######## design 1 ########
File: src/rtl/result_rx.sv
`default_nettype none
// ============================================================================
//  Module   : result_rx
//  Purpose  : Serial result receiver for the systolic-array accelerator.
//             Deserializes the 8N1 UART stream from the array's tx line.
//             Packs three bytes, little-endian, into one 24-bit PE result.
//             Stores up to NUM_RESULTS results in a buffer that is read back
//             through a registered read port.
//  Revision : 1.0  initial release
// ----------------------------------------------------------------------------
//  Ports
//    clk        in   single clock, rising edge
//    reset      in   asynchronous, active-high reset
//    rx         in   serial line, idle high, asynchronous to clk
//    word_valid out  one-cycle pulse when a 24-bit result completes
//    word_data  out  last assembled result (held)
//    word_index out  buffer index of word_data
//    frame_err  out  sticky bad-stop-bit flag
//    rx_done    out  sticky; NUM_RESULTS words stored
//    rd_addr    in   buffer read address
//    rd_data    out  buffer contents at rd_addr, one cycle later
// ============================================================================
module result_rx #(
  parameter int CLKS_PER_BIT = 16,
  parameter int NUM_RESULTS  = 64,
  parameter int AW           = 6
) (
  input  logic          clk,
  input  logic          reset,
  input  logic          rx,
  output logic          word_valid,
  output logic [23:0]   word_data,
  output logic [AW-1:0] word_index,
  output logic          frame_err,
  output logic          rx_done,
  input  logic [AW-1:0] rd_addr,
  output logic [23:0]   rd_data
);

  localparam int BW = $clog2(CLKS_PER_BIT);

  localparam logic [BW-1:0] c_HALF_LAST = BW'(CLKS_PER_BIT / 2 - 1);
  localparam logic [BW-1:0] c_FULL_LAST = BW'(CLKS_PER_BIT - 1);
  localparam logic [AW:0]   c_NUM       = (AW + 1)'(NUM_RESULTS);

  localparam logic [1:0] c_ST_IDLE  = 2'd0;
  localparam logic [1:0] c_ST_START = 2'd1;
  localparam logic [1:0] c_ST_DATA  = 2'd2;
  localparam logic [1:0] c_ST_STOP  = 2'd3;

  logic [1:0]    r_sync;
  logic [1:0]    r_state;
  logic [BW-1:0] r_baud;
  logic [2:0]    r_bitc;
  logic [7:0]    r_shift;
  logic [1:0]    r_byte_cnt;
  logic [15:0]   r_lo;
  // One extra bit so the index can reach NUM_RESULTS without wrapping.
  logic [AW:0]   r_wr_idx;
  logic          r_word_valid;
  logic [23:0]   r_word_data;
  logic [AW-1:0] r_word_index;
  logic          r_frame_err;
  logic          r_rx_done;
  logic [23:0]   r_rd_data;
  logic [23:0]   r_buf [0:(1<<AW)-1];

  logic          w_rxs;
  logic          w_stop_tick;
  logic          w_store;
  logic [AW:0]   w_wr_next;

  assign w_rxs       = r_sync[1];
  assign w_stop_tick = (r_state == c_ST_STOP) && (r_baud == c_FULL_LAST);
  // A good stop bit on the third byte of a word, while still collecting.
  assign w_store     = w_stop_tick && w_rxs && !r_rx_done && (r_byte_cnt == 2'd2);
  assign w_wr_next   = r_wr_idx + 1'b1;

  // Two-flop synchronizer; flops reset to the idle line level.
  always_ff @(posedge clk or posedge reset) begin
    if (reset) r_sync <= 2'b11;
    else       r_sync <= {r_sync[0], rx};
  end

  always_ff @(posedge clk or posedge reset) begin
    if (reset) begin
      r_state      <= c_ST_IDLE;
      r_baud       <= '0;
      r_bitc       <= '0;
      r_shift      <= '0;
      r_byte_cnt   <= '0;
      r_lo         <= '0;
      r_wr_idx     <= '0;
      r_word_valid <= 1'b0;
      r_word_data  <= '0;
      r_word_index <= '0;
      r_frame_err  <= 1'b0;
      r_rx_done    <= 1'b0;
    end else begin
      r_word_valid <= 1'b0;
      case (r_state)
        c_ST_IDLE: begin
          r_baud <= '0;
          r_bitc <= '0;
          if (!w_rxs) r_state <= c_ST_START;
        end
        c_ST_START: begin
          if (r_baud == c_HALF_LAST) begin
            r_baud  <= '0;
            // Line back high at mid start bit: treat as a glitch.
            r_state <= w_rxs ? c_ST_IDLE : c_ST_DATA;
          end else begin
            r_baud <= r_baud + 1'b1;
          end
        end
        c_ST_DATA: begin
          if (r_baud == c_FULL_LAST) begin
            r_baud  <= '0;
            r_shift <= {w_rxs, r_shift[7:1]};
            r_bitc  <= r_bitc + 1'b1;
            if (r_bitc == 3'd7) r_state <= c_ST_STOP;
          end else begin
            r_baud <= r_baud + 1'b1;
          end
        end
        c_ST_STOP: begin
          if (w_stop_tick) begin
            r_baud  <= '0;
            r_state <= c_ST_IDLE;
            if (!w_rxs) begin
              // Bad framing: drop the byte and any partial word.
              r_frame_err <= 1'b1;
              r_byte_cnt  <= '0;
            end else if (!r_rx_done) begin
              case (r_byte_cnt)
                2'd0: begin
                  r_lo[7:0]  <= r_shift;
                  r_byte_cnt <= 2'd1;
                end
                2'd1: begin
                  r_lo[15:8] <= r_shift;
                  r_byte_cnt <= 2'd2;
                end
                default: begin
                  r_byte_cnt   <= 2'd0;
                  r_word_data  <= {r_shift, r_lo};
                  r_word_index <= r_wr_idx[AW-1:0];
                  r_word_valid <= 1'b1;
                  r_wr_idx     <= w_wr_next;
                  if (w_wr_next == c_NUM) r_rx_done <= 1'b1;
                end
              endcase
            end
          end else begin
            r_baud <= r_baud + 1'b1;
          end
        end
        default: r_state <= c_ST_IDLE;
      endcase
    end
  end

  // Result storage is intentionally not reset.
  always_ff @(posedge clk) begin
    if (w_store) r_buf[r_wr_idx[AW-1:0]] <= {r_shift, r_lo};
  end

  // Registered read; a same-cycle write to rd_addr returns the old word.
  always_ff @(posedge clk or posedge reset) begin
    if (reset) r_rd_data <= '0;
    else       r_rd_data <= r_buf[rd_addr];
  end

  assign word_valid = r_word_valid;
  assign word_data  = r_word_data;
  assign word_index = r_word_index;
  assign frame_err  = r_frame_err;
  assign rx_done    = r_rx_done;
  assign rd_data    = r_rd_data;

endmodule
`default_nettype wire

File: config.mk
export PLATFORM = sky130hd
export DESIGN_NAME = result_rx
export DESIGN_NICKNAME = d
export VERILOG_FILES = /design/src/rtl/result_rx.sv
export SDC_FILE = /design/constraint.sdc
export NUM_CORES = 1
export LEC_CHECK = 0
export ABC_CLOCK_PERIOD_IN_PS = 7000
export CAP_MARGIN = 30
export CELL_PAD_IN_SITES_DETAIL_PLACEMENT = 0
export CELL_PAD_IN_SITES_GLOBAL_PLACEMENT = 2
export CORE_MARGIN = 2
export CORE_UTILIZATION = 40
export CTS_CLUSTER_SIZE = 24
export DETAILED_ROUTE_END_ITERATION = 6
export PLACE_DENSITY = 0.74
export SETUP_SLACK_MARGIN = 0.4
export SLEW_MARGIN = 20
export SYNTH_ARGS = -nofsm -noshare
export SYNTH_HDL_FRONTEND = slang
export SYNTH_SLANG_ARGS = --single-unit
File: constraint.sdc
create_clock -name clk -period 7 [get_ports clk]
set_clock_uncertainty 0.15 [all_clocks]
set_input_delay 1.4 -clock clk [delete_from_list [all_inputs] [get_ports clk]]
set_output_delay 1.4 -clock clk [all_outputs]
set_load 0.01 [all_outputs]
######## design 2 ########
**src/rtl/alu_pkg.sv**
```systemverilog
// Shared constants for the ALU and its byte-serial front end: op codes,
// front-end state encoding and the byte-select helper.
package alu_pkg;

    typedef enum logic [2:0] {
        OP_ADD  = 3'd0,
        OP_SUB  = 3'd1,
        OP_MUL  = 3'd2,
        OP_AND  = 3'd3,
        OP_OR   = 3'd4,
        OP_NAND = 3'd5,
        OP_NOR  = 3'd6,
        OP_NOT  = 3'd7
    } alu_op_e;

    localparam logic [2:0] S_HDR  = 3'd0;
    localparam logic [2:0] S_A    = 3'd1;
    localparam logic [2:0] S_B    = 3'd2;
    localparam logic [2:0] S_EXEC = 3'd3;
    localparam logic [2:0] S_OUT  = 3'd4;
    localparam logic [2:0] S_ERR  = 3'd5;

    localparam logic [7:0] ERR_BYTE   = 8'hEE;
    localparam int         OPND_BYTES = 4;
    localparam logic [1:0] LAST_IDX   = 2'(OPND_BYTES - 1);

    function automatic logic [7:0] byte_sel(input logic [31:0] word, input logic [1:0] idx);
        return word[{idx, 3'b000} +: 8];
    endfunction

endpackage

```
**src/rtl/alu_byte_frontend_if.sv**
```systemverilog
// Byte-wide valid/ready command input and result output streams of the
// ALU front end; slave is the front end, master is the traffic source/sink.
interface alu_byte_frontend_if;
    logic       in_valid;
    logic [7:0] in_data;
    logic       in_ready;
    logic       out_valid;
    logic [7:0] out_data;
    logic       out_ready;

    modport slave  (input  in_valid, in_data, out_ready,
                    output in_ready, out_valid, out_data);
    modport master (output in_valid, in_data, out_ready,
                    input  in_ready, out_valid, out_data);
endinterface

```
**src/rtl/alu_byte_frontend.sv**
```systemverilog
// Collects opcode + two 32-bit operands from a byte stream, drives them to
// the adjacent ALU, then returns the sampled ALU result as four bytes.
module alu_byte_frontend
    import alu_pkg::*;
(
    input  logic                 clk,
    input  logic                 rst,
    alu_byte_frontend_if.slave   bus,
    output logic [31:0]          alu_a,
    output logic [31:0]          alu_b,
    output logic [2:0]           alu_op,
    input  logic [31:0]          alu_q,
    output logic                 busy
);

    logic [2:0]  state_r;
    logic [1:0]  k_r;
    logic [31:0] res_r;

    logic [2:0]  state_s;
    logic [1:0]  k_s;
    logic [31:0] a_s;
    logic [31:0] b_s;
    logic [2:0]  op_s;
    logic [31:0] res_s;
    logic        in_ready_s;
    logic        out_valid_s;
    logic [7:0]  out_data_s;
    logic        in_fire_s;
    logic        out_fire_s;

    assign in_fire_s  = bus.in_valid  && bus.in_ready;
    assign out_fire_s = bus.out_valid && bus.out_ready;

    // Next-state, shared byte counter and operand/result shift logic.
    always_comb begin
        state_s = state_r;
        k_s     = k_r;
        a_s     = alu_a;
        b_s     = alu_b;
        op_s    = alu_op;
        res_s   = res_r;
        case (state_r)
            S_HDR: begin
                if (in_fire_s) begin
                    if (bus.in_data[7:3] == 5'd0) begin
                        op_s    = bus.in_data[2:0];
                        state_s = S_A;
                    end else begin
                        state_s = S_ERR;
                    end
                end else begin
                    state_s = S_HDR;
                end
            end
            S_A: begin
                if (in_fire_s) begin
                    a_s[{k_r, 3'b000} +: 8] = bus.in_data;
                    k_s = k_r + 2'd1;
                    if (k_r == LAST_IDX) begin
                        state_s = S_B;
                    end else begin
                        state_s = S_A;
                    end
                end else begin
                    state_s = S_A;
                end
            end
            S_B: begin
                if (in_fire_s) begin
                    b_s[{k_r, 3'b000} +: 8] = bus.in_data;
                    k_s = k_r + 2'd1;
                    if (k_r == LAST_IDX) begin
                        state_s = S_EXEC;
                    end else begin
                        state_s = S_B;
                    end
                end else begin
                    state_s = S_B;
                end
            end
            S_EXEC: begin
                res_s   = alu_q;
                state_s = S_OUT;
            end
            S_OUT: begin
                if (out_fire_s) begin
                    k_s = k_r + 2'd1;
                    if (k_r == LAST_IDX) begin
                        state_s = S_HDR;
                    end else begin
                        state_s = S_OUT;
                    end
                end else begin
                    state_s = S_OUT;
                end
            end
            S_ERR: begin
                if (out_fire_s) begin
                    state_s = S_HDR;
                end else begin
                    state_s = S_ERR;
                end
            end
            default: begin
                state_s = S_HDR;
                k_s     = 2'd0;
            end
        endcase
    end

    // Handshake outputs are decoded from the next state so they can be registered.
    always_comb begin
        in_ready_s  = (state_s == S_HDR) || (state_s == S_A) || (state_s == S_B);
        out_valid_s = (state_s == S_OUT) || (state_s == S_ERR);
        if (state_s == S_OUT) begin
            out_data_s = byte_sel(res_s, k_s);
        end else if (state_s == S_ERR) begin
            out_data_s = ERR_BYTE;
        end else begin
            out_data_s = 8'h00;
        end
    end

    // State, datapath and registered output update.
    always_ff @(posedge clk) begin
        if (rst) begin
            state_r       <= S_HDR;
            k_r           <= 2'd0;
            alu_a         <= 32'd0;
            alu_b         <= 32'd0;
            alu_op        <= 3'b000;
            res_r         <= 32'd0;
            bus.in_ready  <= 1'b1;
            bus.out_valid <= 1'b0;
            bus.out_data  <= 8'h00;
            busy          <= 1'b0;
        end else begin
            state_r       <= state_s;
            k_r           <= k_s;
            alu_a         <= a_s;
            alu_b         <= b_s;
            alu_op        <= op_s;
            res_r         <= res_s;
            bus.in_ready  <= in_ready_s;
            bus.out_valid <= out_valid_s;
            bus.out_data  <= out_data_s;
            busy          <= (state_s != S_HDR);
        end
    end

endmodule

```
**src/flat_wrapper.sv**
```systemverilog
// flat-port wrapper written by rule: the top's interface ports become plain ports
module alu_byte_frontend_flat import alu_pkg::*;
  (clk, rst, alu_a, alu_b, alu_op, alu_q, busy, bus_in_valid, bus_in_data, bus_out_ready, bus_in_ready, bus_out_valid, bus_out_data);
  alu_byte_frontend_if bus_i ();
  input  logic clk;
  input  logic rst;
  output logic [31:0] alu_a;
  output logic [31:0] alu_b;
  output logic [2:0] alu_op;
  input  logic [31:0] alu_q;
  output logic busy;
  input wire logic [$bits(bus_i.in_valid)-1:0] bus_in_valid;
  input wire logic [$bits(bus_i.in_data)-1:0] bus_in_data;
  input wire logic [$bits(bus_i.out_ready)-1:0] bus_out_ready;
  output wire logic [$bits(bus_i.in_ready)-1:0] bus_in_ready;
  output wire logic [$bits(bus_i.out_valid)-1:0] bus_out_valid;
  output wire logic [$bits(bus_i.out_data)-1:0] bus_out_data;
  assign bus_i.in_valid = bus_in_valid;
  assign bus_i.in_data = bus_in_data;
  assign bus_i.out_ready = bus_out_ready;
  assign bus_in_ready = bus_i.in_ready;
  assign bus_out_valid = bus_i.out_valid;
  assign bus_out_data = bus_i.out_data;
  alu_byte_frontend u_core (.clk(clk), .rst(rst), .bus(bus_i), .alu_a(alu_a), .alu_b(alu_b), .alu_op(alu_op), .alu_q(alu_q), .busy(busy));
endmodule
```
**config.mk**
```make
export PLATFORM = sky130hd
export DESIGN_NAME = alu_byte_frontend_flat
export DESIGN_NICKNAME = d
export VERILOG_FILES = /design/src/rtl/alu_pkg.sv /design/src/rtl/alu_byte_frontend_if.sv /design/src/rtl/alu_byte_frontend.sv /design/src/flat_wrapper.sv
export SDC_FILE = /design/constraint.sdc
export NUM_CORES = 1
export LEC_CHECK = 0
export ABC_AREA = 1
export CAP_MARGIN = 10
export CORE_MARGIN = 3
export CORE_UTILIZATION = 40
export CTS_BUF_LIST = sky130_fd_sc_hd__clkbuf_2 sky130_fd_sc_hd__clkbuf_4 sky130_fd_sc_hd__clkbuf_8
export DETAILED_ROUTE_END_ITERATION = 8
export PLACE_DENSITY_LB_ADDON = 0.1
export SLEW_MARGIN = 40
export SYNTH_ARGS = -nofsm -noshare
export SYNTH_HDL_FRONTEND = slang
export SYNTH_SLANG_ARGS = --single-unit
```
**constraint.sdc**
```tcl
create_clock -name clk -period 1.8 [get_ports clk]
set_input_delay 0.45 -clock clk [delete_from_list [all_inputs] [get_ports clk]]
set_output_delay 0.45 -clock clk [all_outputs]
set_load 0.05 [all_outputs]
```
==> design_2/ff_map.png <==
Other sequential cells in the stronger gray, the rest of the logic in the fainter gray.
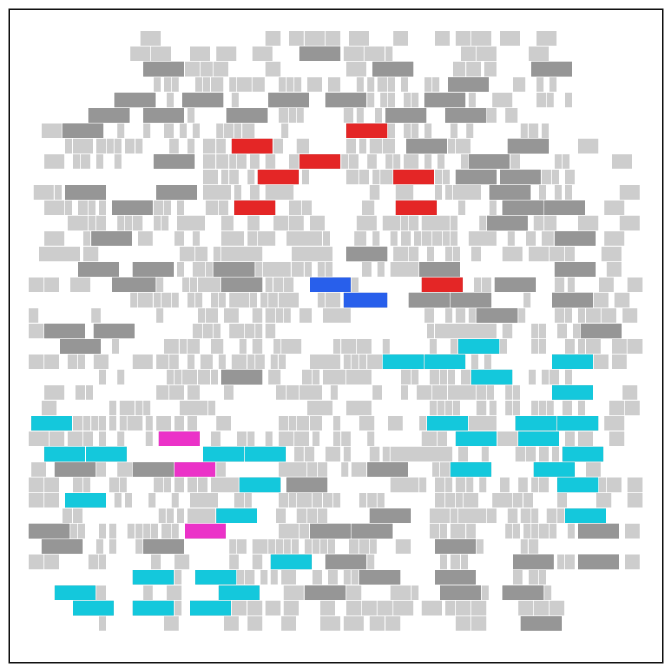
legend:
  magenta:
    signal: u_core.alu_op
    sequential_cells: 3
  red:
    signal: u_core.bus.out_data
    sequential_cells: 8
    where: north
  cyan:
    signal: u_core.alu_a
    sequential_cells: 32
  blue:
    signal: u_core.k_r
    sequential_cells: 2
not colored: 70
post-layout util: 0.573
register area: 2300 um2
Seq. pwr: 2670 uW
flop share of the area: 0.349

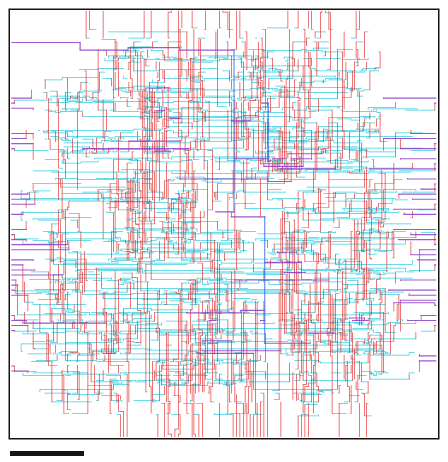
(design_2/layers.png)
The bar under the picture is 20 um long.
legend:
  blue:
    layer: M4
    wire_length: 93.2 um
  purple:
    layer: M3
    wire_length: 795 um
  red:
    layer: M2
    wire_length: 6,130 um
  cyan:
    layer: M1
    wire_length: 6,860 um
total global-route track usage: 0.211
wire per inst: 14.4 um
Post-Route WL: 13,900 um
Via Count: 4,837

==> results.json, design 2 <==
{
  "status": "complete, no violations",
  "clk-power_uw": 2350,
  "intPower_uw": 4310,
  "hold_ws_ns": 0.467,
  "port_buffers": 121,
  "pg_comb_uw": 1140,
  "hold_viol_final": 0,
  "dpl_cell_area_um2": 6140,
  "drt_iter0_drc": 347,
  "switching_share": 0.299,
  "synth_top_area_share": 0.483,
  "common_cells": "nand2_1, dfxtp_1, a21oi_1",
  "logic_area_um2": 2250,
  "fmax_mhz": 599,
  "grt_pass1_wl_um": 22400
}
design 2: layer usage:
layer	vias to the layer above	part of all wire	routed length, um
met5	-	0	0
met1	2234	0.49	6860
met2	139	0.44	6130
met3	9	0.057	794
met4	0	0.0067	93
li1	2455	-	-
design 2: final cells by class:
type,instances,area share
inverters,43,0.0248
well taps,143,0.0271
flip-flops and latches,115,0.349
repair buffers,156,0.200
clock buffers,22,0.0421
multi-input cells,477,0.341
clock inverters,10,0.0165
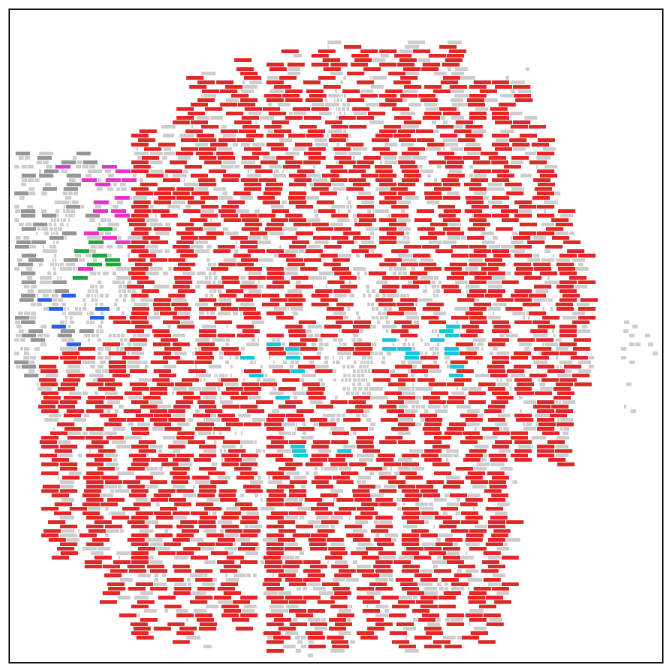
(design_1/ff_map.png)
Other sequential cells in the stronger gray, the rest of the logic in the fainter gray.
legend:
  green:
    signal: r_shift
    sequential_cells: 8
  magenta:
    signal: r_lo
    sequential_cells: 16
  blue:
    signal: r_wr_idx
    sequential_cells: 7
    where: west
  cyan:
    signal: rd_data
    sequential_cells: 24
    where: center
  red:
    signal: r_buf
    sequential_cells: 1,536
flop share of the area: 0.682
Seq. pwr: 10,700 uW
register area: 48,700 um2
post-layout util: 0.459

==> results.json, design 1 <==
{
  "warning_count": 28,
  "use_met3": 0.0448,
  "crit_family": "AND-OR/OR-AND gates",
  "grt_pass1_wl_um": 222000,
  "gr-usage-met1": 0.275,
  "signal_buffers": 198,
  "wire_per_inst_um": 30.3,
  "p_comb_frac": 0.032,
  "power_uw": 19800,
  "async_flop_share": 0.0617,
  "path_cells": "buf_8, buf_12, buf_12, mux4_2, a22o_1, a221oi_1, a211oi_1",
  "holdBufCountCts": 0,
  "dpl.cell_count": 4865,
  "multi_input_comb_cells": 973,
  "tightest_slew_ns": 1.16,
  "status": "complete, no violations",
  "clkCellAreaFrac": 0.0719,
  "cts_sinks": 1637
}
design 1: placed cells by master, fill, tap and decap left out, drive strengths merged, types with 10 or more instances in the layout:
cell type,Yosys,layout
nand3,31,31
a211oi,15,15
nand2,33,33
buf,77,135
dfrtp,99,99
a21oi,25,25
nor2,90,90
o221ai,13,13
a221oi,22,22
edfxtp,1536,1536
clkbuf,77,209
mux2,69,69
inv,4,10
a22oi,51,51
bufinv,0,12
clkdlybuf4s50,0,60
o21ai,31,31
mux4,384,384
nor2b,10,10
mux2i,76,76
clkinv,0,69
a22o,29,29

######## design 3 ########
==> design_3/m4.png <==
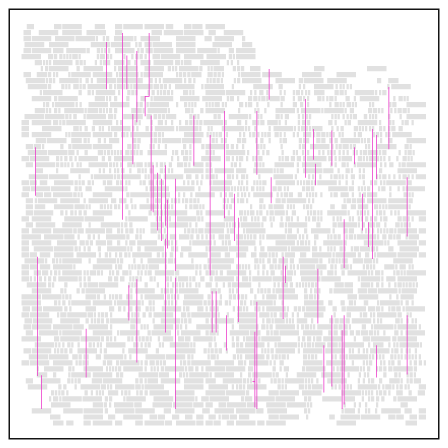

### src/rtl/tms_kbd_pkg.sv
// Shared widths, event layout and debounce threshold for the keyboard-matrix front end.
// No logic here beyond a pure helper; no latency or flow control of its own.
package tms_kbd_pkg;

  localparam int EVT_W         = 7;
  localparam int CODE_W        = 6;
  localparam int EVT_PRESS_BIT = 6;
  localparam int DEB_THRESH    = 3;

  typedef struct packed {
    logic              press;
    logic [CODE_W-1:0] code;
  } evt_t;

  function automatic evt_t mk_evt(input logic press, input logic [CODE_W-1:0] code);
    evt_t e;
    e.press = press;
    e.code  = code;
    return e;
  endfunction

endpackage

### src/rtl/tms_kbd_evt_fifo.sv
// Generic synchronous FIFO; head visible the cycle after a push into an empty FIFO.
// Pushes while full and pops while empty are ignored; the producer must check full_o.
module tms_kbd_evt_fifo #(
  parameter int WIDTH = 7,
  parameter int DEPTH = 4
) (
  input  logic             clk_i,
  input  logic             rst_ni,
  input  logic             push_i,
  input  logic [WIDTH-1:0] push_dat_i,
  input  logic             pop_i,
  output logic [WIDTH-1:0] head_dat_o,
  output logic             full_o,
  output logic             empty_o
);

  localparam int AW = (DEPTH > 1) ? $clog2(DEPTH) : 1;

  logic [WIDTH-1:0] mem_q [DEPTH];
  logic [AW-1:0]    wr_ptr_q;
  logic [AW-1:0]    rd_ptr_q;
  logic [AW:0]      count_q;
  logic             do_push;
  logic             do_pop;

  assign full_o     = (count_q == (AW+1)'(DEPTH));
  assign empty_o    = (count_q == '0);
  assign do_push    = push_i && !full_o;
  assign do_pop     = pop_i && !empty_o;
  assign head_dat_o = empty_o ? '0 : mem_q[rd_ptr_q];

  always_ff @(posedge clk_i or negedge rst_ni) begin
    if (!rst_ni) begin
      for (int i = 0; i < DEPTH; i++) mem_q[i] <= '0;
      wr_ptr_q <= '0;
      rd_ptr_q <= '0;
      count_q  <= '0;
    end else begin
      if (do_push) begin
        mem_q[wr_ptr_q] <= push_dat_i;
        wr_ptr_q        <= wr_ptr_q + 1'b1;
      end
      if (do_pop) rd_ptr_q <= rd_ptr_q + 1'b1;
      case ({do_push, do_pop})
        2'b10:   count_q <= count_q + 1'b1;
        2'b01:   count_q <= count_q - 1'b1;
        default: count_q <= count_q;
      endcase
    end
  end

endmodule

### src/rtl/tms_key_matrix.sv
// Sync + debounce of a raw key matrix, K regeneration for the strobed R rows (1 cycle), and a
// press/release event stream; when the event FIFO is full the event is retried and evt_ovf sticks.
module tms_key_matrix
  import tms_kbd_pkg::*;
#(
  parameter int N_ROWS     = 16,
  parameter int TICK_DIV   = 1000,
  parameter int FIFO_DEPTH = 4
) (
  input  logic                wb_clk_i,
  input  logic                wb_rst_ni,
  input  logic [N_ROWS*4-1:0] key_raw,
  input  logic [N_ROWS-1:0]   R_in,
  output logic [3:0]          K_out,
  output logic                evt_valid,
  input  logic                evt_ready,
  output logic [EVT_W-1:0]    evt_data,
  output logic                evt_ovf,
  input  logic                ovf_clr
);

  localparam int N_KEYS = N_ROWS * 4;
  localparam int TW     = (TICK_DIV > 2) ? $clog2(TICK_DIV) : 1;

  logic [N_KEYS-1:0]      key_meta_q;
  logic [N_KEYS-1:0]      key_s_q;
  logic [TW-1:0]          tick_cnt_q;
  logic [TW-1:0]          tick_cnt_d;
  logic                   tick;
  logic [N_KEYS-1:0]      deb_q;
  logic [N_KEYS-1:0][1:0] cnt_q;
  logic [N_KEYS-1:0]      rep_q;
  logic [CODE_W-1:0]      idx_q;
  logic [CODE_W-1:0]      idx_d;
  logic [3:0]             k_q;
  logic [3:0]             k_d;
  logic                   ovf_q;
  logic                   ovf_d;
  logic                   scan_diff;
  logic                   push;
  logic                   fifo_full;
  logic                   fifo_empty;
  evt_t                   push_evt;

  assign tick       = (tick_cnt_q == TW'(TICK_DIV - 1));
  assign tick_cnt_d = tick ? '0 : tick_cnt_q + 1'b1;

  always_ff @(posedge wb_clk_i or negedge wb_rst_ni) begin
    if (!wb_rst_ni) begin
      key_meta_q <= '0;
      key_s_q    <= '0;
      tick_cnt_q <= '0;
    end else begin
      key_meta_q <= key_raw;
      key_s_q    <= key_meta_q;
      tick_cnt_q <= tick_cnt_d;
    end
  end

  // Each key needs DEB_THRESH consecutive differing samples; one agreeing sample restarts it.
  always_ff @(posedge wb_clk_i or negedge wb_rst_ni) begin
    if (!wb_rst_ni) begin
      deb_q <= '0;
      cnt_q <= '0;
    end else if (tick) begin
      for (int i = 0; i < N_KEYS; i++) begin
        if (key_s_q[i] == deb_q[i]) begin
          cnt_q[i] <= '0;
        end else if (cnt_q[i] == 2'(DEB_THRESH - 1)) begin
          deb_q[i] <= key_s_q[i];
          cnt_q[i] <= '0;
        end else begin
          cnt_q[i] <= cnt_q[i] + 2'd1;
        end
      end
    end
  end

  always_comb begin
    k_d = '0;
    for (int r = 0; r < N_ROWS; r++) begin
      if (R_in[r]) k_d = k_d | deb_q[r*4 +: 4];
    end
  end

  // Fullness is the pre-pop value, so a same-cycle pop never lets a push through.
  assign scan_diff = (deb_q[idx_q] != rep_q[idx_q]);
  assign push      = scan_diff && !fifo_full;
  assign push_evt  = mk_evt(deb_q[idx_q], idx_q);
  assign idx_d     = (idx_q == CODE_W'(N_KEYS - 1)) ? '0 : idx_q + 1'b1;

  always_comb begin
    ovf_d = ovf_q;
    if (ovf_clr) ovf_d = 1'b0;
    if (scan_diff && fifo_full) ovf_d = 1'b1;
  end

  always_ff @(posedge wb_clk_i or negedge wb_rst_ni) begin
    if (!wb_rst_ni) begin
      rep_q <= '0;
      idx_q <= '0;
      k_q   <= '0;
      ovf_q <= 1'b0;
    end else begin
      if (push) rep_q[idx_q] <= deb_q[idx_q];
      idx_q <= idx_d;
      k_q   <= k_d;
      ovf_q <= ovf_d;
    end
  end

  tms_kbd_evt_fifo #(
    .WIDTH (EVT_W),
    .DEPTH (FIFO_DEPTH)
  ) u_evt_fifo (
    .clk_i      (wb_clk_i),
    .rst_ni     (wb_rst_ni),
    .push_i     (push),
    .push_dat_i (push_evt),
    .pop_i      (evt_valid && evt_ready),
    .head_dat_o (evt_data),
    .full_o     (fifo_full),
    .empty_o    (fifo_empty)
  );

  assign evt_valid = !fifo_empty;
  assign K_out     = k_q;
  assign evt_ovf   = ovf_q;

endmodule

### config.mk
export PLATFORM = sky130hd
export DESIGN_NAME = tms_key_matrix
export DESIGN_NICKNAME = d
export VERILOG_FILES = /design/src/rtl/tms_kbd_pkg.sv /design/src/rtl/tms_kbd_evt_fifo.sv /design/src/rtl/tms_key_matrix.sv
export SDC_FILE = /design/constraint.sdc
export NUM_CORES = 1
export LEC_CHECK = 0
export ABC_AREA = 1
export CORE_MARGIN = 5
export CORE_UTILIZATION = 60
export CTS_BUF_LIST = sky130_fd_sc_hd__clkbuf_8
export DETAILED_ROUTE_END_ITERATION = 8
export HOLD_SLACK_MARGIN = 0.15
export PLACE_DENSITY = 0.76
export SETUP_SLACK_MARGIN = 0.05
export SYNTH_ARGS = -nofsm -noshare
export SYNTH_HDL_FRONTEND = slang
export SYNTH_HIERARCHICAL = 1
export SYNTH_SLANG_ARGS = --single-unit
### constraint.sdc
create_clock -name wb_clk_i -period 4.92 [get_ports wb_clk_i]
set_clock_uncertainty 0.15 [all_clocks]
set_input_delay 0.984 -clock wb_clk_i [delete_from_list [all_inputs] [get_ports wb_clk_i]]
set_output_delay 0.984 -clock wb_clk_i [all_outputs]
set_load 0.005 [all_outputs]
######## design 4 ########
$ cat src/rtl/countdown_timer.sv
// MM:SS:CC down-counter with load/start/pause and a blinking alarm at 00:00:00.
// Drives six active-low seven-segment digits from the registered time fields.
module countdown_timer #(
    parameter int CLOCK_FREQ = 50_000_000
) (
    input  logic       clk,
    input  logic       rst_n,
    input  logic       start_stop,
    input  logic       load,
    input  logic [6:0] set_min,
    input  logic [5:0] set_sec,
    output logic [6:0] minutes,
    output logic [5:0] seconds,
    output logic [6:0] centis,
    output logic       running,
    output logic       alarm,
    output logic [6:0] HEX0,
    output logic [6:0] HEX1,
    output logic [6:0] HEX2,
    output logic [6:0] HEX3,
    output logic [6:0] HEX4,
    output logic [6:0] HEX5
);

    localparam int TICK = CLOCK_FREQ / 100;
    localparam int HALF = CLOCK_FREQ / 2;
    localparam int PW   = (TICK > 1) ? $clog2(TICK) : 1;
    localparam int BW   = $clog2(2 * HALF);
    localparam logic [PW-1:0] TICK_LAST  = PW'(TICK - 1);
    localparam logic [BW-1:0] BLINK_LAST = BW'(2 * HALF - 1);
    localparam logic [BW-1:0] BLINK_HALF = BW'(HALF);

    typedef enum logic [1:0] {
        S_IDLE   = 2'd0,
        S_RUN    = 2'd1,
        S_PAUSED = 2'd2,
        S_ALARM  = 2'd3
    } state_t;

    state_t        state_q, state_d;
    logic [6:0]    min_q, min_d;
    logic [5:0]    sec_q, sec_d;
    logic [6:0]    cs_q, cs_d;
    logic [PW-1:0] presc_q, presc_d;
    logic [BW-1:0] blink_q, blink_d;
    logic          running_q, running_d;
    logic          alarm_q, alarm_d;

    logic [6:0] dec_min_s, dec_cs_s, ld_min_s;
    logic [5:0] dec_sec_s, ld_sec_s;
    logic       dec_zero_s, time_zero_s, blank_s;

    function automatic logic [6:0] seg7(input logic [6:0] d);
        case (d)
            7'd0:    seg7 = 7'h40;
            7'd1:    seg7 = 7'h79;
            7'd2:    seg7 = 7'h24;
            7'd3:    seg7 = 7'h30;
            7'd4:    seg7 = 7'h19;
            7'd5:    seg7 = 7'h12;
            7'd6:    seg7 = 7'h02;
            7'd7:    seg7 = 7'h78;
            7'd8:    seg7 = 7'h00;
            7'd9:    seg7 = 7'h10;
            default: seg7 = 7'h7F;
        endcase
    endfunction

    // Two-digit decode: upper seven bits are the tens digit.
    function automatic logic [13:0] dec2seg(input logic [6:0] v);
        dec2seg = {seg7(v / 7'd10), seg7(v % 7'd10)};
    endfunction

    // One-centisecond decrement with borrow, plus clamped load values.
    always_comb begin
        if (cs_q != 7'd0) begin
            dec_cs_s  = cs_q - 7'd1;
            dec_sec_s = sec_q;
            dec_min_s = min_q;
        end else if (sec_q != 6'd0) begin
            dec_cs_s  = 7'd99;
            dec_sec_s = sec_q - 6'd1;
            dec_min_s = min_q;
        end else begin
            dec_cs_s  = 7'd99;
            dec_sec_s = 6'd59;
            dec_min_s = min_q - 7'd1;
        end
        dec_zero_s  = (dec_min_s == 7'd0) && (dec_sec_s == 6'd0) && (dec_cs_s == 7'd0);
        time_zero_s = (min_q == 7'd0) && (sec_q == 6'd0) && (cs_q == 7'd0);
        ld_min_s    = (set_min > 7'd99) ? 7'd99 : set_min;
        ld_sec_s    = (set_sec > 6'd59) ? 6'd59 : set_sec;
    end

    // Next-state logic; load outranks start_stop everywhere it is accepted.
    always_comb begin
        state_d = state_q;
        min_d   = min_q;
        sec_d   = sec_q;
        cs_d    = cs_q;
        presc_d = presc_q;
        blink_d = blink_q;
        case (state_q)
            S_IDLE: begin
                if (load) begin
                    min_d   = ld_min_s;
                    sec_d   = ld_sec_s;
                    cs_d    = 7'd0;
                    presc_d = '0;
                end else if (start_stop && !time_zero_s) begin
                    state_d = S_RUN;
                    presc_d = '0;
                end else begin
                    state_d = S_IDLE;
                end
            end
            S_RUN: begin
                if (start_stop) begin
                    state_d = S_PAUSED;
                end else if (presc_q == TICK_LAST) begin
                    presc_d = '0;
                    min_d   = dec_min_s;
                    sec_d   = dec_sec_s;
                    cs_d    = dec_cs_s;
                    if (dec_zero_s) begin
                        state_d = S_ALARM;
                        blink_d = '0;
                    end else begin
                        state_d = S_RUN;
                    end
                end else begin
                    presc_d = presc_q + {{(PW-1){1'b0}}, 1'b1};
                end
            end
            S_PAUSED: begin
                if (load) begin
                    state_d = S_IDLE;
                    min_d   = ld_min_s;
                    sec_d   = ld_sec_s;
                    cs_d    = 7'd0;
                    presc_d = '0;
                end else if (start_stop) begin
                    state_d = S_RUN;
                end else begin
                    state_d = S_PAUSED;
                end
            end
            S_ALARM: begin
                if (load) begin
                    state_d = S_IDLE;
                    min_d   = ld_min_s;
                    sec_d   = ld_sec_s;
                    cs_d    = 7'd0;
                    presc_d = '0;
                end else if (start_stop) begin
                    state_d = S_IDLE;
                end else if (blink_q == BLINK_LAST) begin
                    blink_d = '0;
                end else begin
                    blink_d = blink_q + {{(BW-1){1'b0}}, 1'b1};
                end
            end
            default: begin
                state_d = S_IDLE;
            end
        endcase
        running_d = (state_d == S_RUN);
        alarm_d   = (state_d == S_ALARM);
    end

    // State and output registers with synchronous active-low reset.
    always_ff @(posedge clk) begin
        if (!rst_n) begin
            state_q   <= S_IDLE;
            min_q     <= 7'd0;
            sec_q     <= 6'd0;
            cs_q      <= 7'd0;
            presc_q   <= '0;
            blink_q   <= '0;
            running_q <= 1'b0;
            alarm_q   <= 1'b0;
        end else begin
            state_q   <= state_d;
            min_q     <= min_d;
            sec_q     <= sec_d;
            cs_q      <= cs_d;
            presc_q   <= presc_d;
            blink_q   <= blink_d;
            running_q <= running_d;
            alarm_q   <= alarm_d;
        end
    end

    // Display path: decode registered time, blank during the alarm's off phase.
    always_comb begin
        blank_s = alarm_q && (blink_q >= BLINK_HALF);
        if (blank_s) begin
            {HEX1, HEX0} = {7'h7F, 7'h7F};
            {HEX3, HEX2} = {7'h7F, 7'h7F};
            {HEX5, HEX4} = {7'h7F, 7'h7F};
        end else begin
            {HEX1, HEX0} = dec2seg(cs_q);
            {HEX3, HEX2} = dec2seg({1'b0, sec_q});
            {HEX5, HEX4} = dec2seg(min_q);
        end
    end

    assign minutes = min_q;
    assign seconds = sec_q;
    assign centis  = cs_q;
    assign running = running_q;
    assign alarm   = alarm_q;

endmodule

$ cat config.mk
export PLATFORM = sky130hd
export DESIGN_NAME = countdown_timer
export DESIGN_NICKNAME = d
export VERILOG_FILES = /design/src/rtl/countdown_timer.sv
export SDC_FILE = /design/constraint.sdc
export NUM_CORES = 1
export LEC_CHECK = 0
export CAP_MARGIN = 10
export CORE_MARGIN = 2
export CORE_UTILIZATION = 29
export DETAILED_ROUTE_END_ITERATION = 10
export PLACE_DENSITY = 0.58
export SETUP_SLACK_MARGIN = 0.02
export SLEW_MARGIN = 20
export SYNTH_ARGS = -nofsm -noshare
export SYNTH_HDL_FRONTEND = slang
export SYNTH_SLANG_ARGS = --single-unit
$ cat constraint.sdc
create_clock -name clk -period 10.25 [get_ports clk]
set_input_delay 2.05 -clock clk [delete_from_list [all_inputs] [get_ports clk]]
set_output_delay 2.05 -clock clk [all_outputs]
set_load 0.005 [all_outputs]
######## design 5 ########
**src/rtl/uart_rx_if.sv**
```systemverilog
// +--------------------------------------------------------------------+
// | uart_rx_if : serial-side and byte-side signals of the UART receiver |
// | Revision   : 1.0                                                    |
// +--------------------------------------------------------------------+
`default_nettype none

interface uart_rx_if;
   logic [31:0] baud_div;
   logic        rx;
   logic [7:0]  rx_data;
   logic        rx_valid;
   logic        frame_err;
   logic        rx_busy;

   modport slave (
      input  baud_div,
      input  rx,
      output rx_data,
      output rx_valid,
      output frame_err,
      output rx_busy
   );

   modport master (
      output baud_div,
      output rx,
      input  rx_data,
      input  rx_valid,
      input  frame_err,
      input  rx_busy
   );
endinterface

`default_nettype wire

```
**src/rtl/uart_rx.sv**
```systemverilog
// +--------------------------------------------------------------------+
// | uart_rx  : 8N1 receiver, midpoint sampling, framing/break detection |
// | Revision : 1.0                                                      |
// +--------------------------------------------------------------------+
`default_nettype none

module uart_rx (
   input  logic      clk,
   input  logic      rst,
   uart_rx_if.slave  bus
);

   typedef enum logic [2:0] {
      ST_IDLE  = 3'd0,
      ST_START = 3'd1,
      ST_DATA  = 3'd2,
      ST_STOP  = 3'd3,
      ST_BREAK = 3'd4
   } state_t;

   state_t      state_q, state_d;
   logic        s1_q, s1_d;
   logic        rx_s_q, rx_s_d;
   logic [31:0] cnt_q, cnt_d;
   logic [31:0] bd_q, bd_d;
   logic [2:0]  bit_idx_q, bit_idx_d;
   logic [7:0]  shift_q, shift_d;
   logic [7:0]  rx_data_q, rx_data_d;
   logic        rx_valid_q, rx_valid_d;
   logic        frame_err_q, frame_err_d;

   logic [31:0] bd_eff;
   logic [31:0] half;
   logic [31:0] bd_last;

   // Dividers below 2 would leave no room between start check and bit sample.
   assign bd_eff  = (bus.baud_div < 32'd2) ? 32'd2 : bus.baud_div;
   assign half    = bd_q >> 1;
   assign bd_last = bd_q - 32'd1;

   always_comb begin
      s1_d        = bus.rx;
      rx_s_d      = s1_q;
      state_d     = state_q;
      cnt_d       = cnt_q;
      bd_d        = bd_q;
      bit_idx_d   = bit_idx_q;
      shift_d     = shift_q;
      rx_data_d   = rx_data_q;
      rx_valid_d  = 1'b0;
      frame_err_d = 1'b0;

      unique case (state_q)
         ST_IDLE: begin
            if (!rx_s_q) begin
               bd_d    = bd_eff;
               cnt_d   = 32'd0;
               state_d = ST_START;
            end
         end

         ST_START: begin
            if (cnt_q == half) begin
               if (!rx_s_q) begin
                  cnt_d     = 32'd0;
                  bit_idx_d = 3'd0;
                  state_d   = ST_DATA;
               end else begin
                  state_d   = ST_IDLE;
               end
            end else begin
               cnt_d = cnt_q + 32'd1;
            end
         end

         ST_DATA: begin
            if (cnt_q == bd_last) begin
               shift_d = {rx_s_q, shift_q[7:1]};
               cnt_d   = 32'd0;
               if (bit_idx_q == 3'd7) begin
                  state_d = ST_STOP;
               end else begin
                  bit_idx_d = bit_idx_q + 3'd1;
               end
            end else begin
               cnt_d = cnt_q + 32'd1;
            end
         end

         ST_STOP: begin
            if (cnt_q == bd_last) begin
               rx_data_d = shift_q;
               cnt_d     = 32'd0;
               if (rx_s_q) begin
                  rx_valid_d  = 1'b1;
                  state_d     = ST_IDLE;
               end else begin
                  frame_err_d = 1'b1;
                  state_d     = ST_BREAK;
               end
            end else begin
               cnt_d = cnt_q + 32'd1;
            end
         end

         // A line held low must not be mistaken for a new start bit.
         ST_BREAK: begin
            if (rx_s_q) begin
               state_d = ST_IDLE;
            end
         end

         default: begin
            state_d = ST_IDLE;
         end
      endcase
   end

   always_ff @(posedge clk) begin
      if (!rst) begin
         state_q     <= ST_IDLE;
         s1_q        <= 1'b1;
         rx_s_q      <= 1'b1;
         cnt_q       <= 32'd0;
         bd_q        <= 32'd0;
         bit_idx_q   <= 3'd0;
         shift_q     <= 8'h00;
         rx_data_q   <= 8'h00;
         rx_valid_q  <= 1'b0;
         frame_err_q <= 1'b0;
      end else begin
         state_q     <= state_d;
         s1_q        <= s1_d;
         rx_s_q      <= rx_s_d;
         cnt_q       <= cnt_d;
         bd_q        <= bd_d;
         bit_idx_q   <= bit_idx_d;
         shift_q     <= shift_d;
         rx_data_q   <= rx_data_d;
         rx_valid_q  <= rx_valid_d;
         frame_err_q <= frame_err_d;
      end
   end

   assign bus.rx_data   = rx_data_q;
   assign bus.rx_valid  = rx_valid_q;
   assign bus.frame_err = frame_err_q;
   assign bus.rx_busy   = (state_q != ST_IDLE);

endmodule

`default_nettype wire

```
**src/flat_wrapper.sv**
```systemverilog
// flat-port wrapper written by rule: the top's interface ports become plain ports
module uart_rx_flat 
  (clk, rst, bus_baud_div, bus_rx, bus_rx_data, bus_rx_valid, bus_frame_err, bus_rx_busy);
  uart_rx_if bus_i ();
  input  logic clk;
  input  logic rst;
  input wire logic [$bits(bus_i.baud_div)-1:0] bus_baud_div;
  input wire logic [$bits(bus_i.rx)-1:0] bus_rx;
  output wire logic [$bits(bus_i.rx_data)-1:0] bus_rx_data;
  output wire logic [$bits(bus_i.rx_valid)-1:0] bus_rx_valid;
  output wire logic [$bits(bus_i.frame_err)-1:0] bus_frame_err;
  output wire logic [$bits(bus_i.rx_busy)-1:0] bus_rx_busy;
  assign bus_i.baud_div = bus_baud_div;
  assign bus_i.rx = bus_rx;
  assign bus_rx_data = bus_i.rx_data;
  assign bus_rx_valid = bus_i.rx_valid;
  assign bus_frame_err = bus_i.frame_err;
  assign bus_rx_busy = bus_i.rx_busy;
  uart_rx u_core (.clk(clk), .rst(rst), .bus(bus_i));
endmodule
```
**config.mk**
```make
export PLATFORM = sky130hd
export DESIGN_NAME = uart_rx_flat
export DESIGN_NICKNAME = d
export VERILOG_FILES = /design/src/rtl/uart_rx_if.sv /design/src/rtl/uart_rx.sv /design/src/flat_wrapper.sv
export SDC_FILE = /design/constraint.sdc
export NUM_CORES = 1
export LEC_CHECK = 0
export CORE_MARGIN = 2
export CORE_UTILIZATION = 40
export DETAILED_ROUTE_END_ITERATION = 12
export PLACE_DENSITY_LB_ADDON = 0.15
export SLEW_MARGIN = 10
export SYNTH_ARGS = -nofsm -noshare
export SYNTH_HDL_FRONTEND = slang
export SYNTH_SLANG_ARGS = --single-unit
```
**constraint.sdc**
```tcl
create_clock -name clk -period 4.1 [get_ports clk]
set_input_delay 0.41 -clock clk [delete_from_list [all_inputs] [get_ports clk]]
set_output_delay 0.41 -clock clk [all_outputs]
set_load 0.1 [all_outputs]
```
######## design 6 ########
[src/rtl/axil_master_seq.sv]
// AXI4-Lite initiator: turns single-beat read/write commands into AW/W/B or AR/R
// handshakes and returns the captured data and response on a result port.
module axil_master_seq #(
   parameter int DATA_WIDTH     = 32,
   parameter int ADDR_WIDTH     = 8,
   parameter int RESP_WIDTH     = 3,
   parameter int TIMEOUT_CYCLES = 256
) (
   input  logic                      m3_axi_aclk,
   input  logic                      m3_axi_areset,

   input  logic                      cmd_valid,
   output logic                      cmd_ready,
   input  logic                      cmd_write,
   input  logic [ADDR_WIDTH-1:0]     cmd_addr,
   input  logic [DATA_WIDTH-1:0]     cmd_wdata,
   input  logic [DATA_WIDTH/8-1:0]   cmd_wstrb,

   output logic                      rsp_valid,
   input  logic                      rsp_ready,
   output logic                      rsp_write,
   output logic [DATA_WIDTH-1:0]     rsp_rdata,
   output logic [RESP_WIDTH-1:0]     rsp_resp,

   output logic [ADDR_WIDTH-1:0]     m3_axi_awaddr,
   output logic                      m3_axi_awvalid,
   input  logic                      m3_axi_awready,
   output logic [DATA_WIDTH-1:0]     m3_axi_wdata,
   output logic [DATA_WIDTH/8-1:0]   m3_axi_wstrb,
   output logic                      m3_axi_wvalid,
   input  logic                      m3_axi_wready,
   input  logic [RESP_WIDTH-1:0]     m3_axi_bresp,
   input  logic                      m3_axi_bvalid,
   output logic                      m3_axi_bready,
   output logic [ADDR_WIDTH-1:0]     m3_axi_araddr,
   output logic                      m3_axi_arvalid,
   input  logic                      m3_axi_arready,
   input  logic [DATA_WIDTH-1:0]     m3_axi_rdata,
   input  logic [RESP_WIDTH-1:0]     m3_axi_rresp,
   input  logic                      m3_axi_rvalid,
   output logic                      m3_axi_rready,

   output logic [2:0]                dbg_state
);

   localparam int STRB_WIDTH = DATA_WIDTH / 8;
   localparam int LSB        = $clog2(STRB_WIDTH);
   localparam int WD_WIDTH   = (TIMEOUT_CYCLES > 0) ? $clog2(TIMEOUT_CYCLES + 1) : 1;
   localparam logic [ADDR_WIDTH-1:0] ADDR_MASK    = ~ADDR_WIDTH'((1 << LSB) - 1);
   localparam logic [WD_WIDTH-1:0]   WD_LIMIT     = WD_WIDTH'(TIMEOUT_CYCLES);
   localparam logic [RESP_WIDTH-1:0] RESP_TIMEOUT = RESP_WIDTH'(4);

   typedef enum logic [2:0] {
      IDLE    = 3'd0,
      WR_REQ  = 3'd1,
      WR_RESP = 3'd2,
      RD_REQ  = 3'd3,
      RD_DATA = 3'd4,
      DONE    = 3'd5
   } state_t;

   state_t                  state, state_next;
   logic [ADDR_WIDTH-1:0]   addr_q;
   logic [DATA_WIDTH-1:0]   wdata_q;
   logic [STRB_WIDTH-1:0]   wstrb_q;
   logic                    write_q;
   logic                    aw_done, w_done;
   logic [DATA_WIDTH-1:0]   rdata_q;
   logic [RESP_WIDTH-1:0]   resp_q;
   logic [WD_WIDTH-1:0]     wd_cnt;
   logic                    busy, timeout;
   logic                    cmd_fire, aw_fire, w_fire, b_fire, ar_fire, r_fire;
   logic                    unused_resp_hi;

   // Every channel transfers on the rising edge where valid and ready are both
   // high; valids here come from registered state only and never look at a ready.
   assign busy    = (state == WR_REQ) || (state == WR_RESP) ||
                    (state == RD_REQ) || (state == RD_DATA);
   assign timeout = (TIMEOUT_CYCLES != 0) && busy && (wd_cnt == WD_LIMIT);

   assign cmd_ready      = (state == IDLE);
   assign rsp_valid      = (state == DONE);
   assign m3_axi_awvalid = (state == WR_REQ)  && !aw_done && !timeout;
   assign m3_axi_wvalid  = (state == WR_REQ)  && !w_done  && !timeout;
   assign m3_axi_bready  = (state == WR_RESP) && !timeout;
   assign m3_axi_arvalid = (state == RD_REQ)  && !timeout;
   assign m3_axi_rready  = (state == RD_DATA) && !timeout;

   assign cmd_fire = cmd_valid && cmd_ready;
   assign aw_fire  = m3_axi_awvalid && m3_axi_awready;
   assign w_fire   = m3_axi_wvalid  && m3_axi_wready;
   assign b_fire   = m3_axi_bvalid  && m3_axi_bready;
   assign ar_fire  = m3_axi_arvalid && m3_axi_arready;
   assign r_fire   = m3_axi_rvalid  && m3_axi_rready;

   assign m3_axi_awaddr = addr_q;
   assign m3_axi_araddr = addr_q;
   assign m3_axi_wdata  = wdata_q;
   assign m3_axi_wstrb  = wstrb_q;
   assign rsp_write     = write_q;
   assign rsp_rdata     = rdata_q;
   assign rsp_resp      = resp_q;
   assign dbg_state     = state;

   // Upper response bits from the slave are not forwarded; bit 2 is ours.
   assign unused_resp_hi = &{1'b0, m3_axi_bresp[RESP_WIDTH-1:2], m3_axi_rresp[RESP_WIDTH-1:2]};

   always_ff @(posedge m3_axi_aclk or posedge m3_axi_areset) begin
      if (m3_axi_areset) begin
         state <= IDLE;
      end else begin
         state <= state_next;
      end
   end

   always_comb begin
      state_next = state;
      if (timeout) begin
         state_next = DONE;
      end else begin
         case (state)
            IDLE:    if (cmd_fire) state_next = cmd_write ? WR_REQ : RD_REQ;
            WR_REQ:  if ((aw_done || aw_fire) && (w_done || w_fire)) state_next = WR_RESP;
            WR_RESP: if (b_fire) state_next = DONE;
            RD_REQ:  if (ar_fire) state_next = RD_DATA;
            RD_DATA: if (r_fire) state_next = DONE;
            DONE:    if (rsp_ready) state_next = IDLE;
            default: state_next = IDLE;
         endcase
      end
   end

   always_ff @(posedge m3_axi_aclk or posedge m3_axi_areset) begin
      if (m3_axi_areset) begin
         addr_q  <= '0;
         wdata_q <= '0;
         wstrb_q <= '0;
         write_q <= 1'b0;
         aw_done <= 1'b0;
         w_done  <= 1'b0;
         rdata_q <= '0;
         resp_q  <= '0;
         wd_cnt  <= '0;
      end else begin
         if (cmd_fire) begin
            addr_q  <= cmd_addr & ADDR_MASK;
            wdata_q <= cmd_wdata;
            wstrb_q <= cmd_wstrb;
            write_q <= cmd_write;
            aw_done <= 1'b0;
            w_done  <= 1'b0;
            rdata_q <= '0;
            resp_q  <= '0;
         end
         if (aw_fire) aw_done <= 1'b1;
         if (w_fire)  w_done  <= 1'b1;
         if (b_fire)  resp_q  <= RESP_WIDTH'(m3_axi_bresp[1:0]);
         if (r_fire) begin
            rdata_q <= m3_axi_rdata;
            resp_q  <= RESP_WIDTH'(m3_axi_rresp[1:0]);
         end
         if (timeout) begin
            rdata_q <= '0;
            resp_q  <= RESP_TIMEOUT;
         end
         // Watchdog measures time spent in the current phase only.
         if (state_next != state) begin
            wd_cnt <= '0;
         end else if (busy && (TIMEOUT_CYCLES != 0)) begin
            wd_cnt <= wd_cnt + 1'b1;
         end
      end
   end

endmodule

[config.mk]
export PLATFORM = sky130hd
export DESIGN_NAME = axil_master_seq
export DESIGN_NICKNAME = d
export VERILOG_FILES = /design/src/rtl/axil_master_seq.sv
export SDC_FILE = /design/constraint.sdc
export NUM_CORES = 1
export LEC_CHECK = 0
export CAP_MARGIN = 20
export CELL_PAD_IN_SITES_DETAIL_PLACEMENT = 2
export CELL_PAD_IN_SITES_GLOBAL_PLACEMENT = 2
export CORE_MARGIN = 1
export CORE_UTILIZATION = 27
export CTS_BUF_LIST = sky130_fd_sc_hd__clkbuf_16
export CTS_CLUSTER_SIZE = 16
export DETAILED_ROUTE_END_ITERATION = 8
export PLACE_DENSITY = 0.83
export SETUP_SLACK_MARGIN = 0.02
export SYNTH_ARGS = -nofsm -noshare
export SYNTH_HDL_FRONTEND = slang
export SYNTH_SLANG_ARGS = --single-unit
[constraint.sdc]
create_clock -name m3_axi_aclk -period 6.3 [get_ports m3_axi_aclk]
set_input_delay 1.26 -clock m3_axi_aclk [delete_from_list [all_inputs] [get_ports m3_axi_aclk]]
set_output_delay 1.26 -clock m3_axi_aclk [all_outputs]
set_load 0.01 [all_outputs]

==> screenshots <==
I/O pins on the die edge.
Pins as bars across the die edge, other pins in gray.
Plate I
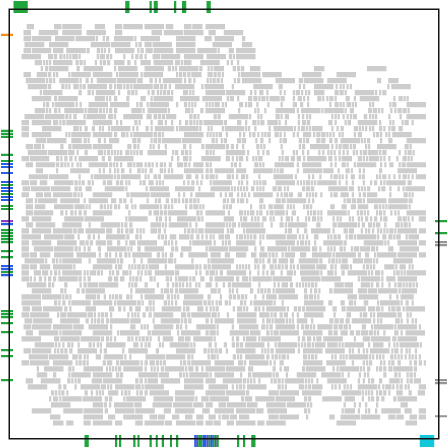
Plate II
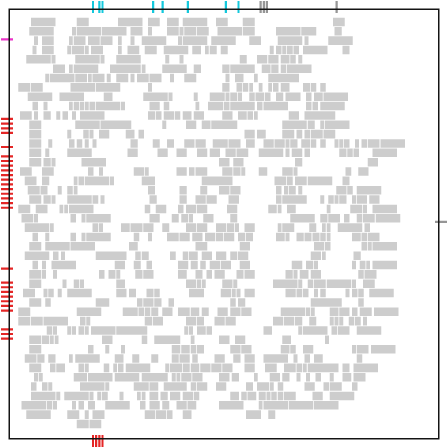
Plate III
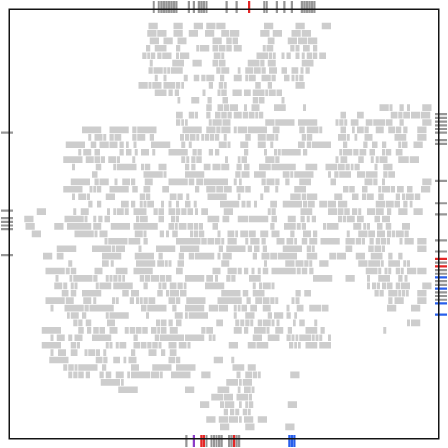
Plate IV
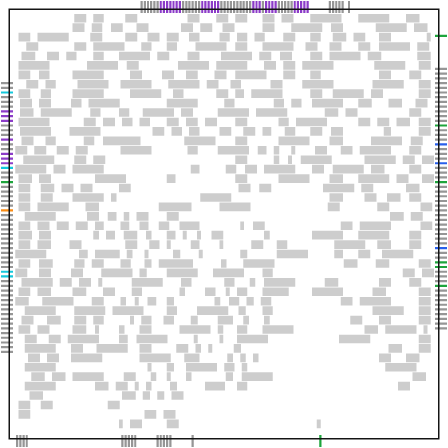
| picture | from |
|---|---|
| Plate I | design 3 |
| Plate II | design 5 |
| Plate IV | design 6 |
| Plate III | design 4 |
- fewest pins: Plate II

Key to Plate IV:
legend:
  green:
    port: m3_axi_araddr
    pins: 8
    direction: output
    edge: 6 east, 1 south, 1 west
  orange:
    port: cmd_ready
    pins: 1
    direction: output
    edge: west
  cyan:
    port: cmd_wstrb
    pins: 4
    direction: input
    edge: west
  purple:
    port: rsp_rdata
    pins: 32
    direction: output
    edge: 25 north, 7 west
  blue:
    port: rsp_resp
    pins: 3
    direction: output
    edge: east
all pins by edge: 59 north, 58 west, 57 east, 16 south

==> design_3/ff_map.png <==
Other sequential cells in the stronger gray, the rest of the logic in the fainter gray.
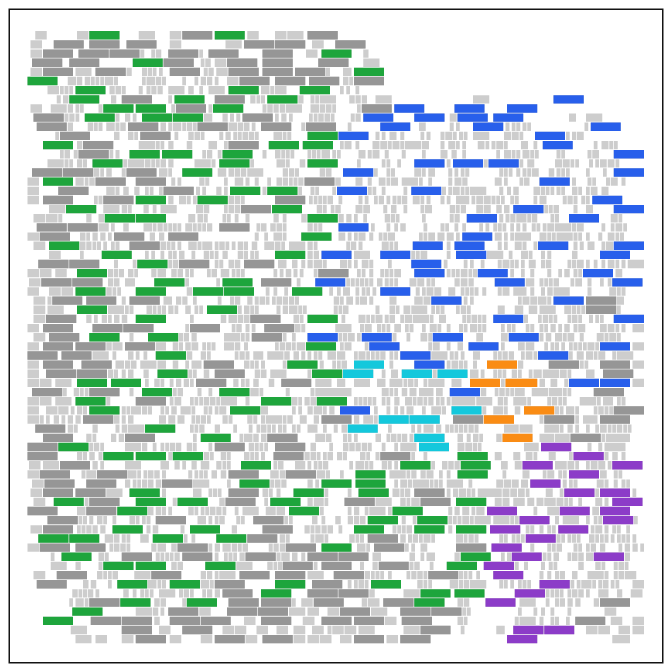
legend:
  orange:
    signal: idx_q
    sequential_cells: 6
    where: east
  green:
    signal: cnt_q
    sequential_cells: 128
  purple:
    signal: u_evt_fifo/mem_q
    sequential_cells: 28
    where: south-east
  cyan:
    signal: tick_cnt_q
    sequential_cells: 10
  blue:
    signal: rep_q
    sequential_cells: 64
not colored: 204
Seq. pwr: 3770 uW
post-layout util: 0.681

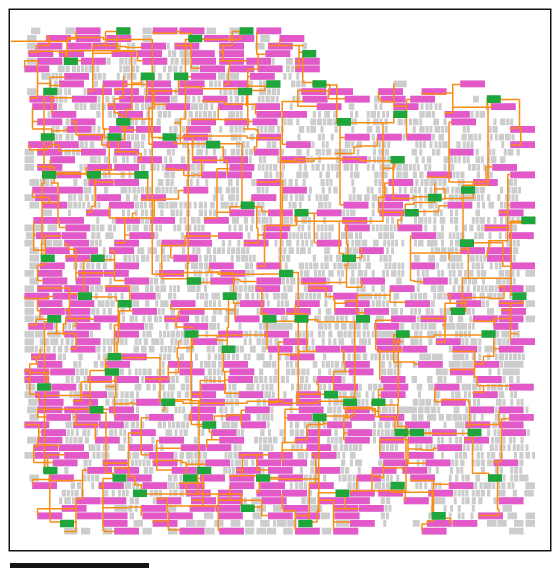
(design_3/clock_wires.png)
The bar under the picture is 50 um long.
legend:
  magenta:
    item: flip-flops
    count: 440
  orange:
    item: clock wires
    length: 5,760 um
  green:
    item: clock-net drivers
    count: 74
routed clock nets: 75
Clk power: 3180 uW
clock latency on the worst-skew pair: 0.63 ns

## Picture notes: design_3/m4.png
share of all routed wire: 3.2%
main direction: vertical
wire length on this layer: 1,570 um
Via Count: 17.1k
Post-Route WL: 49,700 um

==> results.json, design 3 <==
{
  "status": "complete, no violations",
  "crit_path_frequent_cell": "nand2_1",
  "synth_seq_share": 0.543,
  "dieHeight_um": 194,
  "sh_comb_area": 0.320,
  "final_cells": 3019,
  "postRouteAntennaNets": 0,
  "gr-usage-met1": 0.362,
  "first_pass_iters": 6,
  "path_class": "reg2reg",
  "crit_path_max_fanout": 69,
  "clkCellAreaFrac": 0.0638,
  "period_minus_slack_ns": 3.99,
  "grt_setup_unrepaired": "no",
  "warning_count": 33,
  "reg2reg_depth": 20,
  "cts_sinks": 440,
  "setup_slack_ns": 0.931,
  "num_rows": 67,
  "nFlopsAndLatches": 440,
  "cp.depth": 20,
  "switching_share": 0.259
}
==> design 3: what timing repair did <==
action / in CTS / in global routing
hold buffers: 1 / 0
resized: 0 / 0
endpoints found under the hold margin: 39 / 0
==> design 3: synthesized netlist by cell type (6+ instances only) <==
master	instances
a21oi_1	64
a221oi_1	10
buf_1	7
buf_2	35
buf_4	11
buf_6	22
clkbuf_1	35
dfrtp_1	440
ha_1	7
inv_1	339
inv_2	9
nand2_1	633
nand3_1	167
nand4_1	161
nor2_1	167
nor3_1	6
o21ai_0	202
o21ai_1	10
o22ai_1	19
o31ai_1	52
xor2_1	13
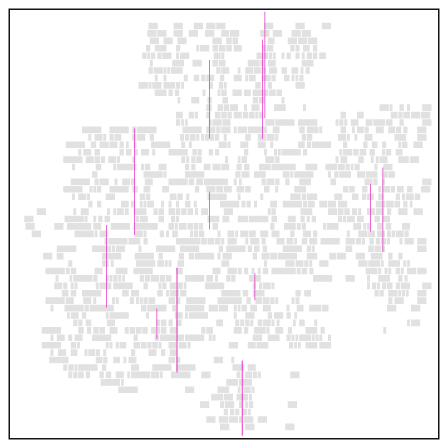
(design_4/m4.png)
main direction: vertical
wire length on this layer: 319 um
Post-Route WL: 19,500 um
Via Count: 7,034

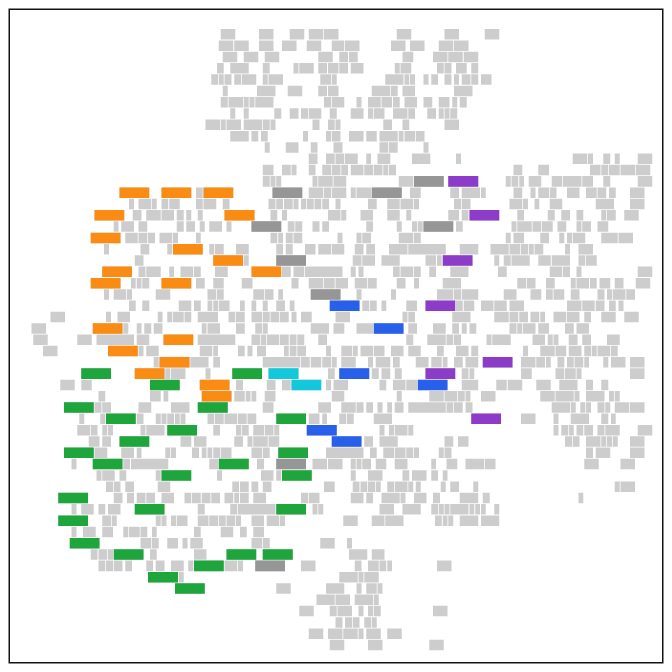
(design_4/ff_map.png)
Other sequential cells in the stronger gray, the rest of the logic in the fainter gray.
legend:
  purple:
    signal: centis
    sequential_cells: 7
  orange:
    signal: presc_q
    sequential_cells: 19
  cyan:
    signal: state_q
    sequential_cells: 2
  blue:
    signal: seconds
    sequential_cells: 6
    where: center
  green:
    signal: blink_q
    sequential_cells: 26
post-layout util: 0.353
Seq. pwr: 301 uW
flop share of the area: 0.172
register area: 1380 um2

==> results.json, design 4 <==
{
  "ys_chip_area_um2": 6770,
  "nFillCells": 2429,
  "p_seq_frac": 0.285,
  "largest_area_cell": "dfxtp_1",
  "hold_ws_ns": 0.486,
  "drt_iter0_drc": 496,
  "die_w_um": 157,
  "setup_tns_ns": 0,
  "cp-startpoint": "centis[4]",
  "common_cells": "nand2_1, nor2_1, o21ai_0",
  "yosys_warnings": 0,
  "grt_antenna_before_repair": 0,
  "hp-class": "reg2reg",
  "power_leakage_uw": 0.00293,
  "top_area_cell_class": "logic gates",
  "ys_sh_mux": 0.0255,
  "status": "complete, no violations"
}
-- design 4: state kept, by name (all words and copies together) (netlist names) --
register and flops:
centis 7, seconds 6, minutes 7, alarm 1
state_q 2, presc_q 19, blink_q 26, running 1
-- design 4: power groups by stage --
stage	combinational, uW	sequential (uW)	clock, uW
finish	465	301	291
global route	518	304	311
CTS	467	301	299
detailed placement	465	307	0
global placement	463	307	0
floorplan	287	287	0
-- design 4: metal layers --
layer  wire [um]  GRT usage  vias to the layer above
met5           0          0                        -
met4         318     0.0398                        0
met3         618     0.0241                       24
met2        9090      0.258                      127
met1        9490      0.215                     3330
li1            -          -                     3553
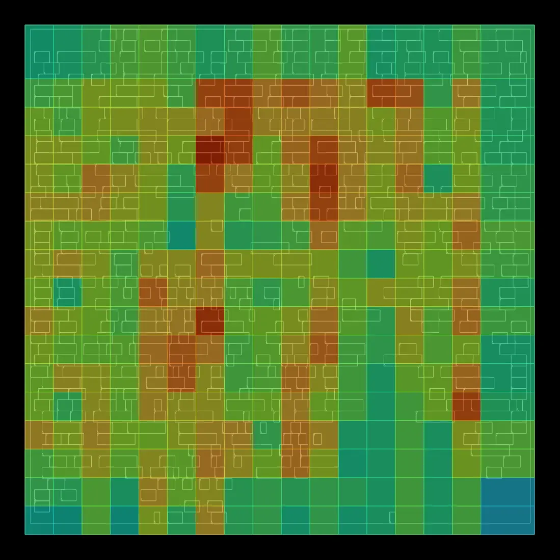
(design_6/congestion_map.png)
wire per inst: 19.2 um
M3 GR Usage: 0.0590
met1 Track Usage GR: 0.184
GRT busiest layer: met2
GR Layer Usage met2: 0.300

==> results.json, design 6 <==
{
  "status": "complete, no violations",
  "seqCellArea_um2": 2300,
  "synth_seq_share": 0.578,
  "holdBufCountCts": 0,
  "inverters": 6,
  "cp-startpoint": "wd_cnt[0]",
  "drive_above_1_share": 0.156,
  "htreeDepth": 3,
  "syn_area_um2": 3980,
  "via_count": 3085,
  "wl_met3_um": 955,
  "cp-start-kind": "flop",
  "power_leakage_uw": 0.00255,
  "cts_sinks": 92,
  "viasPerCell": 4.70,
  "signal_buffers": 185,
  "intPower_uw": 1950,
  "syn_avg_cell_area_um2": 13.3,
  "regToRegEndpoint": "wd_cnt[8]"
}
## design 6: critical path, stage by stage (launching register included)
cell and delay, ns:
dfrtp_1 0.44, inv_1 0.07, ha_1 0.20, and4bb_4 0.23, and2_1 0.28, nor4b_1 0.57
nor2b_1 0.20, clkdlybuf4s50_1 0.54
## design 6: metal layers
layer,track usage,vias to the layer above
met2,0.300,135
met5,0,-
li1,-,1412
met1,0.184,1525
met3,0.0590,13
met4,0.0520,0
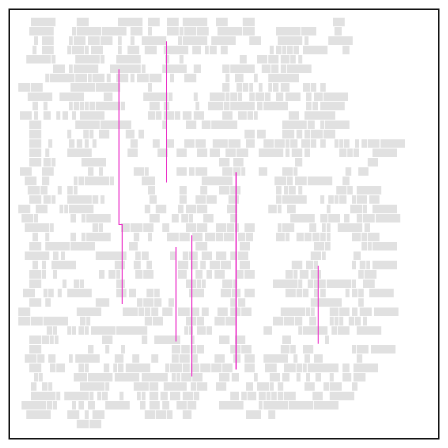
(design_5/m4.png)
nets with wire on the layer: 6
wire length on this layer: 257 um
longest straight run: 57.1 um
share of all routed wire: 1.6%
main direction: vertical
Post-Route WL: 16,000 um
Via Count: 5,369

==> results.json, design 5 <==
{
  "synth_top_area_share": 0.310,
  "cts_resized": 0,
  "top_cell": "nand2_1",
  "preCtsSetupSlack_ns": 0.396,
  "sh_comb_area": 0.560,
  "hp-class": "reg2reg",
  "period_used_share": 0.905,
  "first_pass_iters": 7,
  "cp-startpoint": "u_core.bd_q[1]",
  "clkLatencyLatePin_ns": 0.36,
  "io_pins": 46,
  "regToRegEndpoint": "u_core.bus.rx_data[4]",
  "status": "complete, no violations",
  "powerSeq_uw": 916,
  "seq_share": 0.276
}
[design 5: state kept, by name (all words and copies together), names as in the netlist]
signal / cells
u_core.bd_q: 32
u_core.rx_s_q: 1
u_core.bus.rx_data: 8
u_core.bit_idx_q: 3
u_core.shift_q: 8
u_core.cnt_q: 32
u_core.bus.rx_valid: 1
u_core.bus.frame_err: 1
u_core.rx_s_d: 1
u_core.state_q: 3
[design 5: routing by layer]
metal	vias to the layer above	routed length (um)
met4	0	257
li1	2669	-
met3	15	884
met1	2501	7640
met5	-	0
met2	184	7220

######## design 7 ########
==> design_7/m4.png <==
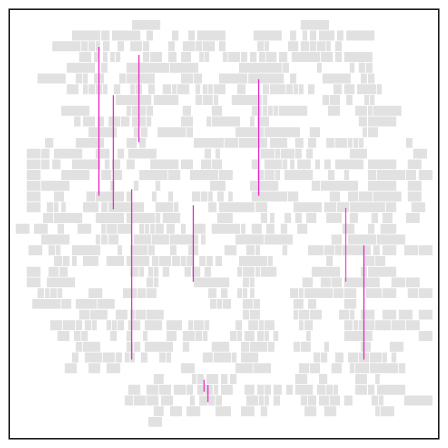

$ cat config.mk
export PLATFORM = sky130hd
export DESIGN_NAME = slider_digit_entry_flat
export DESIGN_NICKNAME = d
export VERILOG_FILES = /design/src/rtl/slider_digit_entry_if.sv /design/src/rtl/slider_digit_entry.sv /design/src/flat_wrapper.sv
export SDC_FILE = /design/constraint.sdc
export NUM_CORES = 1
export LEC_CHECK = 0
export CAP_MARGIN = 0
export CELL_PAD_IN_SITES_DETAIL_PLACEMENT = 0
export CELL_PAD_IN_SITES_GLOBAL_PLACEMENT = 1
export CORE_MARGIN = 1
export CORE_UTILIZATION = 40
export DETAILED_ROUTE_END_ITERATION = 8
export GPL_ROUTABILITY_DRIVEN = 1
export PLACE_DENSITY = 0.74
export SYNTH_ARGS = -nofsm -noshare
export SYNTH_HDL_FRONTEND = slang
export SYNTH_SLANG_ARGS = --single-unit
$ cat constraint.sdc
create_clock -name clk -period 10.2 [get_ports clk]
set_clock_uncertainty 0.1 [all_clocks]
set_input_delay 2.04 -clock clk [delete_from_list [all_inputs] [get_ports clk]]
set_output_delay 2.04 -clock clk [all_outputs]
set_load 0.05 [all_outputs]
$ cat src/rtl/slider_digit_entry_if.sv
// Bundle between the switch front end and the calculator operand path:
// slider/mode/clear controls going in, operands and step/sat pulses coming out.
interface slider_digit_entry_if #(
    parameter int NUM_DIGITS   = 4,
    parameter int NUM_OPERANDS = 2,
    parameter int VAL_W        = 14,
    parameter int SEL_W        = 1
) ();
    logic [NUM_DIGITS-1:0]         slider;
    logic                          dir;
    logic [SEL_W-1:0]              sel;
    logic                          clr;
    logic                          clr_all;
    logic [NUM_OPERANDS*VAL_W-1:0] operands;
    logic                          step;
    logic                          sat;

    modport master (output slider, dir, sel, clr, clr_all,
                    input  operands, step, sat);
    modport slave  (input  slider, dir, sel, clr, clr_all,
                    output operands, step, sat);
endinterface

$ cat src/rtl/slider_digit_entry.sv
// Slider number entry: slider k steps operand[sel] by +/-10^k, with
// press-and-hold auto-repeat and saturation at 0 / MAX_VALUE.
module slider_digit_entry #(
    parameter int NUM_DIGITS    = 4,
    parameter int NUM_OPERANDS  = 2,
    parameter int MAX_VALUE     = 9999,
    parameter int VAL_W         = 14,
    parameter int FIRST_DELAY   = 50000000,
    parameter int REPEAT_PERIOD = 32500000,
    parameter int SEL_W         = 1
) (
    input logic                 clk,
    input logic                 rst,
    slider_digit_entry_if.slave bus
);
    localparam int WW    = VAL_W + 2;
    localparam int IDX_W = (NUM_DIGITS > 1) ? $clog2(NUM_DIGITS) : 1;
    localparam int TMAX  = (FIRST_DELAY > REPEAT_PERIOD) ? FIRST_DELAY : REPEAT_PERIOD;
    localparam int TW    = (TMAX > 1) ? $clog2(TMAX) : 1;
    localparam logic [WW-1:0]    MAX_W       = WW'(MAX_VALUE);
    localparam logic [VAL_W-1:0] MAX_V       = VAL_W'(MAX_VALUE);
    localparam logic [TW-1:0]    FIRST_LOAD  = TW'(FIRST_DELAY - 1);
    localparam logic [TW-1:0]    REPEAT_LOAD = TW'(REPEAT_PERIOD - 1);
    localparam logic [SEL_W:0]   NOPS        = (SEL_W+1)'(NUM_OPERANDS);

    typedef enum logic [1:0] {IDLE, FIRST, REPEAT, LOCK} state_e;

    function automatic logic [WW-1:0] pow10(input int k);
        logic [WW-1:0] p;
        p = WW'(1);
        for (int i = 0; i < k; i++) p = p * WW'(10);
        return p;
    endfunction

    state_e                                state_q;
    logic [TW-1:0]                         timer_q;
    logic [NUM_DIGITS-1:0]                 slider_q;
    logic [IDX_W-1:0]                      act_q;
    logic [NUM_OPERANDS-1:0][VAL_W-1:0]    ops_q;
    logic                                  step_q;
    logic                                  sat_q;

    logic [IDX_W-1:0] act;
    logic             act_vld;
    logic             sel_ok;
    logic [VAL_W-1:0] cur;
    logic [WW-1:0]    cur_w;
    logic [WW-1:0]    weight;
    logic [VAL_W-1:0] op_d;
    logic             sat_d;
    logic             step_d;

    // Descending scan so the lowest set slider wins.
    always_comb begin
        act     = '0;
        act_vld = 1'b0;
        for (int i = NUM_DIGITS - 1; i >= 0; i--) begin
            if (slider_q[i]) begin
                act     = IDX_W'(i);
                act_vld = 1'b1;
            end
        end
    end

    always_comb begin
        sel_ok = ({1'b0, bus.sel} < NOPS);
        cur    = '0;
        for (int m = 0; m < NUM_OPERANDS; m++)
            if (bus.sel == SEL_W'(m)) cur = ops_q[m];
        weight = '0;
        for (int i = 0; i < NUM_DIGITS; i++)
            if (act == IDX_W'(i)) weight = pow10(i);
        cur_w = WW'(cur);
        // Two spare bits keep v + w exact before the clamp compare.
        if (bus.dir) begin
            sat_d = (weight > cur_w);
            op_d  = sat_d ? '0 : VAL_W'(cur_w - weight);
        end else begin
            sat_d = ((cur_w + weight) > MAX_W);
            op_d  = sat_d ? MAX_V : VAL_W'(cur_w + weight);
        end
    end

    always_comb begin
        step_d = 1'b0;
        case (state_q)
            IDLE:          step_d = act_vld;
            FIRST, REPEAT: step_d = act_vld && ((act != act_q) || (timer_q == '0));
            default:       step_d = 1'b0;
        endcase
    end

    always_ff @(posedge clk) begin
        if (rst) begin
            state_q  <= IDLE;
            timer_q  <= '0;
            slider_q <= '0;
            act_q    <= '0;
            ops_q    <= '0;
            step_q   <= 1'b0;
            sat_q    <= 1'b0;
        end else begin
            slider_q <= bus.slider;
            act_q    <= act;
            step_q   <= 1'b0;
            sat_q    <= 1'b0;
            case (state_q)
                IDLE: begin
                    if (act_vld) begin
                        state_q <= FIRST;
                        timer_q <= FIRST_LOAD;
                    end
                end
                FIRST, REPEAT: begin
                    if (!act_vld) begin
                        state_q <= IDLE;
                    end else if (act != act_q) begin
                        state_q <= FIRST;
                        timer_q <= FIRST_LOAD;
                    end else if (timer_q == '0) begin
                        state_q <= REPEAT;
                        timer_q <= REPEAT_LOAD;
                    end else begin
                        timer_q <= timer_q - TW'(1);
                    end
                end
                default: begin
                    if (!act_vld) state_q <= IDLE;
                end
            endcase
            // A clear swallows any coincident step; a still-held slider is locked out.
            if (bus.clr_all || bus.clr) begin
                state_q <= act_vld ? LOCK : IDLE;
                for (int m = 0; m < NUM_OPERANDS; m++)
                    if (bus.clr_all || (bus.clr && bus.sel == SEL_W'(m))) ops_q[m] <= '0;
            end else if (step_d && sel_ok) begin
                for (int m = 0; m < NUM_OPERANDS; m++)
                    if (bus.sel == SEL_W'(m)) ops_q[m] <= op_d;
                step_q <= 1'b1;
                sat_q  <= sat_d;
            end
        end
    end

    assign bus.operands = ops_q;
    assign bus.step     = step_q;
    assign bus.sat      = sat_q;
endmodule

$ cat src/flat_wrapper.sv
// flat-port wrapper written by rule: the top's interface ports become plain ports
module slider_digit_entry_flat 
#(
    parameter int NUM_DIGITS    = 4,
    parameter int NUM_OPERANDS  = 2,
    parameter int MAX_VALUE     = 9999,
    parameter int VAL_W         = 14,
    parameter int FIRST_DELAY   = 50000000,
    parameter int REPEAT_PERIOD = 32500000,
    parameter int SEL_W         = 1
)
  (clk, rst, bus_slider, bus_dir, bus_sel, bus_clr, bus_clr_all, bus_operands, bus_step, bus_sat);
  slider_digit_entry_if #(.NUM_DIGITS(NUM_DIGITS), .NUM_OPERANDS(NUM_OPERANDS), .VAL_W(VAL_W), .SEL_W(SEL_W)) bus_i ();
  input logic clk;
  input logic rst;
  input wire logic [$bits(bus_i.slider)-1:0] bus_slider;
  input wire logic [$bits(bus_i.dir)-1:0] bus_dir;
  input wire logic [$bits(bus_i.sel)-1:0] bus_sel;
  input wire logic [$bits(bus_i.clr)-1:0] bus_clr;
  input wire logic [$bits(bus_i.clr_all)-1:0] bus_clr_all;
  output wire logic [$bits(bus_i.operands)-1:0] bus_operands;
  output wire logic [$bits(bus_i.step)-1:0] bus_step;
  output wire logic [$bits(bus_i.sat)-1:0] bus_sat;
  assign bus_i.slider = bus_slider;
  assign bus_i.dir = bus_dir;
  assign bus_i.sel = bus_sel;
  assign bus_i.clr = bus_clr;
  assign bus_i.clr_all = bus_clr_all;
  assign bus_operands = bus_i.operands;
  assign bus_step = bus_i.step;
  assign bus_sat = bus_i.sat;
  slider_digit_entry #(.NUM_DIGITS(NUM_DIGITS), .NUM_OPERANDS(NUM_OPERANDS), .MAX_VALUE(MAX_VALUE), .VAL_W(VAL_W), .FIRST_DELAY(FIRST_DELAY), .REPEAT_PERIOD(REPEAT_PERIOD), .SEL_W(SEL_W)) u_core (.clk(clk), .rst(rst), .bus(bus_i));
endmodule
######## design 8 ########
`config.mk`:
```
export PLATFORM = sky130hd
export DESIGN_NAME = select_arbiter_flat
export DESIGN_NICKNAME = d
export VERILOG_FILES = /design/src/rtl/select_arbiter_pkg.sv /design/src/rtl/select_arbiter_if.sv /design/src/rtl/select_arbiter_w.sv /design/src/rtl/select_arbiter.sv /design/src/flat_wrapper.sv
export SDC_FILE = /design/constraint.sdc
export NUM_CORES = 1
export LEC_CHECK = 0
export CAP_MARGIN = 10
export CORE_UTILIZATION = 37
export DETAILED_ROUTE_END_ITERATION = 7
export GPL_TIMING_DRIVEN = 0
export PLACE_DENSITY = 0.77
export SLEW_MARGIN = 10
export SYNTH_ARGS = -nofsm -noshare
export SYNTH_HDL_FRONTEND = slang
export SYNTH_SLANG_ARGS = --single-unit
```
`constraint.sdc`:
```
create_clock -name clk -period 2.2 [get_ports clk]
set_clock_uncertainty 0.15 [all_clocks]
set_input_delay 0.33 -clock clk [delete_from_list [all_inputs] [get_ports clk]]
set_output_delay 0.33 -clock clk [all_outputs]
set_load 0.1 [all_outputs]
```
`src/rtl/select_arbiter_pkg.sv`:
```
// Shared types for the two-source round-robin select arbiter.
// State codes, priority pointer values and hold-counter sizing.
package select_arbiter_pkg;

  typedef enum logic [1:0] {
    ST_IDLE  = 2'b00,
    ST_OWN_A = 2'b01,
    ST_OWN_B = 2'b10
  } state_e;

  typedef enum logic {
    PRIO_A = 1'b0,
    PRIO_B = 1'b1
  } prio_e;

  function automatic int hold_w(input int max_hold);
    return (max_hold <= 2) ? 1 : $clog2(max_hold);
  endfunction

endpackage

```
`src/rtl/select_arbiter_if.sv`:
```
// Request/grant/data bundle between two producers,
// the arbiter and the shared sink.
interface select_arbiter_if #(
  parameter int W = 8
);
  logic         req_a;
  logic         req_b;
  logic [W-1:0] data_a;
  logic [W-1:0] data_b;
  logic         last_a;
  logic         last_b;
  logic         gnt_a;
  logic         gnt_b;
  logic         sel;
  logic         out_valid;
  logic [W-1:0] out_data;

  modport master (
    output req_a, req_b, data_a, data_b,
    output last_a, last_b,
    input  gnt_a, gnt_b, sel,
    input  out_valid, out_data
  );

  modport slave (
    input  req_a, req_b, data_a, data_b,
    input  last_a, last_b,
    output gnt_a, gnt_b, sel,
    output out_valid, out_data
  );
endinterface

```
`src/rtl/select_arbiter_w.sv`:
```
// W-bit 2:1 data mux; sel_i=1 routes a_i.
module select_w #(
  parameter int W = 8
) (
  input  logic         sel_i,
  input  logic [W-1:0] a_i,
  input  logic [W-1:0] b_i,
  output logic [W-1:0] y_o
);
  assign y_o = sel_i ? a_i : b_i;
endmodule

```
`src/rtl/select_arbiter.sv`:
```
// Round-robin owner of a 2:1 mux select with burst hold,
// last-beat release and a per-tenure beat limit.
module select_arbiter
  import select_arbiter_pkg::*;
#(
  parameter int W        = 8,
  parameter int MAX_HOLD = 4
) (
  input logic              clk,
  input logic              rst,
  select_arbiter_if.slave  bus
);
  localparam int HW = hold_w(MAX_HOLD);
  localparam logic [HW-1:0] HOLD_LAST = HW'(MAX_HOLD - 1);

  state_e        state_q, state_d;
  prio_e         prio_q, prio_d;
  logic [HW-1:0] hold_q, hold_d;
  logic          gnt_a_q, gnt_b_q, sel_q;
  logic          rel_a, rel_b;
  logic          grant_a, grant_b;

  // abandon, last beat, or the beat that reaches the limit
  assign rel_a = !bus.req_a || bus.last_a || (hold_q == HOLD_LAST);
  assign rel_b = !bus.req_b || bus.last_b || (hold_q == HOLD_LAST);

  always_comb begin
    state_d = state_q;
    prio_d  = prio_q;
    hold_d  = hold_q;
    grant_a = 1'b0;
    grant_b = 1'b0;
    case (state_q)
      ST_IDLE: begin
        if (bus.req_a && (!bus.req_b || prio_q == PRIO_A))
          grant_a = 1'b1;
        else if (bus.req_b)
          grant_b = 1'b1;
      end
      ST_OWN_A: begin
        if (!rel_a)
          hold_d = hold_q + HW'(1);
        else if (bus.req_b)
          grant_b = 1'b1;
        else if (bus.req_a)
          grant_a = 1'b1;
        else
          state_d = ST_IDLE;
      end
      ST_OWN_B: begin
        if (!rel_b)
          hold_d = hold_q + HW'(1);
        else if (bus.req_a)
          grant_a = 1'b1;
        else if (bus.req_b)
          grant_b = 1'b1;
        else
          state_d = ST_IDLE;
      end
      default: state_d = ST_IDLE;
    endcase
    if (grant_a) begin
      state_d = ST_OWN_A;
      prio_d  = PRIO_B;
    end
    if (grant_b) begin
      state_d = ST_OWN_B;
      prio_d  = PRIO_A;
    end
    if (grant_a || grant_b || state_d == ST_IDLE)
      hold_d = '0;
  end

  always_ff @(posedge clk or posedge rst) begin
    if (rst) begin
      state_q <= ST_IDLE;
      prio_q  <= PRIO_A;
      hold_q  <= '0;
      gnt_a_q <= 1'b0;
      gnt_b_q <= 1'b0;
      sel_q   <= 1'b0;
    end else begin
      state_q <= state_d;
      prio_q  <= prio_d;
      hold_q  <= hold_d;
      gnt_a_q <= (state_d == ST_OWN_A);
      gnt_b_q <= (state_d == ST_OWN_B);
      sel_q   <= (state_d == ST_OWN_A);
    end
  end

  assign bus.gnt_a     = gnt_a_q;
  assign bus.gnt_b     = gnt_b_q;
  assign bus.sel       = sel_q;
  assign bus.out_valid = (gnt_a_q & bus.req_a)
                       | (gnt_b_q & bus.req_b);

  select_w #(.W(W)) u_mux (
    .sel_i (sel_q),
    .a_i   (bus.data_a),
    .b_i   (bus.data_b),
    .y_o   (bus.out_data)
  );
endmodule

```
`src/flat_wrapper.sv`:
```
// flat-port wrapper written by rule: the top's interface ports become plain ports
module select_arbiter_flat import select_arbiter_pkg::*;
#(
  parameter int W        = 8,
  parameter int MAX_HOLD = 4
)
  (clk, rst, bus_req_a, bus_req_b, bus_data_a, bus_data_b, bus_last_a, bus_last_b, bus_gnt_a, bus_gnt_b, bus_sel, bus_out_valid, bus_out_data);
  select_arbiter_if #(.W(W)) bus_i ();
  input logic clk;
  input logic rst;
  input wire logic [$bits(bus_i.req_a)-1:0] bus_req_a;
  input wire logic [$bits(bus_i.req_b)-1:0] bus_req_b;
  input wire logic [$bits(bus_i.data_a)-1:0] bus_data_a;
  input wire logic [$bits(bus_i.data_b)-1:0] bus_data_b;
  input wire logic [$bits(bus_i.last_a)-1:0] bus_last_a;
  input wire logic [$bits(bus_i.last_b)-1:0] bus_last_b;
  output wire logic [$bits(bus_i.gnt_a)-1:0] bus_gnt_a;
  output wire logic [$bits(bus_i.gnt_b)-1:0] bus_gnt_b;
  output wire logic [$bits(bus_i.sel)-1:0] bus_sel;
  output wire logic [$bits(bus_i.out_valid)-1:0] bus_out_valid;
  output wire logic [$bits(bus_i.out_data)-1:0] bus_out_data;
  assign bus_i.req_a = bus_req_a;
  assign bus_i.req_b = bus_req_b;
  assign bus_i.data_a = bus_data_a;
  assign bus_i.data_b = bus_data_b;
  assign bus_i.last_a = bus_last_a;
  assign bus_i.last_b = bus_last_b;
  assign bus_gnt_a = bus_i.gnt_a;
  assign bus_gnt_b = bus_i.gnt_b;
  assign bus_sel = bus_i.sel;
  assign bus_out_valid = bus_i.out_valid;
  assign bus_out_data = bus_i.out_data;
  select_arbiter #(.W(W), .MAX_HOLD(MAX_HOLD)) u_core (.clk(clk), .rst(rst), .bus(bus_i));
endmodule
```
######## design 9 ########
==> config.mk <==
export PLATFORM = sky130hd
export DESIGN_NAME = usb_line_receiver
export DESIGN_NICKNAME = d
export VERILOG_FILES = /design/src/rtl/usb_line_receiver.sv
export SDC_FILE = /design/constraint.sdc
export NUM_CORES = 1
export LEC_CHECK = 0
export ABC_CLOCK_PERIOD_IN_PS = 3100
export CAP_MARGIN = 20
export CORE_MARGIN = 2
export CORE_UTILIZATION = 52
export DETAILED_ROUTE_END_ITERATION = 7
export GPL_TIMING_DRIVEN = 0
export HOLD_SLACK_MARGIN = 0.06
export PLACE_DENSITY = 0.67
export SLEW_MARGIN = 10
export SYNTH_ARGS = -nofsm -noshare
export SYNTH_HDL_FRONTEND = slang
export SYNTH_SLANG_ARGS = --single-unit
==> constraint.sdc <==
create_clock -name clk_48mhz -period 3.1 [get_ports clk_48mhz]
set_input_delay 0.62 -clock clk_48mhz [delete_from_list [all_inputs] [get_ports clk_48mhz]]
set_output_delay 0.62 -clock clk_48mhz [all_outputs]
set_load 0.1 [all_outputs]
==> src/rtl/usb_line_receiver.sv <==
// usb_line_receiver: gathers host-to-device bytes into a line buffer with
// backspace editing and replays each completed line as a framed byte stream.
module usb_line_receiver #(
  parameter int MAX_LEN = 32,
  parameter int LEN_W   = 6
) (
  input  logic             clk_48mhz,
  input  logic             reset,
  input  logic [7:0]       uart_out_data,
  input  logic             uart_out_valid,
  output logic             uart_out_ready,
  output logic [7:0]       line_data,
  output logic             line_valid,
  output logic             line_last,
  input  logic             line_ready,
  output logic [LEN_W-1:0] line_len,
  output logic             line_overflow,
  output logic             busy
);

  typedef enum logic {
    COLLECT = 1'b0,
    DRAIN   = 1'b1
  } state_t;

  localparam int IDX_W = (MAX_LEN > 1) ? $clog2(MAX_LEN) : 1;
  localparam logic [LEN_W-1:0] MAX_CNT = LEN_W'(MAX_LEN);

  localparam logic [7:0] CH_CR  = 8'h0D;
  localparam logic [7:0] CH_LF  = 8'h0A;
  localparam logic [7:0] CH_BS  = 8'h08;
  localparam logic [7:0] CH_DEL = 8'h7F;

  state_t           state_q, state_d;
  logic [LEN_W-1:0] wr_cnt_q, wr_cnt_d;
  logic [LEN_W-1:0] rd_ptr_q, rd_ptr_d;
  logic             ovf_q, ovf_d;
  logic [LEN_W-1:0] len_q, len_d;
  logic             lovf_q, lovf_d;
  logic [7:0]       line_buf_q [MAX_LEN];
  logic             buf_we;

  logic byte_acc;
  logic line_acc;
  logic is_term;
  logic is_erase;

  // Handshakes and byte classification.
  assign uart_out_ready = (state_q == COLLECT) & ~reset;
  assign byte_acc       = uart_out_valid & uart_out_ready;
  assign line_acc       = line_valid & line_ready;
  assign is_term        = (uart_out_data == CH_CR) || (uart_out_data == CH_LF);
  assign is_erase       = (uart_out_data == CH_BS) || (uart_out_data == CH_DEL);

  // Presentation side: only meaningful while draining a captured line.
  assign busy          = (state_q == DRAIN);
  assign line_valid    = (state_q == DRAIN);
  assign line_last     = (state_q == DRAIN) && (rd_ptr_q == (len_q - 1'b1));
  assign line_data     = line_buf_q[rd_ptr_q[IDX_W-1:0]];
  assign line_len      = len_q;
  assign line_overflow = lovf_q;

  // Next-state logic for collection, editing and drain sequencing.
  always_comb begin
    state_d  = state_q;
    wr_cnt_d = wr_cnt_q;
    rd_ptr_d = rd_ptr_q;
    ovf_d    = ovf_q;
    len_d    = len_q;
    lovf_d   = lovf_q;
    buf_we   = 1'b0;
    case (state_q)
      COLLECT: begin
        if (byte_acc) begin
          if (is_term) begin
            // A terminator on an empty buffer covers CRLF pairs and blank lines.
            if (wr_cnt_q != '0) begin
              len_d    = wr_cnt_q;
              lovf_d   = ovf_q;
              rd_ptr_d = '0;
              state_d  = DRAIN;
            end
          end else if (is_erase) begin
            // Overflow flag stays sticky even if the line is edited back.
            if (wr_cnt_q != '0) begin
              wr_cnt_d = wr_cnt_q - 1'b1;
            end
          end else if (wr_cnt_q < MAX_CNT) begin
            buf_we   = 1'b1;
            wr_cnt_d = wr_cnt_q + 1'b1;
          end else begin
            ovf_d = 1'b1;
          end
        end
      end
      DRAIN: begin
        if (line_acc) begin
          if (line_last) begin
            state_d  = COLLECT;
            wr_cnt_d = '0;
            ovf_d    = 1'b0;
            rd_ptr_d = '0;
          end else begin
            rd_ptr_d = rd_ptr_q + 1'b1;
          end
        end
      end
    endcase
  end

  // Control state with asynchronous reset; a reset drops any line in flight.
  always_ff @(posedge clk_48mhz or posedge reset) begin
    if (reset) begin
      state_q  <= COLLECT;
      wr_cnt_q <= '0;
      rd_ptr_q <= '0;
      ovf_q    <= 1'b0;
      len_q    <= '0;
      lovf_q   <= 1'b0;
    end else begin
      state_q  <= state_d;
      wr_cnt_q <= wr_cnt_d;
      rd_ptr_q <= rd_ptr_d;
      ovf_q    <= ovf_d;
      len_q    <= len_d;
      lovf_q   <= lovf_d;
    end
  end

  // Line storage is data only and is never reset.
  always_ff @(posedge clk_48mhz) begin
    if (buf_we) begin
      line_buf_q[wr_cnt_q[IDX_W-1:0]] <= uart_out_data;
    end
  end

endmodule

######## design 10 ########
## config.mk

```make
export PLATFORM = sky130hd
export DESIGN_NAME = core_fsm
export DESIGN_NICKNAME = d
export VERILOG_FILES = /design/src/rtl/core_fsm.sv
export SDC_FILE = /design/constraint.sdc
export NUM_CORES = 1
export LEC_CHECK = 0
export CAP_MARGIN = 10
export CORE_MARGIN = 4
export CORE_UTILIZATION = 39
export CTS_CLUSTER_SIZE = 12
export DETAILED_ROUTE_END_ITERATION = 8
export PLACE_DENSITY = 0.78
export REMOVE_ABC_BUFFERS = 1
export SLEW_MARGIN = 20
export SYNTH_ARGS = -nofsm -noshare
export SYNTH_HDL_FRONTEND = slang
export SYNTH_SLANG_ARGS = --single-unit
```

## constraint.sdc

```tcl
create_clock -name clk -period 2 [get_ports clk]
set_clock_uncertainty 0.1 [all_clocks]
set_input_delay 0.6 -clock clk [delete_from_list [all_inputs] [get_ports clk]]
set_output_delay 0.6 -clock clk [all_outputs]
set_load 0.02 [all_outputs]
```

## src/rtl/core_fsm.sv

```systemverilog
// core_fsm: multi-cycle IF/EX/MEM sequencer of the nano core.
// Owns the pc, one-hot state bus, fetch latch request and memory port.
module core_fsm #(
  parameter logic [31:0] RESET_PC = 32'h0000_0000,
  parameter int          CNT_W    = 32
) (
  input  logic             clk,
  input  logic             rstn,
  input  logic             hold,
  input  logic             is_ls,
  input  logic             is_store,
  input  logic             jump,
  input  logic [31:0]      jump_addr,
  input  logic [31:0]      data_addr,
  output logic [2:0]       state,
  output logic             inst_L,
  output logic [31:0]      pc,
  output logic [31:0]      mem_addr,
  output logic             mem_we,
  output logic             pc_misalign,
  output logic [CNT_W-1:0] inst_cnt
);

  localparam int S_IF_B  = 0;
  localparam int S_EX_B  = 1;
  localparam int S_MEM_B = 2;

  typedef enum logic [2:0] {
    S_IF  = 3'b001,
    S_EX  = 3'b010,
    S_MEM = 3'b100
  } state_t;

  localparam logic [CNT_W-1:0] CNT_ONE =
    {{(CNT_W-1){1'b0}}, 1'b1};

  state_t           cur, nxt;
  logic [31:0]      pc_q, pc_d;
  logic             ls_q, ls_d;
  logic [CNT_W-1:0] cnt_q, cnt_d;

  // state, pc, load/store flag and retired count registers
  always_ff @(posedge clk or negedge rstn) begin
    if (!rstn) begin
      cur   <= S_IF;
      pc_q  <= RESET_PC;
      ls_q  <= 1'b0;
      cnt_q <= '0;
    end else begin
      cur   <= nxt;
      pc_q  <= pc_d;
      ls_q  <= ls_d;
      cnt_q <= cnt_d;
    end
  end

  // next state; IF after a load/store must advance even under hold
  // so the returning load data is consumed exactly once
  always_comb begin
    nxt   = S_IF;
    pc_d  = pc_q;
    ls_d  = ls_q;
    cnt_d = cnt_q;
    case (cur)
      S_IF: begin
        if (ls_q) begin
          nxt  = S_EX;
          ls_d = 1'b0;
        end else if (hold) begin
          nxt = S_IF;
        end else begin
          nxt = S_EX;
        end
      end
      S_EX: begin
        if (hold) begin
          nxt = S_EX;
        end else if (is_ls) begin
          nxt  = S_MEM;
          ls_d = 1'b1;
        end else begin
          nxt   = S_IF;
          pc_d  = jump ? {jump_addr[31:1], 1'b0}
                       : pc_q + 32'd4;
          cnt_d = cnt_q + CNT_ONE;
        end
      end
      S_MEM: begin
        if (hold) begin
          nxt = S_MEM;
        end else begin
          nxt   = S_IF;
          pc_d  = pc_q + 32'd4;
          cnt_d = cnt_q + CNT_ONE;
        end
      end
      default: nxt = S_IF;
    endcase
  end

  assign state       = cur;
  assign pc          = pc_q;
  assign inst_cnt    = cnt_q;
  assign pc_misalign = pc_q[1];
  assign inst_L      = ls_q | (cur[S_EX_B] & is_ls);
  assign mem_addr    = cur[S_MEM_B] ? data_addr : pc_q;
  assign mem_we      = cur[S_MEM_B] & is_store & ~hold;

  logic unused_if;
  assign unused_if = cur[S_IF_B];

endmodule

```

######## design 11 ########
**src/rtl/decoder_seq.sv**
```systemverilog
// decoder_seq: registered N-to-2**N one-hot decoder with a valid/ready request
// handshake and an optional one-hot sweep of every output bit.
// Optional sweep build: define DECODER_SEQ_SCAN_EN. Without it only the
// decoder is built; scan_start is ignored and ready_o is constantly 1.
//
// state | meaning
// IDLE  | decode requests accepted; scan_start launches a sweep
// SCAN  | Y = 1 << idx, idx steps 0 .. 2**N-1, one bit per cycle
// DONE  | single cycle, Y = 0, scan_done pulses, then back to IDLE
module decoder_seq #(
  parameter int N    = 5,
  parameter bit HOLD = 1'b0
) (
  input  logic            clock,
  input  logic            reset,
  input  logic [N-1:0]    A,
  input  logic            enable,
  input  logic            valid_i,
  output logic            ready_o,
  input  logic            scan_start,
  output logic [2**N-1:0] Y,
  output logic            valid_o,
  output logic            scan_busy,
  output logic            scan_done
);

  localparam int W = 2**N;

  logic [W-1:0] dec;
  logic [W-1:0] y_nx;
  logic         valid_nx;
  logic         accept;

  // decoded value for the current request; a disabled decode yields zero
  assign dec = enable ? (W'(1) << A) : '0;

`ifdef DECODER_SEQ_SCAN_EN

  typedef enum logic [1:0] {
    IDLE = 2'd0,
    SCAN = 2'd1,
    DONE = 2'd2
  } state_t;

  state_t       state, state_nx;
  logic [N-1:0] idx, idx_nx;
  logic         busy_nx, done_nx;

  // a sweep start takes priority over a simultaneous request
  assign ready_o = (state == IDLE) && !scan_start;
  assign accept  = valid_i && ready_o;

  // next state, sweep index and next registered output values
  always_comb begin
    state_nx = state;
    idx_nx   = idx;
    y_nx     = HOLD ? Y : '0;
    valid_nx = 1'b0;
    busy_nx  = 1'b0;
    done_nx  = 1'b0;
    case (state)
      IDLE: begin
        if (scan_start) begin
          state_nx = SCAN;
          idx_nx   = '0;
          y_nx     = W'(1);
          busy_nx  = 1'b1;
        end else if (accept) begin
          y_nx     = dec;
          valid_nx = 1'b1;
        end
      end
      SCAN: begin
        // terminal index compared directly so idx never wraps back to 0
        if (idx == N'(W - 1)) begin
          state_nx = DONE;
          y_nx     = '0;
          done_nx  = 1'b1;
        end else begin
          idx_nx   = idx + 1'b1;
          y_nx     = W'(1) << (idx + 1'b1);
          busy_nx  = 1'b1;
        end
      end
      DONE: begin
        state_nx = IDLE;
        y_nx     = '0;
      end
      default: begin
        state_nx = IDLE;
        idx_nx   = '0;
        y_nx     = '0;
      end
    endcase
  end

  // state and output registers with synchronous reset
  always_ff @(posedge clock) begin
    if (reset) begin
      state     <= IDLE;
      idx       <= '0;
      Y         <= '0;
      valid_o   <= 1'b0;
      scan_busy <= 1'b0;
      scan_done <= 1'b0;
    end else begin
      state     <= state_nx;
      idx       <= idx_nx;
      Y         <= y_nx;
      valid_o   <= valid_nx;
      scan_busy <= busy_nx;
      scan_done <= done_nx;
    end
  end

`else

  logic unused_scan_start;

  assign unused_scan_start = scan_start;
  assign ready_o           = 1'b1;
  assign accept            = valid_i;
  assign scan_busy         = 1'b0;
  assign scan_done         = 1'b0;

  // next decode result: new value on acceptance, otherwise hold or clear
  always_comb begin
    y_nx     = HOLD ? Y : '0;
    valid_nx = 1'b0;
    if (accept) begin
      y_nx     = dec;
      valid_nx = 1'b1;
    end
  end

  // output registers with synchronous reset
  always_ff @(posedge clock) begin
    if (reset) begin
      Y       <= '0;
      valid_o <= 1'b0;
    end else begin
      Y       <= y_nx;
      valid_o <= valid_nx;
    end
  end

`endif

endmodule

```
**config.mk**
```make
export PLATFORM = sky130hd
export DESIGN_NAME = decoder_seq
export DESIGN_NICKNAME = d
export VERILOG_FILES = /design/src/rtl/decoder_seq.sv
export SDC_FILE = /design/constraint.sdc
export NUM_CORES = 1
export LEC_CHECK = 0
export ABC_AREA = 1
export CAP_MARGIN = 40
export CORE_MARGIN = 2
export CORE_UTILIZATION = 40
export DETAILED_ROUTE_END_ITERATION = 6
export GPL_TIMING_DRIVEN = 1
export PLACE_DENSITY = 0.78
export RECOVER_POWER = 100
export SLEW_MARGIN = 20
export SYNTH_ARGS = -nofsm -noshare
export SYNTH_HDL_FRONTEND = slang
export SYNTH_SLANG_ARGS = --single-unit
```
**constraint.sdc**
```tcl
create_clock -name clock -period 1.7 [get_ports clock]
set_input_delay 0.34 -clock clock [delete_from_list [all_inputs] [get_ports clock]]
set_output_delay 0.34 -clock clock [all_outputs]
set_load 0.02 [all_outputs]
```
==> design_8/layers.png <==
The bar under the picture is 10 um long.
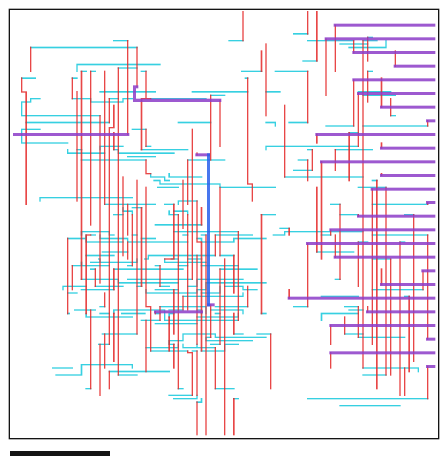
legend:
  purple:
    layer: M3
    wire_length: 211 um
  red:
    layer: M2
    wire_length: 800 um
  blue:
    layer: M4
    wire_length: 15.0 um
  cyan:
    layer: M1
    wire_length: 590 um
wire per inst: 13.9 um
Post-Route WL: 1620 um
Via Count: 609
total global-route track usage: 0.192

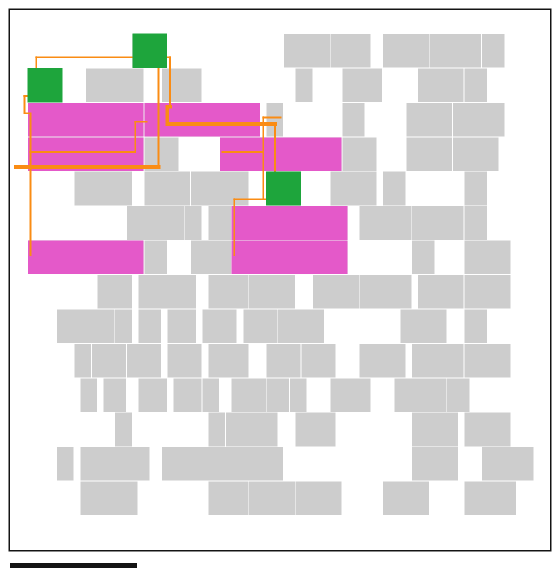
(design_8/clock_wires.png)
The bar under the picture is 10 um long.
legend:
  green:
    item: clock-net drivers
    count: 3
  magenta:
    item: flip-flops
    count: 7
  orange:
    item: clock wires
    length: 98.7 um
routed clock nets: 4
Clk pwr share: 0.076
clock latency on the worst-skew pair: 0.25 ns
Clk power: 114 uW

==> results.json, design 8 <==
{
  "drive_above_1_share": 0.330,
  "synth-xor-area-share": 0.0143,
  "status": "complete, no violations",
  "postSynthCellCount": 62,
  "overflow": 0,
  "p_comb_frac": 0.769,
  "yosys_warnings": 0,
  "place_congestion": 0.865,
  "cp-start-kind": "input port",
  "drcViolationCount": 0,
  "largest_area_cell": "dfrtp_1",
  "grt_pass1_wl_um": 2620,
  "synth.logic.top_family": "AND-OR/OR-AND gates",
  "common_cells": "mux2_2, dfrtp_1, inv_1",
  "path_class": "in2reg",
  "port_buffers": 33,
  "layout_top_cell": "clkdlybuf4s50_1",
  "top_area_cell_class": "logic gates",
  "cp.depth": 5,
  "synth_seq_share": 0.286,
  "peakVddDrop_v": 0.000689,
  "synth_top_area_share": 0.286,
  "rrSetupSlack_ns": 0.08,
  "layout.cells.most_common_list": "clkdlybuf4s50_1, mux2_2, buf_2, inv_1, dfrtp_1",
  "htreeDepth": 1
}
[design 8: metrics by stage]
step / std cells / setup WS [ns] / setup TNS (ns) / cell area (um2)
after floorplan: 62 / 0.105 / 0 / 614
after global placement: 111 / -0.486 / -4.18 / 965
after detailed placement: 111 / -0.496 / -4.22 / 965
after CTS: 115 / 0.0247 / 0 / 1000
after global routing: 116 / 0.0145 / 0 / 982
final: 116 / 0.0767 / 0 / 982
[design 8: routing by layer]
layer	GRT usage	routed length (um)	up-vias
li1	-	-	309
met3	0.106	210	2
met4	0.0688	14	0
met5	0	0	-
met2	0.348	799	33
met1	0.175	590	265
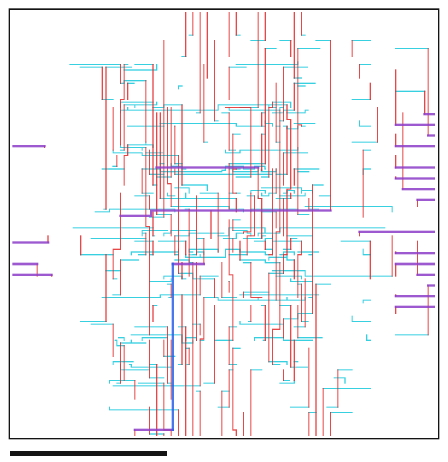
(design_11/layers.png)
The bar under the picture is 20 um long.
legend:
  blue:
    layer: M4
    wire_length: 21.1 um
  purple:
    layer: M3
    wire_length: 124 um
  red:
    layer: M2
    wire_length: 1,050 um
  cyan:
    layer: M1
    wire_length: 747 um
wire per inst: 10.7 um
Post-Route WL: 1940 um

==> results.json, design 11 <==
{
  "ys_chip_area_um2": 1010,
  "status": "complete, no violations",
  "setup_viol": 0,
  "ys_sh_mux": 0,
  "area_growth_pct": 44.3,
  "htreeDepth": 2,
  "grt_pass1_wl_um": 2950,
  "hold_start": "reset",
  "grt_usage": 0.147,
  "yosys.area_share.simple": 0.259,
  "grt_max_degree": 17,
  "port_buffers": 41,
  "peakVddDrop_v": 0.000490,
  "path_clk_slew_ns": 0.09,
  "fmax_mhz": 616,
  "hold_viol_final": 0,
  "io_pins": 46,
  "initCoreUtil": 0.417
}
[design 11: final cells by class]
cell class | instances | share of cell area
clock buffers | 6 | 0.0282
clock inverters | 2 | 0.00684
flip-flops and latches | 33 | 0.451
well taps | 30 | 0.0256
inverters | 6 | 0.0154
multi-input cells | 61 | 0.182
repair buffers | 43 | 0.291
[design 11: metrics by stage]
stage,cell area (um2),setup WS [ns],utilization,power [uW]
final,1460,0.0772,0.602,1250
after detailed placement,1420,0.206,0.584,880
after CTS,1470,0.0922,0.605,1270
after global placement,1420,0.242,0.584,878
after floorplan,1020,0.803,-,849
after global routing,1460,0.0293,0.602,1310
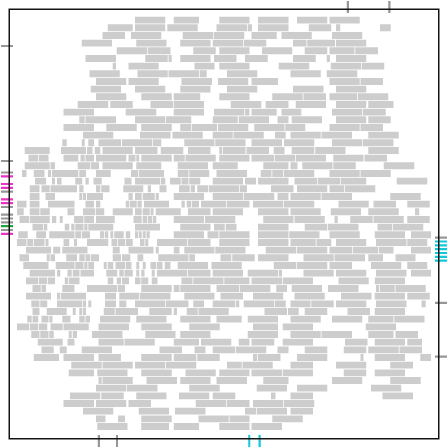
(design_9/pinout.png)
Pins as bars across the die edge, other pins in gray.
legend:
  cyan:
    port: line_data
    pins: 8
    direction: output
    edge: 6 east, 2 south
  magenta:
    port: line_len
    pins: 6
    direction: output
    edge: west
  green:
    port: reset
    pins: 1
    direction: input
    edge: west
all pins by edge: 16 west, 9 east, 4 south, 2 north
Die X: 152 um
Die H: 152 um
IO Port Bufs: 30

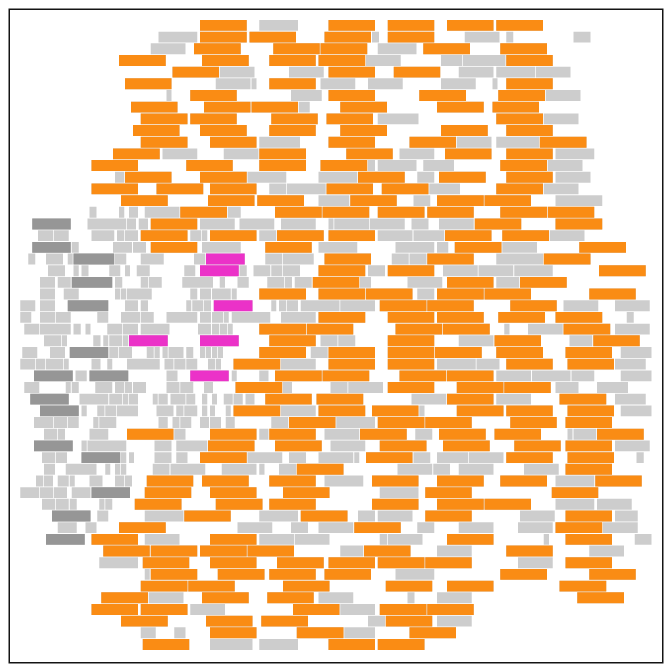
(design_9/ff_map.png)
Other sequential cells in the stronger gray, the rest of the logic in the fainter gray.
legend:
  orange:
    signal: line_buf_q
    sequential_cells: 256
    where: all over the die
  magenta:
    signal: rd_ptr_q
    sequential_cells: 6
Seq. pwr: 4160 uW
flop share of the area: 0.603
post-layout util: 0.630
register area: 8220 um2

==> results.json, design 9 <==
{
  "layout_top_cell": "edfxtp_1",
  "viasPerCell": 6.20,
  "layout.cells.most_common_list": "edfxtp_1, mux4_2, clkbuf_16, nor2_4, nand2_1",
  "final_cells": 947,
  "violations": "negative setup slack",
  "status": "finished, violations left",
  "cp.required_ns": 2.48,
  "setup_slack_ns": -0.441,
  "endpoint_kind": "output pin",
  "crit_path_end": "line_data[1]",
  "setup_viol": 8,
  "p_seq_frac": 0.453,
  "path_clk_slew_ns": 0.06,
  "pg_comb_uw": 1810,
  "nFillCells": 1457
}
-- design 9: routing by layer --
metal | wire, um | vias to the layer above | share of wire
li1 | - | 2474 | -
met1 | 10300 | 3120 | 0.41
met4 | 451 | 2 | 0.018
met3 | 1710 | 34 | 0.069
met2 | 12500 | 242 | 0.50
met5 | 18 | - | 0.00072
-- design 9: cell type report --
cell class              count  area [um2]  share of cell area
inverters                   8        30.0             0.00220
plain buffers              25         215              0.0158
clock buffers              35         748              0.0549
clock inverters            17         136              0.0100
repair buffers             55         716              0.0525
well taps                 280         350              0.0257
flip-flops and latches    277        8220               0.603
multi-input cells         250        3210               0.236
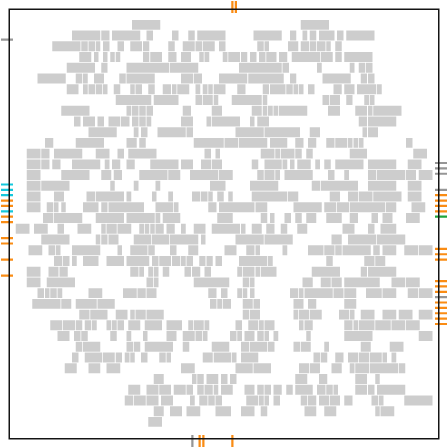
(design_7/pinout.png)
Pins as bars across the die edge, other pins in gray.
legend:
  green:
    port: bus_clr_all
    pins: 1
    direction: input
    edge: east
  orange:
    port: bus_operands
    pins: 28
    direction: output
    edge: 15 east, 8 west, 3 south, 2 north
  cyan:
    port: bus_slider
    pins: 4
    direction: input
    edge: west
all pins by edge: 21 east, 13 west, 4 south, 2 north
IO Port Bufs: 39
Die X: 108 um
Die H: 108 um

About design_7/m4.png:
nets with wire on the layer: 7
wire length on this layer: 233 um
main direction: vertical
longest straight run: 42.8 um
Post-Route WL: 12,800 um
Via Count: 4,402

==> results.json, design 7 <==
{
  "core_um2": 10900,
  "drcViolationCount": 0,
  "synth.logic.top_family": "AND-OR/OR-AND gates",
  "area_growth_pct": 18.2,
  "cts_resized": 0,
  "setup_viol": 0,
  "wl_met2_um": 5440,
  "power_leakage_uw": 0.00198,
  "routed.top_layer": "met4",
  "nClkBuffers": 9,
  "io_pins": 40,
  "slowest_stage": "a211oi_2",
  "status": "complete, no violations",
  "ys_ff": 64,
  "drive_above_1_share": 0.0931,
  "top_usage_layer": "met2",
  "fin_nets": 640
}
## design 7: power groups by stage
stage          sequential, uW  combinational, uW  clock [uW]
2_1_floorplan             304                153           0
3_3_place_gp              293                222           0
3_5_place_dp              293                223           0
4_1_cts                   288                224         343
5_1_grt                   291                249         355
6_report                  288                225         340
## design 7: final timing paths
kind                                    startpoint                      to  depth (start not counted)
worst max-delay path                       bus_sel  u_core.bus.operands[7]                         15
worst min-delay path            u_core.timer_q[18]      u_core.timer_q[18]                          2
worst max register to register  u_core.slider_q[2]  u_core.bus.operands[7]                         15
worst min register to register  u_core.timer_q[18]      u_core.timer_q[18]                          2
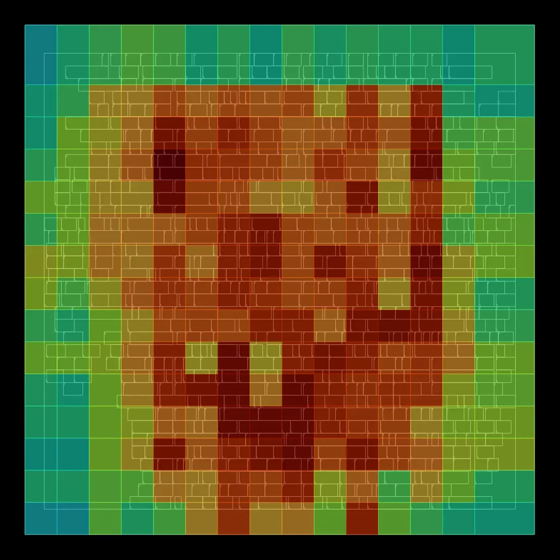
(design_10/congestion_map.png)
total global-route track usage: 0.272
met1 Track Usage GR: 0.314

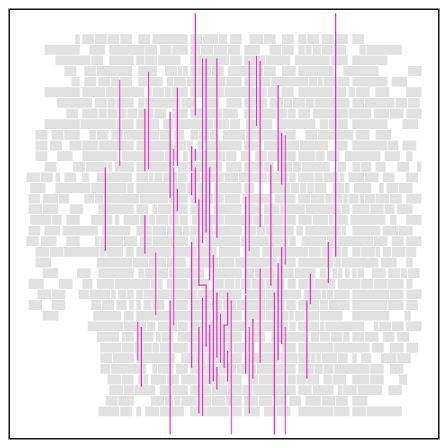
(design_10/m4.png)
nets with wire on the layer: 50
wire length on this layer: 1,260 um
main direction: vertical
Post-Route WL: 20,400 um
Via Count: 5,163

==> results.json, design 10 <==
{
  "clk-power_uw": 1210,
  "tap_cells": 133,
  "ys_chip_area_um2": 4010,
  "switching_share": 0.444,
  "synth.logic.top_family": "simple AND/OR/NAND/NOR gates",
  "grt_antenna_before_repair": 0,
  "htreeDepth": 3,
  "fmax_mhz": 427,
  "setup_viol": 98,
  "common_cells": "dfrtp_1, nand2_1, a21oi_1",
  "setup_slack_ns": -0.341,
  "port_buffers": 169,
  "use_met3": 0.0664,
  "largest_area_cell": "dfrtp_1",
  "violations": "negative setup slack",
  "holdBufCountCts": 0,
  "status": "finished, violations left"
}
## design 10: metrics by stage
step	instance area (um2)	instances	worst slack (ns)	hold WS, ns	setup TNS [ns]
floorplan	3880	411	-2.42	0.204	-107.33
global placement	6390	783	-0.762	0.366	-50.59
detailed placement	6390	783	-0.832	0.377	-53.58
CTS	7290	826	-0.280	0.0790	-13.21
global route	8120	852	-0.367	0.0938	-23.69
finish	8120	852	-0.341	0.0540	-20.66
## design 10: what timing repair did
item,in CTS,in global routing
setup endpoints to repair,163,103
pin swaps,68,53
resized,385,141
buffers inserted,21,28
gates cloned,8,4
hold endpoints to repair,0,0

######## design 12 ########
==> design_12/m4.png <==
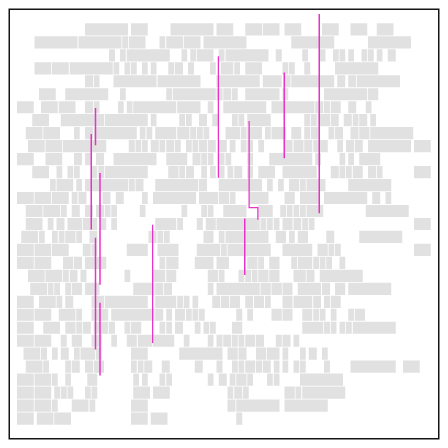

$ cat config.mk
export PLATFORM = sky130hd
export DESIGN_NAME = hub75_scanner
export DESIGN_NICKNAME = d
export VERILOG_FILES = /design/src/rtl/hub75_scanner.sv
export SDC_FILE = /design/constraint.sdc
export NUM_CORES = 1
export LEC_CHECK = 0
export ABC_AREA = 1
export CAP_MARGIN = 10
export CORE_UTILIZATION = 45
export DETAILED_ROUTE_END_ITERATION = 10
export PLACE_DENSITY = 0.76
export REMOVE_ABC_BUFFERS = 1
export SLEW_MARGIN = 25
export SYNTH_ARGS = -nofsm -noshare
export SYNTH_HDL_FRONTEND = slang
export SYNTH_SLANG_ARGS = --single-unit
$ cat constraint.sdc
create_clock -name clkb -period 2.8 [get_ports clkb]
set_input_delay 0.56 -clock clkb [delete_from_list [all_inputs] [get_ports clkb]]
set_output_delay 0.56 -clock clkb [all_outputs]
set_load 0.005 [all_outputs]
$ cat src/rtl/hub75_scanner.sv
// -----------------------------------------------------------------------------
// hub75_scanner
//   Read-side consumer of the frame buffer and driver for a HUB75 LED panel.
//   Walks the displayed buffer two pixels at a time, one from the upper half
//   and one from the lower half. Each pixel is 24-bit RGB. The scanner
//   serialises binary-code-modulated bitplanes onto the panel pins and pulses
//   frame_done once per full frame.
//
//   Build option:
//     HUB75_BLANK_EN  inserts a BLANK state after every LATCH. In that state
//                     oe_n stays high for BLANK_TICKS cycles so the row
//                     drivers can settle before the plane is shown.
//
//   Ports:
//     clkb        in   sole clock, shared with the frame-buffer read port
//     resetn      in   asynchronous active-low reset
//     en          in   scan enable, sampled in IDLE and at frame end
//     addrb       out  buffer read address {row, col}
//     douta       in   upper-half pixel {R,G,B}, valid 1 cycle after addrb
//     doutb       in   lower-half pixel, same format and latency
//     r0/g0/b0    out  upper-half bit of the current plane
//     r1/g1/b1    out  lower-half bit of the current plane
//     panel_clk   out  HUB75 shift clock (clkb/4)
//     lat         out  HUB75 latch
//     oe_n        out  HUB75 output enable, active low
//     row_addr    out  HUB75 A..E row select
//     frame_done  out  one-cycle pulse after the final DISPLAY of a frame
//     busy        out  high in every state except IDLE
// -----------------------------------------------------------------------------
module hub75_scanner #(
    parameter int unsigned COLS        = 64,
    parameter int unsigned ROWS_HALF   = 32,
    parameter int unsigned ADDR_W      = 11,
    parameter int unsigned BPC         = 8,
    parameter int unsigned BASE_TICKS  = 4,
    parameter int unsigned BLANK_TICKS = 2
) (
    input  logic                         clkb,
    input  logic                         resetn,
    input  logic                         en,
    output logic [ADDR_W-1:0]            addrb,
    input  logic [23:0]                  douta,
    input  logic [23:0]                  doutb,
    output logic                         r0,
    output logic                         g0,
    output logic                         b0,
    output logic                         r1,
    output logic                         g1,
    output logic                         b1,
    output logic                         panel_clk,
    output logic                         lat,
    output logic                         oe_n,
    output logic [$clog2(ROWS_HALF)-1:0] row_addr,
    output logic                         frame_done,
    output logic                         busy
);

    localparam int unsigned COL_W   = $clog2(COLS);
    localparam int unsigned ROW_W   = $clog2(ROWS_HALF);
    localparam int unsigned PLANE_W = (BPC > 1) ? $clog2(BPC) : 1;
    localparam int unsigned TICK_W  = $clog2(BASE_TICKS << BPC);
`ifdef HUB75_BLANK_EN
    localparam int unsigned BLANK_W = (BLANK_TICKS > 1) ? $clog2(BLANK_TICKS) : 1;
`endif

    // Reject parameter sets whose address split cannot match {row, col}
    if (ADDR_W != COL_W + ROW_W || BLANK_TICKS == 0) begin : g_param_check
        $error("hub75_scanner: ADDR_W must equal log2(COLS)+log2(ROWS_HALF), BLANK_TICKS must be nonzero");
    end

    typedef enum logic [2:0] {
        S_IDLE,
        S_ADDR,
        S_WAIT,
        S_DATA,
        S_CLK,
        S_LATCH,
`ifdef HUB75_BLANK_EN
        S_BLANK,
`endif
        S_DISPLAY
    } state_t;

    // Scan state and position counters
    state_t                  r_state;
    logic [COL_W-1:0]        r_col;
    logic [ROW_W-1:0]        r_row;
    logic [PLANE_W-1:0]      r_plane;
    logic [TICK_W-1:0]       r_tick;
`ifdef HUB75_BLANK_EN
    logic [BLANK_W-1:0]      r_blank;
`endif

    // Registered panel / buffer outputs
    logic [ADDR_W-1:0]       r_addrb;
    logic [5:0]              r_rgb;
    logic                    r_panel_clk;
    logic                    r_lat;
    logic                    r_oe_n;
    logic [ROW_W-1:0]        r_row_addr;
    logic                    r_frame_done;
    logic                    r_busy;

    // Next-state values
    state_t                  w_state_nxt;
    logic [COL_W-1:0]        w_col_nxt;
    logic [ROW_W-1:0]        w_row_nxt;
    logic [PLANE_W-1:0]      w_plane_nxt;
    logic [TICK_W-1:0]       w_tick_nxt;
`ifdef HUB75_BLANK_EN
    logic [BLANK_W-1:0]      w_blank_nxt;
`endif
    logic                    w_frame_end;
    logic [ADDR_W-1:0]       w_addrb_nxt;
    logic [5:0]              w_rgb_nxt;
    logic [ROW_W-1:0]        w_row_addr_nxt;

    logic [TICK_W-1:0]       w_tick_load;
    logic [4:0]              w_bit;
    logic [5:0]              w_plane_bits;

    // Display length of the current plane minus one (down-counter preload)
    assign w_tick_load = TICK_W'((BASE_TICKS << r_plane) - 1);

    // Bit of each colour channel that belongs to the current plane
    assign w_bit        = 5'(r_plane);
    assign w_plane_bits = {douta[w_bit + 5'd16], douta[w_bit + 5'd8], douta[w_bit],
                           doutb[w_bit + 5'd16], doutb[w_bit + 5'd8], doutb[w_bit]};

    // Next-state and next-output logic
    always_comb begin
        w_state_nxt = r_state;
        w_col_nxt   = r_col;
        w_row_nxt   = r_row;
        w_plane_nxt = r_plane;
        w_tick_nxt  = r_tick;
`ifdef HUB75_BLANK_EN
        w_blank_nxt = r_blank;
`endif
        w_frame_end = 1'b0;

        case (r_state)
            S_IDLE: begin
                if (en) begin
                    w_state_nxt = S_ADDR;
                    w_col_nxt   = '0;
                    w_row_nxt   = '0;
                    w_plane_nxt = '0;
                end
            end
            S_ADDR: w_state_nxt = S_WAIT;
            S_WAIT: w_state_nxt = S_DATA;
            S_DATA: w_state_nxt = S_CLK;
            S_CLK: begin
                if (r_col == COL_W'(COLS - 1)) begin
                    w_state_nxt = S_LATCH;
                end else begin
                    w_col_nxt   = r_col + COL_W'(1);
                    w_state_nxt = S_ADDR;
                end
            end
            S_LATCH: begin
`ifdef HUB75_BLANK_EN
                w_blank_nxt = BLANK_W'(BLANK_TICKS - 1);
                w_state_nxt = S_BLANK;
`else
                w_tick_nxt  = w_tick_load;
                w_state_nxt = S_DISPLAY;
`endif
            end
`ifdef HUB75_BLANK_EN
            S_BLANK: begin
                if (r_blank == '0) begin
                    w_tick_nxt  = w_tick_load;
                    w_state_nxt = S_DISPLAY;
                end else begin
                    w_blank_nxt = r_blank - BLANK_W'(1);
                end
            end
`endif
            S_DISPLAY: begin
                if (r_tick == '0) begin
                    w_col_nxt = '0;
                    if (r_plane != PLANE_W'(BPC - 1)) begin
                        w_plane_nxt = r_plane + PLANE_W'(1);
                        w_state_nxt = S_ADDR;
                    end else begin
                        w_plane_nxt = '0;
                        if (r_row != ROW_W'(ROWS_HALF - 1)) begin
                            w_row_nxt   = r_row + ROW_W'(1);
                            w_state_nxt = S_ADDR;
                        end else begin
                            // Frame end: en is only honoured here, never mid-frame
                            w_row_nxt   = '0;
                            w_frame_end = 1'b1;
                            w_state_nxt = en ? S_ADDR : S_IDLE;
                        end
                    end
                end else begin
                    w_tick_nxt = r_tick - TICK_W'(1);
                end
            end
            default: w_state_nxt = S_IDLE;
        endcase

        // Outputs are registered against the state being entered so that
        // each value is visible during the cycle of that state.
        w_addrb_nxt    = r_addrb;
        w_rgb_nxt      = r_rgb;
        w_row_addr_nxt = r_row_addr;
        case (w_state_nxt)
            S_IDLE: begin
                w_addrb_nxt    = '0;
                w_rgb_nxt      = '0;
                w_row_addr_nxt = '0;
            end
            S_ADDR:  w_addrb_nxt    = ADDR_W'({w_row_nxt, w_col_nxt});
            // douta/doutb carry the ADDR-cycle pixel during WAIT
            S_DATA:  w_rgb_nxt      = w_plane_bits;
            S_LATCH: w_row_addr_nxt = r_row;
            default: ;
        endcase
    end

    // State, counter and output registers
    always_ff @(posedge clkb or negedge resetn) begin
        if (!resetn) begin
            r_state      <= S_IDLE;
            r_col        <= '0;
            r_row        <= '0;
            r_plane      <= '0;
            r_tick       <= '0;
`ifdef HUB75_BLANK_EN
            r_blank      <= '0;
`endif
            r_addrb      <= '0;
            r_rgb        <= '0;
            r_panel_clk  <= 1'b0;
            r_lat        <= 1'b0;
            r_oe_n       <= 1'b1;
            r_row_addr   <= '0;
            r_frame_done <= 1'b0;
            r_busy       <= 1'b0;
        end else begin
            r_state      <= w_state_nxt;
            r_col        <= w_col_nxt;
            r_row        <= w_row_nxt;
            r_plane      <= w_plane_nxt;
            r_tick       <= w_tick_nxt;
`ifdef HUB75_BLANK_EN
            r_blank      <= w_blank_nxt;
`endif
            r_addrb      <= w_addrb_nxt;
            r_rgb        <= w_rgb_nxt;
            r_panel_clk  <= (w_state_nxt == S_CLK);
            r_lat        <= (w_state_nxt == S_LATCH);
            // Panel is lit only in DISPLAY, never while the next plane shifts
            r_oe_n       <= (w_state_nxt != S_DISPLAY);
            r_row_addr   <= w_row_addr_nxt;
            r_frame_done <= w_frame_end;
            r_busy       <= (w_state_nxt != S_IDLE);
        end
    end

    assign addrb      = r_addrb;
    assign r0         = r_rgb[5];
    assign g0         = r_rgb[4];
    assign b0         = r_rgb[3];
    assign r1         = r_rgb[2];
    assign g1         = r_rgb[1];
    assign b1         = r_rgb[0];
    assign panel_clk  = r_panel_clk;
    assign lat        = r_lat;
    assign oe_n       = r_oe_n;
    assign row_addr   = r_row_addr;
    assign frame_done = r_frame_done;
    assign busy       = r_busy;

endmodule

######## design 13 ########
File: config.mk
export PLATFORM = sky130hd
export DESIGN_NAME = uart_tx_param_flat
export DESIGN_NICKNAME = d
export VERILOG_FILES = /design/src/rtl/uart_tx_param_pkg.sv /design/src/rtl/uart_tx_param_if.sv /design/src/rtl/uart_tx_param_fifo.sv /design/src/rtl/uart_tx_param.sv /design/src/flat_wrapper.sv
export SDC_FILE = /design/constraint.sdc
export NUM_CORES = 1
export LEC_CHECK = 0
export CAP_MARGIN = 15
export CELL_PAD_IN_SITES_DETAIL_PLACEMENT = 1
export CELL_PAD_IN_SITES_GLOBAL_PLACEMENT = 1
export CORE_MARGIN = 2
export CORE_UTILIZATION = 29
export CTS_CLUSTER_DIAMETER = 50
export DETAILED_ROUTE_END_ITERATION = 8
export PLACE_DENSITY = 0.58
export SYNTH_ARGS = -nofsm -noshare
export SYNTH_HDL_FRONTEND = slang
export SYNTH_SLANG_ARGS = --single-unit
File: constraint.sdc
create_clock -name clk -period 3.17 [get_ports clk]
set_input_delay 0.951 -clock clk [delete_from_list [all_inputs] [get_ports clk]]
set_output_delay 0.951 -clock clk [all_outputs]
set_load 0.03 [all_outputs]
File: src/rtl/uart_tx_param_pkg.sv
// Shared UART types and constants: FSM states, parity codes, baud divisor rounding.
// Latency: n/a (definitions only).
// Backpressure: n/a.
package uart_tx_param_pkg;

    typedef enum logic [2:0] {
        ST_IDLE   = 3'd0,
        ST_START  = 3'd1,
        ST_DATA   = 3'd2,
        ST_PARITY = 3'd3,
        ST_STOP   = 3'd4
    } state_t;

    localparam int PAR_NONE = 0;
    localparam int PAR_ODD  = 1;
    localparam int PAR_EVEN = 2;

    // Clocks per bit, rounded to nearest; the receiver reuses this so both ends agree.
    function automatic int baud_div(input int clk_freq, input int baud);
        return (clk_freq + baud / 2) / baud;
    endfunction

endpackage

File: src/rtl/uart_tx_param_if.sv
// Valid/ready word interface between the byte producer and the UART transmitter.
// Latency: n/a (wires only).
// Backpressure: the word moves on a clk edge where tx_valid & tx_ready.
// Ports: tx_data (word, LSB sent first), tx_valid (producer), tx_ready (transmitter FIFO not full).
interface uart_tx_param_if #(
    parameter int DATA_BITS = 8
);
    logic [DATA_BITS-1:0] tx_data;
    logic                 tx_valid;
    logic                 tx_ready;

    modport master (output tx_data, output tx_valid, input  tx_ready);
    modport slave  (input  tx_data, input  tx_valid, output tx_ready);
endinterface

File: src/rtl/uart_tx_param_fifo.sv
// Synchronous FIFO holding words waiting for the serialiser.
// Latency: a pushed word is visible at pop_dat one clk after the push edge.
// Backpressure: rdy = not full; pushes while full are dropped, pops while empty are ignored.
// Ports: clk, rst_n (async active-low flush), push/push_dat/rdy, pop/pop_dat, level (occupancy).
module uart_tx_param_fifo #(
    parameter int DEPTH = 4,
    parameter int WIDTH = 8
) (
    input  logic                     clk,
    input  logic                     rst_n,
    input  logic                     push,
    input  logic [WIDTH-1:0]         push_dat,
    output logic                     rdy,
    input  logic                     pop,
    output logic [WIDTH-1:0]         pop_dat,
    output logic [$clog2(DEPTH):0]   level
);
    localparam int AW = $clog2(DEPTH);
    localparam int LW = AW + 1;

    logic [WIDTH-1:0] mem_q [DEPTH];
    logic [WIDTH-1:0] mem_d [DEPTH];
    logic [AW-1:0]    wr_ptr_q, wr_ptr_d;
    logic [AW-1:0]    rd_ptr_q, rd_ptr_d;
    logic [LW-1:0]    level_q, level_d;
    logic             push_ok;
    logic             pop_ok;

    // Full is judged on the registered count, so a push alongside a pop while full is refused.
    assign rdy     = (level_q != LW'(DEPTH));
    assign push_ok = push && rdy;
    assign pop_ok  = pop && (level_q != '0);
    assign pop_dat = mem_q[rd_ptr_q];
    assign level   = level_q;

    always_comb begin
        mem_d    = mem_q;
        wr_ptr_d = wr_ptr_q;
        rd_ptr_d = rd_ptr_q;
        if (push_ok) begin
            mem_d[wr_ptr_q] = push_dat;
            wr_ptr_d        = wr_ptr_q + 1'b1;   // power-of-2 depth: wraps naturally
        end
        if (pop_ok) begin
            rd_ptr_d = rd_ptr_q + 1'b1;
        end
        level_d = level_q + LW'(push_ok) - LW'(pop_ok);
    end

    always_ff @(posedge clk) begin
        mem_q <= mem_d;
    end

    always_ff @(posedge clk or negedge rst_n) begin
        if (!rst_n) begin
            wr_ptr_q <= '0;
            rd_ptr_q <= '0;
            level_q  <= '0;
        end else begin
            wr_ptr_q <= wr_ptr_d;
            rd_ptr_q <= rd_ptr_d;
            level_q  <= level_d;
        end
    end

endmodule

File: src/rtl/uart_tx_param.sv
// Parametrised UART transmitter (DATA_BITS, parity, STOP_BITS, baud) fed by a small FIFO; frames run back-to-back.
// Latency: start bit begins one clk after the edge that pops a word; every bit lasts exactly BAUD_DIV clks.
// Backpressure: in_if.tx_ready drops while the FIFO is full; the line itself never stalls.
// Ports: clk, rst (async active-low), in_if (slave word input), tx (serial, idles high),
//        busy (start bit through last stop bit), level (FIFO occupancy).
module uart_tx_param
    import uart_tx_param_pkg::*;
#(
    parameter int CLK_FREQ   = 50_000_000,
    parameter int BAUD       = 9600,
    parameter int DATA_BITS  = 8,
    parameter int PARITY     = 0,
    parameter int STOP_BITS  = 1,
    parameter int FIFO_DEPTH = 4
) (
    input  logic                          clk,
    input  logic                          rst,
    uart_tx_param_if.slave                in_if,
    output logic                          tx,
    output logic                          busy,
    output logic [$clog2(FIFO_DEPTH):0]   level
);
    localparam int BAUD_DIV  = baud_div(CLK_FREQ, BAUD);
    localparam int STOP_CLKS = STOP_BITS * BAUD_DIV;
    localparam int CW        = $clog2(STOP_CLKS);

    localparam logic [CW-1:0] BIT_LAST  = CW'(BAUD_DIV - 1);
    localparam logic [CW-1:0] STOP_LAST = CW'(STOP_CLKS - 1);
    localparam logic [3:0]    DATA_LAST = 4'(DATA_BITS - 1);

    if (DATA_BITS < 5 || DATA_BITS > 9) begin : g_bad_data_bits
        $error("uart_tx_param: DATA_BITS must be 5..9");
    end
    if (PARITY < PAR_NONE || PARITY > PAR_EVEN) begin : g_bad_parity
        $error("uart_tx_param: PARITY must be 0, 1 or 2");
    end
    if (STOP_BITS != 1 && STOP_BITS != 2) begin : g_bad_stop_bits
        $error("uart_tx_param: STOP_BITS must be 1 or 2");
    end
    if (BAUD_DIV < 2) begin : g_bad_baud_div
        $error("uart_tx_param: BAUD_DIV must be at least 2");
    end
    if (FIFO_DEPTH < 2 || (FIFO_DEPTH & (FIFO_DEPTH - 1)) != 0) begin : g_bad_depth
        $error("uart_tx_param: FIFO_DEPTH must be a power of 2, at least 2");
    end

    logic [DATA_BITS-1:0] head;
    logic                 pop;
    logic                 load;
    logic                 fifo_nempty;
    logic                 head_par;

    uart_tx_param_fifo #(
        .DEPTH (FIFO_DEPTH),
        .WIDTH (DATA_BITS)
    ) u_fifo (
        .clk      (clk),
        .rst_n    (rst),
        .push     (in_if.tx_valid),
        .push_dat (in_if.tx_data),
        .rdy      (in_if.tx_ready),
        .pop      (pop),
        .pop_dat  (head),
        .level    (level)
    );

    assign fifo_nempty = (level != '0);
    // Parity is fixed at load time so the shift register can be consumed freely.
    assign head_par    = (PARITY == PAR_ODD) ? ~^head : ^head;

    state_t               state_q, state_d;
    logic [CW-1:0]        cnt_q, cnt_d;
    logic [3:0]           bit_q, bit_d;
    logic [DATA_BITS-1:0] shift_q, shift_d;
    logic                 par_q, par_d;
    logic                 tx_q, tx_d;
    logic                 busy_q, busy_d;

    always_comb begin
        state_d = state_q;
        cnt_d   = cnt_q;
        bit_d   = bit_q;
        shift_d = shift_q;
        par_d   = par_q;
        tx_d    = tx_q;
        busy_d  = busy_q;
        load    = 1'b0;
        pop     = 1'b0;

        case (state_q)
            ST_IDLE: begin
                tx_d   = 1'b1;
                busy_d = 1'b0;
                load   = fifo_nempty;
            end
            ST_START: begin
                if (cnt_q == BIT_LAST) begin
                    cnt_d   = '0;
                    bit_d   = '0;
                    tx_d    = shift_q[0];
                    state_d = ST_DATA;
                end else begin
                    cnt_d = cnt_q + 1'b1;
                end
            end
            ST_DATA: begin
                if (cnt_q == BIT_LAST) begin
                    cnt_d = '0;
                    if (bit_q == DATA_LAST) begin
                        if (PARITY != PAR_NONE) begin
                            tx_d    = par_q;
                            state_d = ST_PARITY;
                        end else begin
                            tx_d    = 1'b1;
                            state_d = ST_STOP;
                        end
                    end else begin
                        bit_d   = bit_q + 4'd1;
                        shift_d = shift_q >> 1;
                        tx_d    = shift_q[1];
                    end
                end else begin
                    cnt_d = cnt_q + 1'b1;
                end
            end
            ST_PARITY: begin
                if (cnt_q == BIT_LAST) begin
                    cnt_d   = '0;
                    tx_d    = 1'b1;
                    state_d = ST_STOP;
                end else begin
                    cnt_d = cnt_q + 1'b1;
                end
            end
            ST_STOP: begin
                // The whole stop period is one count so STOP_BITS=2 needs no extra state.
                if (cnt_q == STOP_LAST) begin
                    if (fifo_nempty) begin
                        load = 1'b1;
                    end else begin
                        tx_d    = 1'b1;
                        busy_d  = 1'b0;
                        state_d = ST_IDLE;
                    end
                end else begin
                    cnt_d = cnt_q + 1'b1;
                end
            end
            default: begin
                state_d = ST_IDLE;
            end
        endcase

        // Shared by IDLE and the last stop clock, which gives back-to-back frames with no gap.
        if (load) begin
            pop     = 1'b1;
            shift_d = head;
            par_d   = head_par;
            tx_d    = 1'b0;
            busy_d  = 1'b1;
            cnt_d   = '0;
            state_d = ST_START;
        end
    end

    always_ff @(posedge clk or negedge rst) begin
        if (!rst) begin
            state_q <= ST_IDLE;
            cnt_q   <= '0;
            bit_q   <= '0;
            shift_q <= '0;
            par_q   <= 1'b0;
            tx_q    <= 1'b1;
            busy_q  <= 1'b0;
        end else begin
            state_q <= state_d;
            cnt_q   <= cnt_d;
            bit_q   <= bit_d;
            shift_q <= shift_d;
            par_q   <= par_d;
            tx_q    <= tx_d;
            busy_q  <= busy_d;
        end
    end

    assign tx   = tx_q;
    assign busy = busy_q;

endmodule

File: src/flat_wrapper.sv
// flat-port wrapper written by rule: the top's interface ports become plain ports
module uart_tx_param_flat import uart_tx_param_pkg::*;
#(
    parameter int CLK_FREQ   = 50_000_000,
    parameter int BAUD       = 9600,
    parameter int DATA_BITS  = 8,
    parameter int PARITY     = 0,
    parameter int STOP_BITS  = 1,
    parameter int FIFO_DEPTH = 4
)
  (clk, rst, tx, busy, level, in_if_tx_data, in_if_tx_valid, in_if_tx_ready);
  uart_tx_param_if #(.DATA_BITS(DATA_BITS)) in_if_i ();
  input  logic clk;
  input  logic rst;
  output logic tx;
  output logic busy;
  output logic [$clog2(FIFO_DEPTH):0] level;
  input wire logic [$bits(in_if_i.tx_data)-1:0] in_if_tx_data;
  input wire logic [$bits(in_if_i.tx_valid)-1:0] in_if_tx_valid;
  output wire logic [$bits(in_if_i.tx_ready)-1:0] in_if_tx_ready;
  assign in_if_i.tx_data = in_if_tx_data;
  assign in_if_i.tx_valid = in_if_tx_valid;
  assign in_if_tx_ready = in_if_i.tx_ready;
  uart_tx_param #(.CLK_FREQ(CLK_FREQ), .BAUD(BAUD), .DATA_BITS(DATA_BITS), .PARITY(PARITY), .STOP_BITS(STOP_BITS), .FIFO_DEPTH(FIFO_DEPTH)) u_core (.clk(clk), .rst(rst), .in_if(in_if_i), .tx(tx), .busy(busy), .level(level));
endmodule
######## design 14 ########
**config.mk**
```make
export PLATFORM = sky130hd
export DESIGN_NAME = spike_rate_monitor
export DESIGN_NICKNAME = d
export VERILOG_FILES = /design/src/rtl/spike_rate_monitor.sv
export SDC_FILE = /design/constraint.sdc
export NUM_CORES = 1
export LEC_CHECK = 0
export ABC_CLOCK_PERIOD_IN_PS = 4000
export CAP_MARGIN = 20
export CORE_UTILIZATION = 40
export CTS_CLUSTER_DIAMETER = 120
export DETAILED_ROUTE_END_ITERATION = 12
export GPL_TIMING_DRIVEN = 0
export PLACE_DENSITY_LB_ADDON = 0.2
export SLEW_MARGIN = 0
export SYNTH_ARGS = -nofsm -noshare
export SYNTH_HDL_FRONTEND = slang
export SYNTH_SLANG_ARGS = --single-unit
```
**constraint.sdc**
```tcl
create_clock -name clk -period 4 [get_ports clk]
set_input_delay 0.6 -clock clk [delete_from_list [all_inputs] [get_ports clk]]
set_output_delay 0.6 -clock clk [all_outputs]
set_load 0.01 [all_outputs]
```
**src/rtl/spike_rate_monitor.sv**
```systemverilog
// spike_rate_monitor: counts rising edges on three input-neuron spike lines and
// the output-neuron spike line over a fixed window of WINDOW_CYCLES clocks.
// At the end of each window it latches the per-line counts and the index of
// the most active input neuron, and pulses result_valid for one cycle.
// Optional rate alarm on the output-neuron count: define SPIKE_RATE_ALARM_EN.
module spike_rate_monitor #(
  parameter int unsigned WINDOW_CYCLES = 64,
  parameter int unsigned COUNT_W       = 6
) (
  input  logic               clk,
  input  logic               reset,
  input  logic               enable,
  input  logic               spike_1,
  input  logic               spike_2,
  input  logic               spike_3,
  input  logic               spike_output,
  output logic [COUNT_W-1:0] in_count_1,
  output logic [COUNT_W-1:0] in_count_2,
  output logic [COUNT_W-1:0] in_count_3,
  output logic [COUNT_W-1:0] out_count,
  output logic [1:0]         winner,
  output logic               result_valid,
  output logic               busy
`ifdef SPIKE_RATE_ALARM_EN
  ,
  input  logic [COUNT_W-1:0] rate_thresh,
  output logic               rate_alarm
`endif
);

  typedef enum logic [1:0] {
    S_IDLE   = 2'd0,
    S_COUNT  = 2'd1,
    S_REPORT = 2'd2
  } state_t;

  localparam logic [COUNT_W-1:0] CNT_MAX = '1;
  localparam logic [15:0]        WLAST   = 16'(WINDOW_CYCLES - 1);

  state_t             state_q;
  logic [15:0]        wcnt_q;
  logic [3:0]         spk;
  logic [3:0]         prev_q;
  logic [3:0]         ev;
  logic [COUNT_W-1:0] cnt_q [4];
  logic [COUNT_W-1:0] cnt_d [4];
  logic [COUNT_W-1:0] lat_q [4];
  logic [1:0]         winner_d;
  logic [1:0]         winner_q;
  logic               rv_q;
`ifdef SPIKE_RATE_ALARM_EN
  logic               alarm_q;
`endif

  // Line order: index 0..2 = input neurons 1..3, index 3 = output neuron.
  assign spk = {spike_output, spike_3, spike_2, spike_1};
  assign ev  = spk & ~prev_q;

  // Saturating increment of each working counter on a rising-edge event.
  for (genvar g = 0; g < 4; g++) begin : g_inc
    assign cnt_d[g] = (ev[g] && (cnt_q[g] != CNT_MAX)) ? cnt_q[g] + 1'b1 : cnt_q[g];
  end

  // Argmax over the three input counts including this cycle's events;
  // ties resolve to the lowest index, all-zero gives 0.
  always_comb begin
    winner_d = 2'd0;
    if ((cnt_d[0] != '0) && (cnt_d[0] >= cnt_d[1]) && (cnt_d[0] >= cnt_d[2])) begin
      winner_d = 2'd1;
    end else if ((cnt_d[1] != '0) && (cnt_d[1] >= cnt_d[2])) begin
      winner_d = 2'd2;
    end else if (cnt_d[2] != '0) begin
      winner_d = 2'd3;
    end
  end

  // Previous-value registers for edge detection, updated in every state.
  always_ff @(posedge clk or negedge reset) begin
    if (!reset) begin
      prev_q <= '0;
    end else begin
      prev_q <= spk;
    end
  end

  // Window sequencer: IDLE -> COUNT (WINDOW_CYCLES cycles) -> REPORT (1 cycle).
  always_ff @(posedge clk or negedge reset) begin
    if (!reset) begin
      state_q  <= S_IDLE;
      wcnt_q   <= '0;
      cnt_q    <= '{default: '0};
      lat_q    <= '{default: '0};
      winner_q <= 2'd0;
      rv_q     <= 1'b0;
`ifdef SPIKE_RATE_ALARM_EN
      alarm_q  <= 1'b0;
`endif
    end else begin
      rv_q <= 1'b0;
      case (state_q)
        S_IDLE: begin
          wcnt_q <= '0;
          cnt_q  <= '{default: '0};
          if (enable) begin
            state_q <= S_COUNT;
          end
        end
        S_COUNT: begin
          if (!enable) begin
            // Abort discards the partial window; latched results stay intact.
            state_q <= S_IDLE;
            wcnt_q  <= '0;
            cnt_q   <= '{default: '0};
          end else if (wcnt_q == WLAST) begin
            // Final-cycle events are folded in via cnt_d before latching.
            lat_q    <= cnt_d;
            winner_q <= winner_d;
            cnt_q    <= '{default: '0};
            wcnt_q   <= '0;
            rv_q     <= 1'b1;
            state_q  <= S_REPORT;
`ifdef SPIKE_RATE_ALARM_EN
            alarm_q  <= (cnt_d[3] >= rate_thresh) && (rate_thresh != '0);
`endif
          end else begin
            cnt_q  <= cnt_d;
            wcnt_q <= wcnt_q + 16'd1;
          end
        end
        S_REPORT: begin
          state_q <= enable ? S_COUNT : S_IDLE;
        end
        default: begin
          state_q <= S_IDLE;
        end
      endcase
    end
  end

  assign in_count_1   = lat_q[0];
  assign in_count_2   = lat_q[1];
  assign in_count_3   = lat_q[2];
  assign out_count    = lat_q[3];
  assign winner       = winner_q;
  assign result_valid = rv_q;
  assign busy         = (state_q != S_IDLE);
`ifdef SPIKE_RATE_ALARM_EN
  assign rate_alarm   = alarm_q;
`endif

endmodule

```
######## design 15 ########
--- src/rtl/inst_fetch_pkg.sv ---
// inst_fetch_pkg: shared FSM encoding, instruction field ranges and FIFO entry type for the fetch unit
package inst_fetch_pkg;

    localparam int INST_W     = 32;
    localparam int OPCODE_LSB = 0;
    localparam int OPCODE_W   = 7;
    localparam int FUNCT3_LSB = 12;
    localparam int FUNCT3_W   = 3;
    localparam int FUNCT7_LSB = 25;
    localparam int FUNCT7_W   = 7;

    typedef enum logic [1:0] {
        IDLE = 2'd0,
        WAIT = 2'd1,
        DROP = 2'd2
    } fetch_state_e;

    typedef struct packed {
        logic [31:0]       pc;
        logic [INST_W-1:0] inst;
    } fetch_entry_t;

endpackage

--- src/rtl/inst_fetch_fifo.sv ---
// fetch_fifo: two-entry in-order buffer of {pc, inst}; entry e0 is always the head
module fetch_fifo
    import inst_fetch_pkg::*;
(
    input  logic         clk,
    input  logic         rst,
    input  logic         flush,
    input  logic         push,
    input  logic         pop,
    input  fetch_entry_t din,
    output fetch_entry_t head,
    output logic [1:0]   count
);

    fetch_entry_t e0, e1;
    logic [1:0]   cnt;

    always_ff @(posedge clk or posedge rst) begin
        if (rst) begin
            e0  <= '0;
            e1  <= '0;
            cnt <= '0;
        end else if (flush) begin
            cnt <= '0;
        end else begin
            // a pop shifts the tail forward; with one entry the incoming word becomes the new head
            if (pop)
                e0 <= (cnt == 2'd2) ? e1 : din;
            else if (push && cnt == 2'd0)
                e0 <= din;
            if (push && (cnt == 2'd2 || (cnt == 2'd1 && !pop)))
                e1 <= din;
            cnt <= cnt + {1'b0, push} - {1'b0, pop};
        end
    end

    assign head  = e0;
    assign count = cnt;

endmodule

--- src/rtl/inst_fetch.sv ---
// inst_fetch: single-outstanding instruction fetch with 2-entry buffer and redirect handling.
// Optional FETCH_ALIGN_CHECK_EN adds a sticky fetch_misalign flag that halts fetch.
module inst_fetch
    import inst_fetch_pkg::*;
#(
    parameter logic [31:0] RESET_PC = 32'h0000_0000
) (
    input  logic        cpu_clk,
    input  logic        cpu_rst,
    output logic        irom_req,
    output logic [31:0] irom_addr,
    input  logic        irom_rvalid,
    input  logic [31:0] irom_rdata,
    input  logic        redirect_valid,
    input  logic [31:0] redirect_pc,
    output logic        inst_valid,
    input  logic        inst_ready,
    output logic [31:0] inst,
    output logic [31:0] inst_pc,
    output logic [6:0]  opcode,
    output logic [2:0]  funct3,
    output logic [6:0]  funct7
`ifdef FETCH_ALIGN_CHECK_EN
    , output logic      fetch_misalign
`endif
);

    fetch_state_e state, state_nx;
    logic [31:0]  pc, pc_nx, redir_target;
    logic         push, pop, halt;
    logic [1:0]   count;
    fetch_entry_t head;

`ifdef FETCH_ALIGN_CHECK_EN
    assign halt         = fetch_misalign;
    assign redir_target = redirect_pc;

    always_ff @(posedge cpu_clk or posedge cpu_rst) begin
        if (cpu_rst)
            fetch_misalign <= 1'b0;
        else
            fetch_misalign <= fetch_misalign | (redirect_valid & (|redirect_pc[1:0]));
    end
`else
    logic unused_redirect_lsb;
    assign halt                = 1'b0;
    assign redir_target        = {redirect_pc[31:2], 2'b00};
    assign unused_redirect_lsb = ^redirect_pc[1:0];
`endif

    // reset gating keeps the request low while cpu_rst holds the FSM in IDLE
    assign irom_req   = !cpu_rst && state == IDLE && !redirect_valid && count != 2'd2 && !halt;
    assign irom_addr  = pc;
    assign inst_valid = count != 2'd0;
    assign pop        = inst_valid && inst_ready && !redirect_valid;
    assign push       = state == WAIT && irom_rvalid && !redirect_valid;
    assign pc_nx      = redirect_valid ? redir_target : push ? pc + 32'd4 : pc;

    always_comb begin
        state_nx = state;
        case (state)
            IDLE:    state_nx = irom_req ? WAIT : IDLE;
            WAIT:    state_nx = irom_rvalid ? IDLE : redirect_valid ? DROP : WAIT;
            DROP:    state_nx = irom_rvalid ? IDLE : DROP;
            default: state_nx = IDLE;
        endcase
    end

    always_ff @(posedge cpu_clk or posedge cpu_rst) begin
        if (cpu_rst) begin
            state <= IDLE;
            pc    <= RESET_PC;
        end else begin
            state <= state_nx;
            pc    <= pc_nx;
        end
    end

    fetch_fifo u_fifo (
        .clk   (cpu_clk),
        .rst   (cpu_rst),
        .flush (redirect_valid),
        .push  (push),
        .pop   (pop),
        .din   ('{pc: pc, inst: irom_rdata}),
        .head  (head),
        .count (count)
    );

    assign inst    = head.inst;
    assign inst_pc = head.pc;
    assign opcode  = head.inst[OPCODE_LSB +: OPCODE_W];
    assign funct3  = head.inst[FUNCT3_LSB +: FUNCT3_W];
    assign funct7  = head.inst[FUNCT7_LSB +: FUNCT7_W];

endmodule

--- config.mk ---
export PLATFORM = sky130hd
export DESIGN_NAME = inst_fetch
export DESIGN_NICKNAME = d
export VERILOG_FILES = /design/src/rtl/inst_fetch_pkg.sv /design/src/rtl/inst_fetch_fifo.sv /design/src/rtl/inst_fetch.sv
export SDC_FILE = /design/constraint.sdc
export NUM_CORES = 1
export LEC_CHECK = 0
export CORE_ASPECT_RATIO = 0.6
export CORE_MARGIN = 10
export CORE_UTILIZATION = 52
export CTS_BUF_LIST = sky130_fd_sc_hd__clkbuf_8
export DETAILED_ROUTE_END_ITERATION = 16
export MAX_ROUTING_LAYER = met4
export PLACE_DENSITY = 0.8
export SYNTH_ARGS = -nofsm -noshare
export SYNTH_HDL_FRONTEND = slang
export SYNTH_SLANG_ARGS = --single-unit
--- constraint.sdc ---
create_clock -name cpu_clk -period 8.77 [get_ports cpu_clk]
set_input_delay 2.631 -clock cpu_clk [delete_from_list [all_inputs] [get_ports cpu_clk]]
set_output_delay 2.631 -clock cpu_clk [all_outputs]
set_load 0.02 [all_outputs]
==> design_12/clock_wires.png <==
The bar under the picture is 20 um long.
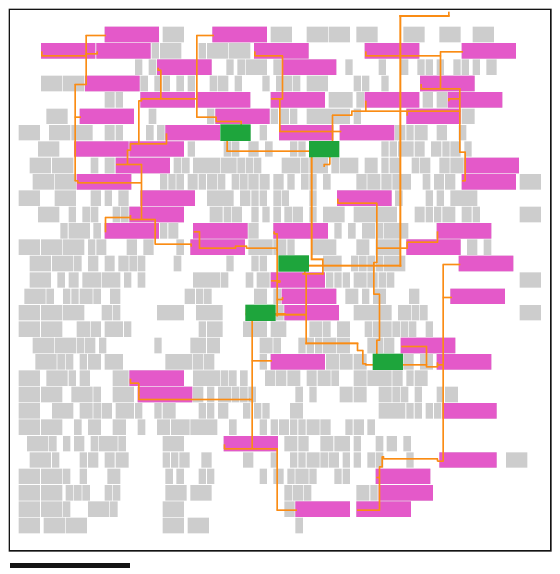
legend:
  green:
    item: clock-net drivers
    count: 5
  magenta:
    item: flip-flops
    count: 54
  orange:
    item: clock wires
    length: 662 um
routed clock nets: 6
flops lie: all over the die
Clk power: 478 uW
clock skew: 0.00719 ns
Clk pwr share: 0.150
clock latency on the worst-skew pair: 0.32 ns

Notes on design_12/m4.png above:
wire length on this layer: 231 um
main direction: vertical
nets with wire on the layer: 10
longest straight run: 41.5 um
Post-Route WL: 8500 um
Via Count: 3,431

==> results.json, design 12 <==
{
  "status": "complete, no violations",
  "synthAoiAreaFrac": 0.0971,
  "root_buffer": "clkbuf_8",
  "core_um2": 7330,
  "cp-startpoint": "r_plane[1]",
  "syn_area_um2": 3460,
  "drv_cap": 0,
  "tightest_slew_ns": 0.588,
  "dieArea_um2": 8050,
  "grt_pass1_wl_um": 14500,
  "ys_sh_mux": 0,
  "drive_above_1_share": 0.108,
  "powerDensity_nw_per_um2": 726,
  "ys_cells": 473,
  "ys.flop_type": "dfrtp_1",
  "common_cells": "nand2_1, dfrtp_1, nand3_1"
}
design 12: critical path: stages (launching register included):
cell and delay (ns):
dfrtp_1 0.63, inv_1 0.34, ha_1 0.30, inv_1 0.05
nor2_1 0.04, nand2_1 0.08, nand2_2 0.10, nor2_4 0.17
inv_2 0.06, nor2_2 0.12, nand3_1 0.07, nand3_1 0.09
nand2_1 0.05
design 12: sequential cells by signal (all words and copies together), names as in the netlist, 3 cells and up:
register  count
r_plane       3
r_tick       10
r_row         5
row_addr      5
r_col         6
r_rgb         6
r_state       3
addrb        11
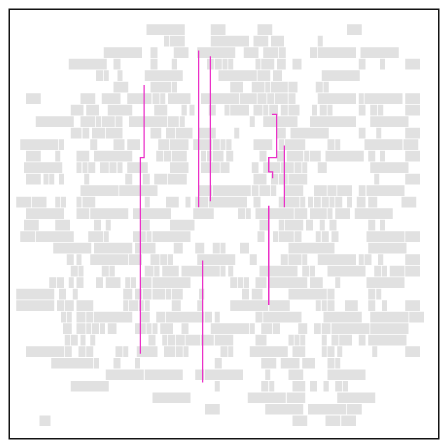
(design_14/m4.png)
share of all routed wire: 2.3%
nets with wire on the layer: 5
main direction: vertical
wire length on this layer: 220 um
longest straight run: 46.2 um
Via Count: 3,362
Post-Route WL: 9540 um

==> results.json, design 14 <==
{
  "setup_tns_ns": 0,
  "ys_chip_area_um2": 3940,
  "top_area_cell_class": "logic gates",
  "top_cell": "nand2_1",
  "skew_ns": 0.00757,
  "layout.cells.most_common_list": "nand2_1, dfrtp_1, o21ai_0, clkdlybuf4s50_1, nor2_1",
  "ys_sh_mux": 0.0235,
  "synth_seq_share": 0.464,
  "diodes": 0,
  "largest_area_cell": "dfrtp_1",
  "overflow": 0,
  "status": "complete, no violations",
  "power_leakage_uw": 0.00206,
  "hp-class": "in2async",
  "crit_path_max_fanout": 5,
  "viasPerCell": 5.52,
  "yosys_warnings": 0,
  "io_pins": 35,
  "fmax_mhz": 306,
  "switchingPower_uw": 385,
  "path_cells": "ha_1, nand3_1, o21ai_1, xor2_1, inv_1, ha_1, nand2b_1, a21oi_1, nor2_1, a21oi_1, a211oi_1, o41ai_2, a221o_1, a22o_1",
  "endpoint_kind": "flop",
  "period_used_share": 0.816,
  "num_rows": 35,
  "dpl.cell_count": 593,
  "clkCellAreaFrac": 0.0483,
  "fin_nets": 494,
  "ys_cells": 429,
  "drv_cap": 0,
  "multi_input_comb_cells": 332
}
## design 14: registers in the layout, indices dropped and copies added, names as in the netlist
name,flops
winner,2
in_count_2,6
result_valid,1
out_count,6
wcnt_q,16
cnt_q,24
in_count_3,6
in_count_1,6
state_q,2
prev_q,4
## design 14: routing by layer
layer / GRT usage / vias up / wire (um)
li1: - / 1640 / -
met1: 0.295 / 1600 / 4580
met2: 0.314 / 104 / 4290
met3: 0.0283 / 18 / 453
met4: 0.0914 / 0 / 219
met5: 0 / - / 0
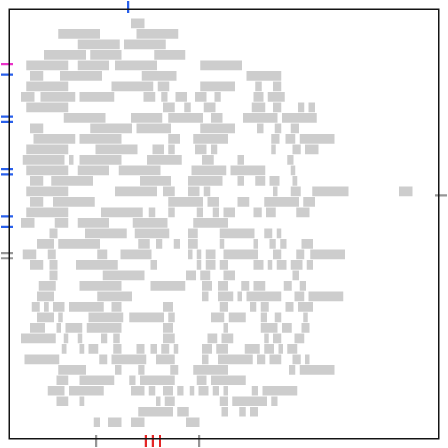
(design_13/pinout.png)
Pins as bars across the die edge, other pins in gray.
legend:
  blue:
    port: in_if_tx_data
    pins: 8
    direction: input
    edge: 7 west, 1 north
  red:
    port: level
    pins: 3
    direction: output
    edge: south
  magenta:
    port: clk
    pins: 1
    direction: input
    edge: west
all pins by edge: 10 west, 5 south, 1 north, 1 east
IO Port Bufs: 16
Die X: 111 um
Die H: 111 um

==> results.json, design 13 <==
{
  "period_minus_slack_ns": 2.72,
  "path_clk_slew_ns": 0.06,
  "synth_top_area_share": 0.290,
  "period_used_share": 0.859,
  "syn_nets": 288,
  "hold_ws_ns": 0.481,
  "final_cells": 434,
  "cp.depth": 11,
  "skew_ns": 0.00478,
  "reg2reg_depth": 11,
  "async_flop_share": 0.536,
  "fin_util": 0.349,
  "status": "complete, no violations",
  "warning_count": 29,
  "wire_per_inst_um": 17.0,
  "yosys_warnings": 0,
  "arrival_ns": 2.98
}
[design 13: worst register-to-register path, cell delays in order, from the launching register on]
cell and delay (ns):
dfrtp_1 0.46, ha_1 0.24, nand4b_1 0.24, o31ai_1 0.37
nand2_1 0.11, inv_1 0.17, ha_1 0.15, inv_1 0.04
ha_1 0.18, fa_1 0.37, xnor2_1 0.18, xnor2_1 0.13
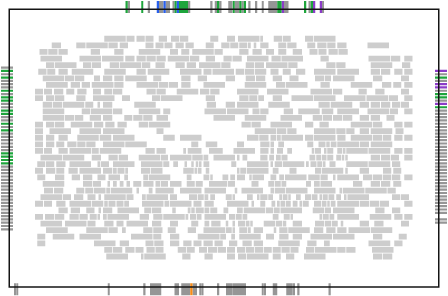
(design_15/pinout.png)
Pins as bars across the die edge, other pins in gray.
legend:
  green:
    port: irom_rdata
    pins: 32
    direction: input
    edge: 15 north, 13 west, 4 east
  purple:
    port: opcode
    pins: 7
    direction: output
    edge: 4 east, 3 north
  blue:
    port: funct3
    pins: 3
    direction: output
    edge: north
  orange:
    port: irom_req
    pins: 1
    direction: output
    edge: south
IO Port Bufs: 177
Die X: 176 um
Die H: 114 um

==> results.json, design 15 <==
{
  "status": "complete, no violations",
  "ys_types": 43,
  "adder_share": 0.00492,
  "drt-met1-wl_um": 8400,
  "sh_comb_area": 0.341,
  "routed.top_layer": "met4",
  "diodes": 0,
  "wl_met2_um": 8930,
  "drcViolationCount": 0,
  "signal_buffers": 182,
  "gr-usage-met1": 0.240,
  "synth_top_area_share": 0.518,
  "p_seq_frac": 0.417,
  "period_minus_slack_ns": 7.23,
  "grt_pass1_wl_um": 31100,
  "clkCellAreaFrac": 0.0377,
  "regToRegEndpoint": "u_fifo.head[57]",
  "cp-start-kind": "input port",
  "hold_viol_final": 0,
  "fmax_mhz": 138
}
[design 15: stage by stage]
stage,cell area (um2),power [uW],utilization,setup WS (ns)
after global routing,9720,2720,0.674,1.48
after global placement,9360,2070,0.649,1.52
after CTS,9720,2610,0.674,1.52
final,9720,2580,0.674,1.54
after detailed placement,9360,2100,0.649,1.53
after floorplan,7650,1620,-,1.88
[design 15: worst max-delay path, cell delays in order]
cell and delay [ns]:
clkdlybuf4s50_1 0.40, buf_4 0.25, or4_1 0.57, nor2_1 0.13, clkdlybuf4s50_1 0.62

==> notes/layouts.md <==
Pictures saved along the way, in no particular order.

Track usage over the die.
(a)
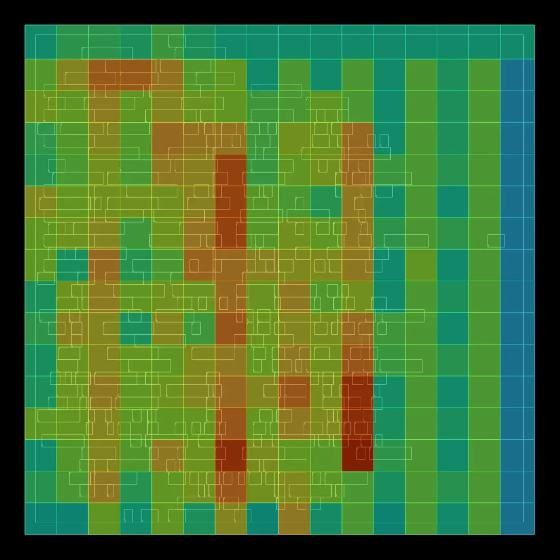
(b)
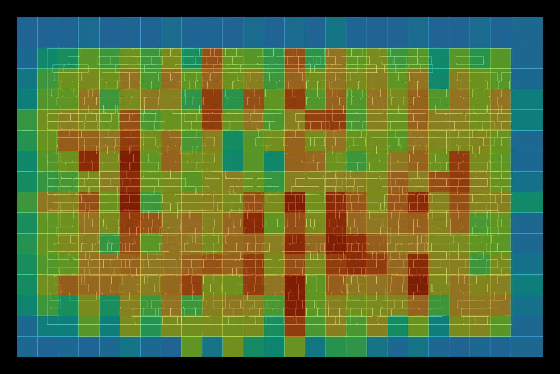
(c)
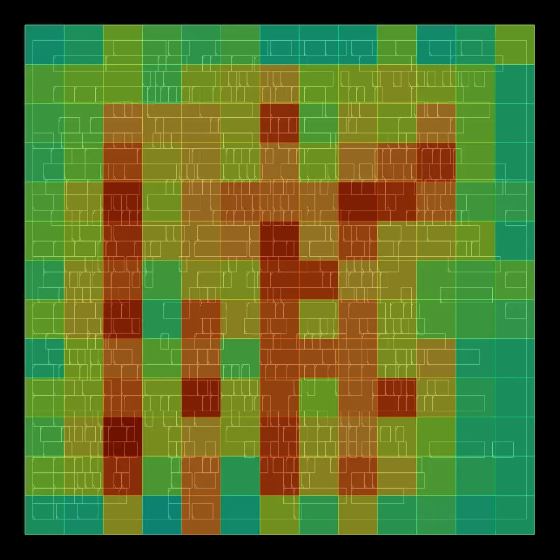
(d)
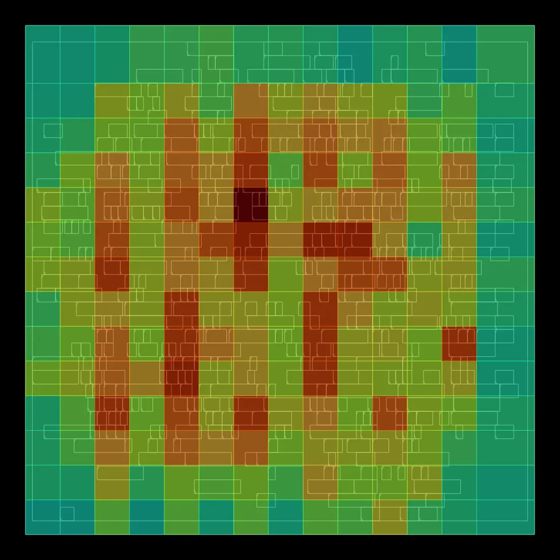
design 14 -> (d)
design 13 -> (a)
design 12 -> (c)
design 15 -> (b)



==> layout pictures side by side <==
Track usage over the die.
shot_01.png
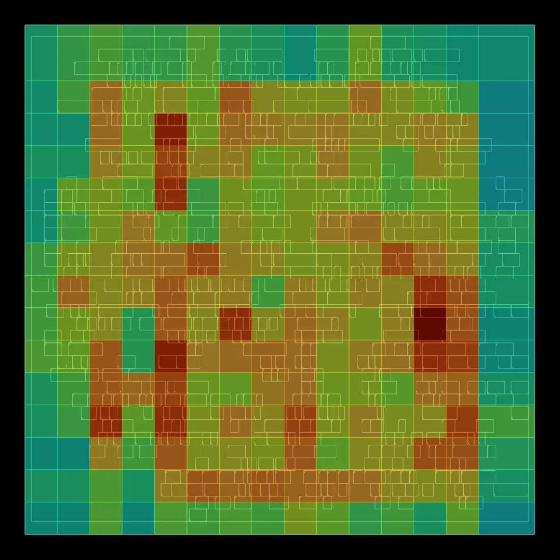
shot_02.png
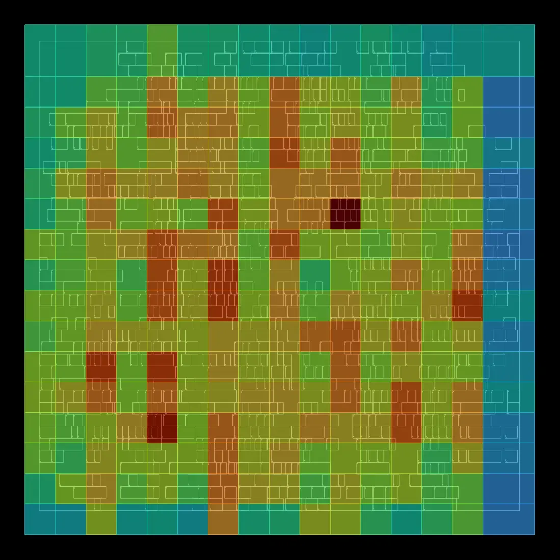
shot_03.png
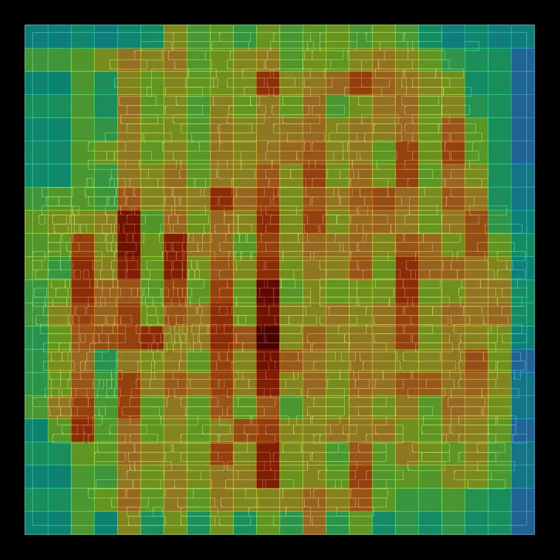
shot_04.png
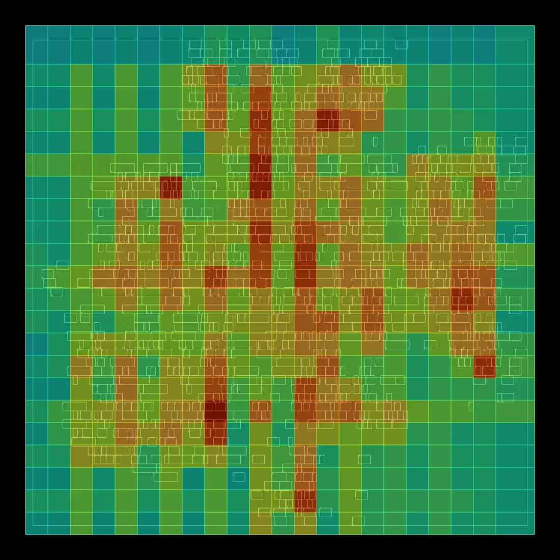
shot_05.png
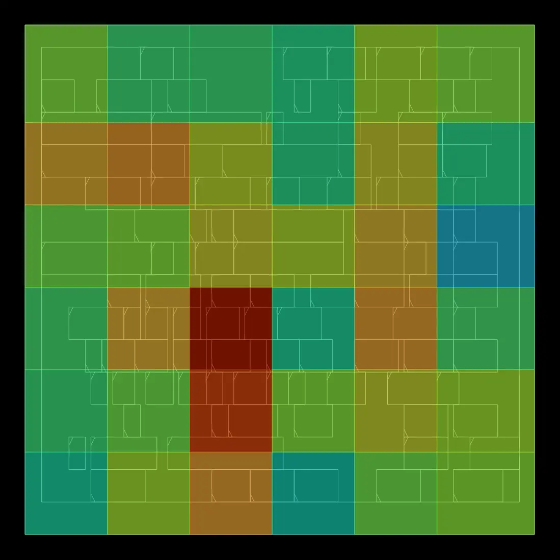
shot_06.png
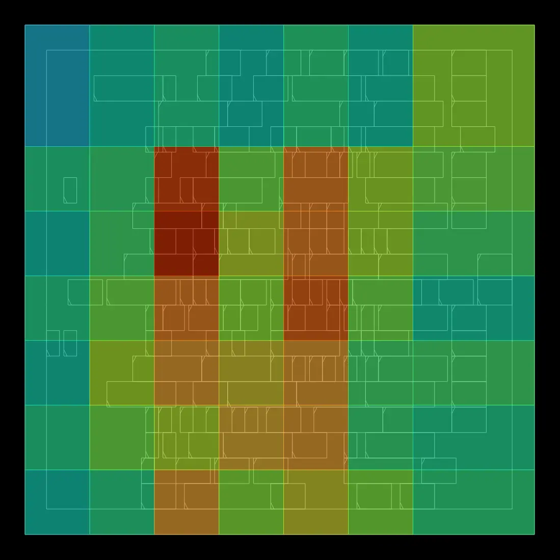
Design 8 is shot_05.png.
Design 7 is shot_01.png.
Design 2 is shot_02.png.
Design 11 is shot_06.png.
Design 4 is shot_04.png.
Design 9 is shot_03.png.
- lowest utilization: shot_04.png


==> layout pictures side by side <==
Register map, names as in the netlist.
Other sequential cells in the stronger gray, the rest of the logic in the fainter gray.
image #1
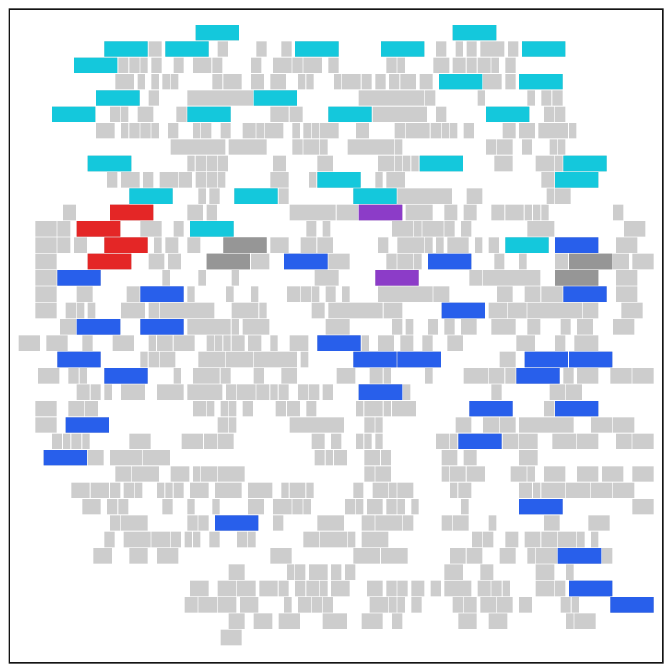
image #2
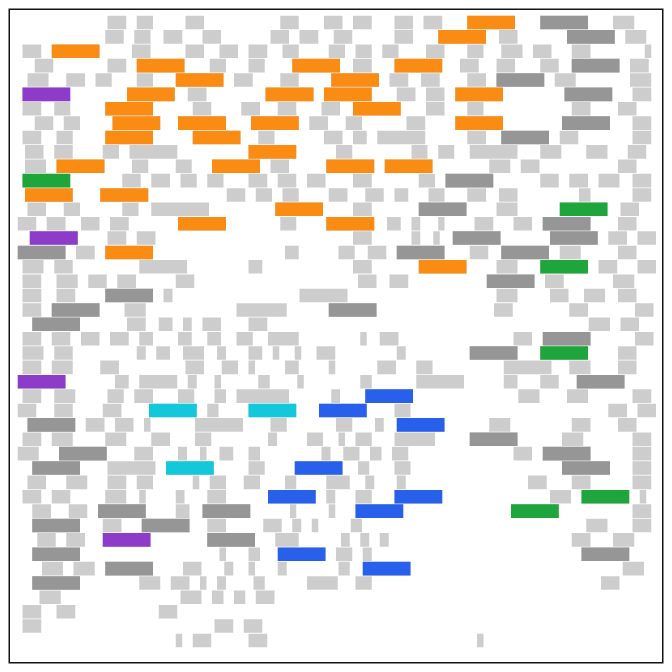
image #3
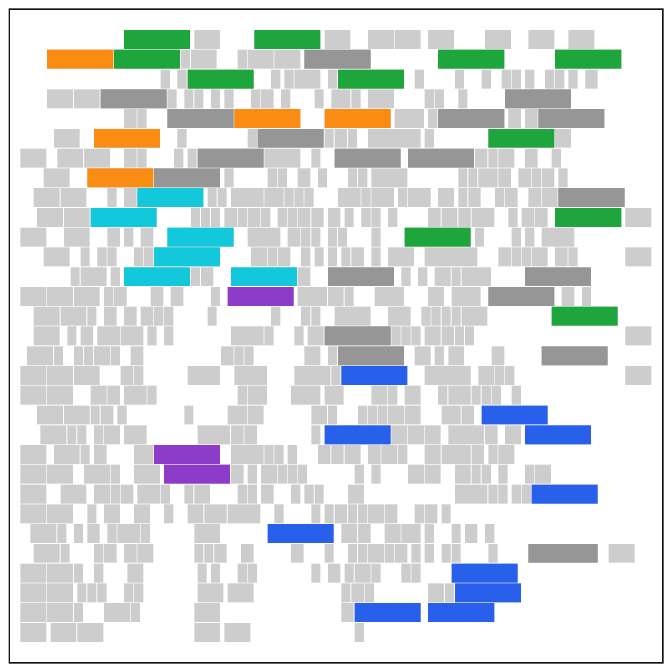
image #4
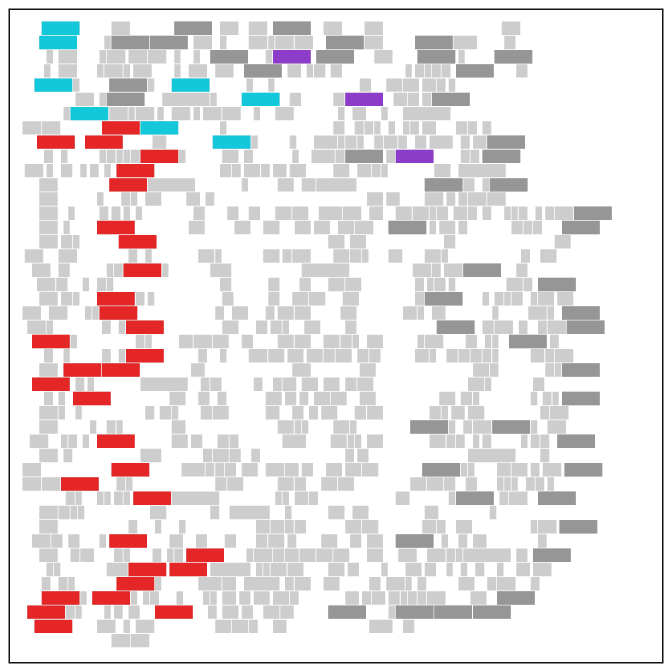
image #5
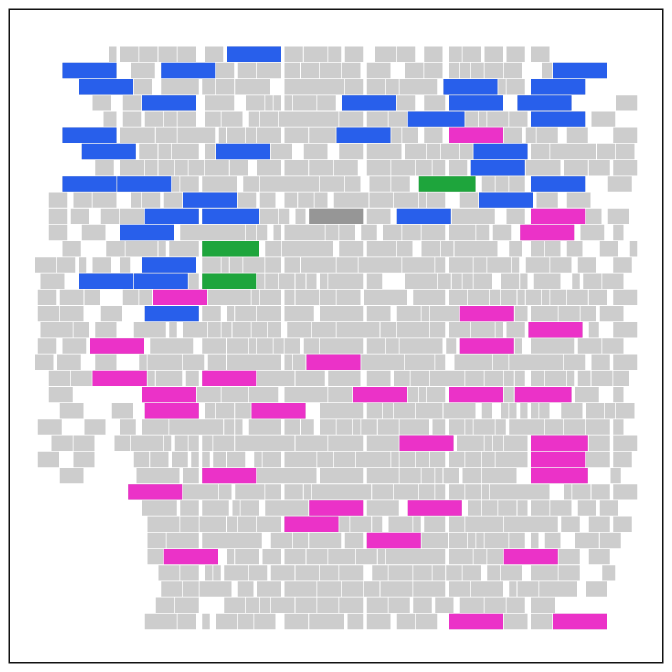
image #6
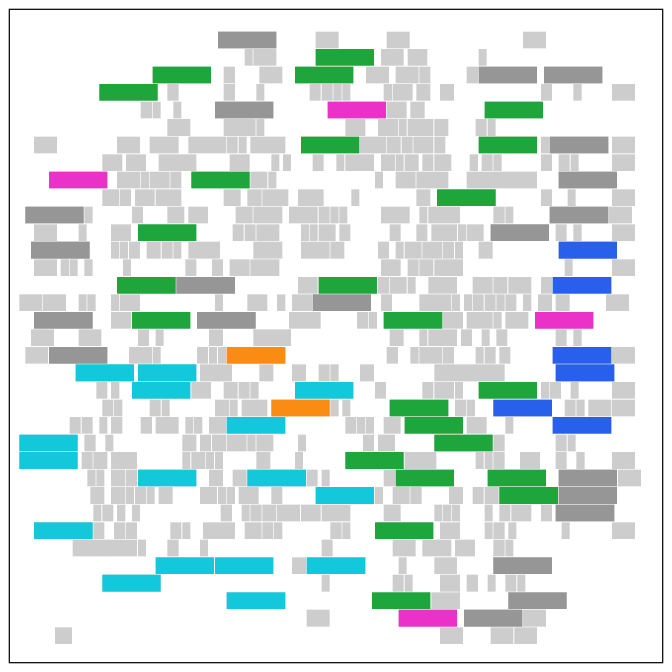
| from | picture |
|---|---|
| design 12 | image #3 |
| design 5 | image #4 |
| design 7 | image #1 |
| design 14 | image #6 |
| design 6 | image #2 |
| design 10 | image #5 |

Key to image #4:
legend:
  cyan:
    signal: u_core.shift_q
    sequential_cells: 8
    where: north-west
  purple:
    signal: u_core.state_q
    sequential_cells: 3
  red:
    signal: u_core.bd_q
    sequential_cells: 32
    where: a column on the left

No activity file was given, so power comes from the tool's default toggle rates.
